# block 1

**Block 1: placed cells, one color a class**

Scale: 6 px per um. Fill, decap, tap and diode cells in gray.
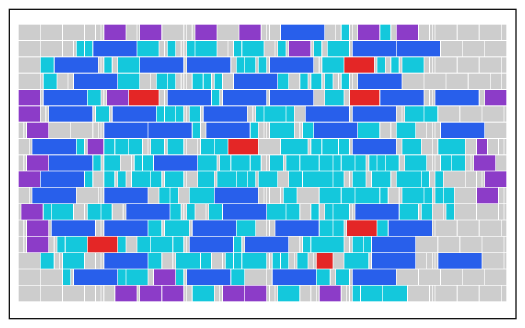

--- src/rtl/spi_pkg.sv ---
// Shared types and helpers for the SPI master/slave pair.
package spi_pkg;

  typedef struct packed {
    logic cpol;
    logic cpha;
  } spi_mode_t;

  typedef enum logic {
    IDLE   = 1'b0,
    ACTIVE = 1'b1
  } spi_slave_state_t;

  function automatic int spi_cnt_width(input int data_width);
    return $clog2(data_width + 1);
  endfunction

endpackage

--- src/rtl/spi_synchronizer.sv ---
// Single-bit multi-flop synchroniser for asynchronous SPI pin inputs.
module spi_synchronizer #(
  parameter int SYNC_STAGES = 2
) (
  input  logic i_clock,
  input  logic i_reset,
  input  logic i_async,
  output logic o_sync
);

  logic [SYNC_STAGES-1:0] sync_q, sync_d;

  always_comb sync_d = {sync_q[SYNC_STAGES-2:0], i_async};

  // Clearing to 0 makes a CS_n still held low after reset look already asserted,
  // so only a fresh high->low transition can start a transfer.
  always_ff @(posedge i_clock) begin
    if (i_reset) sync_q <= '0;
    else         sync_q <= sync_d;
  end

  assign o_sync = sync_q[SYNC_STAGES-1];

endmodule

--- src/rtl/spi_slave.sv ---
// SPI responder: oversamples SCLK/MOSI/CS_n, all four CPOL/CPHA modes, MSB-first,
// back-to-back words while CS_n stays low.
module spi_slave
  import spi_pkg::*;
#(
  parameter int SPI_DATA_WIDTH = 8,
  parameter int SYNC_STAGES    = 2
) (
  input  logic                      i_clock,
  input  logic                      i_reset,
  input  logic                      i_clock_polarity,
  input  logic                      i_clock_phase,
  input  logic [SPI_DATA_WIDTH-1:0] i_tx_data,
  input  logic                      i_tx_load,
  output logic                      o_tx_ready,
  output logic [SPI_DATA_WIDTH-1:0] o_rx_data,
  output logic                      o_rx_valid,
  output logic                      o_busy,
  input  logic                      i_spi_cs_n,
  input  logic                      i_spi_clock,
  input  logic                      i_spi_mosi,
  output logic                      o_spi_miso,
  output logic                      o_spi_miso_oe
);

  localparam int W  = SPI_DATA_WIDTH;
  localparam int CW = spi_cnt_width(SPI_DATA_WIDTH);
  localparam logic [CW-1:0] LAST_BIT = CW'(W - 1);

  logic cs_s, sclk_s, mosi_s;
  logic cs_dly_q, cs_dly_d, sclk_dly_q, sclk_dly_d;
  spi_slave_state_t state_q, state_d;
  spi_mode_t        mode_q, mode_d;
  logic [CW-1:0] cnt_q, cnt_d;
  logic [W-1:0]  rx_shift_q, rx_shift_d, tx_shift_q, tx_shift_d;
  logic [W-1:0]  hold_q, hold_d, rx_data_q, rx_data_d, reload_word;
  logic hold_full_q, hold_full_d, skip_q, skip_d, word_done_q, word_done_d;
  logic rx_valid_q, rx_valid_d, busy_q, busy_d, miso_q, miso_d, oe_q, oe_d;
  logic reload, sclk_toggle, lead_edge, trail_edge, sample_edge, shift_edge;
  logic cs_fall, cs_rise;

  spi_synchronizer #(.SYNC_STAGES(SYNC_STAGES)) u_sync_cs (
    .i_clock(i_clock), .i_reset(i_reset), .i_async(i_spi_cs_n), .o_sync(cs_s));
  spi_synchronizer #(.SYNC_STAGES(SYNC_STAGES)) u_sync_sclk (
    .i_clock(i_clock), .i_reset(i_reset), .i_async(i_spi_clock), .o_sync(sclk_s));
  spi_synchronizer #(.SYNC_STAGES(SYNC_STAGES)) u_sync_mosi (
    .i_clock(i_clock), .i_reset(i_reset), .i_async(i_spi_mosi), .o_sync(mosi_s));

  assign sclk_toggle = sclk_s ^ sclk_dly_q;
  assign lead_edge   = sclk_toggle & (sclk_s != mode_q.cpol);
  assign trail_edge  = sclk_toggle & (sclk_s == mode_q.cpol);
  assign sample_edge = mode_q.cpha ? trail_edge : lead_edge;
  assign shift_edge  = mode_q.cpha ? lead_edge : trail_edge;
  assign cs_fall     = ~cs_s & cs_dly_q;
  assign cs_rise     = cs_s & ~cs_dly_q;
  assign reload_word = hold_full_q ? hold_q : '0;

  always_comb begin
    state_d     = state_q;
    mode_d      = mode_q;
    cnt_d       = cnt_q;
    rx_shift_d  = rx_shift_q;
    tx_shift_d  = tx_shift_q;
    hold_d      = hold_q;
    hold_full_d = hold_full_q;
    skip_d      = skip_q;
    word_done_d = 1'b0;
    rx_data_d   = rx_data_q;
    rx_valid_d  = 1'b0;
    busy_d      = busy_q;
    miso_d      = miso_q;
    oe_d        = oe_q;
    reload      = 1'b0;
    cs_dly_d    = cs_s;
    sclk_dly_d  = sclk_s;

    if (word_done_q) begin
      rx_data_d  = rx_shift_q;
      rx_valid_d = 1'b1;
    end

    case (state_q)
      IDLE: begin
        if (cs_fall) begin
          state_d = ACTIVE;
          mode_d  = '{cpol: i_clock_polarity, cpha: i_clock_phase};
          reload  = 1'b1;
          cnt_d   = '0;
          oe_d    = 1'b1;
          busy_d  = 1'b1;
          // With CPHA=1 the MSB waits for the first leading edge.
          skip_d  = i_clock_phase;
          miso_d  = i_clock_phase ? 1'b0 : reload_word[W-1];
        end
      end
      ACTIVE: begin
        if (cs_rise) begin
          state_d     = IDLE;
          cnt_d       = '0;
          oe_d        = 1'b0;
          busy_d      = 1'b0;
          miso_d      = 1'b0;
          skip_d      = 1'b0;
        end else if (sample_edge) begin
          rx_shift_d = {rx_shift_q[W-2:0], mosi_s};
          if (cnt_q == LAST_BIT) begin
            cnt_d       = '0;
            word_done_d = 1'b1;
            reload      = 1'b1;
            // The next shift edge must not consume the freshly reloaded MSB.
            skip_d      = 1'b1;
            if (!mode_q.cpha) miso_d = reload_word[W-1];
          end else begin
            cnt_d = cnt_q + CW'(1);
          end
        end else if (shift_edge) begin
          if (skip_q) begin
            skip_d = 1'b0;
            if (mode_q.cpha) miso_d = tx_shift_q[W-1];
          end else begin
            tx_shift_d = {tx_shift_q[W-2:0], 1'b0};
            miso_d     = tx_shift_q[W-2];
          end
        end
      end
      default: state_d = IDLE;
    endcase

    // A load coinciding with a reload: reload takes the old word, new word stays held.
    if (reload) begin
      tx_shift_d  = reload_word;
      hold_full_d = 1'b0;
    end
    if (i_tx_load) begin
      hold_d      = i_tx_data;
      hold_full_d = 1'b1;
    end
  end

  always_ff @(posedge i_clock) begin
    if (i_reset) begin
      state_q     <= IDLE;
      mode_q      <= '0;
      cnt_q       <= '0;
      rx_shift_q  <= '0;
      tx_shift_q  <= '0;
      hold_q      <= '0;
      hold_full_q <= 1'b0;
      skip_q      <= 1'b0;
      word_done_q <= 1'b0;
      rx_data_q   <= '0;
      rx_valid_q  <= 1'b0;
      busy_q      <= 1'b0;
      miso_q      <= 1'b0;
      oe_q        <= 1'b0;
      cs_dly_q    <= 1'b0;
      sclk_dly_q  <= 1'b0;
    end else begin
      state_q     <= state_d;
      mode_q      <= mode_d;
      cnt_q       <= cnt_d;
      rx_shift_q  <= rx_shift_d;
      tx_shift_q  <= tx_shift_d;
      hold_q      <= hold_d;
      hold_full_q <= hold_full_d;
      skip_q      <= skip_d;
      word_done_q <= word_done_d;
      rx_data_q   <= rx_data_d;
      rx_valid_q  <= rx_valid_d;
      busy_q      <= busy_d;
      miso_q      <= miso_d;
      oe_q        <= oe_d;
      cs_dly_q    <= cs_dly_d;
      sclk_dly_q  <= sclk_dly_d;
    end
  end

  assign o_tx_ready    = ~hold_full_q;
  assign o_rx_data     = rx_data_q;
  assign o_rx_valid    = rx_valid_q;
  assign o_busy        = busy_q;
  assign o_spi_miso    = miso_q;
  assign o_spi_miso_oe = oe_q;

endmodule

--- config.mk ---
export PLATFORM = sky130hd
export DESIGN_NAME = spi_slave
export DESIGN_NICKNAME = d
export VERILOG_FILES = /design/src/rtl/spi_pkg.sv /design/src/rtl/spi_synchronizer.sv /design/src/rtl/spi_slave.sv
export SDC_FILE = /design/constraint.sdc
export NUM_CORES = 1
export LEC_CHECK = 0
export CORE_ASPECT_RATIO = 0.6
export CORE_UTILIZATION = 55
export DETAILED_ROUTE_END_ITERATION = 10
export PLACE_DENSITY = 0.87
export SLEW_MARGIN = 20
export SYNTH_ARGS = -nofsm -noshare
export SYNTH_HDL_FRONTEND = slang
export SYNTH_SLANG_ARGS = --single-unit
--- constraint.sdc ---
create_clock -name i_clock -period 3.65 [get_ports i_clock]
set_clock_uncertainty 0.2 [all_clocks]
set_input_delay 0.5475 -clock i_clock [delete_from_list [all_inputs] [get_ports i_clock]]
set_output_delay 0.5475 -clock i_clock [all_outputs]
set_load 0.03 [all_outputs]
# block 2

===== src/rtl/fetch_unit.sv =====
// Instruction-fetch stage: owns the PC, talks to a variable-latency instruction
// memory and presents one instruction per cycle to decode through the IF/ID register.
module fetch_unit #(
    parameter logic [15:0] PC_RESET  = 16'h0000,
    parameter logic [15:0] NOP_INSTR = 16'h0800
) (
    input  logic        clk,
    input  logic        rst,
    input  logic        stall,
    input  logic        redirect,
    input  logic [15:0] redirectPC,
    input  logic        haltDecoded,
    input  logic [15:0] imemData,
    input  logic        imemDone,
    output logic [15:0] imemAddr,
    output logic        imemRd,
    output logic [15:0] instrOut,
    output logic [15:0] pcPlus2Out,
    output logic        instrValid,
    output logic        halted,
    output logic        err
);

    typedef enum logic [1:0] {
        REQ    = 2'd0,
        HOLD   = 2'd1,
        DRAIN  = 2'd2,
        HALTED = 2'd3
    } fetchState_t;

    fetchState_t state, stateNext;

    logic [15:0] pc, pcNext;
    logic [15:0] instrNext, pcPlus2Next;
    logic        validNext;
    logic [15:0] bufInstr, bufInstrNext;
    logic [15:0] bufPcPlus2, bufPcPlus2Next;
    logic [15:0] drainAddr, drainAddrNext;
    logic        errNext;
    logic [15:0] pcPlus2;
    logic        haltNow;

    assign pcPlus2 = pc + 16'd2;
    assign haltNow = haltDecoded && instrValid && !stall && !redirect;

    // DRAIN keeps presenting the abandoned address so the memory sees a stable request.
    assign imemRd   = !rst && ((state == REQ) || (state == DRAIN));
    assign imemAddr = (state == DRAIN) ? drainAddr : pc;
    assign halted   = (state == HALTED);

    always_ff @(posedge clk or posedge rst) begin
        if (rst) begin
            state      <= REQ;
            pc         <= PC_RESET;
            instrOut   <= NOP_INSTR;
            pcPlus2Out <= 16'h0000;
            instrValid <= 1'b0;
            bufInstr   <= NOP_INSTR;
            bufPcPlus2 <= 16'h0000;
            drainAddr  <= 16'h0000;
            err        <= 1'b0;
        end else begin
            state      <= stateNext;
            pc         <= pcNext;
            instrOut   <= instrNext;
            pcPlus2Out <= pcPlus2Next;
            instrValid <= validNext;
            bufInstr   <= bufInstrNext;
            bufPcPlus2 <= bufPcPlus2Next;
            drainAddr  <= drainAddrNext;
            err        <= errNext;
        end
    end

    always_comb begin
        stateNext      = state;
        pcNext         = pc;
        instrNext      = instrOut;
        pcPlus2Next    = pcPlus2Out;
        validNext      = instrValid;
        bufInstrNext   = bufInstr;
        bufPcPlus2Next = bufPcPlus2;
        drainAddrNext  = drainAddr;
        errNext        = err;

        if (state != HALTED) begin
            if (redirect) begin
                pcNext         = {redirectPC[15:1], 1'b0};
                instrNext      = NOP_INSTR;
                validNext      = 1'b0;
                bufInstrNext   = NOP_INSTR;
                bufPcPlus2Next = 16'h0000;
                errNext        = err | redirectPC[0];
                // An outstanding request in REQ must still be drained before refetching.
                case (state)
                    REQ: begin
                        if (imemDone) begin
                            stateNext = REQ;
                        end else begin
                            stateNext     = DRAIN;
                            drainAddrNext = pc;
                        end
                    end
                    HOLD:    stateNext = REQ;
                    DRAIN:   stateNext = imemDone ? REQ : DRAIN;
                    default: stateNext = state;
                endcase
            end else if (haltNow) begin
                stateNext      = HALTED;
                instrNext      = NOP_INSTR;
                validNext      = 1'b0;
                bufInstrNext   = NOP_INSTR;
                bufPcPlus2Next = 16'h0000;
            end else begin
                case (state)
                    REQ: begin
                        if (imemDone && !stall) begin
                            instrNext   = imemData;
                            pcPlus2Next = pcPlus2;
                            validNext   = 1'b1;
                            pcNext      = pcPlus2;
                        end else if (imemDone && stall) begin
                            bufInstrNext   = imemData;
                            bufPcPlus2Next = pcPlus2;
                            stateNext      = HOLD;
                        end else if (!stall) begin
                            instrNext = NOP_INSTR;
                            validNext = 1'b0;
                        end
                    end
                    HOLD: begin
                        if (!stall) begin
                            instrNext   = bufInstr;
                            pcPlus2Next = bufPcPlus2;
                            validNext   = 1'b1;
                            pcNext      = pcPlus2;
                            stateNext   = REQ;
                        end
                    end
                    DRAIN: begin
                        if (imemDone) begin
                            stateNext = REQ;
                        end
                    end
                    default: stateNext = state;
                endcase
            end
        end
    end

endmodule


===== config.mk =====
export PLATFORM = sky130hd
export DESIGN_NAME = fetch_unit
export DESIGN_NICKNAME = d
export VERILOG_FILES = /design/src/rtl/fetch_unit.sv
export SDC_FILE = /design/constraint.sdc
export NUM_CORES = 1
export LEC_CHECK = 0
export CAP_MARGIN = 20
export CORE_UTILIZATION = 45
export CTS_CLUSTER_DIAMETER = 120
export DETAILED_ROUTE_END_ITERATION = 7
export PLACE_DENSITY = 0.7
export REMOVE_ABC_BUFFERS = 1
export SLEW_MARGIN = 40
export SYNTH_ARGS = -nofsm -noshare
export SYNTH_HDL_FRONTEND = slang
export SYNTH_SLANG_ARGS = --single-unit

===== constraint.sdc =====
create_clock -name clk -period 3.3 [get_ports clk]
set_input_delay 0.495 -clock clk [delete_from_list [all_inputs] [get_ports clk]]
set_output_delay 0.495 -clock clk [all_outputs]
set_load 0.005 [all_outputs]

# block 3

`src/rtl/timer_pkg.sv`:
```
// Shared constants for the memory-mapped interval timer: register offsets,
// TCON bit positions and the default base address of the register window.
package timer_pkg;

    localparam logic [31:0] TIMER_BASE     = 32'h4000_0000;

    localparam logic [3:0]  TIMER_TH_OFS   = 4'h0;
    localparam logic [3:0]  TIMER_TL_OFS   = 4'h4;
    localparam logic [3:0]  TIMER_TCON_OFS = 4'h8;
    localparam logic [3:0]  TIMER_PSC_OFS  = 4'hC;

    localparam int TCON_EN = 0;
    localparam int TCON_IE = 1;
    localparam int TCON_ST = 2;

endpackage

```
`src/rtl/timer_prescaler.sv`:
```
// Prescale tick generator: asserts tick once every (psc+1) enabled cycles.
// Only instantiated when TIMER_PRESCALE_EN is defined.
module timer_prescaler (
    input  logic        clk,
    input  logic        reset,
    input  logic        en,
    input  logic        clr,
    input  logic [15:0] psc,
    output logic        tick
);

    logic [15:0] cnt_q;
    logic [15:0] cnt_d;

    assign tick = (cnt_q == psc);

    always_comb begin
        cnt_d = cnt_q;
        if (clr) begin
            cnt_d = 16'd0;
        end else if (en) begin
            cnt_d = tick ? 16'd0 : cnt_q + 16'd1;
        end
    end

    always_ff @(posedge clk or negedge reset) begin
        if (!reset) begin
            cnt_q <= 16'd0;
        end else begin
            cnt_q <= cnt_d;
        end
    end

endmodule

```
`src/rtl/timer_irq.sv`:
```
// Memory-mapped interval timer with sticky overflow flag driving the CPU IRQ.
// Optional prescaler at offset 0xC is enabled by defining TIMER_PRESCALE_EN.
module timer_irq
    import timer_pkg::*;
#(
    parameter logic [31:0] BASE_ADDR = TIMER_BASE,
    parameter logic [31:0] RESET_TH  = 32'h0000_0000
) (
    input  logic        clk,
    input  logic        reset,
    input  logic        MemRead,
    input  logic        MemWrite,
    input  logic [31:0] Address,
    input  logic [31:0] WriteData,
    output logic [31:0] ReadData,
    output logic        IRQ
);

    logic [31:0] th_q, th_d;
    logic [31:0] tl_q, tl_d;
    logic        en_q, en_d;
    logic        ie_q, ie_d;
    logic        st_q, st_d;

    logic        hit;
    logic [3:0]  ofs;
    logic        wr_th, wr_tl, wr_tcon;
    logic        tick;
    logic        count;
    logic        ovf;
    logic        unused_addr_bits;

    assign hit              = (Address[31:4] == BASE_ADDR[31:4]);
    assign ofs              = {Address[3:2], 2'b00};
    assign unused_addr_bits = ^Address[1:0];

    assign wr_th   = MemWrite && hit && (ofs == TIMER_TH_OFS);
    assign wr_tl   = MemWrite && hit && (ofs == TIMER_TL_OFS);
    assign wr_tcon = MemWrite && hit && (ofs == TIMER_TCON_OFS);

`ifdef TIMER_PRESCALE_EN
    logic [15:0] psc_q, psc_d;
    logic        wr_psc;
    logic        psc_clr;

    assign wr_psc  = MemWrite && hit && (ofs == TIMER_PSC_OFS);
    assign psc_clr = wr_tcon && !WriteData[TCON_EN];

    always_comb begin
        psc_d = psc_q;
        if (wr_psc) begin
            psc_d = WriteData[15:0];
        end
    end

    always_ff @(posedge clk or negedge reset) begin
        if (!reset) begin
            psc_q <= 16'd0;
        end else begin
            psc_q <= psc_d;
        end
    end

    timer_prescaler u_prescaler (
        .clk   (clk),
        .reset (reset),
        .en    (en_q),
        .clr   (psc_clr),
        .psc   (psc_q),
        .tick  (tick)
    );
`else
    assign tick = 1'b1;
`endif

    assign count = en_q && tick;
    assign ovf   = count && (tl_q == 32'hFFFF_FFFF);

    // Bus writes beat the counter on TL; an overflow set of ST beats a TCON clear
    always_comb begin
        th_d = th_q;
        tl_d = tl_q;
        en_d = en_q;
        ie_d = ie_q;
        st_d = st_q;

        if (count) begin
            tl_d = ovf ? th_q : tl_q + 32'd1;
        end
        if (wr_tl) begin
            tl_d = WriteData;
        end
        if (wr_th) begin
            th_d = WriteData;
        end
        if (wr_tcon) begin
            en_d = WriteData[TCON_EN];
            ie_d = WriteData[TCON_IE];
            st_d = WriteData[TCON_ST];
        end
        if (ovf && ie_q) begin
            st_d = 1'b1;
        end
    end

    always_ff @(posedge clk or negedge reset) begin
        if (!reset) begin
            th_q <= RESET_TH;
            tl_q <= 32'd0;
            en_q <= 1'b0;
            ie_q <= 1'b0;
            st_q <= 1'b0;
        end else begin
            th_q <= th_d;
            tl_q <= tl_d;
            en_q <= en_d;
            ie_q <= ie_d;
            st_q <= st_d;
        end
    end

    always_comb begin
        ReadData = 32'h0;
        if (MemRead && hit) begin
            case (ofs)
                TIMER_TH_OFS:   ReadData = th_q;
                TIMER_TL_OFS:   ReadData = tl_q;
                TIMER_TCON_OFS: ReadData = {29'd0, st_q, ie_q, en_q};
`ifdef TIMER_PRESCALE_EN
                TIMER_PSC_OFS:  ReadData = {16'd0, psc_q};
`endif
                default:        ReadData = 32'h0;
            endcase
        end
    end

    assign IRQ = st_q & ie_q;

endmodule
```
`config.mk`:
```
export PLATFORM = sky130hd
export DESIGN_NAME = timer_irq
export DESIGN_NICKNAME = d
export VERILOG_FILES = /design/src/rtl/timer_pkg.sv /design/src/rtl/timer_prescaler.sv /design/src/rtl/timer_irq.sv
export SDC_FILE = /design/constraint.sdc
export NUM_CORES = 1
export LEC_CHECK = 0
export CAP_MARGIN = 20
export CORE_MARGIN = 4
export CORE_UTILIZATION = 52
export CTS_CLUSTER_SIZE = 20
export DETAILED_ROUTE_END_ITERATION = 10
export PLACE_DENSITY = 0.89
export SYNTH_ARGS = -nofsm -noshare
export SYNTH_HDL_FRONTEND = slang
export SYNTH_SLANG_ARGS = --single-unit
```
`constraint.sdc`:
```
create_clock -name clk -period 8.08 [get_ports clk]
set_clock_uncertainty 0.2 [all_clocks]
set_input_delay 2.02 -clock clk [delete_from_list [all_inputs] [get_ports clk]]
set_output_delay 2.02 -clock clk [all_outputs]
set_load 0.01 [all_outputs]
```
# block 4

===== src/rtl/kamus_pkg.sv =====
// rtl/kamus_pkg.sv - shared types, constants and result fix-up for the RV32M mul/div sequencer
package kamus_pkg;

  typedef enum logic [2:0] {
    MUL    = 3'd0,
    MULH   = 3'd1,
    MULHSU = 3'd2,
    MULHU  = 3'd3,
    DIV    = 3'd4,
    DIVU   = 3'd5,
    REM    = 3'd6,
    REMU   = 3'd7
  } md_op_e;

  typedef enum logic [1:0] {
    IDLE = 2'd0,
    CALC = 2'd1,
    DONE = 2'd2
  } md_state_e;

  localparam logic [31:0] MD_DIV0_Q = 32'hFFFF_FFFF;
  localparam logic [31:0] MD_OVF_Q  = 32'h8000_0000;

  // Applies the sign fix-up to a magnitude result and picks the architectural word.
  function automatic logic [31:0] md_fixup(input md_op_e op, input logic [63:0] acc,
                                           input logic [31:0] quot, input logic sa,
                                           input logic sb);
    logic [63:0] prod;
    logic [31:0] res;
    prod = (sa ^ sb) ? (64'd0 - acc) : acc;
    case (op)
      MUL:                 res = prod[31:0];
      MULH, MULHSU, MULHU: res = prod[63:32];
      DIV, DIVU:           res = (sa ^ sb) ? (32'd0 - quot) : quot;
      default:             res = sa ? (32'd0 - acc[31:0]) : acc[31:0];
    endcase
    return res;
  endfunction

endpackage


===== src/rtl/kamus_md_step.sv =====
// rtl/kamus_md_step.sv - one combinational radix-2 shift-add / restoring shift-subtract step
module kamus_md_step
  import kamus_pkg::*;
#(
  parameter int XLEN = 32
) (
  input  logic              is_div_i,
  input  logic [2*XLEN-1:0] acc_i,
  input  logic [XLEN-1:0]   opnd_i,
  input  logic              bit_i,
  output logic [2*XLEN-1:0] acc_o,
  output logic              q_o
);

  logic [XLEN:0] trial;
  logic [XLEN:0] diff;

  // Bits are consumed MSB first, so multiply accumulates by doubling before adding.
  always_comb begin
    acc_o = '0;
    q_o   = 1'b0;
    trial = {acc_i[XLEN-1:0], bit_i};
    diff  = trial - {1'b0, opnd_i};
    if (is_div_i) begin
      if (!diff[XLEN]) begin
        acc_o = {{XLEN{1'b0}}, diff[XLEN-1:0]};
        q_o   = 1'b1;
      end else begin
        acc_o = {{XLEN{1'b0}}, trial[XLEN-1:0]};
      end
    end else begin
      acc_o = (acc_i << 1) + (bit_i ? {{XLEN{1'b0}}, opnd_i} : {(2*XLEN){1'b0}});
    end
  end

endmodule


===== src/rtl/kamus_muldiv_seq.sv =====
// rtl/kamus_muldiv_seq.sv - RV32M multi-cycle mul/div sequencer; KAMUS_MUL_1CYC_EN selects single-cycle multiply
module kamus_muldiv_seq
  import kamus_pkg::*;
#(
  parameter int XLEN = 32
) (
  input  logic            clk_i,
  input  logic            rst_ni,
  input  logic            req_i,
  input  logic [2:0]      op_i,
  input  logic [XLEN-1:0] rs1_data_i,
  input  logic [XLEN-1:0] rs2_data_i,
  input  logic            kill_i,
  output logic            ready_o,
  output logic            stall_o,
  output logic            done_o,
  output logic [XLEN-1:0] result_o
);

  md_state_e         state_q, state_d;
  md_op_e            op_q, op_d;
  logic [4:0]        cnt_q, cnt_d;
  logic [2*XLEN-1:0] acc_q, acc_d;
  logic [XLEN-1:0]   shreg_q, shreg_d;
  logic [XLEN-1:0]   opnd_q, opnd_d;
  logic              sa_q, sa_d, sb_q, sb_d;
  logic [XLEN-1:0]   result_q, result_d;

  md_op_e            op_in;
  logic              in_div, sgn_a, sgn_b, div0, ovf;
  logic [XLEN-1:0]   mag_a, mag_b;
  logic [2*XLEN-1:0] step_acc;
  logic              step_q;
  logic [XLEN-1:0]   quot_next;

  assign op_in  = md_op_e'(op_i);
  assign in_div = op_i[2];
  assign sgn_a  = rs1_data_i[XLEN-1] &
                  ((op_in == MULH) || (op_in == MULHSU) || (op_in == DIV) || (op_in == REM));
  assign sgn_b  = rs2_data_i[XLEN-1] & ((op_in == MULH) || (op_in == DIV) || (op_in == REM));
  assign mag_a  = sgn_a ? (XLEN'(0) - rs1_data_i) : rs1_data_i;
  assign mag_b  = sgn_b ? (XLEN'(0) - rs2_data_i) : rs2_data_i;
  assign div0   = in_div && (rs2_data_i == '0);
  assign ovf    = ((op_in == DIV) || (op_in == REM)) &&
                  (rs1_data_i == MD_OVF_Q) && (rs2_data_i == MD_DIV0_Q);

`ifdef KAMUS_MUL_1CYC_EN
  logic [2*XLEN-1:0] fast_prod;
  assign fast_prod = {{XLEN{1'b0}}, mag_a} * {{XLEN{1'b0}}, mag_b};
`endif

  kamus_md_step #(.XLEN(XLEN)) u_step (
    .is_div_i (op_q[2]),
    .acc_i    (acc_q),
    .opnd_i   (opnd_q),
    .bit_i    (shreg_q[XLEN-1]),
    .acc_o    (step_acc),
    .q_o      (step_q)
  );

  // The operand shift register doubles as the quotient register while dividing.
  assign quot_next = {shreg_q[XLEN-2:0], step_q};

  always_comb begin
    state_d  = state_q;
    op_d     = op_q;
    cnt_d    = cnt_q;
    acc_d    = acc_q;
    shreg_d  = shreg_q;
    opnd_d   = opnd_q;
    sa_d     = sa_q;
    sb_d     = sb_q;
    result_d = result_q;
    case (state_q)
      IDLE: begin
        if (req_i && !kill_i) begin
          op_d    = op_in;
          sa_d    = sgn_a;
          sb_d    = sgn_b;
          shreg_d = mag_a;
          opnd_d  = mag_b;
          acc_d   = '0;
          cnt_d   = 5'd31;
          if (div0) begin
            result_d = op_i[1] ? rs1_data_i : MD_DIV0_Q;
            state_d  = DONE;
          end else if (ovf) begin
            result_d = op_i[1] ? '0 : MD_OVF_Q;
            state_d  = DONE;
`ifdef KAMUS_MUL_1CYC_EN
          end else if (!in_div) begin
            result_d = md_fixup(op_in, fast_prod, '0, sgn_a, sgn_b);
            state_d  = DONE;
`endif
          end else begin
            state_d = CALC;
          end
        end
      end
      CALC: begin
        acc_d   = step_acc;
        shreg_d = quot_next;
        if (cnt_q == 5'd0) begin
          state_d  = DONE;
          result_d = md_fixup(op_q, step_acc, quot_next, sa_q, sb_q);
        end else begin
          cnt_d = cnt_q - 5'd1;
        end
      end
      DONE:    state_d = IDLE;
      default: state_d = IDLE;
    endcase
    if (kill_i) begin
      state_d  = IDLE;
      result_d = result_q;
    end
  end

  always_ff @(posedge clk_i) begin
    if (!rst_ni) begin
      state_q  <= IDLE;
      op_q     <= MUL;
      cnt_q    <= '0;
      acc_q    <= '0;
      shreg_q  <= '0;
      opnd_q   <= '0;
      sa_q     <= 1'b0;
      sb_q     <= 1'b0;
      result_q <= '0;
    end else begin
      state_q  <= state_d;
      op_q     <= op_d;
      cnt_q    <= cnt_d;
      acc_q    <= acc_d;
      shreg_q  <= shreg_d;
      opnd_q   <= opnd_d;
      sa_q     <= sa_d;
      sb_q     <= sb_d;
      result_q <= result_d;
    end
  end

  assign ready_o  = (state_q == IDLE);
  assign done_o   = (state_q == DONE);
  assign stall_o  = ((state_q == IDLE) && req_i) || (state_q == CALC);
  assign result_o = result_q;

endmodule


===== config.mk =====
export PLATFORM = sky130hd
export DESIGN_NAME = kamus_muldiv_seq
export DESIGN_NICKNAME = d
export VERILOG_FILES = /design/src/rtl/kamus_pkg.sv /design/src/rtl/kamus_md_step.sv /design/src/rtl/kamus_muldiv_seq.sv
export SDC_FILE = /design/constraint.sdc
export NUM_CORES = 1
export LEC_CHECK = 0
export CAP_MARGIN = 5
export CORE_MARGIN = 3
export CORE_UTILIZATION = 54
export DETAILED_ROUTE_END_ITERATION = 12
export PLACE_DENSITY = 0.73
export SYNTH_ARGS = -nofsm -noshare
export SYNTH_HDL_FRONTEND = slang
export SYNTH_SLANG_ARGS = --single-unit
export TNS_END_PERCENT = 20

===== constraint.sdc =====
create_clock -name clk_i -period 7.8 [get_ports clk_i]
set_input_delay 0.78 -clock clk_i [delete_from_list [all_inputs] [get_ports clk_i]]
set_output_delay 0.78 -clock clk_i [all_outputs]
set_load 0.02 [all_outputs]

**Block 4: logic cells by family**

Scale: 2 px per um.
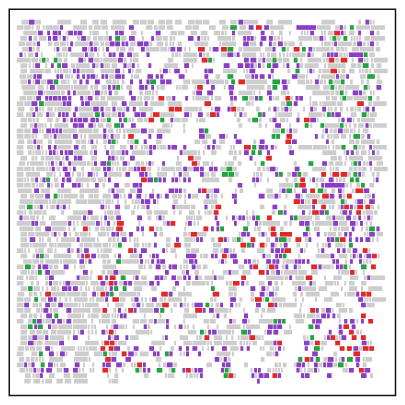
color	family	cells	most used	where
green	AND and OR gates	137	or3_1	all over the die
purple	inverting AOI/OAI gates	799	a21oi_1	all over the die
red	AND-OR and OR-AND gates	132	a21o_1	all over the die
leading cell type in the layout, fill and taps excluded: nand2_1
share of cell area taken by multi-input logic gates: 69.77%
number of standard cells in the layout, taps in and fillers out: 3216

==> changes_impl.md, block 4 <==
### Changed

* Number of instances in the placed design at 3184
* Die H at 192.4 um
* Sequential cell area at 0.003427 mm2
* Worst reg2reg setup slack at 1.02 ns
* Area of the mapped netlist at 0.01876 mm2
* Part of the cycle the worst path needs at 86.90%
* DRC violations left at 0
* Hold slack at 0.4808 ns
* Portion of the layout cell area used by non-clock buffers at 6.922%
* TritonCTS clock tree: built
* Max-area cell class: combinational gates
* Static Leakage at 7.464 nW
* Number of standard cells after synthesis at 2754
* Cell occurring most often along the worst timing path: buf_4
* MI comb area at 0.01445 mm2
* Status: finished clean
* Non-clock buffer count in the final layout at 156
* Post-layout nets at 2899
* Hold-fix buffer count after cts at 0
* Type of the most critical hold path: reg2reg
* Number of filler cells placed in the layout at 3132
* Area Overhead vs Synth at 10.45%
* Dominant register cell in the synthesized netlist: dfxtp_1
* Resize count post-CTS at 0
* Largest type area fraction at 18.25%
* Share of flip-flops with an asynchronous set or reset after synthesis at 0%
* Nets in the synthesized netlist at 2898
* Crit Path Category: reg2reg
* Area after detailed placement at 0.02014 mm2
* Yosys warns at 0
* Top-count cell post-synth: nand2_1
* Setup slack after layout at 1.022 ns
* Residual antenna-violating net count after detailed routing at 0
* Clock period minus worst slack at 6.778 ns
* Clk root buf: clkbuf_16
* Capturing element type of the critical path: flip-flop
* Maximum clock frequency at 147.5 MHz
* Final setup violation count at 0
* Post-synthesis sequential area ratio at 18.25%
* Fraction of power spent switching nets at 38.87%
* Inverters excl. clock at 70
==> block 4: metal layers <==
metal | up-vias | track usage (%) | share of wire, % | wire length (um)
met5 | - | 0 | 0.014 | 12
met4 | 2 | 20.17 | 5.5 | 4520
met3 | 334 | 12.95 | 14 | 11480
met2 | 1762 | 62.80 | 41 | 33760
met1 | 10664 | 58.96 | 40 | 33100
li1 | 10282 | - | - | -
==> block 4: kinds of logic (layout without fill, tap and decap cells) <==
family	after synthesis	in the layout	synth area share, %
AOI/OAI and AO/OA	931	931	32.34
xor gates and xnor gates	164	164	7.658
adders and majority gates	73	73	4.950
buffers and inverters	244	258	5.017
DFF	171	171	18.25
muxes	50	50	2.728
and+or+nand+nor	1121	1121	29.06
==> block 4: sequential cells by signal, summed over array words and instances (netlist names) <==
| name | cells |
|---|---|
| acc_q | 63 |
| opnd_q | 32 |
| result_o | 32 |
| shreg_q | 32 |
| cnt_q | 5 |
| op_q | 3 |
| state_q | 2 |
| sa_q | 1 |
| sb_q | 1 |
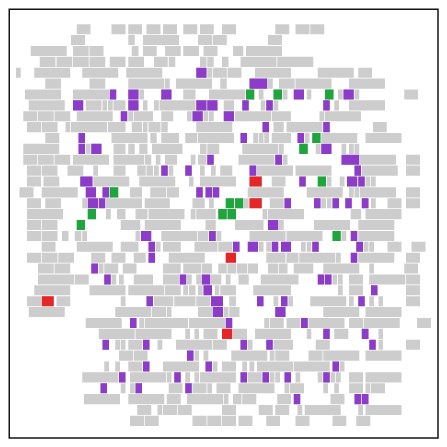
**Above:** block 2 (logic cells by family).
Scale: 4 px per um.
color	family	cells
green	AND and OR gates	14
red	AND-OR and OR-AND gates	5
purple	inverting AOI/OAI gates	102

**Block 2: cell sizes after repair**

Scale: 4 px per um.
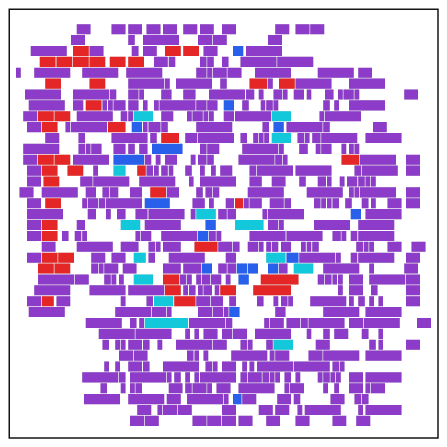
color	size	cells	share	most used
cyan	drive 6 and up	14	2.5%	clkbuf_8
blue	drive 3 to 4	18	3.2%	buf_4
red	drive 2	43	7.6%	mux2_2
purple	drive 1 or less	494	87%	nand2_1
non-clock buffer count in the final layout: 100
setup slack after layout: 0.5952 ns
Area Overhead vs Synth: 21.72%

==> changes_impl.md, block 2 <==
### Changed

* Main logic family after synthesis: simple AND/OR/NAND/NOR gates
* Residual antenna-violating net count after detailed routing at 0
* Number of I/O port buffers at 88
* WP data required at 2.80 ns
* Total routing usage reported by global routing at 20.18%
* Chip Area, Yosys at 0.004942 mm2
* Switching power of the nets at 1.717 mW
* Deepest level of the CTS H-tree at 3
* Total met3 wirelength after detailed routing at 372 um
* Area fraction in mux cells at 11.34%
* Core Area at 0.01051 mm2
* Maximum clock frequency at 369.7 MHz
* Cell total in the yosys stat output at 493
* Clock period minus worst slack at 2.705 ns
* Status: finished clean
* Worst stage delay on the critical path at 0.44 ns
* Fraction of the mapped netlist area in adder cells at 1.266%
* Global Route met1 Usage at 27.91%
* Die H at 106.8 um
* Met1 WL at 4973 um
* Design area at 0.006016 mm2
* Arrival time of the worst setup path at 2.21 ns
* Number of vias per cell after detailed routing at 5.295
* DRC violations left at 0
* DP Worst Slack at 0.7166 ns
==> block 2: worst max-delay path, delay by kind of cell, from the launching register on <==
kind	cells	cell delay, ns
fa+ha+maj	1	0.21
mux	1	0.37
buf+inv	3	0.83
flops	1	0.44
==> block 2: final cells by class <==
| class | count | area share, % |
|---|---|---|
| multi-input cells | 348 | 36.06 |
| clock buffers | 10 | 2.288 |
| well taps | 136 | 2.829 |
| flip-flops and latches | 98 | 40.81 |
| repair buffers | 100 | 16.35 |
| clock inverters | 6 | 1.186 |
| inverters | 7 | 0.4784 |
==> block 2: worst max-delay path by stage <==
stage	startpoint	end
2_1_floorplan	state[1]	pcPlus2Out[11]
3_3_place_gp	redirect	pcPlus2Out[9]
3_5_place_dp	redirect	pcPlus2Out[9]
4_1_cts	state[0]	imemAddr[10]
5_1_grt	state[0]	imemAddr[8]
6_report	state[0]	imemAddr[13]
==> block 2: registers in the layout (all words and copies together), names as in the netlist <==
signal / count
bufInstr: 16
bufPcPlus2: 16
drainAddr: 15
err: 1
instrOut: 16
instrValid: 1
pc: 15
pcPlus2Out: 16
state: 2
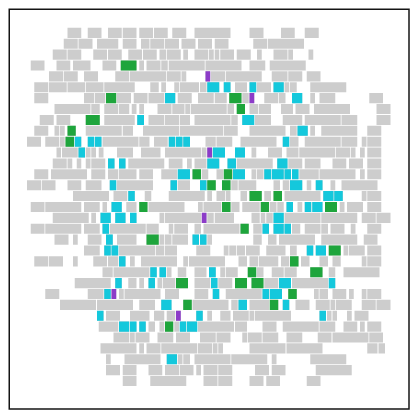
**Above:** block 3 (logic cells by family).
Scale: 4 px per um.
color	family	cells	most used
green	AND and OR gates	30	and4_1
cyan	inverting AOI/OAI gates	82	a21oi_1
purple	inverters	6	inv_1
share of cell area taken by multi-input logic gates: 45.52%
leading cell type in the layout, fill and taps excluded: clkdlybuf4s50_1
number of standard cells in the layout, taps in and fillers out: 658

==> changes_impl.md, block 3 <==
### Changed

* Status: finished clean
* Sum of routed wire length over all layers at 12020 um
* ANT cells at 0
* Count of unique library cells instantiated by Yosys at 51
* Maximum VDD drop at 0.00006770 V
* Sequential power share at 49.5%
* MI comb area at 0.002534 mm2
* DR vias at 4026
* Type of the most critical hold path: reg2reg
* Max Cap Violations at 0
* Combinational gate count at 362
* Setup slack after layout at 0.9865 ns
* Maximum count of clock buffers along a single path at 2
* Start point of the worst hold path: th_q[11]
* Largest type area fraction at 38.46%
* R2R Path End: tl_q[14]
* Flip-flop and latch power at 0.335 mW
## block 3: registers in the layout, indices dropped and copies added, names as in the netlist
name,flops
th_q,32
count,1
st_q,1
tl_q,32
ie_q,1
## block 3: layout by cell type, fill, tap and decap left out, drive strengths merged, types with 5 or more instances in the layout
cell,synthesis,final
nand2,35,35
o31ai,10,10
dfrtp,67,67
nor4,14,14
and2,6,6
o21ai,24,24
and3,8,8
xor2,6,6
buf,15,7
mux2i,43,43
clkdlybuf4s50,0,96
xnor2,10,10
nor2,47,47
mux2,33,33
nor3b,7,7
inv,5,5
clkbuf,15,13
a21oi,30,30
nand4,15,15
and4,9,9
nor3,14,14
a211oi,6,6
nand3,18,18
## block 3: through the flow
step           power, mW  instance area [um2]  utilization (%)  std cells  hold WS (ns)
5_1_grt           0.7015                 5567            68.09        658        0.3233
2_1_floorplan     0.3541                 4359                -        465        0.2707
6_report          0.6777                 5567            68.09        658        0.3189
4_1_cts           0.6794                 5567            68.09        658        0.3179
3_3_place_gp      0.3984                 5373            65.72        643        0.2871
3_5_place_dp      0.3995                 5373            65.72        643        0.2985
**Block 1: cell sizes after repair**

Scale: 6 px per um.
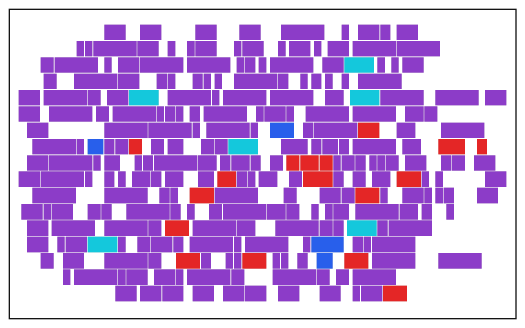
color	size	cells	share
blue	drive 3 to 4	4	1.5%
red	drive 2	17	6.4%
cyan	drive 6 and up	6	2.3%
purple	drive 1 or less	238	90%

**Block 1: track usage over the die**

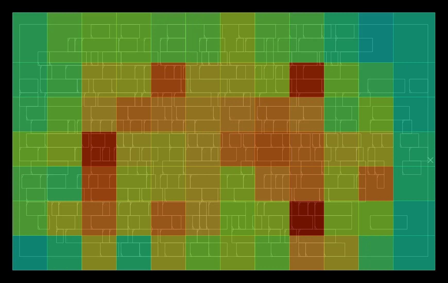
per-cell routed wire length: 14.30 um
GR Layer Usage met2: 31.42%

## Picture notes: 'placed cells, one color a class' of block 1
color	class	cells
cyan	all other logic	176
red	clock drivers and dummy loads	7
purple	other buffers and delay cells	29
blue	flip-flops	53

==> changes_impl.md, block 1 <==
### Changed

* Kind of launch point of the worst setup path: flip-flop
* Area of the die at 0.004323 mm2
* Violated checks: DRC
* Core Area at 0.003765 mm2
* MI comb area at 0.001065 mm2
* Syn Area/Cell at 9.181 um2
* Status: complete, but fails checks
* XOR Share, Synth at 0.7852%
* First-pass GRT wire length at 7500 um
* Residual overflow from global routing at 0
* DR vias at 1761
* Capturing element type of the critical path: flip-flop
* Deepest level of the CTS H-tree at 2
* Sequential cell area at 0.001061 mm2
* Layer carrying the most global-route usage: met1
* Leading cell type in the layout, fill and taps excluded: dfxtp_1
* Static Leakage at 0.9598 nW
* Total met3 wirelength after detailed routing at 352 um
* Detailed-placement wirelength estimate at 3083 um
* TritonCTS clock tree: built
* Number of filler cells placed in the layout at 288
* Final sum of negative setup slack at 0 ns
* Switching power of the nets at 0.2452 mW
* Hold slack at 0.2379 ns
* Clock period minus worst slack at 2.396 ns
* Sequential power share at 58.7%
* DRC violations left at 2
* Final hold violations at 0
* Number of detailed-routing iterations run before antenna repair at 7
* Combinational Power Share at 9.2%
* Arrival time of the worst setup path at 2.41 ns
* CTS Sinks at 53
* Area fraction in mux cells at 9.871%
* Share of power burned in the clock network at 32.1%
* Least-Margin Pin Slew at 0.8868 ns
* Total length of routed met2 wires at 1699 um
* Type of the most critical hold path: reg2reg
* Maximum VDD drop at 0.0002747 V
* Setup fix buffers added after clock tree synthesis at 0
* Post-synth top area cell: dfxtp_1
[block 1: area by class of cell]
| cell class | count | share of cell area (%) |
|---|---|---|
| clock buffer | 6 | 3.173 |
| clock inverter | 1 | 0.2885 |
| inverter | 12 | 1.731 |
| multi-input combinational | 164 | 40.91 |
| sequential | 53 | 40.77 |
| tap | 47 | 2.260 |
| timing repair buffer | 29 | 10.87 |
[block 1: final timing paths]
path                              start            end  slack, ns  cells past startpoint
setup / recovery              mode_q[1]  tx_shift_q[6]       1.25                      5
hold / removal    u_sync_mosi.sync_q[1]  rx_shift_q[0]       0.24                      2
setup reg to reg              mode_q[1]  tx_shift_q[6]       1.25                      5
hold reg to reg   u_sync_mosi.sync_q[1]  rx_shift_q[0]       0.24                      2
[block 1: metrics by stage]
| stage | util (%) | setup WS [ns] | std cells |
|---|---|---|---|
| after detailed placement | 66.73 | 1.297 | 305 |
| after CTS | 69.13 | 1.270 | 312 |
| after global placement | 66.73 | 1.399 | 305 |
| after floorplan | - | 1.766 | 243 |
| final | 69.13 | 1.254 | 312 |
| after global routing | 69.13 | 1.152 | 312 |

# block 5

**Block 5: M3 wires**

Scale: 3 px per um.
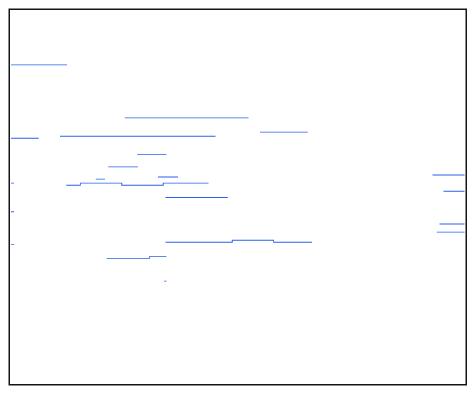

[src/rtl/sync_fifo_core_if.sv]
// sync_fifo_core_if: producer/consumer side signals of the single-clock FIFO.
// Optional error flags exist only when SYNC_FIFO_ERR_FLAGS_EN is defined.
//
// Handshake: w_en and r_en are enable-qualified requests, not valid/ready.
// - A write is accepted on a rising edge iff w_en=1 and full=0.
// - A read is accepted on a rising edge iff r_en=1 and empty=0.
// - Requests made while blocked are dropped, never held pending.
// - Read data appears on data_out after the edge that accepts the read.
interface sync_fifo_core_if #(
  parameter int DATA_WIDTH = 8
);
  logic                  w_en;
  logic                  r_en;
  logic [DATA_WIDTH-1:0] data_in;
  logic [DATA_WIDTH-1:0] data_out;
  logic                  full;
  logic                  empty;
`ifdef SYNC_FIFO_ERR_FLAGS_EN
  logic                  overflow;
  logic                  underflow;

  modport master (
    output w_en, r_en, data_in,
    input  data_out, full, empty, overflow, underflow
  );

  modport slave (
    input  w_en, r_en, data_in,
    output data_out, full, empty, overflow, underflow
  );
`else
  modport master (
    output w_en, r_en, data_in,
    input  data_out, full, empty
  );

  modport slave (
    input  w_en, r_en, data_in,
    output data_out, full, empty
  );
`endif
endinterface

[src/rtl/sync_fifo_core.sv]
// sync_fifo_core: single-clock FIFO with full/empty flags and a registered
// read data output. DEPTH must be a power of two and at least 2.
// Optional sticky overflow/underflow flags: define SYNC_FIFO_ERR_FLAGS_EN.
module sync_fifo_core #(
  parameter int DATA_WIDTH = 8,
  parameter int DEPTH      = 8
) (
  input  logic              clk,
  input  logic              rst_n,
  sync_fifo_core_if.slave   bus
);

  localparam int AW = $clog2(DEPTH);
  localparam logic [AW:0] PTR_ONE = {{AW{1'b0}}, 1'b1};

  // Pointers carry one extra wrap bit so full and empty are distinguishable.
  logic [AW:0]           wptr;
  logic [AW:0]           rptr;
  logic [DATA_WIDTH-1:0] mem [DEPTH];
  logic [DATA_WIDTH-1:0] data_out_q;

  logic full_w;
  logic empty_w;
  logic wr_accept;
  logic rd_accept;

  // Flags come straight from the registered pointers.
  assign empty_w = (wptr == rptr);
  assign full_w  = (wptr[AW-1:0] == rptr[AW-1:0]) && (wptr[AW] != rptr[AW]);

  // A write while full or a read while empty is simply not accepted.
  assign wr_accept = bus.w_en && !full_w;
  assign rd_accept = bus.r_en && !empty_w;

  assign bus.full     = full_w;
  assign bus.empty    = empty_w;
  assign bus.data_out = data_out_q;

  // Storage write; contents are deliberately left uncleared by reset.
  always_ff @(posedge clk) begin
    if (wr_accept) begin
      mem[wptr[AW-1:0]] <= bus.data_in;
    end
  end

  // Write pointer advances on each accepted write, wrap bit toggles naturally.
  always_ff @(posedge clk or negedge rst_n) begin
    if (!rst_n) begin
      wptr <= '0;
    end else if (wr_accept) begin
      wptr <= wptr + PTR_ONE;
    end
  end

  // Read pointer advances on each accepted read.
  always_ff @(posedge clk or negedge rst_n) begin
    if (!rst_n) begin
      rptr <= '0;
    end else if (rd_accept) begin
      rptr <= rptr + PTR_ONE;
    end
  end

  // Registered read data; holds its last value when no read is accepted.
  always_ff @(posedge clk or negedge rst_n) begin
    if (!rst_n) begin
      data_out_q <= '0;
    end else if (rd_accept) begin
      data_out_q <= mem[rptr[AW-1:0]];
    end
  end

`ifdef SYNC_FIFO_ERR_FLAGS_EN
  logic overflow_q;
  logic underflow_q;

  assign bus.overflow  = overflow_q;
  assign bus.underflow = underflow_q;

  // Sticky error flags, cleared only by reset.
  always_ff @(posedge clk or negedge rst_n) begin
    if (!rst_n) begin
      overflow_q  <= 1'b0;
      underflow_q <= 1'b0;
    end else begin
      if (bus.w_en && full_w) begin
        overflow_q <= 1'b1;
      end
      if (bus.r_en && empty_w) begin
        underflow_q <= 1'b1;
      end
    end
  end
`endif

endmodule

[src/flat_wrapper.sv]
// flat-port wrapper written by rule: the top's interface ports become plain ports
module sync_fifo_core_flat 
#(
  parameter int DATA_WIDTH = 8,
  parameter int DEPTH      = 8
)
  (clk, rst_n, bus_w_en, bus_r_en, bus_data_in, bus_data_out, bus_full, bus_empty);
  sync_fifo_core_if #(.DATA_WIDTH(DATA_WIDTH)) bus_i ();
  input  logic clk;
  input  logic rst_n;
  input wire logic [$bits(bus_i.w_en)-1:0] bus_w_en;
  input wire logic [$bits(bus_i.r_en)-1:0] bus_r_en;
  input wire logic [$bits(bus_i.data_in)-1:0] bus_data_in;
  output wire logic [$bits(bus_i.data_out)-1:0] bus_data_out;
  output wire logic [$bits(bus_i.full)-1:0] bus_full;
  output wire logic [$bits(bus_i.empty)-1:0] bus_empty;
  assign bus_i.w_en = bus_w_en;
  assign bus_i.r_en = bus_r_en;
  assign bus_i.data_in = bus_data_in;
  assign bus_data_out = bus_i.data_out;
  assign bus_full = bus_i.full;
  assign bus_empty = bus_i.empty;
  sync_fifo_core #(.DATA_WIDTH(DATA_WIDTH), .DEPTH(DEPTH)) u_core (.clk(clk), .rst_n(rst_n), .bus(bus_i));
endmodule
[config.mk]
export PLATFORM = sky130hd
export DESIGN_NAME = sync_fifo_core_flat
export DESIGN_NICKNAME = d
export VERILOG_FILES = /design/src/rtl/sync_fifo_core_if.sv /design/src/rtl/sync_fifo_core.sv /design/src/flat_wrapper.sv
export SDC_FILE = /design/constraint.sdc
export NUM_CORES = 1
export LEC_CHECK = 0
export ABC_AREA = 1
export CAP_MARGIN = 0
export CELL_PAD_IN_SITES_DETAIL_PLACEMENT = 0
export CELL_PAD_IN_SITES_GLOBAL_PLACEMENT = 1
export CORE_ASPECT_RATIO = 0.8
export CORE_MARGIN = 8
export CORE_UTILIZATION = 25
export DETAILED_ROUTE_END_ITERATION = 10
export PLACE_DENSITY = 0.52
export SLEW_MARGIN = 20
export SYNTH_ARGS = -nofsm -noshare
export SYNTH_HDL_FRONTEND = slang
export SYNTH_SLANG_ARGS = --single-unit
export TNS_END_PERCENT = 50
[constraint.sdc]
create_clock -name clk -period 2.4 [get_ports clk]
set_input_delay 0.24 -clock clk [delete_from_list [all_inputs] [get_ports clk]]
set_output_delay 0.24 -clock clk [all_outputs]
set_load 0.005 [all_outputs]
# block 6

[src/rtl/pipe_stage_skid.sv]
// pipe_stage_skid
// ---------------
// This module is a generic pipeline-stage register with a valid/ready handshake and
// a 2-entry skid buffer. The main register drives the outputs. The skid register
// catches the word that is accepted in the cycle the downstream stalls. Because
// in_ready depends only on a flop (skid occupancy), it never depends
// combinationally on out_ready.
//
// Parameters:
//   WIDTH     - payload width in bits (>= 1)
//   NOP_VALUE - bubble driven on out_data whenever out_valid = 0
//
// Ports:
//   clock     - single clock; all state changes on its rising edge
//   rst_n     - synchronous active-low reset; overrides flush and handshakes
//   flush     - synchronous discard of every held entry
//   in_valid  - upstream offers in_data this cycle
//   in_data   - upstream payload
//   in_ready  - stage can accept (low only while the skid entry is occupied)
//   out_valid - out_data holds a live entry
//   out_data  - head entry, NOP_VALUE when out_valid = 0
//   out_ready - downstream consumes the head entry this cycle
//
// Optional build macro PIPE_STAGE_STATS_EN adds two outputs:
//   stall_cnt - saturating count of cycles with out_valid & !out_ready
//   flush_cnt - saturating count of cycles with flush = 1 outside reset
// Reset clears both counters. Flush does not clear them.

module pipe_stage_skid #(
  parameter int               WIDTH     = 64,
  parameter logic [WIDTH-1:0] NOP_VALUE = {WIDTH{1'b0}}
) (
  input  logic             clock,
  input  logic             rst_n,
  input  logic             flush,
  input  logic             in_valid,
  input  logic [WIDTH-1:0] in_data,
  output logic             in_ready,
  output logic             out_valid,
  output logic [WIDTH-1:0] out_data,
  input  logic             out_ready
`ifdef PIPE_STAGE_STATS_EN
  ,
  output logic [15:0]      stall_cnt,
  output logic [15:0]      flush_cnt
`endif
);

  // The encoding is {skid_v, main_v}, so each occupancy bit can be read
  // directly from the state. The value 2'b10 is never entered.
  typedef enum logic [1:0] {
    EMPTY = 2'b00,
    ONE   = 2'b01,
    FULL  = 2'b11
  } state_t;

  state_t           state_q;
  state_t           state_next;
  logic [WIDTH-1:0] main_data;
  logic [WIDTH-1:0] main_data_next;
  logic [WIDTH-1:0] skid_data;
  logic [WIDTH-1:0] skid_data_next;
  logic             accept;
  logic             consume;

  assign out_valid = state_q[0];
  assign out_data  = main_data;
  assign in_ready  = ~state_q[1];

  assign accept  = in_valid & in_ready;
  assign consume = out_valid & out_ready;

  always_comb begin
    state_next     = state_q;
    main_data_next = main_data;
    skid_data_next = skid_data;

    if (flush) begin
      // A word accepted in the flush cycle is dropped along with the held entries.
      state_next     = EMPTY;
      main_data_next = NOP_VALUE;
      skid_data_next = NOP_VALUE;
    end else begin
      case (state_q)
        EMPTY: begin
          if (accept) begin
            state_next     = ONE;
            main_data_next = in_data;
          end
        end
        ONE: begin
          if (accept && consume) begin
            main_data_next = in_data;
          end else if (consume) begin
            state_next     = EMPTY;
            main_data_next = NOP_VALUE;
          end else if (accept) begin
            state_next     = FULL;
            skid_data_next = in_data;
          end
        end
        FULL: begin
          // in_ready is low here, so only a consume can move the state.
          // While stalled, main_data holds its value.
          if (consume) begin
            state_next     = ONE;
            main_data_next = skid_data;
            skid_data_next = NOP_VALUE;
          end
        end
        default: begin
          // The unreachable encoding recovers to a clean empty stage.
          state_next     = EMPTY;
          main_data_next = NOP_VALUE;
          skid_data_next = NOP_VALUE;
        end
      endcase
    end
  end

  always_ff @(posedge clock) begin
    if (!rst_n) begin
      state_q   <= EMPTY;
      main_data <= NOP_VALUE;
      skid_data <= NOP_VALUE;
    end else begin
      state_q   <= state_next;
      main_data <= main_data_next;
      skid_data <= skid_data_next;
    end
  end

`ifdef PIPE_STAGE_STATS_EN
  // Both counters saturate instead of wrapping, so a long stall never reads as a short one.
  always_ff @(posedge clock) begin
    if (!rst_n) begin
      stall_cnt <= 16'h0000;
      flush_cnt <= 16'h0000;
    end else begin
      if (out_valid && !out_ready && (stall_cnt != 16'hFFFF)) begin
        stall_cnt <= stall_cnt + 16'h0001;
      end
      if (flush && (flush_cnt != 16'hFFFF)) begin
        flush_cnt <= flush_cnt + 16'h0001;
      end
    end
  end
`endif

endmodule

[config.mk]
export PLATFORM = sky130hd
export DESIGN_NAME = pipe_stage_skid
export DESIGN_NICKNAME = d
export VERILOG_FILES = /design/src/rtl/pipe_stage_skid.sv
export SDC_FILE = /design/constraint.sdc
export NUM_CORES = 1
export LEC_CHECK = 0
export CAP_MARGIN = 10
export CORE_ASPECT_RATIO = 1.2
export CORE_MARGIN = 1
export CORE_UTILIZATION = 50
export CTS_BUF_LIST = sky130_fd_sc_hd__clkbuf_8
export DETAILED_ROUTE_END_ITERATION = 10
export GPL_ROUTABILITY_DRIVEN = 1
export PLACE_DENSITY = 0.8
export RECOVER_POWER = 25
export SLEW_MARGIN = 20
export SYNTH_ARGS = -nofsm -noshare
export SYNTH_HDL_FRONTEND = slang
export SYNTH_SLANG_ARGS = --single-unit
[constraint.sdc]
create_clock -name clock -period 2 [get_ports clock]
set_input_delay 0.3 -clock clock [delete_from_list [all_inputs] [get_ports clock]]
set_output_delay 0.3 -clock clock [all_outputs]
set_load 0.01 [all_outputs]
# block 7

`config.mk`:
```
export PLATFORM = sky130hd
export DESIGN_NAME = poly_axis_tx
export DESIGN_NICKNAME = d
export VERILOG_FILES = /design/src/rtl/poly_axis_tx.sv
export SDC_FILE = /design/constraint.sdc
export NUM_CORES = 1
export LEC_CHECK = 0
export CORE_MARGIN = 10
export CORE_UTILIZATION = 61
export CTS_CLUSTER_DIAMETER = 120
export DETAILED_ROUTE_END_ITERATION = 16
export GPL_TIMING_DRIVEN = 0
export PLACE_DENSITY = 0.93
export SLEW_MARGIN = 20
export SYNTH_ARGS = -nofsm -noshare
export SYNTH_HDL_FRONTEND = slang
export SYNTH_SLANG_ARGS = --single-unit
export TNS_END_PERCENT = 30
```
`constraint.sdc`:
```
create_clock -name clk_i -period 3.4 [get_ports clk_i]
set_clock_uncertainty 0.05 [all_clocks]
set_input_delay 0.68 -clock clk_i [delete_from_list [all_inputs] [get_ports clk_i]]
set_output_delay 0.68 -clock clk_i [all_outputs]
set_load 0.005 [all_outputs]
```
`src/rtl/poly_axis_tx.sv`:
```
// rtl/poly_axis_tx.sv - ping-pong operand buffer streaming p/u coefficient pairs in lockstep
module poly_axis_tx #(
  parameter int N  = 4,
  parameter int QW = 5,
  parameter int UW = 1
) (
  input  logic                  clk_i,
  input  logic                  s_rst_i,
  input  logic                  wr_en_i,
  input  logic                  wr_sel_i,
  input  logic [$clog2(N)-1:0]  wr_addr_i,
  input  logic [QW-1:0]         wr_data_i,
  input  logic                  commit_i,
  output logic                  bank_full_o,
  output logic                  busy_o,
  output logic                  err_o,
  output logic [QW-1:0]         p_data_o,
  output logic                  p_vld_o,
  output logic                  p_last_o,
  input  logic                  p_rdy_i,
  output logic [UW-1:0]         u_data_o,
  output logic                  u_vld_o,
  output logic                  u_last_o,
  input  logic                  u_rdy_i
);

  localparam int AW = $clog2(N);
  localparam int IW = AW + 1;
  localparam logic [IW-1:0] LAST_IDX = IW'(N - 1);
  localparam logic [AW-1:0] IDX0     = '0;

  localparam logic [0:0] ST_IDLE = 1'b0;
  localparam logic [0:0] ST_SEND = 1'b1;

  // Coefficient storage: [bank][index]; never reset, only overwritten.
  logic [QW-1:0] mem_p_q [2][N];
  logic [UW-1:0] mem_u_q [2][N];

  logic [0:0]    state_q, state_d;
  logic [IW-1:0] idx_q, idx_d;
  logic [1:0]    loaded_q, loaded_d;
  logic          wb_q, wb_d;
  logic          rb_q, rb_d;
  logic          vld_q, vld_d;
  logic          last_q, last_d;
  logic [QW-1:0] p_data_q, p_data_d;
  logic [UW-1:0] u_data_q, u_data_d;
  logic          err_q, err_d;

  logic          bank_full;
  logic          wr_ok;
  logic          commit_ok;
  logic          fire;
  logic          rdy_mismatch;
  logic [IW-1:0] idx_inc;

  assign bank_full    = loaded_q[0] & loaded_q[1];
  assign wr_ok        = wr_en_i & ~bank_full & ({1'b0, wr_addr_i} < LAST_IDX + 1'b1);
  assign commit_ok    = commit_i & ~bank_full & ~loaded_q[wb_q];
  assign fire         = vld_q & p_rdy_i & u_rdy_i;
  assign rdy_mismatch = vld_q & (p_rdy_i ^ u_rdy_i);
  assign idx_inc      = idx_q + 1'b1;

  // Write port: coefficients land in the current write bank; blocked during reset.
  always_ff @(posedge clk_i) begin
    if (!s_rst_i && wr_ok) begin
      if (wr_sel_i) begin
        mem_u_q[wb_q][wr_addr_i] <= wr_data_i[UW-1:0];
      end else begin
        mem_p_q[wb_q][wr_addr_i] <= wr_data_i;
      end
    end
  end

  // Next-state: bank bookkeeping, stream sequencing and registered beat outputs.
  always_comb begin
    state_d  = state_q;
    idx_d    = idx_q;
    loaded_d = loaded_q;
    wb_d     = wb_q;
    rb_d     = rb_q;
    vld_d    = vld_q;
    last_d   = last_q;
    p_data_d = p_data_q;
    u_data_d = u_data_q;
    err_d    = err_q | rdy_mismatch;

    // A write in the same cycle reaches memory at this edge, before the bank is read.
    if (commit_ok) begin
      loaded_d[wb_q] = 1'b1;
      wb_d           = ~wb_q;
    end

    case (state_q)
      ST_IDLE: begin
        if (loaded_q[rb_q]) begin
          state_d  = ST_SEND;
          vld_d    = 1'b1;
          idx_d    = '0;
          p_data_d = mem_p_q[rb_q][IDX0];
          u_data_d = mem_u_q[rb_q][IDX0];
          last_d   = 1'b0; // N >= 2, so coeff 0 is never the last
        end
      end
      ST_SEND: begin
        if (fire) begin
          if (idx_q == LAST_IDX) begin
            loaded_d[rb_q] = 1'b0;
            rb_d           = ~rb_q;
            idx_d          = '0;
            last_d         = 1'b0;
            if (loaded_q[~rb_q]) begin
              p_data_d = mem_p_q[~rb_q][IDX0];
              u_data_d = mem_u_q[~rb_q][IDX0];
            end else begin
              state_d  = ST_IDLE;
              vld_d    = 1'b0;
              p_data_d = '0;
              u_data_d = '0;
            end
          end else begin
            idx_d    = idx_inc;
            p_data_d = mem_p_q[rb_q][idx_inc[AW-1:0]];
            u_data_d = mem_u_q[rb_q][idx_inc[AW-1:0]];
            last_d   = (idx_inc == LAST_IDX);
          end
        end
      end
      default: begin
        state_d = ST_IDLE;
        vld_d   = 1'b0;
      end
    endcase
  end

  // State registers with synchronous active-high reset; reset aborts any stream in flight.
  always_ff @(posedge clk_i) begin
    if (s_rst_i) begin
      state_q  <= ST_IDLE;
      idx_q    <= '0;
      loaded_q <= '0;
      wb_q     <= 1'b0;
      rb_q     <= 1'b0;
      vld_q    <= 1'b0;
      last_q   <= 1'b0;
      p_data_q <= '0;
      u_data_q <= '0;
      err_q    <= 1'b0;
    end else begin
      state_q  <= state_d;
      idx_q    <= idx_d;
      loaded_q <= loaded_d;
      wb_q     <= wb_d;
      rb_q     <= rb_d;
      vld_q    <= vld_d;
      last_q   <= last_d;
      p_data_q <= p_data_d;
      u_data_q <= u_data_d;
      err_q    <= err_d;
    end
  end

  assign bank_full_o = bank_full;
  assign busy_o      = (state_q == ST_SEND);
  assign err_o       = err_q;
  assign p_data_o    = p_data_q;
  assign p_vld_o     = vld_q;
  assign p_last_o    = last_q;
  assign u_data_o    = u_data_q;
  assign u_vld_o     = vld_q;
  assign u_last_o    = last_q;

endmodule

```
# block 8

`src/rtl/instr_fetch_unit.sv`:
```
// Instruction fetch stage of the multi-cycle RV32I core.
// Holds the PC and IR registers. Runs the IR_Write/PC_Write fetch commands from the
// control unit against a variable-latency instruction memory (req/ready handshake).
// Ports:
//   clk, rst_n              clock, synchronous active-low reset
//   IR_Write, PC_Write      fetch start pulse / increment-pc-on-completion flag
//   pc_load, pc_load_val    jump/branch PC load (honoured in IDLE and ERR only)
//   imem_req, imem_addr     memory request (held until ready) and fetch address (= pc)
//   imem_rdata, imem_ready  instruction word and same-cycle accept/return strobe
//   pc, ir                  architectural PC and instruction register
//   fetch_done              1-cycle pulse in the cycle after ir is written
//   fetch_busy, fetch_err   state != IDLE / state == ERR
module instr_fetch_unit #(
    parameter int unsigned XLEN     = 32,
    parameter logic [XLEN-1:0] RESET_PC = '0,
    parameter int unsigned TIMEOUT  = 15
) (
    input  logic            clk,
    input  logic            rst_n,
    input  logic            IR_Write,
    input  logic            PC_Write,
    input  logic            pc_load,
    input  logic [XLEN-1:0] pc_load_val,
    output logic            imem_req,
    output logic [XLEN-1:0] imem_addr,
    input  logic [XLEN-1:0] imem_rdata,
    input  logic            imem_ready,
    output logic [XLEN-1:0] pc,
    output logic [XLEN-1:0] ir,
    output logic            fetch_done,
    output logic            fetch_busy,
    output logic            fetch_err
);

    localparam int unsigned CNT_W = 8;
    localparam logic [CNT_W-1:0] CNT_LAST = CNT_W'(TIMEOUT - 1);
    localparam logic [XLEN-1:0]  NOP      = XLEN'(32'h0000_0013);

    typedef enum logic [1:0] {
        S_IDLE = 2'd0,
        S_REQ  = 2'd1,
        S_ERR  = 2'd2
    } state_e;

    state_e             state_q, state_d;
    logic [XLEN-1:0]    pc_q, pc_d;
    logic [XLEN-1:0]    ir_q, ir_d;
    logic [CNT_W-1:0]   cnt_q, cnt_d;
    logic               inc_q, inc_d;
    logic               done_q, done_d;
    logic               req_q, req_d;
    logic               busy_q, busy_d;
    logic               err_q, err_d;
    logic               load_misaligned;

    assign load_misaligned = pc_load && (pc_load_val[1:0] != 2'b00);

    // Next-state and registered-output logic
    always_comb begin
        state_d = state_q;
        pc_d    = pc_q;
        ir_d    = ir_q;
        cnt_d   = cnt_q;
        inc_d   = inc_q;
        done_d  = 1'b0;

        unique case (state_q)
            S_IDLE, S_ERR: begin
                // A load applies before a fetch so the request goes out at the new pc;
                // a misaligned load wins and suppresses the fetch.
                if (load_misaligned) begin
                    state_d = S_ERR;
                end else begin
                    if (pc_load) begin
                        pc_d    = pc_load_val;
                        state_d = S_IDLE;
                    end
                    if (IR_Write) begin
                        inc_d   = PC_Write;
                        cnt_d   = '0;
                        state_d = S_REQ;
                    end
                end
            end
            S_REQ: begin
                if (imem_ready) begin
                    ir_d    = imem_rdata;
                    if (inc_q) begin
                        pc_d = pc_q + XLEN'(4);
                    end
                    done_d  = 1'b1;
                    state_d = S_IDLE;
                end else if (cnt_q == CNT_LAST) begin
                    state_d = S_ERR;
                end else begin
                    cnt_d = cnt_q + CNT_W'(1);
                end
            end
            default: begin
                state_d = S_IDLE;
            end
        endcase

        req_d  = (state_d == S_REQ);
        busy_d = (state_d != S_IDLE);
        err_d  = (state_d == S_ERR);
    end

    // State and output registers
    always_ff @(posedge clk) begin
        if (!rst_n) begin
            state_q <= S_IDLE;
            pc_q    <= RESET_PC;
            ir_q    <= NOP;
            cnt_q   <= '0;
            inc_q   <= 1'b0;
            done_q  <= 1'b0;
            req_q   <= 1'b0;
            busy_q  <= 1'b0;
            err_q   <= 1'b0;
        end else begin
            state_q <= state_d;
            pc_q    <= pc_d;
            ir_q    <= ir_d;
            cnt_q   <= cnt_d;
            inc_q   <= inc_d;
            done_q  <= done_d;
            req_q   <= req_d;
            busy_q  <= busy_d;
            err_q   <= err_d;
        end
    end

    assign imem_req   = req_q;
    assign imem_addr  = pc_q;
    assign pc         = pc_q;
    assign ir         = ir_q;
    assign fetch_done = done_q;
    assign fetch_busy = busy_q;
    assign fetch_err  = err_q;

endmodule

```
`config.mk`:
```
export PLATFORM = sky130hd
export DESIGN_NAME = instr_fetch_unit
export DESIGN_NICKNAME = d
export VERILOG_FILES = /design/src/rtl/instr_fetch_unit.sv
export SDC_FILE = /design/constraint.sdc
export NUM_CORES = 1
export LEC_CHECK = 0
export ABC_CLOCK_PERIOD_IN_PS = 4800
export CAP_MARGIN = 20
export CORE_MARGIN = 1.5
export CORE_UTILIZATION = 46
export DETAILED_ROUTE_END_ITERATION = 12
export PLACE_DENSITY_LB_ADDON = 0.25
export SYNTH_ARGS = -nofsm -noshare
export SYNTH_HDL_FRONTEND = slang
export SYNTH_SLANG_ARGS = --single-unit
export TNS_END_PERCENT = 5
```
`constraint.sdc`:
```
create_clock -name clk -period 4.8 [get_ports clk]
set_input_delay 0.96 -clock clk [delete_from_list [all_inputs] [get_ports clk]]
set_output_delay 0.96 -clock clk [all_outputs]
set_load 0.03 [all_outputs]
```
**Block 6: placed cells, one color a class**

Scale: 3 px per um. Fill, decap, tap and diode cells in gray.
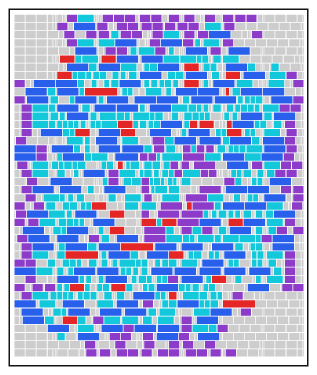
color	class	cells
blue	flip-flops	130
cyan	all other logic	353
red	clock drivers and dummy loads	32
purple	other buffers and delay cells	160

==> changes_impl.md, block 6 <==
### Changed

* Number of I/O port buffers at 134
* Total met3 wirelength after detailed routing at 934 um
* Post-synth top area cell: dfxtp_1
* WP data required at 2.35 ns
* Setup Skew at 0.007683 ns
* Area of the die at 0.01172 mm2
* CTS Sinks at 130
* Crit Path Category: reg2reg
* Dominant register cell in the synthesized netlist: dfxtp_1
* XOR Share, Synth at 0%
* Kind of launch point of the worst setup path: flip-flop
* Clock Power at 2.51 mW
* Per-cell routed wire length at 19.87 um
* Setup repair after global routing missed its margin: false
* Launch instance of the worst register-to-register path: state_q[1]
* Residual overflow from global routing at 0
* Least-Margin Pin Slew at 0.5836 ns
* Worst path buffer plus inverter count at 3
* Number of standard cells after synthesis at 552
* Static Leakage at 2.753 nW
* Critical-path cell list: inv_1, ha_2, buf_6, a21boi_4, buf_4, o21ai_0, a21oi_1
* Placer's final routability congestion estimate at 0.8180
* Maximum VDD drop at 0.0005902 V
* Post-synthesis sequential area ratio at 46.12%
* Final sum of negative setup slack at 0 ns
* Arrival time of the worst setup path at 2.23 ns
* Maximum number of pins on one net before global-route repair at 55
* Total number of cells along the worst setup path at 7
* Share of the core filled with cells at 69.30%
* Count of unique library cells instantiated by Yosys at 34
* Syn Area/Cell at 10.22 um2
* Type of the most critical hold path: reg2reg
* Global Route met1 Usage at 32.36%
* Leading post-synthesis cells by cell area: dfxtp_1, o2bb2ai_2, a22oi_1
* Combinational Power Share at 17.0%
* Status: finished clean
* Log Warnings at 29
* Die H at 118.4 um
* Overall die width at 98.98 um
* Row cnt at 42
* Number of flops mapped to enable cells by yosys at 0
* Max Cap Violations at 0
* Maximum count of clock buffers along a single path at 2
* Overall Power at 6.301 mW
* First-pass GRT wire length at 25370 um
* Family of cells with the greatest summed delay on the critical path: buffers and inverters
* Late-Pin Clk Latency at 0.43 ns
* Fraction of the mapped netlist area in adder cells at 0.8869%
[block 6: registers in the layout, summed over array words and instances, names as in the netlist]
name	cells
out_data	64
skid_data	64
state_q	2
[block 6: final cells by class]
cell class                 instances  area share (%)
sequential                       130           34.05
timing repair buffer             160           21.94
multi-input combinational        349           35.68
clock inverter                    10           2.012
tap                              132           2.160
clock buffer                      22           3.959
inverter                           4          0.1963
[block 6: per-stage QoR]
step / instances / area, um2
global route: 807 / 7647
detailed placement: 775 / 7183
CTS: 807 / 7640
floorplan: 552 / 5643
global placement: 775 / 7183
finish: 807 / 7647
[block 6: timing repair]
| action | 4_1_cts | 5_1_grt |
|---|---|---|
| setup buffers | 0 | 0 |
| hold buffers | 0 | 0 |
| gates resized | 0 | 3 |
| setup endpoints to repair | 0 | 68 |
[block 6: how the worst max path moves through the flow]
stage	from	to	slack [ns]
finish	state_q[1]	skid_data[55]	0.12
global route	state_q[1]	skid_data[55]	0.01
CTS	state_q[0]	out_data[40]	0.06
detailed placement	in_valid	skid_data[50]	0.05
global placement	out_ready	out_data[40]	0.13
floorplan	state_q[1]	out_data[0]	0.24
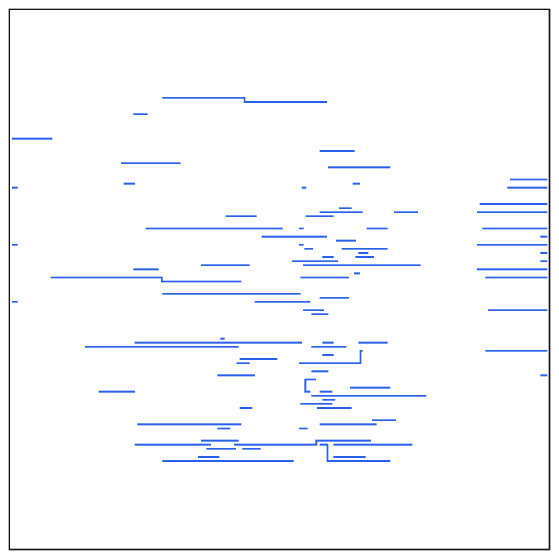
**Above:** block 7 (M3 wires).
Scale: 6 px per um.
nets with wire on the layer	62
wire length on this layer	650 um

==> changes_impl.md, block 7 <==
### Changed

* Internal power of the cells at 1.261 mW
* Residual overflow from global routing at 0
* Setup slack after layout at 0.8065 ns
* Worst path buffer plus inverter count at 2
* Met3 layer usage reported by global route at 5.569%
* Family of cells with the greatest summed delay on the critical path: AND-OR/OR-AND gates
* Area of the mapped netlist at 0.002972 mm2
* Number of instances in the placed design at 325
* Combinational gate count at 142
* Final setup violation count at 0
* Kind of launch point of the worst setup path: flip-flop
* Least-Margin Pin Slew at 0.8290 ns
* Top cells by count: edfxtp_1, nor2_1, dfxtp_1, nand2_1
* Maximum number of pins on one net before global-route repair at 17
* Inverters excl. clock at 9
* Hold-fix buffer count after cts at 0
* Type of the most critical hold path: reg2reg
* Core Area at 0.004723 mm2
* Clock period minus worst slack at 2.593 ns
* Setup fix buffers added after clock tree synthesis at 0
* Status: finished clean
* Setup repair after global routing missed its margin: false
* Sequential power share at 55.0%
* Total routing usage reported by global routing at 16.27%
* Die H at 89.80 um
* Commonest cells after routing, fill and taps aside: edfxtp_1, clkdlybuf4s50_1, nor2_1
[block 7: sequential cells by signal (all words and copies together) (netlist names), named ones only]
register	cells
busy_o	1
err_o	1
idx_q	3
loaded_q	2
mem_p_q	40
mem_u_q	8
p_data_o	5
p_last_o	1
p_vld_o	1
rb_q	1
u_data_o	1
wb_q	1
[block 7: path summary, 6_finish.rpt]
path              startpoint     endpoint  slack (ns)  cells after the start
hold reg to reg        err_o        err_o        0.42                      2
hold / removal         err_o        err_o        0.42                      2
setup reg to reg    idx_q[0]  p_data_o[3]        0.81                      7
setup / recovery    idx_q[0]  p_data_o[3]        0.81                      7
[block 7: logic make-up (layout without fill, tap and decap cells)]
| group | after synthesis | in the layout | synth area share (%) |
|---|---|---|---|
| XOR/XNOR | 2 | 2 | 0.5896 |
| adder cells (fa/ha/maj) | 4 | 4 | 1.684 |
| buffers and inverters | 25 | 66 | 4.126 |
| multiplexers | 19 | 19 | 9.558 |
| AND-OR/OR-AND | 41 | 41 | 10.32 |
| flip-flops | 66 | 66 | 60.63 |
| AND/OR/NAND/NOR | 76 | 76 | 13.09 |
**Block 8: cell sizes after repair**

Scale: 4 px per um.
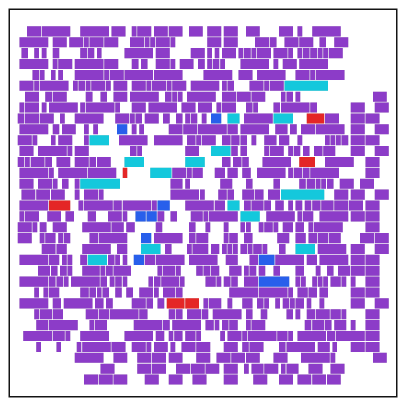
color	size	cells	share
red	drive 2	6	0.92%
blue	drive 3 to 4	9	1.4%
purple	drive 1 or less	620	95%
cyan	drive 6 and up	15	2.3%
Area Overhead vs Synth: 43.43%
non-clock buffer count in the final layout: 175
design area: 0.005764 mm2
setup slack after layout: 1.842 ns

==> changes_impl.md, block 8 <==
### Changed

* Flop and latch count out of synthesis at 79
* Post-synth top area cell: dfxtp_1
* Part of the cycle the worst path needs at 61.63%
* Die H at 96.47 um
* Chip Area, Yosys at 0.004019 mm2
* Share of power burned in the clock network at 36.0%
* Number of standard cells after synthesis at 522
* Sequential power share at 45.7%
* TritonCTS Buffers at 9
* Detailed-placement wirelength estimate at 8598 um
* Clk root buf: clkbuf_8
* Number of standard cells in the layout, taps in and fillers out at 755
* Fraction of standard cell area that is sequential at 27.44%
* CTS Sinks at 79
* Yosys warns at 0
* Overall die width at 96.47 um
* Number of detailed-routing iterations run before antenna repair at 5
* Sequential cell area at 0.001582 mm2
* Number of flops mapped to enable cells by yosys at 0
* Maximum count of clock buffers along a single path at 2
* DP Worst Slack at 1.516 ns
* Status: finished clean
* Placer's final routability congestion estimate at 0.8626
* Critical-path cell list: clkdlybuf4s50_1, or4b_1, nand2_1, nand4_1, mux2_2, a31oi_1
block 8: state kept, by name, indices dropped and copies added (netlist names):
signal,flops
imem_addr,32
fetch_busy,1
imem_req,1
inc_q,1
fetch_err,1
state_q,2
fetch_done,1
cnt_q,8
ir,32
block 8: metal layers:
| metal | track usage, % | vias up | routed length, um |
|---|---|---|---|
| met2 | 43.07 | 166 | 6090 |
| met4 | 9.058 | 0 | 227 |
| li1 | - | 2057 | - |
| met3 | 5.790 | 24 | 806 |
| met1 | 32.66 | 1998 | 5027 |
| met5 | 0 | - | 0 |
block 8: cells by family after synthesis:
kind of cell | share of synthesized area, %
compound gates | 19.55
buf+inv | 9.776
xor+xnor | 1.308
simple gates | 28.05
fa+ha+maj | 0.9341
flops | 39.35
mux | 1.027
block 8: tightest hold or removal path: stages, from the launching register on:
cell     delay, ns
dfxtp_1       0.31
nand2_1       0.05
a21oi_1       0.05
block 8: metrics by stage:
| stage | power [mW] | utilization (%) |
|---|---|---|
| after detailed placement | 0.9940 | 66.14 |
| after global placement | 0.9871 | 65.96 |
| after global routing | 1.596 | 69.11 |
| final | 1.537 | 69.11 |
| after CTS | 1.544 | 68.78 |
| after floorplan | 0.8660 | - |
**Block 5: track usage over the die**

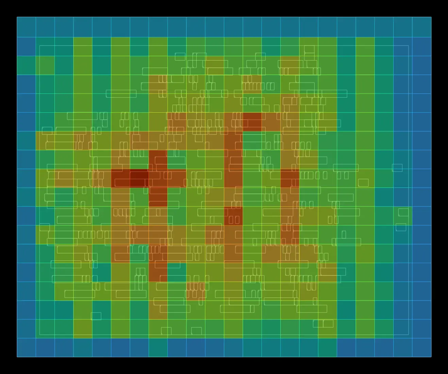
GR Layer Usage met2: 14.60%
share of the core filled with cells: 30.86%
total routing usage reported by global routing: 9.723%
Global Route met1 Usage: 12.89%
met3 layer usage reported by global route: 3.589%

About 'M3 wires' of block 5:
nets with wire on the layer	14
share of all routed wire	3.8%
main direction	horizontal
wire length on this layer	340 um
longest straight run	51.5 um

==> changes_impl.md, block 5 <==
### Changed

* Status: finished clean
* Clk root buf: clkbuf_16
* Overall Power at 5.161 mW
* Cell total in the yosys stat output at 402
* Per-cell routed wire length at 14.24 um
* Syn Area/Cell at 9.185 um2
* R2R Path End: u_core.mem[6][1]
* Share of flip-flops with an asynchronous set or reset after synthesis at 20.00%
* Drt initial violations at 137
* Critical-path cell list: xnor2_1, nand4_2, inv_1, clkdlybuf4s50_1
* Area fraction of clock buffers and clock inverters at 5.964%
* Setup slack after layout at 0.2502 ns
* Number of flops mapped to enable cells by yosys at 64
* Maximum VDD drop at 0.0003732 V
* PD cells at 1166 mW/mm2
* Least-Margin Pin Slew at 0.7800 ns
* Max-area cell class: flip-flops and latches
* TritonCTS clock tree: built
## block 5: logic make-up (layout without fill, tap and decap cells)
| logic type | after synthesis | count (layout) | share of synthesized area (%) |
|---|---|---|---|
| and+or+nand+nor | 227 | 227 | 25.65 |
| buffers and inverters | 89 | 127 | 9.827 |
| DFF | 80 | 80 | 62.89 |
| xor gates and xnor gates | 4 | 4 | 0.9490 |
| adders and majority gates | 2 | 2 | 0.6776 |
## block 5: worst max path at each step
stage | cells past startpoint | end | from
6_report | 4 | bus_full | u_core.wptr[2]
2_1_floorplan | 7 | u_core.mem[4][0] | u_core.rptr[0]
3_5_place_dp | 4 | bus_full | u_core.wptr[2]
3_3_place_gp | 4 | bus_full | u_core.wptr[2]
4_1_cts | 4 | bus_full | u_core.wptr[2]
5_1_grt | 4 | bus_full | u_core.wptr[2]
## block 5: report_power, final
part	total, mW	internal [mW]	switching (mW)
sequential	1.97	1.79	0.175
clock	1.23	0.693	0.540
combinational	1.96	0.707	1.25
total	5.16	3.19	1.97
## block 5: metal layers
layer / vias to the layer above / GRT usage (%)
met1: 1132 / 12.89
li1: 1309 / -
met4: 0 / 2.440
met2: 28 / 14.60
met5: - / 0
met3: 7 / 3.589

==> notes/layouts.md <==
Pictures saved along the way, in no particular order.

Logic cells by family.
image #1
Scale: 4 px per um.
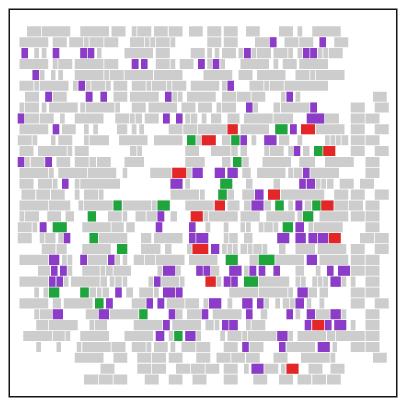
image #2
Scale: 4 px per um.
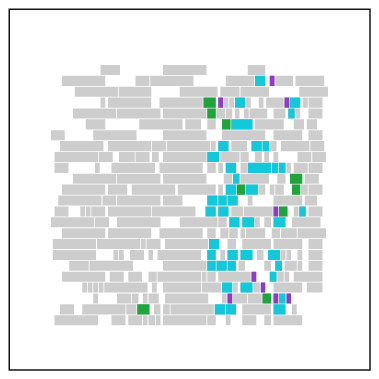
image #3
Scale: 2 px per um.
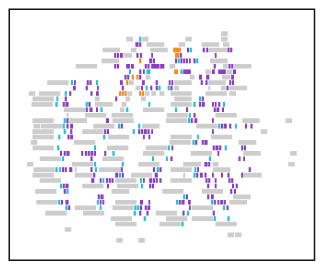
image #4
Scale: 3 px per um.
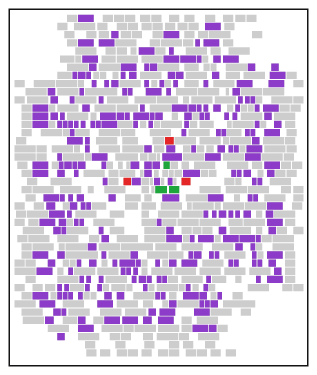
block 8: image #1
block 5: image #3
block 7: image #2
block 6: image #4

Key to image #4:
color	family	cells
green	AND and OR gates	3
red	AND-OR and OR-AND gates	3
purple	inverting AOI/OAI gates	267


# block 9

**Block 9: cell sizes after repair**

Scale: 3 px per um.
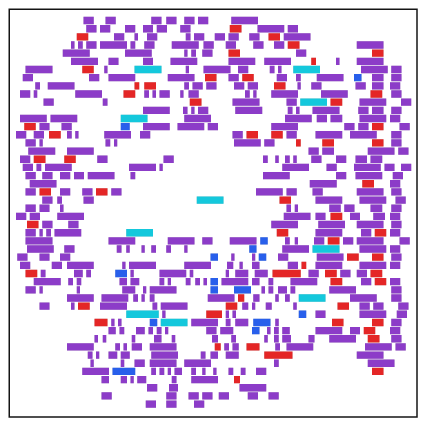

### src/rtl/sram_mem_ctrl_pkg.sv
// Shared definitions for the SRAM memory controller: FSM state encoding and default address map.
package sram_mem_ctrl_pkg;

  typedef enum logic [1:0] {
    ST_IDLE   = 2'd0,
    ST_ACC_LO = 2'd1,
    ST_ACC_HI = 2'd2,
    ST_DONE   = 2'd3
  } state_t;

  localparam int DEFAULT_BASE_ADDR = 1024;

endpackage

### src/rtl/sram_phase_timer.sv
// Per-phase cycle counter: counts while enabled, clears on request.
// pre_tc flags the second-to-last cycle so registered strobes can release on time.
module sram_phase_timer #(
  parameter int WAIT_CYCLES = 3
) (
  input  logic clk,
  input  logic rst,
  input  logic clr_i,
  input  logic en_i,
  output logic tc_o,
  output logic pre_tc_o
);

  localparam int CW = $clog2(WAIT_CYCLES);

  logic [CW-1:0] cnt_q;
  logic [CW-1:0] cnt_d;

  always_comb begin
    cnt_d = cnt_q;
    if (clr_i)     cnt_d = '0;
    else if (en_i) cnt_d = cnt_q + CW'(1);
  end

  always_ff @(posedge clk or posedge rst) begin
    if (rst) cnt_q <= '0;
    else     cnt_q <= cnt_d;
  end

  assign tc_o     = (cnt_q == CW'(WAIT_CYCLES - 1));
  assign pre_tc_o = (cnt_q == CW'(WAIT_CYCLES - 2));

endmodule

### src/rtl/sram_mem_ctrl.sv
// Splits each 32-bit load/store into two halfword SRAM phases, freezing the pipeline
// via ready until done. All SRAM pin drivers are registered.
module sram_mem_ctrl
  import sram_mem_ctrl_pkg::*;
#(
  parameter int BASE_ADDR   = DEFAULT_BASE_ADDR,
  parameter int WAIT_CYCLES = 3,
  parameter int SRAM_AW     = 18
) (
  input  logic               clk,
  input  logic               rst,
  input  logic               rd_en,
  input  logic               wr_en,
  input  logic [31:0]        address,
  input  logic [31:0]        write_data,
  output logic [31:0]        read_data,
  output logic               ready,
  output logic [SRAM_AW-1:0] sram_addr,
  output logic [15:0]        sram_dq_out,
  input  logic [15:0]        sram_dq_in,
  output logic               sram_dq_oe,
  output logic               sram_we_n,
  output logic               sram_oe_n
);

  state_t               state_q;
  logic [SRAM_AW-2:0]   word_q;
  logic [SRAM_AW-2:0]   word_d;
  logic                 is_wr_q;
  logic [15:0]          wdata_hi_q;
  logic [31:0]          read_data_q;
  logic [SRAM_AW-1:0]   sram_addr_q;
  logic [15:0]          dq_out_q;
  logic                 dq_oe_q;
  logic                 we_n_q;
  logic                 oe_n_q;
  logic                 req;
  logic                 phase_active;
  logic                 tc;
  logic                 pre_tc;

  assign req          = rd_en | wr_en;
  // Out-of-range addresses wrap silently through the modulo subtraction.
  assign word_d       = (SRAM_AW-1)'((address - 32'(BASE_ADDR)) >> 2);
  assign phase_active = (state_q == ST_ACC_LO) || (state_q == ST_ACC_HI);

  sram_phase_timer #(.WAIT_CYCLES(WAIT_CYCLES)) u_timer (
    .clk      (clk),
    .rst      (rst),
    .clr_i    (~phase_active | tc),
    .en_i     (phase_active),
    .tc_o     (tc),
    .pre_tc_o (pre_tc)
  );

  always_ff @(posedge clk or posedge rst) begin
    if (rst) begin
      state_q     <= ST_IDLE;
      word_q      <= '0;
      is_wr_q     <= 1'b0;
      wdata_hi_q  <= '0;
      read_data_q <= '0;
      sram_addr_q <= '0;
      dq_out_q    <= '0;
      dq_oe_q     <= 1'b0;
      we_n_q      <= 1'b1;
      oe_n_q      <= 1'b1;
    end else begin
      case (state_q)
        ST_IDLE: begin
          if (req) begin
            state_q     <= ST_ACC_LO;
            word_q      <= word_d;
            is_wr_q     <= wr_en;
            wdata_hi_q  <= write_data[31:16];
            sram_addr_q <= {word_d, 1'b0};
            if (wr_en) begin
              dq_oe_q  <= 1'b1;
              dq_out_q <= write_data[15:0];
              we_n_q   <= 1'b0;
            end else begin
              oe_n_q   <= 1'b0;
            end
          end
        end
        ST_ACC_LO: begin
          // Release the write strobe one cycle early so data is held past its rising edge.
          if (is_wr_q && pre_tc) we_n_q <= 1'b1;
          if (tc) begin
            state_q     <= ST_ACC_HI;
            sram_addr_q <= {word_q, 1'b1};
            if (is_wr_q) begin
              dq_out_q <= wdata_hi_q;
              we_n_q   <= 1'b0;
            end else begin
              read_data_q[15:0] <= sram_dq_in;
            end
          end
        end
        ST_ACC_HI: begin
          if (is_wr_q && pre_tc) we_n_q <= 1'b1;
          if (tc) begin
            state_q <= ST_DONE;
            we_n_q  <= 1'b1;
            oe_n_q  <= 1'b1;
            dq_oe_q <= 1'b0;
            if (!is_wr_q) read_data_q[31:16] <= sram_dq_in;
          end
        end
        ST_DONE: begin
          state_q <= ST_IDLE;
        end
      endcase
    end
  end

  assign ready       = ((state_q == ST_IDLE) && !req) || (state_q == ST_DONE);
  assign read_data   = read_data_q;
  assign sram_addr   = sram_addr_q;
  assign sram_dq_out = dq_out_q;
  assign sram_dq_oe  = dq_oe_q;
  assign sram_we_n   = we_n_q;
  assign sram_oe_n   = oe_n_q;

endmodule

### config.mk
export PLATFORM = sky130hd
export DESIGN_NAME = sram_mem_ctrl
export DESIGN_NICKNAME = d
export VERILOG_FILES = /design/src/rtl/sram_mem_ctrl_pkg.sv /design/src/rtl/sram_phase_timer.sv /design/src/rtl/sram_mem_ctrl.sv
export SDC_FILE = /design/constraint.sdc
export NUM_CORES = 1
export LEC_CHECK = 0
export CAP_MARGIN = 10
export CELL_PAD_IN_SITES_DETAIL_PLACEMENT = 1
export CELL_PAD_IN_SITES_GLOBAL_PLACEMENT = 2
export CORE_UTILIZATION = 26
export DETAILED_ROUTE_END_ITERATION = 7
export PLACE_DENSITY = 0.74
export RECOVER_POWER = 25
export SLEW_MARGIN = 20
export SYNTH_ARGS = -nofsm -noshare
export SYNTH_HDL_FRONTEND = slang
export SYNTH_SLANG_ARGS = --single-unit
export TNS_END_PERCENT = 10
### constraint.sdc
create_clock -name clk -period 3.3 [get_ports clk]
set_input_delay 0.495 -clock clk [delete_from_list [all_inputs] [get_ports clk]]
set_output_delay 0.495 -clock clk [all_outputs]
set_load 0.02 [all_outputs]
# block 10

### config.mk
export PLATFORM = sky130hd
export DESIGN_NAME = pipe_gap_generator
export DESIGN_NICKNAME = d
export VERILOG_FILES = /design/src/rtl/pipe_gap_pkg.sv /design/src/rtl/gap_lfsr.sv /design/src/rtl/pipe_gap_generator.sv
export SDC_FILE = /design/constraint.sdc
export NUM_CORES = 1
export LEC_CHECK = 0
export CAP_MARGIN = 20
export CORE_AREA = 8 8 130 132
export CTS_CLUSTER_SIZE = 28
export DETAILED_ROUTE_END_ITERATION = 16
export DIE_AREA = 0 0 138 140
export PLACE_DENSITY = 0.48
export SYNTH_ARGS = -nofsm -noshare
export SYNTH_HDL_FRONTEND = slang
export SYNTH_HIERARCHICAL = 1
export SYNTH_SLANG_ARGS = --single-unit
export TNS_END_PERCENT = 100
### constraint.sdc
create_clock -name Clk -period 7.5 [get_ports Clk]
set_clock_uncertainty 0.2 [all_clocks]
set_input_delay 1.5 -clock Clk [delete_from_list [all_inputs] [get_ports Clk]]
set_output_delay 1.5 -clock Clk [all_outputs]
set_load 0.02 [all_outputs]
### src/rtl/pipe_gap_pkg.sv
// -----------------------------------------------------------------------------
// pipe_gap_pkg
//   Shared definitions for the pipe gap generator:
//     - state_t     : run-control FSM encoding (IDLE / RUN / DONE)
//     - LFSR_TAPS   : Galois feedback mask for x^16 + x^14 + x^13 + x^11 + 1
//     - draw_byte   : per-channel byte selection from the LFSR
//     - draw_gap    : byte -> quantised gap height, no divider
//     - slew_clamp  : limits the change between consecutive gaps (used only
//                     when PIPE_GAP_SLEW_EN is defined)
// -----------------------------------------------------------------------------
package pipe_gap_pkg;

    typedef enum logic [1:0] {
        ST_IDLE = 2'd0,
        ST_RUN  = 2'd1,
        ST_DONE = 2'd2
    } state_t;

    // Right-shifting Galois LFSR: bits 15,13,12,10 receive the feedback.
    localparam logic [15:0] LFSR_TAPS = 16'hB400;

    // Channel k reads 8 bits starting at bit 3k, wrapping around bit 15.
    // Doubling the word makes the wrap a plain shift.
    function automatic logic [7:0] draw_byte(input logic [15:0] lfsr, input int unsigned k);
        logic [31:0] dbl;
        dbl = {lfsr, lfsr} >> ((3 * k) % 16);
        return dbl[7:0];
    endfunction

    // idx = (b * num_steps) >> 8 maps 0..255 evenly onto 0..num_steps-1.
    function automatic int draw_gap(input logic [15:0] lfsr, input int unsigned k,
                                    input int min_gap, input int step, input int num_steps);
        logic [7:0]  b;
        logic [15:0] prod;
        logic [7:0]  idx;
        b    = draw_byte(lfsr, k);
        prod = 16'(b) * 16'(num_steps);
        idx  = prod[15:8];
        return min_gap + step * int'(idx);
    endfunction

    // Clamp first to old +/- max_delta, then to the legal gap range.
    function automatic int slew_clamp(input int draw, input int old, input int max_delta,
                                      input int lo, input int hi);
        int v;
        v = draw;
        if (v > old + max_delta) v = old + max_delta;
        if (v < old - max_delta) v = old - max_delta;
        if (v < lo) v = lo;
        if (v > hi) v = hi;
        return v;
    endfunction

endpackage

### src/rtl/gap_lfsr.sv
// -----------------------------------------------------------------------------
// gap_lfsr
//   16-bit Galois LFSR (x^16 + x^14 + x^13 + x^11 + 1) that advances every
//   clock. A Load pulse replaces the step with Value ^ LoadXor, falling back
//   to SEED when that result is zero so the register never locks up.
// Ports:
//   Clk      in   system clock
//   Reset    in   synchronous active-low reset (Value <= SEED)
//   Load     in   reseed strobe
//   LoadXor  in   value mixed into the state on Load
//   Value    out  current LFSR state
// -----------------------------------------------------------------------------
module gap_lfsr
    import pipe_gap_pkg::*;
#(
    parameter logic [15:0] SEED = 16'hACE1
) (
    input  logic        Clk,
    input  logic        Reset,
    input  logic        Load,
    input  logic [15:0] LoadXor,
    output logic [15:0] Value
);

    logic [15:0] step_val;
    logic [15:0] mix_val;
    logic [15:0] value_d;

    always_comb begin
        step_val = Value[0] ? ((Value >> 1) ^ LFSR_TAPS) : (Value >> 1);
        mix_val  = Value ^ LoadXor;
        value_d  = step_val;
        if (Load) begin
            value_d = (mix_val == 16'd0) ? SEED : mix_val;
        end
    end

    always_ff @(posedge Clk) begin
        if (!Reset) begin
            Value <= SEED;
        end else begin
            Value <= value_d;
        end
    end

endmodule

### src/rtl/pipe_gap_generator.sv
// -----------------------------------------------------------------------------
// pipe_gap_generator
//   Produces a fresh gap height for each pipe channel every time that pipe
//   wraps to x=0, using an LFSR rather than fixed tables. A run starts on a
//   flap press, lasts LEVELS pipes per channel, then parks every gap at
//   END_GAP (off-screen) and reports Done.
//
//   Optional build macro: PIPE_GAP_SLEW_EN -- when defined, each drawn gap
//   is clamped to within MAX_DELTA of that channel's previous gap (start load
//   and END_GAP are not clamped). Undefined: raw draws are used.
//
// Ports:
//   Clk       in   system clock
//   Reset     in   synchronous active-low reset, wins over everything
//   Tick      in   game-rate strobe; qualifies Button and PipePos
//   Button    in   flap button, active-low; starts/restarts a run
//   PipePos   in   x-position of pipe k at [k*GAP_W +: GAP_W]
//   Gap       out  gap height of pipe k at [k*GAP_W +: GAP_W]
//   Running   out  high while a run is in progress
//   Done      out  high once every channel has finished
//   Level     out  channel 0 pipe count (score)
//   DbgState  out  current FSM state (IDLE=0, RUN=1, DONE=2)
//
// Handshake: there is no valid/ready traffic here; Tick is a one-cycle
// qualifier and every input is only acted on in a cycle where Tick is high.
// -----------------------------------------------------------------------------
module pipe_gap_generator
    import pipe_gap_pkg::*;
#(
    parameter int          NUM_PIPES = 2,
    parameter int          GAP_W     = 16,
    parameter int          LEVELS    = 50,
    parameter int          MIN_GAP   = 40,
    parameter int          STEP      = 20,
    parameter int          NUM_STEPS = 7,
    parameter int          END_GAP   = 395,
    parameter int          MAX_DELTA = 60,
    parameter logic [15:0] SEED      = 16'hACE1
) (
    input  logic                       Clk,
    input  logic                       Reset,
    input  logic                       Tick,
    input  logic                       Button,
    input  logic [NUM_PIPES*GAP_W-1:0] PipePos,
    output logic [NUM_PIPES*GAP_W-1:0] Gap,
    output logic                       Running,
    output logic                       Done,
    output logic [7:0]                 Level,
    output logic [1:0]                 DbgState
);

    localparam int CNT_W   = 8;
    localparam int MID_GAP = MIN_GAP + STEP * (NUM_STEPS / 2);
    localparam int HI_GAP  = MIN_GAP + STEP * (NUM_STEPS - 1);

    state_t               state_q;
    state_t               state_d;
    logic                 start;
    logic                 press;
    logic [15:0]          free_cnt;
    logic [15:0]          lfsr;
    logic [NUM_PIPES-1:0] finished;
    logic [CNT_W-1:0]     count_arr [NUM_PIPES];

    // ------------------------------------------------------------------
    // Run-control FSM
    // ------------------------------------------------------------------
    assign press = Tick && !Button;

    always_ff @(posedge Clk) begin
        if (!Reset) begin
            state_q <= ST_IDLE;
        end else begin
            state_q <= state_d;
        end
    end

    // Button only matters outside RUN; a press there is the start event.
    always_comb begin
        state_d = state_q;
        start   = 1'b0;
        unique case (state_q)
            ST_IDLE: begin
                if (press) begin
                    start   = 1'b1;
                    state_d = ST_RUN;
                end
            end
            ST_RUN: begin
                if (&finished) begin
                    state_d = ST_DONE;
                end
            end
            ST_DONE: begin
                if (press) begin
                    start   = 1'b1;
                    state_d = ST_RUN;
                end
            end
            default: state_d = ST_IDLE;
        endcase
    end

    assign Running  = (state_q == ST_RUN);
    assign Done     = (state_q == ST_DONE);
    assign DbgState = state_q;

    // ------------------------------------------------------------------
    // Entropy: free-running counter is folded into the LFSR at each start
    // so the gap sequence depends on how long the player waited.
    // ------------------------------------------------------------------
    always_ff @(posedge Clk) begin
        if (!Reset) begin
            free_cnt <= 16'd0;
        end else begin
            free_cnt <= free_cnt + 16'd1;
        end
    end

    gap_lfsr #(
        .SEED(SEED)
    ) u_lfsr (
        .Clk     (Clk),
        .Reset   (Reset),
        .Load    (start),
        .LoadXor (free_cnt),
        .Value   (lfsr)
    );

    // ------------------------------------------------------------------
    // Per-channel gap logic. Each channel reads a different byte of the
    // same LFSR state, so simultaneous arrivals get independent draws.
    // ------------------------------------------------------------------
    for (genvar k = 0; k < NUM_PIPES; k++) begin : g_chan
        logic [GAP_W-1:0] pos;
        logic [GAP_W-1:0] gap_q;
        logic [GAP_W-1:0] raw_draw;
        logic [GAP_W-1:0] arr_draw;
        logic [CNT_W-1:0] cnt_q;
        logic             prev_zero_q;
        logic             fin_q;
        logic             at_zero;
        logic             arrival;

        assign pos      = PipePos[k*GAP_W +: GAP_W];
        assign at_zero  = (pos == '0);
        // Edge-detect on x==0 so a pipe resting at 0 counts once per wrap.
        assign arrival  = Tick && (state_q == ST_RUN) && at_zero && !prev_zero_q && !fin_q;
        assign raw_draw = GAP_W'(draw_gap(lfsr, k, MIN_GAP, STEP, NUM_STEPS));

`ifdef PIPE_GAP_SLEW_EN
        assign arr_draw = GAP_W'(slew_clamp(int'(raw_draw), int'(gap_q), MAX_DELTA,
                                            MIN_GAP, HI_GAP));
`else
        assign arr_draw = raw_draw;
`endif

        always_ff @(posedge Clk) begin
            if (!Reset) begin
                gap_q       <= GAP_W'(MID_GAP);
                cnt_q       <= '0;
                prev_zero_q <= 1'b1;
                fin_q       <= 1'b0;
            end else begin
                if (Tick) begin
                    prev_zero_q <= at_zero;
                end
                if (start) begin
                    // Start load is the first pipe of the run; never clamped.
                    gap_q <= raw_draw;
                    cnt_q <= CNT_W'(1);
                    fin_q <= 1'b0;
                end else if (arrival) begin
                    if (cnt_q < CNT_W'(LEVELS)) begin
                        gap_q <= arr_draw;
                        cnt_q <= cnt_q + CNT_W'(1);
                    end else begin
                        gap_q <= GAP_W'(END_GAP);
                        fin_q <= 1'b1;
                    end
                end
            end
        end

        assign Gap[k*GAP_W +: GAP_W] = gap_q;
        assign finished[k]           = fin_q;
        assign count_arr[k]          = cnt_q;
    end

    // Score display follows channel 0 and never shows more than LEVELS.
    assign Level = (count_arr[0] > CNT_W'(LEVELS)) ? CNT_W'(LEVELS) : count_arr[0];

endmodule

# block 11

## config.mk

```make
export PLATFORM = sky130hd
export DESIGN_NAME = pc_gen
export DESIGN_NICKNAME = d
export VERILOG_FILES = /design/src/rtl/pc_pkg.sv /design/src/rtl/pc_next_sel.sv /design/src/rtl/pc_gen.sv
export SDC_FILE = /design/constraint.sdc
export NUM_CORES = 1
export LEC_CHECK = 0
export CORE_UTILIZATION = 43
export CTS_CLUSTER_SIZE = 14
export DETAILED_ROUTE_END_ITERATION = 8
export GPL_ROUTABILITY_DRIVEN = 1
export GPL_TIMING_DRIVEN = 0
export PLACE_DENSITY = 0.73
export SYNTH_ARGS = -nofsm -noshare
export SYNTH_HDL_FRONTEND = slang
export SYNTH_SLANG_ARGS = --single-unit
```

## constraint.sdc

```tcl
create_clock -name clk -period 6.5 [get_ports clk]
set_input_delay 1.3 -clock clk [delete_from_list [all_inputs] [get_ports clk]]
set_output_delay 1.3 -clock clk [all_outputs]
set_load 0.02 [all_outputs]
```

## src/rtl/pc_pkg.sv

```systemverilog
// Shared types and default constants for the fetch program-counter generator.
package pc_pkg;

    typedef enum logic [1:0] {
        BOOT = 2'd0,
        RUN  = 2'd1,
        HALT = 2'd2
    } pc_state_e;

    typedef enum logic [2:0] {
        SEL_TRAP  = 3'd0,
        SEL_HOLD  = 3'd1,
        SEL_REDIR = 3'd2,
        SEL_PEND  = 3'd3,
        SEL_SEQ   = 3'd4
    } pc_sel_e;

    localparam logic [31:0] PC_RESET_VEC = 32'h8000_0000;
    localparam int unsigned PC_INC       = 4;

endpackage

```

## src/rtl/pc_next_sel.sv

```systemverilog
// Combinational next-PC priority encoder: picks the PC source and flags a
// misaligned redirect target at the moment it would be applied.
module pc_next_sel
    import pc_pkg::*;
#(
    parameter int unsigned XLEN       = 32,
    parameter int unsigned ALIGN_BITS = 2
) (
    input  pc_state_e        state_i,
    input  logic             trap_valid_i,
    input  logic             stall_i,
    input  logic             redirect_valid_i,
    input  logic [XLEN-1:0]  redirect_pc_i,
    input  logic             pend_valid_i,
    input  logic [XLEN-1:0]  pend_pc_i,
    input  logic             fetch_ready_i,
    output pc_sel_e          sel_c_o,
    output logic             misalign_c_o,
    output logic [XLEN-1:0]  target_c_o
);

    localparam logic [XLEN-1:0] ALIGN_MASK = XLEN'((64'd1 << ALIGN_BITS) - 64'd1);

    logic target_bad;

    // A fresh redirect always overrides whatever is pending.
    assign target_c_o = redirect_valid_i ? redirect_pc_i : pend_pc_i;
    assign target_bad = |(target_c_o & ALIGN_MASK);

    always_comb begin
        sel_c_o      = SEL_HOLD;
        misalign_c_o = 1'b0;
        if (trap_valid_i) begin
            sel_c_o = SEL_TRAP;
        end else if (state_i == RUN && !stall_i) begin
            if (redirect_valid_i || pend_valid_i) begin
                if (target_bad) begin
                    misalign_c_o = 1'b1;
                end else begin
                    sel_c_o = redirect_valid_i ? SEL_REDIR : SEL_PEND;
                end
            end else if (fetch_ready_i) begin
                sel_c_o = SEL_SEQ;
            end
        end
    end

endmodule

```

## src/rtl/pc_gen.sv

```systemverilog
// Fetch program-counter generator: sequential advance, redirects with a
// stall-time pending slot, trap vectors, and halt on misaligned targets.
module pc_gen
    import pc_pkg::*;
#(
    parameter int unsigned     XLEN       = 32,
    parameter logic [XLEN-1:0] RESET_VEC  = XLEN'(PC_RESET_VEC),
    parameter int unsigned     INC        = PC_INC,
    parameter int unsigned     ALIGN_BITS = 2
) (
    input  logic             clk,
    input  logic             rst,
    input  logic             stall_i,
    input  logic             fetch_ready_i,
    input  logic             redirect_valid_i,
    input  logic [XLEN-1:0]  redirect_pc_i,
    input  logic             trap_valid_i,
    input  logic [XLEN-1:0]  trap_vec_i,
    output logic             fetch_valid_o,
    output logic [XLEN-1:0]  pc_o,
    output logic [XLEN-1:0]  pcplus_o,
    output logic             redirect_pending_o,
    output logic             misalign_o,
    output logic [XLEN-1:0]  misalign_addr_o
);

    localparam logic [XLEN-1:0] INC_W = XLEN'(INC);

    pc_state_e       state_q, state_d;
    logic [XLEN-1:0] pc_q, pc_d;
    logic [XLEN-1:0] pcplus_q, pcplus_d;
    logic            pend_q, pend_d;
    logic [XLEN-1:0] pend_pc_q, pend_pc_d;
    logic            fv_q, fv_d;
    logic            mis_q, mis_d;
    logic [XLEN-1:0] maddr_q, maddr_d;

    pc_sel_e         sel_c;
    logic            misalign_c;
    logic [XLEN-1:0] target_c;

    pc_next_sel #(
        .XLEN       (XLEN),
        .ALIGN_BITS (ALIGN_BITS)
    ) u_sel (
        .state_i          (state_q),
        .trap_valid_i     (trap_valid_i),
        .stall_i          (stall_i),
        .redirect_valid_i (redirect_valid_i),
        .redirect_pc_i    (redirect_pc_i),
        .pend_valid_i     (pend_q),
        .pend_pc_i        (pend_pc_q),
        .fetch_ready_i    (fetch_ready_i),
        .sel_c_o          (sel_c),
        .misalign_c_o     (misalign_c),
        .target_c_o       (target_c)
    );

    always_ff @(posedge clk or posedge rst) begin
        if (rst) begin
            state_q   <= BOOT;
            pc_q      <= RESET_VEC;
            pcplus_q  <= RESET_VEC + INC_W;
            pend_q    <= 1'b0;
            pend_pc_q <= '0;
            fv_q      <= 1'b0;
            mis_q     <= 1'b0;
            maddr_q   <= '0;
        end else begin
            state_q   <= state_d;
            pc_q      <= pc_d;
            pcplus_q  <= pcplus_d;
            pend_q    <= pend_d;
            pend_pc_q <= pend_pc_d;
            fv_q      <= fv_d;
            mis_q     <= mis_d;
            maddr_q   <= maddr_d;
        end
    end

    always_comb begin
        state_d   = state_q;
        pc_d      = pc_q;
        pend_d    = pend_q;
        pend_pc_d = pend_pc_q;
        mis_d     = 1'b0;
        maddr_d   = maddr_q;

        case (sel_c)
            SEL_TRAP:            pc_d = trap_vec_i;
            SEL_REDIR, SEL_PEND: pc_d = target_c;
            SEL_SEQ:             pc_d = pc_q + INC_W;
            default:             pc_d = pc_q;
        endcase
        pcplus_d = pc_d + INC_W;

        // Pending slot: consumed by any applied target, refilled only while stalled in RUN.
        if (sel_c == SEL_TRAP || sel_c == SEL_REDIR || sel_c == SEL_PEND || misalign_c) begin
            pend_d = 1'b0;
        end else if (state_q == RUN && stall_i && redirect_valid_i) begin
            pend_d    = 1'b1;
            pend_pc_d = redirect_pc_i;
        end

        if (misalign_c) begin
            mis_d   = 1'b1;
            maddr_d = target_c;
        end

        case (state_q)
            BOOT:    state_d = RUN;
            RUN:     if (misalign_c) state_d = HALT;
            HALT:    if (trap_valid_i) state_d = RUN;
            default: state_d = BOOT;
        endcase

        fv_d = (state_d == RUN);
    end

    assign fetch_valid_o      = fv_q;
    assign pc_o               = pc_q;
    assign pcplus_o           = pcplus_q;
    assign redirect_pending_o = pend_q;
    assign misalign_o         = mis_q;
    assign misalign_addr_o    = maddr_q;

endmodule

```

**Block 11: track usage over the die**

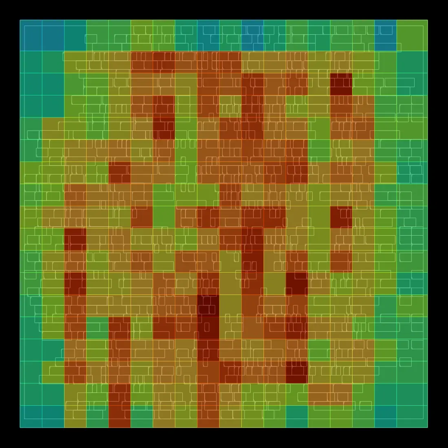
met3 layer usage reported by global route: 4.091%
per-cell routed wire length: 20.10 um
share of the core filled with cells: 60.77%

==> changes_impl.md, block 11 <==
### Changed

* TritonCTS clock tree: built
* Residual antenna-violating net count after detailed routing at 0
* Clock period minus worst slack at 5.131 ns
* Area of the mapped netlist at 0.006711 mm2
* Dominant register cell in the synthesized netlist: dfrtp_1
* FP Core Util at 44.15%
* Flop and latch count out of synthesis at 131
* Residual overflow from global routing at 0
* Share of power burned in the clock network at 30.9%
* Chip Area, Yosys at 0.006711 mm2
* Crit Path Category: in2reg
* Deepest level of the CTS H-tree at 4
* Maximum count of clock buffers along a single path at 2
* Maximum VDD drop at 0.0002464 V
* Area of the die at 0.01611 mm2
* Setup fix buffers added after clock tree synthesis at 0
* Number of instances in the placed design at 1016
* Cell total in the yosys stat output at 661
* Overall Power at 3.109 mW
* Number of vias per cell after detailed routing at 5.849
* Status: finished clean
## block 11: worst paths after layout
| check | startpoint | cells past startpoint | slack, ns | to |
|---|---|---|---|---|
| worst max-delay path | fetch_ready_i | 11 | 1.37 | pcplus_o[31] |
| worst min-delay path | pend_pc_q[3] | 1 | 0.50 | pend_pc_q[3] |
| worst max register to register | redirect_pending_o | 11 | 2.26 | pcplus_o[31] |
| worst min register to register | pend_pc_q[3] | 1 | 0.50 | pend_pc_q[3] |
| max in group asynchronous | rst | 3 | 4.47 | misalign_addr_o[4] |
| min in group asynchronous | rst | 2 | 1.26 | pcplus_o[28] |
## block 11: area by class of cell
cell class | count | area, um2 | area share, %
clock inverters | 12 | 131.4 | 1.422
clock buffers | 20 | 466.7 | 5.051
multi-input cells | 473 | 3181 | 34.43
well taps | 188 | 235.2 | 2.546
flip-flops and latches | 131 | 3282 | 35.52
inverters | 19 | 77.57 | 0.8397
plain buffers | 38 | 176.4 | 1.910
repair buffers | 167 | 1689 | 18.28
## block 11: metal layers
layer	vias up	GRT usage, %	part of all wire, %
li1	2799	-	-
met1	3032	36.99	44
met2	264	43.24	48
met3	35	4.091	5.5
met4	0	10.57	2.0
met5	-	0	0
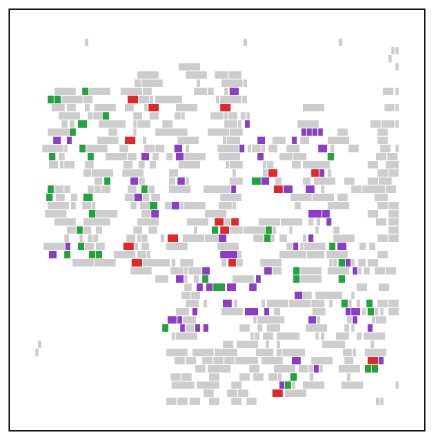
**Above:** block 10 (logic cells by family).
Scale: 3 px per um.
color	family	cells	most used
purple	inverting AOI/OAI gates	65	a21oi_1
red	AND-OR and OR-AND gates	16	o211a_1
green	AND and OR gates	41	and2_1
share of cell area taken by multi-input logic gates: 50.43%
leading cell type in the layout, fill and taps excluded: dfxtp_1
number of standard cells in the layout, taps in and fillers out: 708

**Block 10: cell sizes after repair**

Scale: 3 px per um.
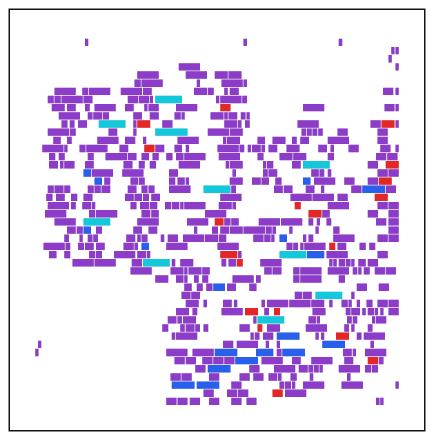
color	size	cells	share	most used
purple	drive 1 or less	473	91%	dfxtp_1
blue	drive 3 to 4	18	3.5%	nor4_4
red	drive 2	19	3.7%	nor4_2
cyan	drive 6 and up	10	1.9%	clkbuf_16
Area Overhead vs Synth: 23.48%
non-clock buffer count in the final layout: 65
design area: 0.005344 mm2
setup slack after layout: 3.629 ns

==> changes_impl.md, block 10 <==
### Changed

* XOR Share, Synth at 8.904%
* PD cells at 227.0 mW/mm2
* TritonCTS clock tree: built
* Per-cell routed wire length at 13.84 um
* Drt initial violations at 116
* Part of the cycle the worst path needs at 51.61%
* Die H at 140 um
* Ports at 80
* Area fraction of clock buffers and clock inverters at 5.502%
* Portion of the layout cell area used by non-clock buffers at 12.08%
* Capturing element type of the critical path: flip-flop
* TritonCTS Buffers at 9
* Combinational gate count at 341
* Placer's final routability congestion estimate at 0.7832
* Share of flip-flops with an asynchronous set or reset after synthesis at 0%
* Area of the die at 0.01932 mm2
* Type of the most critical hold path: reg2reg
* DRC violations left at 0
* Dominant register cell in the synthesized netlist: dfxtp_1
* Inverters excl. clock at 30
* Number of flops mapped to enable cells by yosys at 0
* Family of cells with the greatest summed delay on the critical path: buffers and inverters
* Setup repair after global routing missed its margin: false
* Total routing usage reported by global routing at 10.36%
* Residual antenna-violating net count after detailed routing at 0
* Setup fix buffers added after clock tree synthesis at 0
* Maximum number of pins on one net before global-route repair at 36
* Top-count cell post-synth: dfxtp_1
* Max Cap Violations at 0
* Final hold violations at 0
* Number of I/O port buffers at 63
* Overall Power at 1.213 mW
* Area of the mapped netlist at 0.004328 mm2
* DP Worst Slack at 3.297 ns
* MI comb area at 0.002695 mm2
* Clk root buf: clkbuf_16
* # clk buffers at 10
* Count of unique library cells instantiated by Yosys at 64
* Main logic family after synthesis: simple AND/OR/NAND/NOR gates
* Status: finished clean
* Clock period minus worst slack at 3.871 ns
* Number of instances in the placed design at 692
* Least-Margin Pin Slew at 0.8498 ns
* Yosys aoi share at 13.65%
* CTS Sinks at 68
* Cell total in the yosys stat output at 457
* Proportion of layout cells with a drive suffix above 1 at 9.038%
* Number of standard cells after synthesis at 457
-- block 10: path summary, 6_finish.rpt --
path,from,slack (ns),end,cells after the start
worst max register to register,u_lfsr/Value[7],3.63,g_chan[1].gap_q[6],12
worst min register to register,g_chan[1].cnt_q[5],0.25,g_chan[1].cnt_q[5],2
worst max-delay path,Tick,3.63,u_lfsr/Value[0],7
worst min-delay path,g_chan[1].cnt_q[5],0.25,g_chan[1].cnt_q[5],2
-- block 10: report_power, final --
group          switching, mW  internal [mW]
sequential            0.0261          0.384
clock                  0.161          0.256
combinational          0.204          0.181
total                  0.392          0.821
-- block 10: flip-flops by register name (all words and copies together), names as in the netlist --
name / cells
free_cnt: 16
g_chan.cnt_q: 16
u_lfsr/Value: 16
g_chan.gap_q: 14
DbgState: 2
g_chan.fin_q: 2
g_chan.prev_zero_q: 2
-- block 10: layer usage --
metal  up-vias  GRT usage [%]  part of all wire (%)
met5         -              0                     0
met4         0          3.261                   1.2
met3        10          3.313                   4.0
met2        61          16.95                    47
met1      1546          12.65                    48
li1       1682              -                     -
**Block 9: placed cells, one color a class**

Scale: 3 px per um. Fill, decap, tap and diode cells in gray.
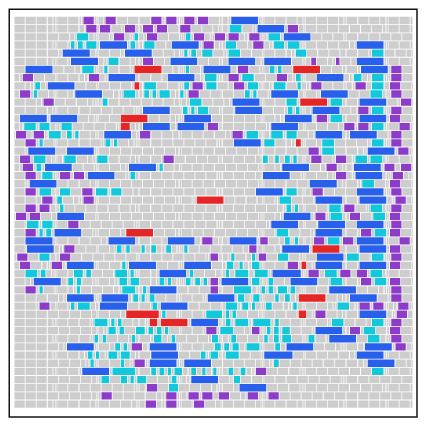
color	class	cells
cyan	all other logic	249
purple	other buffers and delay cells	147
blue	flip-flops	107
red	clock drivers and dummy loads	16
design area: 0.006534 mm2
fraction of standard cell area that is sequential: 41.02%
share of the core filled with cells: 37.64%

About 'cell sizes after repair' of block 9:
color	size	cells	share	most used
blue	drive 3 to 4	15	2.9%	buf_4
cyan	drive 6 and up	10	1.9%	clkbuf_16
red	drive 2	60	12%	mux2_2
purple	drive 1 or less	434	84%	clkdlybuf4s50_1
setup slack after layout: 0.5625 ns
Area Overhead vs Synth: 41.14%
non-clock buffer count in the final layout: 147

==> changes_impl.md, block 9 <==
### Changed

* Status: complete, but fails checks
* Violated checks: capacitance limit, slew limit
* Hold-fix buffer count after cts at 0
* Overall die width at 135.4 um
* Max Cap Violations at 2
* TritonCTS clock tree: built
* Worst path buffer plus inverter count at 2
* FFs & Latches at 107
* Number of detailed-routing iterations run before antenna repair at 4
* Number of slew-limit violations in the final report at 109
* Top-count cell post-synth: dfrtp_1
* Final sum of negative setup slack at 0 ns
* Total length of routed met2 wires at 5611 um
* MI comb area at 0.001794 mm2
* Nets in the synthesized netlist at 468
* Internal power of the cells at 4.138 mW
* Family of cells with the greatest summed delay on the critical path: buffers and inverters
* DRC violations left at 0
* Share of cell area taken by multi-input logic gates at 27.46%
* Worst stage delay on the critical path at 0.59 ns
* Dominant register cell in the synthesized netlist: dfrtp_1
-- block 9: power groups by stage --
stage          clock (mW)  combinational, mW  sequential [mW]
2_1_floorplan           0               1.52             2.79
3_3_place_gp            0               3.25             2.31
3_5_place_dp            0               3.34             2.35
4_1_cts              1.14               3.34             2.34
5_1_grt              1.19               3.57             2.42
6_report             1.08               3.27             2.32
-- block 9: worst paths after layout --
path | cells after the start | end | slack [ns] | from
setup / recovery | 4 | ready | 0.56 | wr_en
hold / removal | 1 | sram_addr[13] | 0.48 | sram_addr[13]
setup reg to reg | 8 | sram_addr[5] | 0.99 | state_q[1]
hold reg to reg | 1 | sram_addr[13] | 0.48 | sram_addr[13]
max in group asynchronous | 3 | word_q[14] | 0.82 | rst
min in group asynchronous | 3 | read_data[16] | 1.27 | rst
-- block 9: cells by family after synthesis --
logic type / synth area share, %
xor+xnor: 1.324
buf+inv: 3.568
simple gates: 8.244
fa+ha+maj: 1.892
flops: 57.89
compound gates: 7.784
mux: 19.30
-- block 9: per-layer routing --
metal / GRT usage, % / vias to the layer above
met5: 0 / -
met4: 5.618 / 0
met3: 3.517 / 13
met2: 23.68 / 103
met1: 16.79 / 1619
li1: - / 1569

==> screenshots <==
M3 wires.
shot_01.png
Scale: 3 px per um.
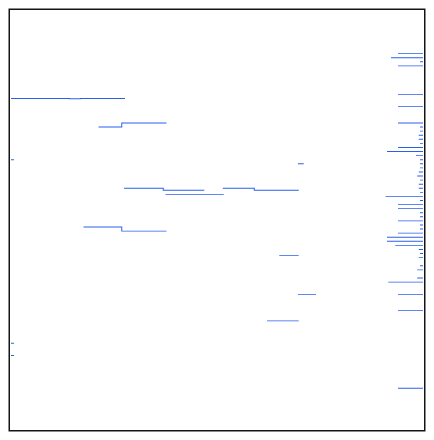
shot_02.png
Scale: 3 px per um.
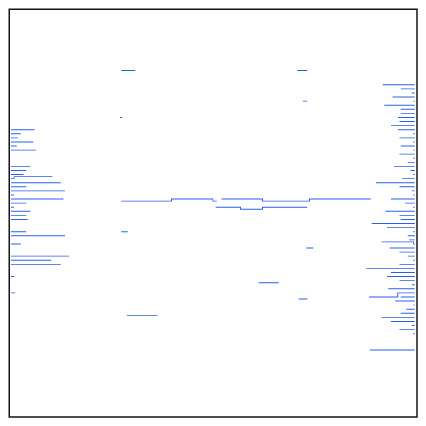
shot_03.png
Scale: 4 px per um.
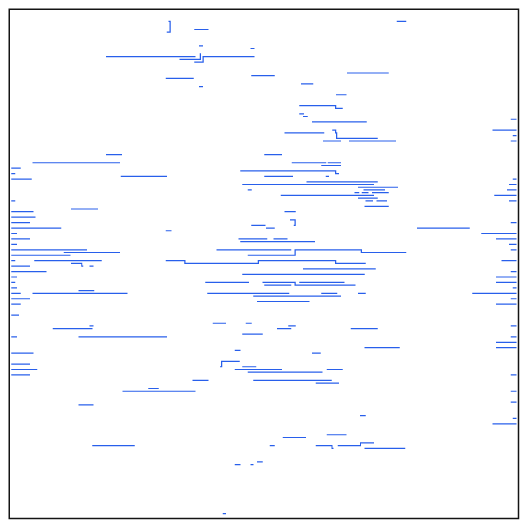
| picture | from |
|---|---|
| shot_01.png | block 10 |
| shot_02.png | block 9 |
| shot_03.png | block 11 |

Key to shot_03.png:
main direction	horizontal
wire length on this layer	1160 um


# block 12

--- src/rtl/tune_player_if.sv ---
`default_nettype none
// ============================================================================
//  Module      : tune_player_if
//  Description : Control, status and note-ROM signals of the background-music
//                sequencer. The master side is the game logic plus note ROM;
//                the slave side is the tune_player itself.
//  Revision    : 1.0  initial release
// ============================================================================
interface tune_player_if #(
  parameter int AW    = 7,
  parameter int PER_W = 20,
  parameter int VOL_W = 3
);
  logic             start;
  logic             stop;
  logic             pause;
  logic             loop_en;
  logic [AW-1:0]    last_idx;
  logic [1:0]       tempo;
  logic [VOL_W-1:0] volume;
  logic [AW-1:0]    note_addr;
  logic [PER_W-1:0] note_period;
  logic             beep;
  logic             busy;
  logic             done;
  logic [AW-1:0]    step_idx;

  modport master (
    output start, stop, pause, loop_en, last_idx, tempo, volume, note_period,
    input  note_addr, beep, busy, done, step_idx
  );

  modport slave (
    input  start, stop, pause, loop_en, last_idx, tempo, volume, note_period,
    output note_addr, beep, busy, done, step_idx
  );
endinterface
`default_nettype wire

--- src/rtl/tune_player.sv ---
`default_nettype none
// ============================================================================
//  Module      : tune_player
//  Description : Background-music sequencer. Walks a note table in an external
//                synchronous ROM and drives a square-wave tone on the buzzer
//                pin with runtime volume (duty) and tempo control, loop or
//                one-shot playback, and start/stop/pause.
//  Revision    : 1.0  initial release
// ============================================================================
module tune_player #(
  parameter int AW          = 7,
  parameter int PER_W       = 20,
  parameter int VOL_W       = 3,
  parameter int BEAT_W      = 26,
  parameter int BEAT_CYCLES = 25_000_000,
  parameter int GAP_CYCLES  = 0
) (
  input  wire logic    clk,
  input  wire logic    rst,
  tune_player_if.slave bus
);

  localparam logic [BEAT_W-1:0] c_BEAT_CYCLES = BEAT_W'(BEAT_CYCLES);
  localparam logic [BEAT_W-1:0] c_GAP_CYCLES  = BEAT_W'(GAP_CYCLES);
  localparam logic [BEAT_W-1:0] c_BEAT_ONE    = BEAT_W'(1);
  localparam logic [PER_W-1:0]  c_PER_ONE     = PER_W'(1);
  localparam logic [AW-1:0]     c_ADDR_ONE    = AW'(1);
  localparam int                c_PROD_W      = PER_W + VOL_W;

  typedef enum logic [1:0] {
    S_IDLE = 2'd0,
    S_ADDR = 2'd1,
    S_WAIT = 2'd2,
    S_PLAY = 2'd3
  } state_t;

  state_t              r_state;
  logic [AW-1:0]       r_note_addr;
  logic [AW-1:0]       r_step_idx;
  logic [PER_W-1:0]    r_cur_per;
  logic [PER_W-1:0]    r_tone_cnt;
  logic [BEAT_W-1:0]   r_beat_len;
  logic [BEAT_W-1:0]   r_beat_cnt;
  logic                r_beep;
  logic                r_busy;
  logic                r_done;

  logic [c_PROD_W-1:0] w_prod;
  logic [PER_W-1:0]    w_high_cyc;
  logic                w_beat_last;
  logic                w_audible;
  logic                w_tone_wrap;
  logic                w_tone_on;

  // Full-width product first so low periods keep their duty resolution; the
  // shift by VOL_W+1 caps the duty just below one half.
  assign w_prod      = {{VOL_W{1'b0}}, r_cur_per} * {{PER_W{1'b0}}, bus.volume};
  assign w_high_cyc  = {1'b0, w_prod[c_PROD_W-1:VOL_W+1]};

  // Step timing: last beat cycle and the articulation gap at the step tail.
  assign w_beat_last = (r_beat_cnt == (r_beat_len - c_BEAT_ONE));
  assign w_audible   = (r_beat_cnt < (r_beat_len - c_GAP_CYCLES));

  // A rest (period 0) holds the tone counter at zero.
  assign w_tone_wrap = (r_cur_per == '0) || (r_tone_cnt == (r_cur_per - c_PER_ONE));

  // Tone is high only in the first high_cyc cycles of each period.
  assign w_tone_on   = (r_state == S_PLAY) && !bus.pause && (r_cur_per != '0) &&
                       (r_tone_cnt < w_high_cyc) && w_audible;

  // Sequencer state, note/beat/tone counters and registered outputs.
  always_ff @(posedge clk or negedge rst) begin
    if (!rst) begin
      r_state     <= S_IDLE;
      r_note_addr <= '0;
      r_step_idx  <= '0;
      r_cur_per   <= '0;
      r_tone_cnt  <= '0;
      r_beat_len  <= '0;
      r_beat_cnt  <= '0;
      r_beep      <= 1'b0;
      r_busy      <= 1'b0;
      r_done      <= 1'b0;
    end else begin
      r_done <= 1'b0;
      r_beep <= w_tone_on;
      if (bus.stop) begin
        // Abort wins over everything, including a simultaneous start.
        r_state     <= S_IDLE;
        r_note_addr <= '0;
        r_busy      <= 1'b0;
        r_beep      <= 1'b0;
      end else if (bus.start) begin
        // (Re)start from the first step, also when already playing.
        r_state     <= S_ADDR;
        r_note_addr <= '0;
        r_busy      <= 1'b1;
        r_beep      <= 1'b0;
      end else if (!bus.pause) begin
        case (r_state)
          S_IDLE: begin
            r_busy <= 1'b0;
          end
          S_ADDR: begin
            // ROM registers note_addr during this cycle.
            r_state <= S_WAIT;
          end
          S_WAIT: begin
            // ROM data is valid now: load the note and restart its phase.
            r_cur_per  <= bus.note_period;
            r_beat_len <= c_BEAT_CYCLES >> bus.tempo;
            r_step_idx <= r_note_addr;
            r_beat_cnt <= '0;
            r_tone_cnt <= '0;
            r_state    <= S_PLAY;
          end
          S_PLAY: begin
            if (w_beat_last) begin
              if (r_note_addr != bus.last_idx) begin
                r_note_addr <= r_note_addr + c_ADDR_ONE;
                r_state     <= S_ADDR;
              end else if (bus.loop_en) begin
                r_note_addr <= '0;
                r_state     <= S_ADDR;
              end else begin
                r_done  <= 1'b1;
                r_busy  <= 1'b0;
                r_state <= S_IDLE;
              end
            end else begin
              r_beat_cnt <= r_beat_cnt + c_BEAT_ONE;
              r_tone_cnt <= w_tone_wrap ? '0 : (r_tone_cnt + c_PER_ONE);
            end
          end
          default: begin
            r_state <= S_IDLE;
            r_busy  <= 1'b0;
          end
        endcase
      end
    end
  end

  assign bus.note_addr = r_note_addr;
  assign bus.step_idx  = r_step_idx;
  assign bus.beep      = r_beep;
  assign bus.busy      = r_busy;
  assign bus.done      = r_done;

endmodule
`default_nettype wire

--- src/flat_wrapper.sv ---
// flat-port wrapper written by rule: the top's interface ports become plain ports
module tune_player_flat 
#(
  parameter int AW          = 7,
  parameter int PER_W       = 20,
  parameter int VOL_W       = 3,
  parameter int BEAT_W      = 26,
  parameter int BEAT_CYCLES = 25_000_000,
  parameter int GAP_CYCLES  = 0
)
  (clk, rst, bus_start, bus_stop, bus_pause, bus_loop_en, bus_last_idx, bus_tempo, bus_volume, bus_note_period, bus_note_addr, bus_beep, bus_busy, bus_done, bus_step_idx);
  tune_player_if #(.AW(AW), .PER_W(PER_W), .VOL_W(VOL_W)) bus_i ();
  input  wire logic clk;
  input  wire logic rst;
  input wire logic [$bits(bus_i.start)-1:0] bus_start;
  input wire logic [$bits(bus_i.stop)-1:0] bus_stop;
  input wire logic [$bits(bus_i.pause)-1:0] bus_pause;
  input wire logic [$bits(bus_i.loop_en)-1:0] bus_loop_en;
  input wire logic [$bits(bus_i.last_idx)-1:0] bus_last_idx;
  input wire logic [$bits(bus_i.tempo)-1:0] bus_tempo;
  input wire logic [$bits(bus_i.volume)-1:0] bus_volume;
  input wire logic [$bits(bus_i.note_period)-1:0] bus_note_period;
  output wire logic [$bits(bus_i.note_addr)-1:0] bus_note_addr;
  output wire logic [$bits(bus_i.beep)-1:0] bus_beep;
  output wire logic [$bits(bus_i.busy)-1:0] bus_busy;
  output wire logic [$bits(bus_i.done)-1:0] bus_done;
  output wire logic [$bits(bus_i.step_idx)-1:0] bus_step_idx;
  assign bus_i.start = bus_start;
  assign bus_i.stop = bus_stop;
  assign bus_i.pause = bus_pause;
  assign bus_i.loop_en = bus_loop_en;
  assign bus_i.last_idx = bus_last_idx;
  assign bus_i.tempo = bus_tempo;
  assign bus_i.volume = bus_volume;
  assign bus_i.note_period = bus_note_period;
  assign bus_note_addr = bus_i.note_addr;
  assign bus_beep = bus_i.beep;
  assign bus_busy = bus_i.busy;
  assign bus_done = bus_i.done;
  assign bus_step_idx = bus_i.step_idx;
  tune_player #(.AW(AW), .PER_W(PER_W), .VOL_W(VOL_W), .BEAT_W(BEAT_W), .BEAT_CYCLES(BEAT_CYCLES), .GAP_CYCLES(GAP_CYCLES)) u_core (.clk(clk), .rst(rst), .bus(bus_i));
endmodule
--- config.mk ---
export PLATFORM = sky130hd
export DESIGN_NAME = tune_player_flat
export DESIGN_NICKNAME = d
export VERILOG_FILES = /design/src/rtl/tune_player_if.sv /design/src/rtl/tune_player.sv /design/src/flat_wrapper.sv
export SDC_FILE = /design/constraint.sdc
export NUM_CORES = 1
export LEC_CHECK = 0
export CORE_AREA = 2 2 134 136
export CTS_CLUSTER_DIAMETER = 50
export DETAILED_ROUTE_END_ITERATION = 6
export DIE_AREA = 0 0 136 138
export GPL_ROUTABILITY_DRIVEN = 0
export PLACE_DENSITY = 0.74
export SYNTH_ARGS = -nofsm -noshare
export SYNTH_HDL_FRONTEND = slang
export SYNTH_SLANG_ARGS = --single-unit
--- constraint.sdc ---
create_clock -name clk -period 5.2 [get_ports clk]
set_input_delay 1.3 -clock clk [delete_from_list [all_inputs] [get_ports clk]]
set_output_delay 1.3 -clock clk [all_outputs]
set_load 0.05 [all_outputs]
# block 13

--- src/rtl/sd_sweep_ctrl.sv ---
// Frequency-sweep sequencer for the two-piece sigma-delta tone generator: takes a sweep
// config, settles the modulator in reset, then steps kin. Define SD_SWEEP_TRIANGLE_EN for up/down sweeps.
module sd_sweep_ctrl #(
  parameter  int BITWIDTH   = 40,
  parameter  int DWELL_W    = 16,
  parameter  int SETTLE_CYC = 4,
  localparam int KW         = BITWIDTH - 12
) (
  input  logic               clk,
  input  logic               reset,
  input  logic               cfg_valid,
  output logic               cfg_ready,
  input  logic [KW-1:0]      cfg_start,
  input  logic [KW-1:0]      cfg_stop,
  input  logic [KW-1:0]      cfg_step,
  input  logic [DWELL_W-1:0] cfg_dwell,
  output logic               cfg_err,
  input  logic               run,
  output logic               mod_reset,
  output logic [KW-1:0]      kin,
  output logic               busy,
  output logic               sweep_done
);

  localparam logic [1:0] ST_IDLE   = 2'd0;
  localparam logic [1:0] ST_ARMED  = 2'd1;
  localparam logic [1:0] ST_SETTLE = 2'd2;
  localparam logic [1:0] ST_RUN    = 2'd3;

  localparam int            SW          = (SETTLE_CYC > 1) ? $clog2(SETTLE_CYC) : 1;
  localparam logic [SW-1:0] SETTLE_LOAD = SW'(SETTLE_CYC - 1);

  logic [1:0]         state_q, state_d;
  logic [KW-1:0]      cfg_start_q, cfg_start_d;
  logic [KW-1:0]      cfg_stop_q, cfg_stop_d;
  logic [KW-1:0]      cfg_step_q, cfg_step_d;
  logic [DWELL_W-1:0] cfg_dwell_q, cfg_dwell_d;
  logic [KW-1:0]      kin_q, kin_d;
  logic               mod_reset_q, mod_reset_d;
  logic               busy_q, busy_d;
  logic               cfg_ready_q, cfg_ready_d;
  logic               cfg_err_q, cfg_err_d;
  logic               sweep_done_q, sweep_done_d;
  logic [SW-1:0]      settle_cnt_q, settle_cnt_d;
  logic [DWELL_W-1:0] dwell_cnt_q, dwell_cnt_d;

  logic               cfg_accept;
  logic               cfg_bad;
  logic               cfg_ok;
  logic               sweeping;
  logic [KW:0]        kin_sum;
  logic               sum_over;

  // One extra bit keeps kin+step from wrapping near the top of the kin range.
  assign cfg_accept = cfg_valid & cfg_ready_q;
  assign cfg_bad    = cfg_start > cfg_stop;
  assign cfg_ok     = cfg_accept & ~cfg_bad;
  assign sweeping   = (state_q == ST_SETTLE) || (state_q == ST_RUN);
  assign kin_sum    = {1'b0, kin_q} + {1'b0, cfg_step_q};
  assign sum_over   = kin_sum > {1'b0, cfg_stop_q};

`ifdef SD_SWEEP_TRIANGLE_EN
  logic               dir_down_q, dir_down_d;
  logic signed [KW:0] kin_diff;
  logic               diff_under;

  assign kin_diff   = $signed({1'b0, kin_q}) - $signed({1'b0, cfg_step_q});
  assign diff_under = kin_diff < $signed({1'b0, cfg_start_q});
`endif

  always_comb begin
    // NOTE: every signal gets its hold value first so no path through this block can infer a latch.
    state_d      = state_q;
    cfg_start_d  = cfg_start_q;
    cfg_stop_d   = cfg_stop_q;
    cfg_step_d   = cfg_step_q;
    cfg_dwell_d  = cfg_dwell_q;
    kin_d        = kin_q;
    mod_reset_d  = mod_reset_q;
    busy_d       = busy_q;
    cfg_ready_d  = cfg_ready_q;
    cfg_err_d    = 1'b0;
    sweep_done_d = 1'b0;
    settle_cnt_d = settle_cnt_q;
    dwell_cnt_d  = dwell_cnt_q;
`ifdef SD_SWEEP_TRIANGLE_EN
    dir_down_d   = dir_down_q;
`endif

    if (cfg_accept) begin
      if (cfg_bad) begin
        cfg_err_d = 1'b1;
      end else begin
        cfg_start_d = cfg_start;
        cfg_stop_d  = cfg_stop;
        cfg_step_d  = cfg_step;
        cfg_dwell_d = cfg_dwell;
        if (state_q == ST_IDLE) state_d = ST_ARMED;
      end
    end

    if (sweeping && !run) begin
      // Abort takes priority over any settle or dwell event this cycle.
      state_d      = ST_ARMED;
      mod_reset_d  = 1'b1;
      kin_d        = '0;
      busy_d       = 1'b0;
      cfg_ready_d  = 1'b1;
      settle_cnt_d = '0;
      dwell_cnt_d  = '0;
    end else begin
      case (state_q)
        ST_ARMED: begin
          if (run) begin
            state_d      = ST_SETTLE;
            kin_d        = cfg_ok ? cfg_start : cfg_start_q;
            mod_reset_d  = 1'b1;
            busy_d       = 1'b1;
            cfg_ready_d  = 1'b0;
            settle_cnt_d = SETTLE_LOAD;
            dwell_cnt_d  = '0;
`ifdef SD_SWEEP_TRIANGLE_EN
            dir_down_d   = 1'b0;
`endif
          end
        end
        ST_SETTLE: begin
          if (settle_cnt_q == '0) begin
            state_d     = ST_RUN;
            mod_reset_d = 1'b0;
            dwell_cnt_d = '0;
          end else begin
            settle_cnt_d = settle_cnt_q - SW'(1);
          end
        end
        ST_RUN: begin
          if (dwell_cnt_q == cfg_dwell_q) begin
            dwell_cnt_d = '0;
`ifdef SD_SWEEP_TRIANGLE_EN
            if (!dir_down_q) begin
              if (sum_over) begin
                dir_down_d   = 1'b1;
                sweep_done_d = 1'b1;
                kin_d        = diff_under ? cfg_start_q : kin_diff[KW-1:0];
              end else begin
                kin_d = kin_sum[KW-1:0];
              end
            end else begin
              if (diff_under) begin
                dir_down_d   = 1'b0;
                sweep_done_d = 1'b1;
                kin_d        = sum_over ? cfg_stop_q : kin_sum[KW-1:0];
              end else begin
                kin_d = kin_diff[KW-1:0];
              end
            end
`else
            // A zero step never exceeds stop, so a fixed tone simply holds cfg_start.
            if (sum_over) begin
              kin_d        = cfg_start_q;
              sweep_done_d = 1'b1;
            end else begin
              kin_d = kin_sum[KW-1:0];
            end
`endif
          end else begin
            dwell_cnt_d = dwell_cnt_q + DWELL_W'(1);
          end
        end
        default: ;
      endcase
    end
  end

  always_ff @(posedge clk or posedge reset) begin
    if (reset) begin
      state_q      <= ST_IDLE;
      cfg_start_q  <= '0;
      cfg_stop_q   <= '0;
      cfg_step_q   <= '0;
      cfg_dwell_q  <= '0;
      kin_q        <= '0;
      mod_reset_q  <= 1'b1;
      busy_q       <= 1'b0;
      cfg_ready_q  <= 1'b1;
      cfg_err_q    <= 1'b0;
      sweep_done_q <= 1'b0;
      settle_cnt_q <= '0;
      dwell_cnt_q  <= '0;
    end else begin
      // NOTE: non-blocking assignments so every flop samples the pre-edge value of the others.
      state_q      <= state_d;
      cfg_start_q  <= cfg_start_d;
      cfg_stop_q   <= cfg_stop_d;
      cfg_step_q   <= cfg_step_d;
      cfg_dwell_q  <= cfg_dwell_d;
      kin_q        <= kin_d;
      mod_reset_q  <= mod_reset_d;
      busy_q       <= busy_d;
      cfg_ready_q  <= cfg_ready_d;
      cfg_err_q    <= cfg_err_d;
      sweep_done_q <= sweep_done_d;
      settle_cnt_q <= settle_cnt_d;
      dwell_cnt_q  <= dwell_cnt_d;
    end
  end

`ifdef SD_SWEEP_TRIANGLE_EN
  always_ff @(posedge clk or posedge reset) begin
    if (reset) dir_down_q <= 1'b0;
    else       dir_down_q <= dir_down_d;
  end
`endif

  assign cfg_ready  = cfg_ready_q;
  assign cfg_err    = cfg_err_q;
  assign mod_reset  = mod_reset_q;
  assign kin        = kin_q;
  assign busy       = busy_q;
  assign sweep_done = sweep_done_q;

endmodule

--- config.mk ---
export PLATFORM = sky130hd
export DESIGN_NAME = sd_sweep_ctrl
export DESIGN_NICKNAME = d
export VERILOG_FILES = /design/src/rtl/sd_sweep_ctrl.sv
export SDC_FILE = /design/constraint.sdc
export NUM_CORES = 1
export LEC_CHECK = 0
export CELL_PAD_IN_SITES_DETAIL_PLACEMENT = 1
export CELL_PAD_IN_SITES_GLOBAL_PLACEMENT = 2
export CORE_UTILIZATION = 34
export DETAILED_ROUTE_END_ITERATION = 10
export PLACE_DENSITY_LB_ADDON = 0.1
export SKIP_LAST_GASP = 1
export SLEW_MARGIN = 25
export SYNTH_ARGS = -nofsm -noshare
export SYNTH_HDL_FRONTEND = slang
export SYNTH_SLANG_ARGS = --single-unit
--- constraint.sdc ---
create_clock -name clk -period 13.25 [get_ports clk]
set_input_delay 2.65 -clock clk [delete_from_list [all_inputs] [get_ports clk]]
set_output_delay 2.65 -clock clk [all_outputs]
set_load 0.01 [all_outputs]
**Block 13: logic cells by family**

Scale: 2 px per um.
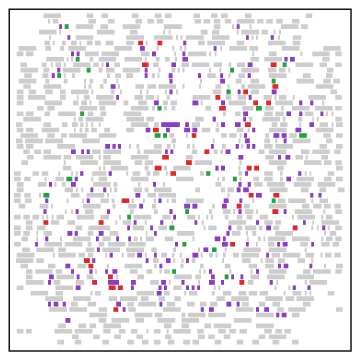
color	family	cells	most used
red	AND-OR and OR-AND gates	37	a21o_1
green	AND and OR gates	26	and3_1
purple	inverting AOI/OAI gates	202	o21ai_0

==> changes_impl.md, block 13 <==
### Changed

* Final sum of negative setup slack at 0 ns
* Area of the die at 0.02896 mm2
* Design area at 0.01195 mm2
* Kind of launch point of the worst setup path: primary input
* Status: finished clean
* Sum of routed wire length over all layers at 29460 um
* TritonCTS clock tree: built
* Share of the core filled with cells at 43.01%
* Clk root buf: clkbuf_16
* Part of the cycle the worst path needs at 49.99%
* Cell occurring most often along the worst timing path: buf_4
* Post-layout nets at 1296
* Leading post-synthesis cells by cell area: dfrtp_1, ha_1, mux2_2
* Dominant register cell in the synthesized netlist: dfrtp_1
* Family of cells with the greatest summed delay on the critical path: buffers and inverters
* Overall die width at 170.2 um
* Deepest level of the CTS H-tree at 4
* Area after detailed placement at 0.01132 mm2
* Setup repair after global routing missed its margin: false
* Global Route met1 Usage at 29.16%
* Number of detailed-routing iterations run before antenna repair at 4
* Drt initial violations at 322
* Resize count post-CTS at 0
* Ports at 137
==> block 13: worst paths after layout <==
check	from	to	slack, ns	cells past startpoint
worst max register to register	kin[0]	kin[25]	6.82	21
worst min-delay path	settle_cnt_q[1]	settle_cnt_q[1]	0.48	1
min in group asynchronous	reset	cfg_step_q[4]	2.73	2
worst max-delay path	cfg_stop[24]	kin[19]	6.63	13
max in group asynchronous	reset	cfg_stop_q[11]	9.28	4
worst min register to register	settle_cnt_q[1]	settle_cnt_q[1]	0.48	1
==> block 13: cell type report <==
class | instances | area, um2
Clock buffer | 17 | 425.4
Tap cell | 378 | 473.0
Clock inverter | 15 | 185.2
Inverter | 71 | 271.5
Sequential cell | 153 | 3831
Fill cell | 3168 | 15830
Multi-Input combinational cell | 714 | 5335
Timing Repair Buffer | 143 | 1426
==> block 13: kinds of logic after synthesis <==
family | synth area share (%)
mux | 11.05
simple gates | 11.89
compound gates | 15.91
fa+ha+maj | 12.05
xor+xnor | 4.554
buf+inv | 4.697
flops | 39.84
==> block 13: power by group <==
group / internal (mW) / total, mW / switching [mW]
clock: 0.272 / 0.516 / 0.244
sequential: 0.665 / 0.801 / 0.135
combinational: 0.845 / 1.97 / 1.12
**Block 12: logic cells by family**

Scale: 3 px per um.
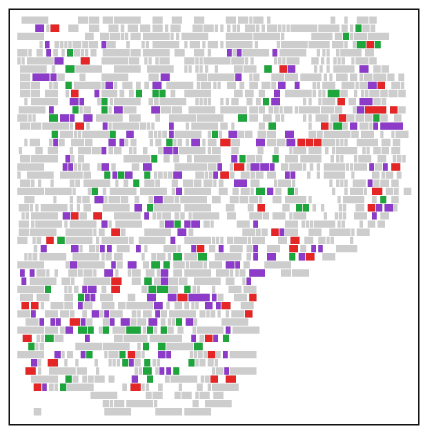
color	family	cells	most used
green	AND and OR gates	75	and3_1
purple	inverting AOI/OAI gates	155	a21oi_1
red	AND-OR and OR-AND gates	50	a21o_1
number of standard cells in the layout, taps in and fillers out: 1389
leading cell type in the layout, fill and taps excluded: nand2_1
share of cell area taken by multi-input logic gates: 58.54%

==> changes_impl.md, block 12 <==
### Changed

* Final setup violation count at 0
* Number of antenna violations at the first check in global routing at 0
* Maximum clock frequency at 201.1 MHz
* Worst Setup EP: u_core.bus.beep
* Setup repair after global routing missed its margin: false
* Part of the cycle the worst path needs at 95.61%
* PD cells at 257.4 mW/mm2
* Fraction of power spent switching nets at 36.10%
* Crit path from: bus_volume[2]
* Number of I/O port buffers at 54
* Start point of the worst hold path: u_core.bus.step_idx[3]
* Hold-fix buffer count after cts at 0
* Violated checks: DRC
* Hold Crit Endpoint: u_core.bus.step_idx[3]
* Global Route met1 Usage at 38.26%
* DRC violations left at 1
* Internal power of the cells at 1.678 mW
* Static Leakage at 4.846 nW
* Switching power of the nets at 0.9481 mW
* Total number of cells along the worst setup path at 22
* Area fraction in mux cells at 1.885%
* Total length of routed met2 wires at 10870 um
* Post-layout nets at 1278
* Status: complete, but fails checks
* Most flop-heavy register: u_core.r_beat_cnt
* Final hold violations at 0
* Clock Power at 0.724 mW
* Kind of launch point of the worst setup path: primary input
* Clk root buf: clkbuf_16
* XOR Share, Synth at 7.002%
* Combinational Power Share at 34.4%
* Number of standard cells after synthesis at 1095
* Core Area at 0.01753 mm2
block 12: placed cells by master (no fill, tap or decap), types with 10 or more instances in the layout:
cell | synthesis | final
clkdlybuf4s50_1 | 0 | 50
nor2b_1 | 11 | 10
nor2_1 | 59 | 59
inv_1 | 70 | 70
and2_1 | 10 | 10
nand2b_1 | 14 | 14
dfrtp_1 | 97 | 97
nand3_1 | 48 | 48
nand2_1 | 197 | 196
xnor2_1 | 37 | 36
buf_4 | 1 | 51
fa_1 | 18 | 18
a31oi_1 | 12 | 11
or3_1 | 15 | 14
and3_1 | 21 | 21
mux2i_1 | 14 | 14
nor4_1 | 24 | 24
a21oi_1 | 43 | 40
ha_1 | 67 | 66
nor3_1 | 30 | 29
a311oi_1 | 12 | 11
nand4_1 | 15 | 15
xor2_1 | 31 | 31
a21o_1 | 19 | 19
o21ai_0 | 34 | 30
block 12: final cells by class:
cell class,instances,area (um2)
clock buffer,11,232.7
clock inverter,5,88.84
fill,1588,7332
inverter,70,262.8
multi-input combinational,870,5972
sequential,97,2427
tap,229,286.5
timing repair buffer,107,932.1

# block 14

**Block 14: logic cells by family**

Scale: 3 px per um.
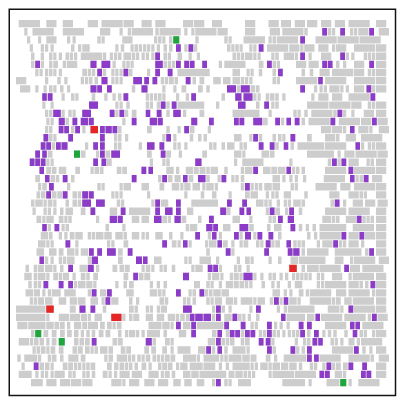

### src/rtl/calc_pkg.sv
// Shared types and constants for the calculator result path arbiter and its
// reusable rotate-priority picker.
package calc_pkg;

    localparam int N_REQ  = 16;
    localparam int DATA_W = 32;
    localparam int SRC_W  = 4;

    typedef enum logic [1:0] {
        IDLE = 2'd0,
        SEL  = 2'd1,
        OUT  = 2'd2
    } arb_state_t;

    typedef logic [N_REQ-1:0]  sel_vec_t;
    typedef logic [DATA_W-1:0] data_word_t;
    typedef logic [SRC_W-1:0]  src_idx_t;

    // Successor of a unit index, wrapping from the last unit back to unit 0.
    function automatic src_idx_t wrap_inc(input src_idx_t idx);
        src_idx_t nxt;
        if (idx == src_idx_t'(N_REQ - 1)) begin
            nxt = '0;
        end else begin
            nxt = idx + src_idx_t'(1'b1);
        end
        return nxt;
    endfunction

endpackage

### src/rtl/calc_result_arbiter_if.sv
// Bundle of the function-unit handshake, result-mux select/data and the
// host-facing valid/ready result channel.
interface calc_result_arbiter_if;
    import calc_pkg::*;

    sel_vec_t   req;
    sel_vec_t   ack;
    sel_vec_t   hotselect;
    data_word_t muxout;
    logic       out_valid;
    data_word_t out_data;
    src_idx_t   out_src;
    logic       out_ready;

    modport master (
        input  req,
        input  muxout,
        input  out_ready,
        output ack,
        output hotselect,
        output out_valid,
        output out_data,
        output out_src
    );

    modport slave (
        output req,
        output muxout,
        output out_ready,
        input  ack,
        input  hotselect,
        input  out_valid,
        input  out_data,
        input  out_src
    );

endinterface

### src/rtl/calc_result_arbiter_rr_pick.sv
// Combinational rotate-priority encoder: first set request at or above the
// pointer, wrapping past the top index back to zero.
module rr_pick
    import calc_pkg::*;
(
    input  sel_vec_t req_i,
    input  src_idx_t rr_ptr_i,
    output logic     any_o,
    output sel_vec_t grant_o,
    output src_idx_t idx_o
);

    // Walk from the farthest offset down so the nearest request wins last.
    always_comb begin
        src_idx_t pos_s;
        any_o   = 1'b0;
        grant_o = '0;
        idx_o   = '0;
        pos_s   = '0;
        for (int k = N_REQ - 1; k >= 0; k--) begin
            pos_s = src_idx_t'((int'(rr_ptr_i) + k) % N_REQ);
            if (req_i[pos_s]) begin
                any_o   = 1'b1;
                grant_o = sel_vec_t'(1'b1) << pos_s;
                idx_o   = pos_s;
            end else begin
                grant_o = grant_o;
            end
        end
    end

endmodule

### src/rtl/calc_result_arbiter.sv
// Round-robin owner of the 16:1 result mux: select a unit, capture the mux
// one cycle later, acknowledge it, and hold the result until the host takes it.
module calc_result_arbiter
    import calc_pkg::*;
(
    input  logic                 clk,
    input  logic                 rst,
    calc_result_arbiter_if.master bus
);

    arb_state_t state_q,     state_d;
    src_idx_t   rr_ptr_q,    rr_ptr_d;
    src_idx_t   win_idx_q,   win_idx_d;
    sel_vec_t   hotselect_q, hotselect_d;
    sel_vec_t   ack_q,       ack_d;
    logic       out_valid_q, out_valid_d;
    data_word_t out_data_q,  out_data_d;
    src_idx_t   out_src_q,   out_src_d;

    logic       pick_any_s;
    sel_vec_t   pick_grant_s;
    src_idx_t   pick_idx_s;

    rr_pick u_rr_pick (
        .req_i    (bus.req),
        .rr_ptr_i (rr_ptr_q),
        .any_o    (pick_any_s),
        .grant_o  (pick_grant_s),
        .idx_o    (pick_idx_s)
    );

    // Next-state and output decode; select and ack are only ever live in SEL.
    always_comb begin
        state_d     = state_q;
        rr_ptr_d    = rr_ptr_q;
        win_idx_d   = win_idx_q;
        hotselect_d = '0;
        ack_d       = '0;
        out_valid_d = out_valid_q;
        out_data_d  = out_data_q;
        out_src_d   = out_src_q;
        case (state_q)
            IDLE: begin
                if (pick_any_s) begin
                    hotselect_d = pick_grant_s;
                    ack_d       = pick_grant_s;
                    win_idx_d   = pick_idx_s;
                    state_d     = SEL;
                end else begin
                    state_d     = IDLE;
                end
            end
            SEL: begin
                out_data_d  = bus.muxout;
                out_src_d   = win_idx_q;
                out_valid_d = 1'b1;
                state_d     = OUT;
            end
            OUT: begin
                // Requests are not looked at here; the next IDLE cycle decides.
                if (bus.out_ready) begin
                    out_valid_d = 1'b0;
                    rr_ptr_d    = wrap_inc(win_idx_q);
                    state_d     = IDLE;
                end else begin
                    state_d     = OUT;
                end
            end
            default: begin
                state_d     = IDLE;
                out_valid_d = 1'b0;
            end
        endcase
    end

    // State and output registers; reset drops any in-flight result.
    always_ff @(posedge clk) begin
        if (rst) begin
            state_q     <= IDLE;
            rr_ptr_q    <= '0;
            win_idx_q   <= '0;
            hotselect_q <= '0;
            ack_q       <= '0;
            out_valid_q <= 1'b0;
            out_data_q  <= '0;
            out_src_q   <= '0;
        end else begin
            state_q     <= state_d;
            rr_ptr_q    <= rr_ptr_d;
            win_idx_q   <= win_idx_d;
            hotselect_q <= hotselect_d;
            ack_q       <= ack_d;
            out_valid_q <= out_valid_d;
            out_data_q  <= out_data_d;
            out_src_q   <= out_src_d;
        end
    end

    assign bus.hotselect = hotselect_q;
    assign bus.ack       = ack_q;
    assign bus.out_valid = out_valid_q;
    assign bus.out_data  = out_data_q;
    assign bus.out_src   = out_src_q;

endmodule
### src/flat_wrapper.sv
// flat-port wrapper written by rule: the top's interface ports become plain ports
module calc_result_arbiter_flat import calc_pkg::*;
  (clk, rst, bus_req, bus_muxout, bus_out_ready, bus_ack, bus_hotselect, bus_out_valid, bus_out_data, bus_out_src);
  calc_result_arbiter_if bus_i ();
  input  logic clk;
  input  logic rst;
  input wire logic [$bits(bus_i.req)-1:0] bus_req;
  input wire logic [$bits(bus_i.muxout)-1:0] bus_muxout;
  input wire logic [$bits(bus_i.out_ready)-1:0] bus_out_ready;
  output wire logic [$bits(bus_i.ack)-1:0] bus_ack;
  output wire logic [$bits(bus_i.hotselect)-1:0] bus_hotselect;
  output wire logic [$bits(bus_i.out_valid)-1:0] bus_out_valid;
  output wire logic [$bits(bus_i.out_data)-1:0] bus_out_data;
  output wire logic [$bits(bus_i.out_src)-1:0] bus_out_src;
  assign bus_i.req = bus_req;
  assign bus_i.muxout = bus_muxout;
  assign bus_i.out_ready = bus_out_ready;
  assign bus_ack = bus_i.ack;
  assign bus_hotselect = bus_i.hotselect;
  assign bus_out_valid = bus_i.out_valid;
  assign bus_out_data = bus_i.out_data;
  assign bus_out_src = bus_i.out_src;
  calc_result_arbiter u_core (.clk(clk), .rst(rst), .bus(bus_i));
endmodule
### config.mk
export PLATFORM = sky130hd
export DESIGN_NAME = calc_result_arbiter_flat
export DESIGN_NICKNAME = d
export VERILOG_FILES = /design/src/rtl/calc_pkg.sv /design/src/rtl/calc_result_arbiter_if.sv /design/src/rtl/calc_result_arbiter_rr_pick.sv /design/src/rtl/calc_result_arbiter.sv /design/src/flat_wrapper.sv
export SDC_FILE = /design/constraint.sdc
export NUM_CORES = 1
export LEC_CHECK = 0
export ABC_AREA = 1
export CAP_MARGIN = 20
export CORE_MARGIN = 1.5
export CORE_UTILIZATION = 45
export CTS_CLUSTER_SIZE = 30
export DETAILED_ROUTE_END_ITERATION = 7
export PLACE_DENSITY_LB_ADDON = 0.12
export REMOVE_ABC_BUFFERS = 1
export SLEW_MARGIN = 10
export SYNTH_ARGS = -nofsm -noshare
export SYNTH_HDL_FRONTEND = slang
export SYNTH_HIERARCHICAL = 1
export SYNTH_SLANG_ARGS = --single-unit
### constraint.sdc
create_clock -name clk -period 3.65 [get_ports clk]
set_input_delay 0.5475 -clock clk [delete_from_list [all_inputs] [get_ports clk]]
set_output_delay 0.5475 -clock clk [all_outputs]
set_load 0.05 [all_outputs]
# block 15

`src/rtl/ram_arbiter.sv`:
```
// Two-requester arbiter onto a simple dual-port RAM (write port A, read port B).
// Define RAM_ARB_RR_EN for a round-robin priority register; otherwise requester 0 wins conflicts.
module ram_arbiter #(
    parameter int AddrBusWidth = 5,
    parameter int DataBusWidth = 8
) (
    input  logic                      clk,
    input  logic                      rst,
    input  logic [1:0]                req_valid,
    input  logic [1:0]                req_we,
    input  logic [2*AddrBusWidth-1:0] req_addr,
    input  logic [2*DataBusWidth-1:0] req_wdata,
    output logic [1:0]                req_ready,
    output logic [1:0]                rsp_valid,
    output logic [DataBusWidth-1:0]   rsp_rdata,
    output logic [AddrBusWidth-1:0]   ram_addr_a,
    output logic                      ram_we_a,
    output logic [DataBusWidth-1:0]   ram_w_data_a,
    output logic [AddrBusWidth-1:0]   ram_addr_b,
    output logic                      ram_re_b,
    input  logic [DataBusWidth-1:0]   ram_r_data_b
);

    localparam int AW = AddrBusWidth;
    localparam int DW = DataBusWidth;

    logic [AW-1:0] addr0;
    logic [AW-1:0] addr1;
    logic [DW-1:0] wdata0;
    logic [DW-1:0] wdata1;
    logic [1:0]    grant;
    logic [1:0]    wr_go;
    logic [1:0]    rd_go;
    logic [1:0]    rd_owner;
    logic          prio;

    assign addr0  = req_addr[0*AW +: AW];
    assign addr1  = req_addr[1*AW +: AW];
    assign wdata0 = req_wdata[0*DW +: DW];
    assign wdata1 = req_wdata[1*DW +: DW];

`ifdef RAM_ARB_RR_EN
    logic prio_q;
    logic conflict;

    assign conflict = !rst && (&req_valid) && (req_we[0] == req_we[1]);
    assign prio     = prio_q;

    // After a conflict the loser gets priority next time.
    always_ff @(posedge clk or posedge rst) begin
        if (rst) begin
            prio_q <= 1'b0;
        end else if (conflict) begin
            prio_q <= ~prio_q;
        end
    end
`else
    assign prio = 1'b0;
`endif

    always_comb begin
        grant = 2'b00;
        if (!rst) begin
            case (req_valid)
                2'b01: grant = 2'b01;
                2'b10: grant = 2'b10;
                2'b11: begin
                    if (req_we[0] != req_we[1]) begin
                        // Same address: write first, the read retries.
                        if (addr0 == addr1) begin
                            grant = req_we;
                        end else begin
                            grant = 2'b11;
                        end
                    end else begin
                        grant = prio ? 2'b10 : 2'b01;
                    end
                end
                default: grant = 2'b00;
            endcase
        end
    end

    assign req_ready = grant;
    assign wr_go     = grant & req_we;
    assign rd_go     = grant & ~req_we;

    always_comb begin
        ram_we_a     = 1'b0;
        ram_addr_a   = '0;
        ram_w_data_a = '0;
        if (wr_go[1]) begin
            ram_we_a     = 1'b1;
            ram_addr_a   = addr1;
            ram_w_data_a = wdata1;
        end else if (wr_go[0]) begin
            ram_we_a     = 1'b1;
            ram_addr_a   = addr0;
            ram_w_data_a = wdata0;
        end
    end

    always_comb begin
        ram_re_b   = 1'b0;
        ram_addr_b = '0;
        if (rd_go[1]) begin
            ram_re_b   = 1'b1;
            ram_addr_b = addr1;
        end else if (rd_go[0]) begin
            ram_re_b   = 1'b1;
            ram_addr_b = addr0;
        end
    end

    always_ff @(posedge clk or posedge rst) begin
        if (rst) begin
            rd_owner <= 2'b00;
        end else begin
            rd_owner <= rd_go;
        end
    end

    assign rsp_valid = rd_owner;
    assign rsp_rdata = (|rd_owner) ? ram_r_data_b : '0;

endmodule

```
`config.mk`:
```
export PLATFORM = sky130hd
export DESIGN_NAME = ram_arbiter
export DESIGN_NICKNAME = d
export VERILOG_FILES = /design/src/rtl/ram_arbiter.sv
export SDC_FILE = /design/constraint.sdc
export NUM_CORES = 1
export LEC_CHECK = 0
export CORE_MARGIN = 3
export CORE_UTILIZATION = 21
export CTS_CLUSTER_DIAMETER = 60
export DETAILED_ROUTE_END_ITERATION = 12
export PLACE_DENSITY_LB_ADDON = 0.15
export SETUP_SLACK_MARGIN = 0.15
export SYNTH_ARGS = -nofsm -noshare
export SYNTH_HDL_FRONTEND = slang
export SYNTH_SLANG_ARGS = --single-unit
```
`constraint.sdc`:
```
create_clock -name clk -period 1.5 [get_ports clk]
set_clock_uncertainty 0.1 [all_clocks]
set_input_delay 0.3 -clock clk [delete_from_list [all_inputs] [get_ports clk]]
set_output_delay 0.3 -clock clk [all_outputs]
set_load 0.01 [all_outputs]
```

==> gallery <==
Track usage over the die.
panel A
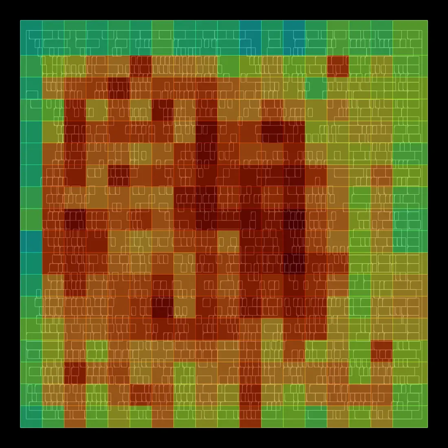
panel B
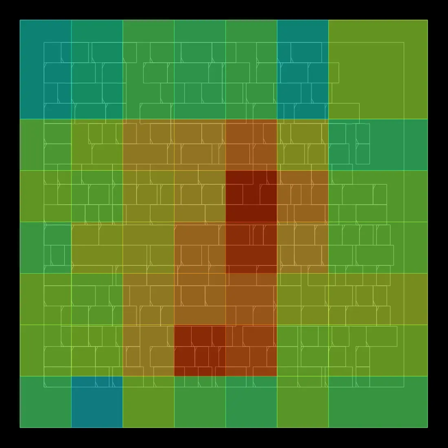
The one with the highest track usage is panel A.
The one with the highest utilization is panel B.
- block 15 = panel B
- block 14 = panel A

**Block 14: cell sizes after repair**

Scale: 3 px per um.
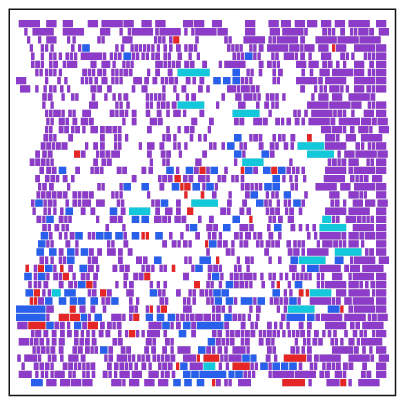
color	size	cells	share	most used
red	drive 2	51	3.5%	inv_2
cyan	drive 6 and up	16	1.1%	clkbuf_16
purple	drive 1 or less	1269	87%	nand2_1
blue	drive 3 to 4	122	8.4%	buf_4

About 'logic cells by family' of block 14:
color	family	cells	most used
red	AND-OR and OR-AND gates	4	o21a_1
purple	inverting AOI/OAI gates	273	o21ai_0
green	AND and OR gates	5	or2_2
share of cell area taken by multi-input logic gates: 51.97%
number of standard cells in the layout, taps in and fillers out: 1669
leading cell type in the layout, fill and taps excluded: nand2_1

==> changes_impl.md, block 14 <==
### Changed

* Status: finished clean
* Share of power burned in the clock network at 23.6%
* Top cells by count: nand2_1, nor2_1, o21ai_0, inv_1, nand3_1
* Highest routed layer: met4
* Drt initial violations at 1262
* First-pass GRT wire length at 50370 um
* Maximum count of clock buffers along a single path at 2
* Type of the most critical hold path: reg2reg
* Dominant register cell in the synthesized netlist: dfxtp_1
* Number of global-route vias before repair at 8823
* Sequential cell area at 0.001264 mm2
* Log Warnings at 34
* Overall Power at 3.596 mW
* Family of cells with the greatest summed delay on the critical path: simple AND/OR/NAND/NOR gates
* Syn Area/Cell at 5.471 um2
* Number of detailed-routing iterations run before antenna repair at 6
* Flop and latch count out of synthesis at 63
* Hold slack at 0.4818 ns
* Inverters excl. clock at 151
* Least-Margin Pin Slew at 1.014 ns
* Power dissipated in combinational cells at 1.96 mW
* Area of the die at 0.01646 mm2
* Count of unique library cells instantiated by Yosys at 45
* Setup slack after layout at 0.2409 ns
* FFs & Latches at 63
* FP Core Util at 46.29%
* Number of filler cells placed in the layout at 1569
* Fraction of standard cell area that is sequential at 13.70%
* Maximum clock frequency at 293.3 MHz
* DP Worst Slack at -0.02676 ns
* DRC violations left at 0
* Area of the mapped netlist at 0.007063 mm2
* Number of standard cells after synthesis at 1291
* Top-count cell post-synth: nand2_1
* Post-layout nets at 1518
* Switching power of the nets at 1.685 mW
* Arrival time of the worst setup path at 3.66 ns
* Final hold violations at 0
* Group drawing the most power: combinational cells
-- block 14: kinds of logic (layout without fill, tap and decap cells) --
kind of cell | after synthesis | after routing | share of synthesized area [%]
AOI/OAI and AO/OA | 277 | 277 | 21.47
xor gates and xnor gates | 4 | 4 | 1.240
and+or+nand+nor | 707 | 707 | 42.27
DFF | 63 | 63 | 17.86
buffers and inverters | 226 | 393 | 14.69
adders and majority gates | 14 | 14 | 2.480
-- block 14: final timing paths --
check / from / endpoint / slack (ns) / depth (start not counted)
worst max register to register: u_core/rr_ptr_q[1] / u_core/win_idx_q[3] / 0.24 / 23
worst min-delay path: u_core/bus.out_src[1] / u_core/bus.out_src[1] / 0.48 / 2
worst max-delay path: u_core/rr_ptr_q[1] / u_core/win_idx_q[3] / 0.24 / 23
worst min register to register: u_core/bus.out_src[1] / u_core/bus.out_src[1] / 0.48 / 2
-- block 14: stage by stage --
step	utilization (%)	setup TNS (ns)
6_report	60.47	0
5_1_grt	60.47	-0.002271
4_1_cts	60.04	0
3_5_place_dp	58.09	-0.02676
3_3_place_gp	58.09	-0.08025
2_1_floorplan	-	-12.47
**Block 15: logic cells by family**

Scale: 6 px per um.
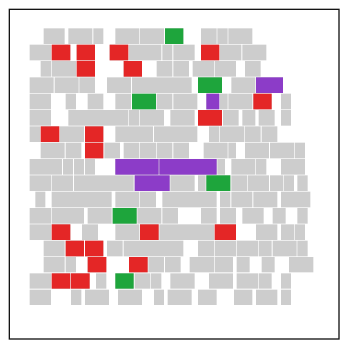
color	family	cells
red	AND-OR and OR-AND gates	20
purple	inverting AOI/OAI gates	5
green	AND and OR gates	6

**Block 15: cell sizes after repair**

Scale: 6 px per um.
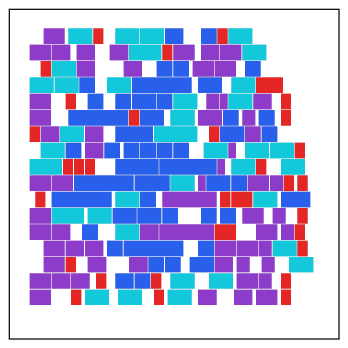
color	size	cells	share	most used
red	drive 2	32	18%	buf_2
cyan	drive 6 and up	36	20%	buf_6
purple	drive 1 or less	61	34%	clkdlybuf4s50_1
blue	drive 3 to 4	48	27%	buf_4

==> changes_impl.md, block 15 <==
### Changed

* CP max-delay cell: xnor2_4
* Hold-fix buffer count after cts at 0
* Worst path buffer plus inverter count at 4
* Setup slack after layout at -0.4247 ns
* Area of the mapped netlist at 498.0 um2
* Violated checks: setup timing
* Kind of launch point of the worst setup path: primary input
* Largest type area fraction at 31.66%
* Total met3 wirelength after detailed routing at 333 um
* Fraction of standard cell area that is sequential at 2.874%
* Syn Area/Cell at 8.440 um2
* Nets in the synthesized netlist at 99
* Met3 layer usage reported by global route at 5.450%
* Least-Margin Pin Slew at 0.2521 ns
* Proportion of layout cells with a drive suffix above 1 at 65.54%
* Deepest level of the CTS H-tree at 1
* Core Area at 0.002233 mm2
* Drt initial violations at 11
* Number of filler cells placed in the layout at 151
* Crit Path Category: in2out
* Highest routed layer: met4
* MI comb area at 611.8 um2
* Chip Area, Yosys at 498.0 um2
* Final setup violation count at 27
* Share of power burned in the clock network at 20.0%
* Status: complete, but fails checks
* Commonest cells after routing, fill and taps aside: buf_6, buf_2, buf_4
* Fraction of power spent switching nets at 34.03%
* Number of vias per cell after detailed routing at 4.888
* Final hold violations at 0
* Final sum of negative setup slack at -4.598 ns
* Top-count cell post-synth: a22o_1
* Number of detailed-routing iterations run before antenna repair at 4
* Flip-flop count of the largest register after layout at 2
* Setup repair after global routing missed its margin: true
* Critical-path cell list: buf_8, xnor2_4, nand3_4, nor2_4, a311oi_4, buf_4, buf_6, a22o_1, buf_2
* Clk root buf: clkbuf_4
* Maximum VDD drop at 0.0002996 V
* Number of slew-limit violations in the final report at 0
* Area Overhead vs Synth at 249.7%
* Post-synthesis sequential area ratio at 10.05%
* Share of flip-flops with an asynchronous set or reset after synthesis at 100.0%
* Family of cells with the greatest summed delay on the critical path: buffers and inverters
* Resize count post-CTS at 222
* Residual antenna-violating net count after detailed routing at 0
* CTS Sinks at 2
* Total number of cells along the worst setup path at 9
* Capturing element type of the critical path: output pin
## block 15: through the flow
stage	power [mW]	hold WS, ns	cells	utilization, %
5_1_grt	0.7057	0.03048	205	77.98
6_report	0.6649	0.01998	205	77.98
3_5_place_dp	0.4471	0.5638	174	65.27
3_3_place_gp	0.4419	0.5489	174	65.27
4_1_cts	0.6173	0.02271	202	72.61
2_1_floorplan	0.1932	-0.03945	59	-
## block 15: logic make-up (layout without fill, tap and decap cells)
group | after synthesis | in the layout | share of synthesized area, %
XOR/XNOR | 5 | 5 | 8.794
flip-flops | 2 | 2 | 10.05
buffers and inverters | 5 | 121 | 4.271
AND-OR/OR-AND | 25 | 25 | 49.50
AND/OR/NAND/NOR | 22 | 24 | 27.39
## block 15: power by group through the flow
stage | clock network, mW | registers (mW) | logic (mW)
after floorplan | 0 | 0.0590 | 0.134
after global placement | 0 | 0.0579 | 0.384
after detailed placement | 0 | 0.0580 | 0.389
after CTS | 0.130 | 0.0583 | 0.429
after global routing | 0.142 | 0.0587 | 0.505
final | 0.133 | 0.0584 | 0.474

# block 16

**Block 16: M3 wires**

Scale: 6 px per um.
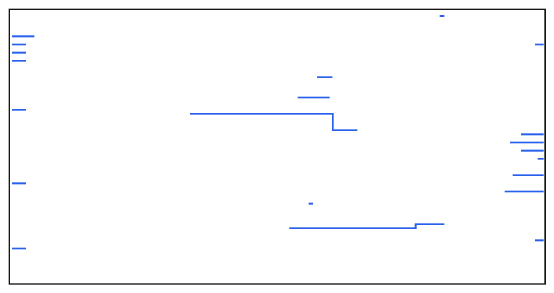
[src/rtl/mlp_layer_sequencer.sv]
// Purpose : sequences one fully-connected MLP layer (SRAM weight/input reads -> MAC -> output write).
// Latency : start in cycle t -> CLEAR at t+1; NUM_INPUTS+3 cycles per neuron; done at t+NUM_NEURONS*(NUM_INPUTS+3)+1.
// Backpr. : none; SRAM and MAC are assumed always ready, abort cancels a running layer.
module mlp_layer_sequencer #(
    parameter int NUM_INPUTS  = 16,
    parameter int NUM_NEURONS = 8,
    parameter int ADDR_W      = 9,
    parameter int WEIGHT_BASE = 0,
    parameter int INPUT_BASE  = 256,
    parameter int OUTPUT_BASE = 384,
    localparam int NW = (NUM_NEURONS > 1) ? $clog2(NUM_NEURONS) : 1,
    localparam int KW = (NUM_INPUTS > 1) ? $clog2(NUM_INPUTS) : 1
) (
    input  logic              clk,
    input  logic              reset,
    input  logic              start,
    input  logic              abort,
    output logic              read_enable,
    output logic [ADDR_W-1:0] weight_addr,
    output logic [ADDR_W-1:0] input_addr,
    output logic              acc_clear,
    output logic              acc_en,
    output logic              write_enable,
    output logic [ADDR_W-1:0] out_addr,
    output logic [NW-1:0]     neuron_idx,
    output logic              busy,
    output logic              done
);

    typedef enum logic [2:0] {
        IDLE  = 3'd0,
        CLEAR = 3'd1,
        FETCH = 3'd2,
        DRAIN = 3'd3,
        WRITE = 3'd4,
        DONE  = 3'd5
    } state_t;

    // Address arithmetic is done at ADDR_W bits so it wraps naturally.
    localparam logic [ADDR_W-1:0] W_BASE = ADDR_W'(WEIGHT_BASE);
    localparam logic [ADDR_W-1:0] I_BASE = ADDR_W'(INPUT_BASE);
    localparam logic [ADDR_W-1:0] O_BASE = ADDR_W'(OUTPUT_BASE);
    localparam logic [ADDR_W-1:0] N_IN   = ADDR_W'(NUM_INPUTS);
    localparam logic [KW-1:0]     K_LAST = KW'(NUM_INPUTS - 1);
    localparam logic [NW-1:0]     N_LAST = NW'(NUM_NEURONS - 1);

    state_t         state, state_nx;
    logic [NW-1:0]  n, n_nx;
    logic [KW-1:0]  k, k_nx;
    logic           running;

    assign running = (state != IDLE);

    // State and loop counters.
    always_ff @(posedge clk or posedge reset) begin
        if (reset) begin
            state <= IDLE;
            n     <= '0;
            k     <= '0;
        end else begin
            state <= state_nx;
            n     <= n_nx;
            k     <= k_nx;
        end
    end

    // Next state and counter updates; abort overrides every transition.
    always_comb begin
        state_nx = state;
        n_nx     = n;
        k_nx     = k;
        case (state)
            IDLE: begin
                if (start) begin
                    state_nx = CLEAR;
                    n_nx     = '0;
                    k_nx     = '0;
                end
            end
            CLEAR: begin
                k_nx     = '0;
                state_nx = FETCH;
            end
            FETCH: begin
                if (k == K_LAST) begin
                    k_nx     = '0;
                    state_nx = DRAIN;
                end else begin
                    k_nx = k + 1'b1;
                end
            end
            DRAIN: state_nx = WRITE;
            WRITE: begin
                if (n == N_LAST) begin
                    state_nx = DONE;
                end else begin
                    n_nx     = n + 1'b1;
                    state_nx = CLEAR;
                end
            end
            DONE: begin
                n_nx     = '0;
                state_nx = IDLE;
            end
            default: state_nx = IDLE;
        endcase
        if (abort && running) begin
            state_nx = IDLE;
            n_nx     = '0;
            k_nx     = '0;
        end
    end

    // Output decode from registered state; unused addresses are held at 0.
    always_comb begin
        read_enable  = 1'b0;
        weight_addr  = '0;
        input_addr   = '0;
        acc_clear    = 1'b0;
        write_enable = 1'b0;
        out_addr     = '0;
        done         = 1'b0;
        case (state)
            CLEAR: acc_clear = 1'b1;
            FETCH: begin
                read_enable = 1'b1;
                weight_addr = W_BASE + ADDR_W'(n) * N_IN + ADDR_W'(k);
                input_addr  = I_BASE + ADDR_W'(k);
            end
            WRITE: begin
                // An abort in the write cycle suppresses the write itself.
                write_enable = !abort;
                out_addr     = O_BASE + ADDR_W'(n);
            end
            DONE:    done = !abort;
            default: ;
        endcase
    end

    assign busy       = running;
    assign neuron_idx = n;

    // Accumulate enable trails the read strobe by the one-cycle SRAM latency.
    always_ff @(posedge clk or posedge reset) begin
        if (reset) begin
            acc_en <= 1'b0;
        end else if (abort && running) begin
            acc_en <= 1'b0;
        end else begin
            acc_en <= read_enable;
        end
    end

endmodule

[config.mk]
export PLATFORM = sky130hd
export DESIGN_NAME = mlp_layer_sequencer
export DESIGN_NICKNAME = d
export VERILOG_FILES = /design/src/rtl/mlp_layer_sequencer.sv
export SDC_FILE = /design/constraint.sdc
export NUM_CORES = 1
export LEC_CHECK = 0
export CAP_MARGIN = 25
export CORE_ASPECT_RATIO = 0.5
export CORE_MARGIN = 1
export CORE_UTILIZATION = 23
export CTS_BUF_LIST = sky130_fd_sc_hd__clkbuf_4 sky130_fd_sc_hd__clkbuf_8 sky130_fd_sc_hd__clkbuf_16
export DETAILED_ROUTE_END_ITERATION = 12
export PLACE_DENSITY = 0.53
export SYNTH_ARGS = -nofsm -noshare
export SYNTH_HDL_FRONTEND = slang
export SYNTH_SLANG_ARGS = --single-unit
[constraint.sdc]
create_clock -name clk -period 1.7 [get_ports clk]
set_input_delay 0.51 -clock clk [delete_from_list [all_inputs] [get_ports clk]]
set_output_delay 0.51 -clock clk [all_outputs]
set_load 0.01 [all_outputs]
==> changes_impl.md <==
### Changed

* Dominant register cell in the synthesized netlist: dfrtp_1
* CP max-delay cell: dfrtp_2
* Status: complete, but fails checks
* Main logic family after synthesis: simple AND/OR/NAND/NOR gates
* DP Worst Slack at -0.7352 ns
* Hold slack at 0.5817 ns
* Setup slack after layout at -0.1991 ns
* Count of unique library cells instantiated by Yosys at 38
* Total length of routed met2 wires at 1132 um
* Clk root buf: clkbuf_8
* Critical-path cell list: buf_6, buf_6, or3_4, buf_6
* Yosys aoi share at 11.19%
* Resize count post-CTS at 119
* Yosys warns at 0
* Maximum count of clock buffers along a single path at 2
* Max-area cell class: combinational gates
* Final setup violation count at 20
* TritonCTS clock tree: built
* Number of antenna violations at the first check in global routing at 0
* Combinational Power Share at 61.8%
* Fraction of the mapped netlist area in adder cells at 4.304%
* Placer's final routability congestion estimate at 0.7561
* Violated checks: setup timing
* Fraction of standard cell area that is sequential at 18.61%
* Number of I/O port buffers at 29
* Ports at 40
* Maximum clock frequency at 526.6 MHz
* Flip-flop count of the largest register after layout at 4
* Maximum number of pins on one net before global-route repair at 12
* Final hold violations at 0
* Combinational gate count at 66
* Number of vias per cell after detailed routing at 4.208
* Basic Gates by Area at 27.40%
* PD cells at 1112 mW/mm2
* Inverters excl. clock at 7
* Area Overhead vs Synth at 71.16%
* Per-cell routed wire length at 11.30 um
* Setup fix buffers added after clock tree synthesis at 6
* Number of tapcells at 51
* Static Leakage at 0.7430 nW
* Worst reg2reg setup slack at 0.05 ns
* ANT cells at 0
* FP Core Util at 24.72%
* Proportion of layout cells with a drive suffix above 1 at 52.74%
* First-pass GRT wire length at 3105 um
* Area of the mapped netlist at 872.1 um2
* Sequential power share at 21.0%
* FFs & Latches at 11
* # clk buffers at 4
* Fraction of power spent switching nets at 35.99%
* Post-layout nets at 154
About 'M3 wires' of block 16:
share of all routed wire	4.8%
longest straight run	23.7 um
nets with wire on the layer	19
met3 layer usage reported by global route: 4.348%
sum of routed wire length over all layers: 2227 um
DR vias: 829

-- worst max path at each step --
stage | slack, ns | startpoint | depth (start not counted) | to
final | -0.20 | state[1] | 4 | busy
after detailed placement | -0.74 | abort | 4 | done
after CTS | -0.21 | state[1] | 4 | write_enable
after global routing | -0.23 | state[1] | 4 | busy
after global placement | -0.70 | abort | 4 | done
after floorplan | 0.03 | state[2] | 4 | weight_addr[0]
-- metrics by stage --
step	power, mW	cells	util [%]	setup TNS, ns
6_report	1.660	197	42.31	-2.307
3_5_place_dp	1.101	185	35.85	-7.906
5_1_grt	1.760	197	42.31	-3.493
2_1_floorplan	0.7641	105	-	0
4_1_cts	1.556	195	39.79	-1.876
3_3_place_gp	1.105	185	35.85	-7.688
-- cell usage after synthesis (2+ instances only) --
master	count	area [um2]
dfrtp_1	11	275.3
inv_1	6	22.52
ha_1	3	37.54
nand2b_1	2	12.51
nand2_1	5	18.77
nor3b_1	2	15.01
buf_2	2	10.01
buf_4	17	127.6
nor3_1	3	15.01
a21o_1	2	15.01
nor2_1	2	7.510
and2_1	3	18.77
mux2i_1	3	30.03
and3_1	7	43.79
a21oi_1	5	25.02


==> layout pictures side by side <==
Placed cells, one color a class.
picture 1
Scale: 4 px per um. Fill, decap, tap and diode cells in gray.
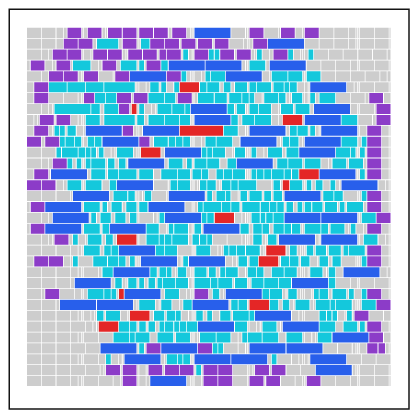
picture 2
Scale: 3 px per um. Fill, decap, tap and diode cells in gray.
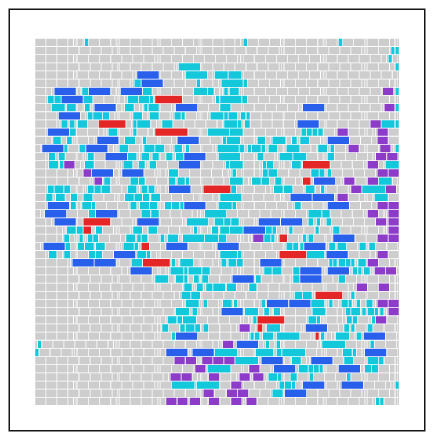
picture 3
Scale: 4 px per um. Fill, decap, tap and diode cells in gray.
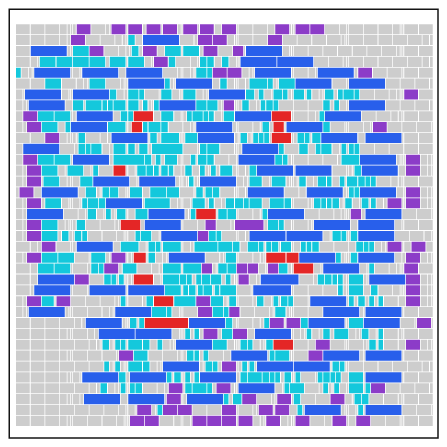
picture 4
Scale: 3 px per um. Fill, decap, tap and diode cells in gray.
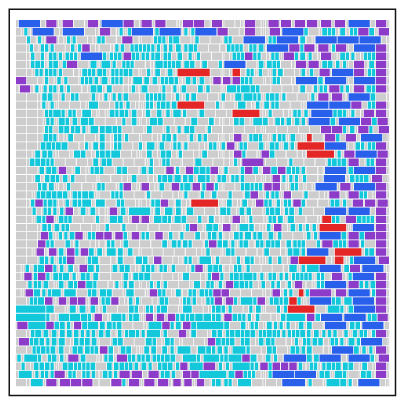
picture 5
Scale: 4 px per um. Fill, decap, tap and diode cells in gray.
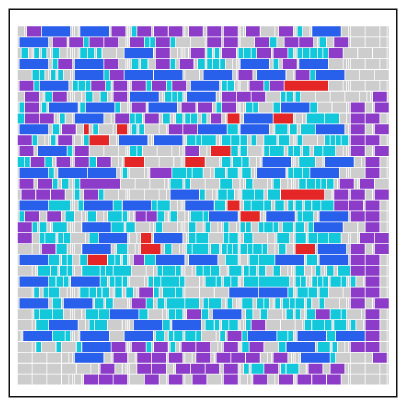
picture 6
Scale: 6 px per um. Fill, decap, tap and diode cells in gray.
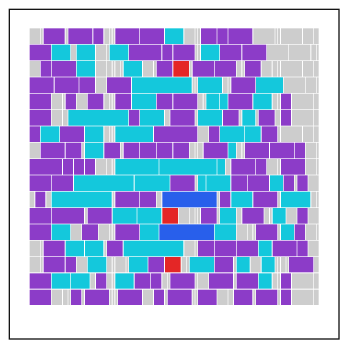
block 15: picture 6
block 3: picture 1
block 10: picture 2
block 2: picture 3
block 14: picture 4
block 8: picture 5


==> gallery <==
Track usage over the die.
(a)
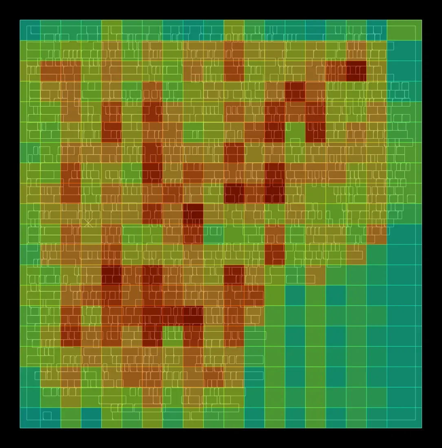
(b)
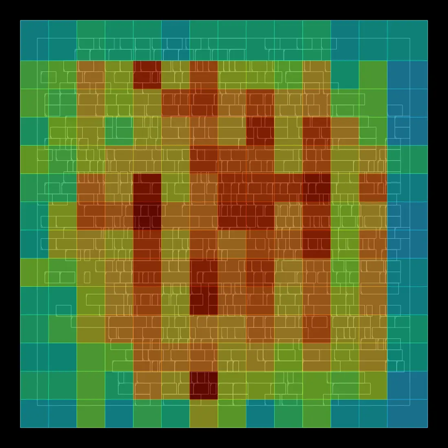
(c)
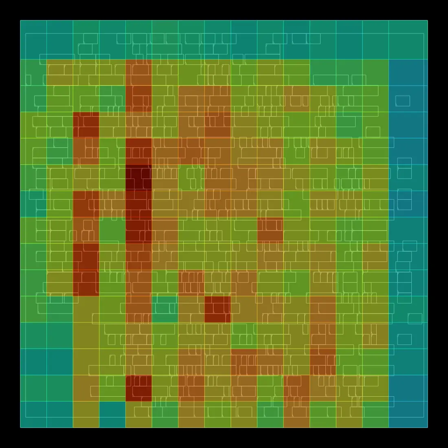
(d)
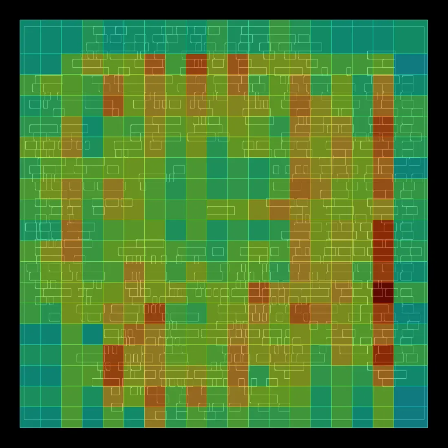
(e)
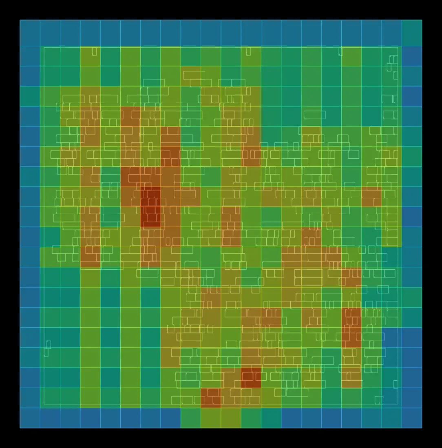
(f)
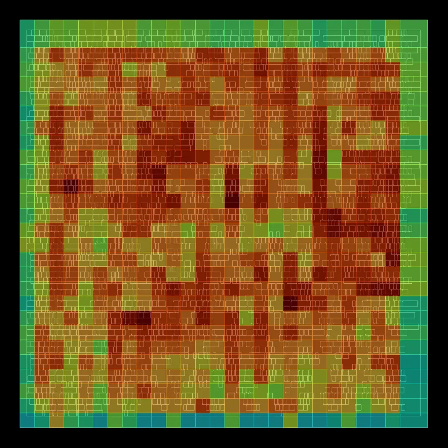
(b) -> block 3
(a) -> block 12
(e) -> block 10
(f) -> block 4
(d) -> block 9
(c) -> block 2
The one with the lowest track usage is (e).
The one with the most wire per cell is (f).

Power figures rest on the tool's default switching activity, not on a simulated workload.
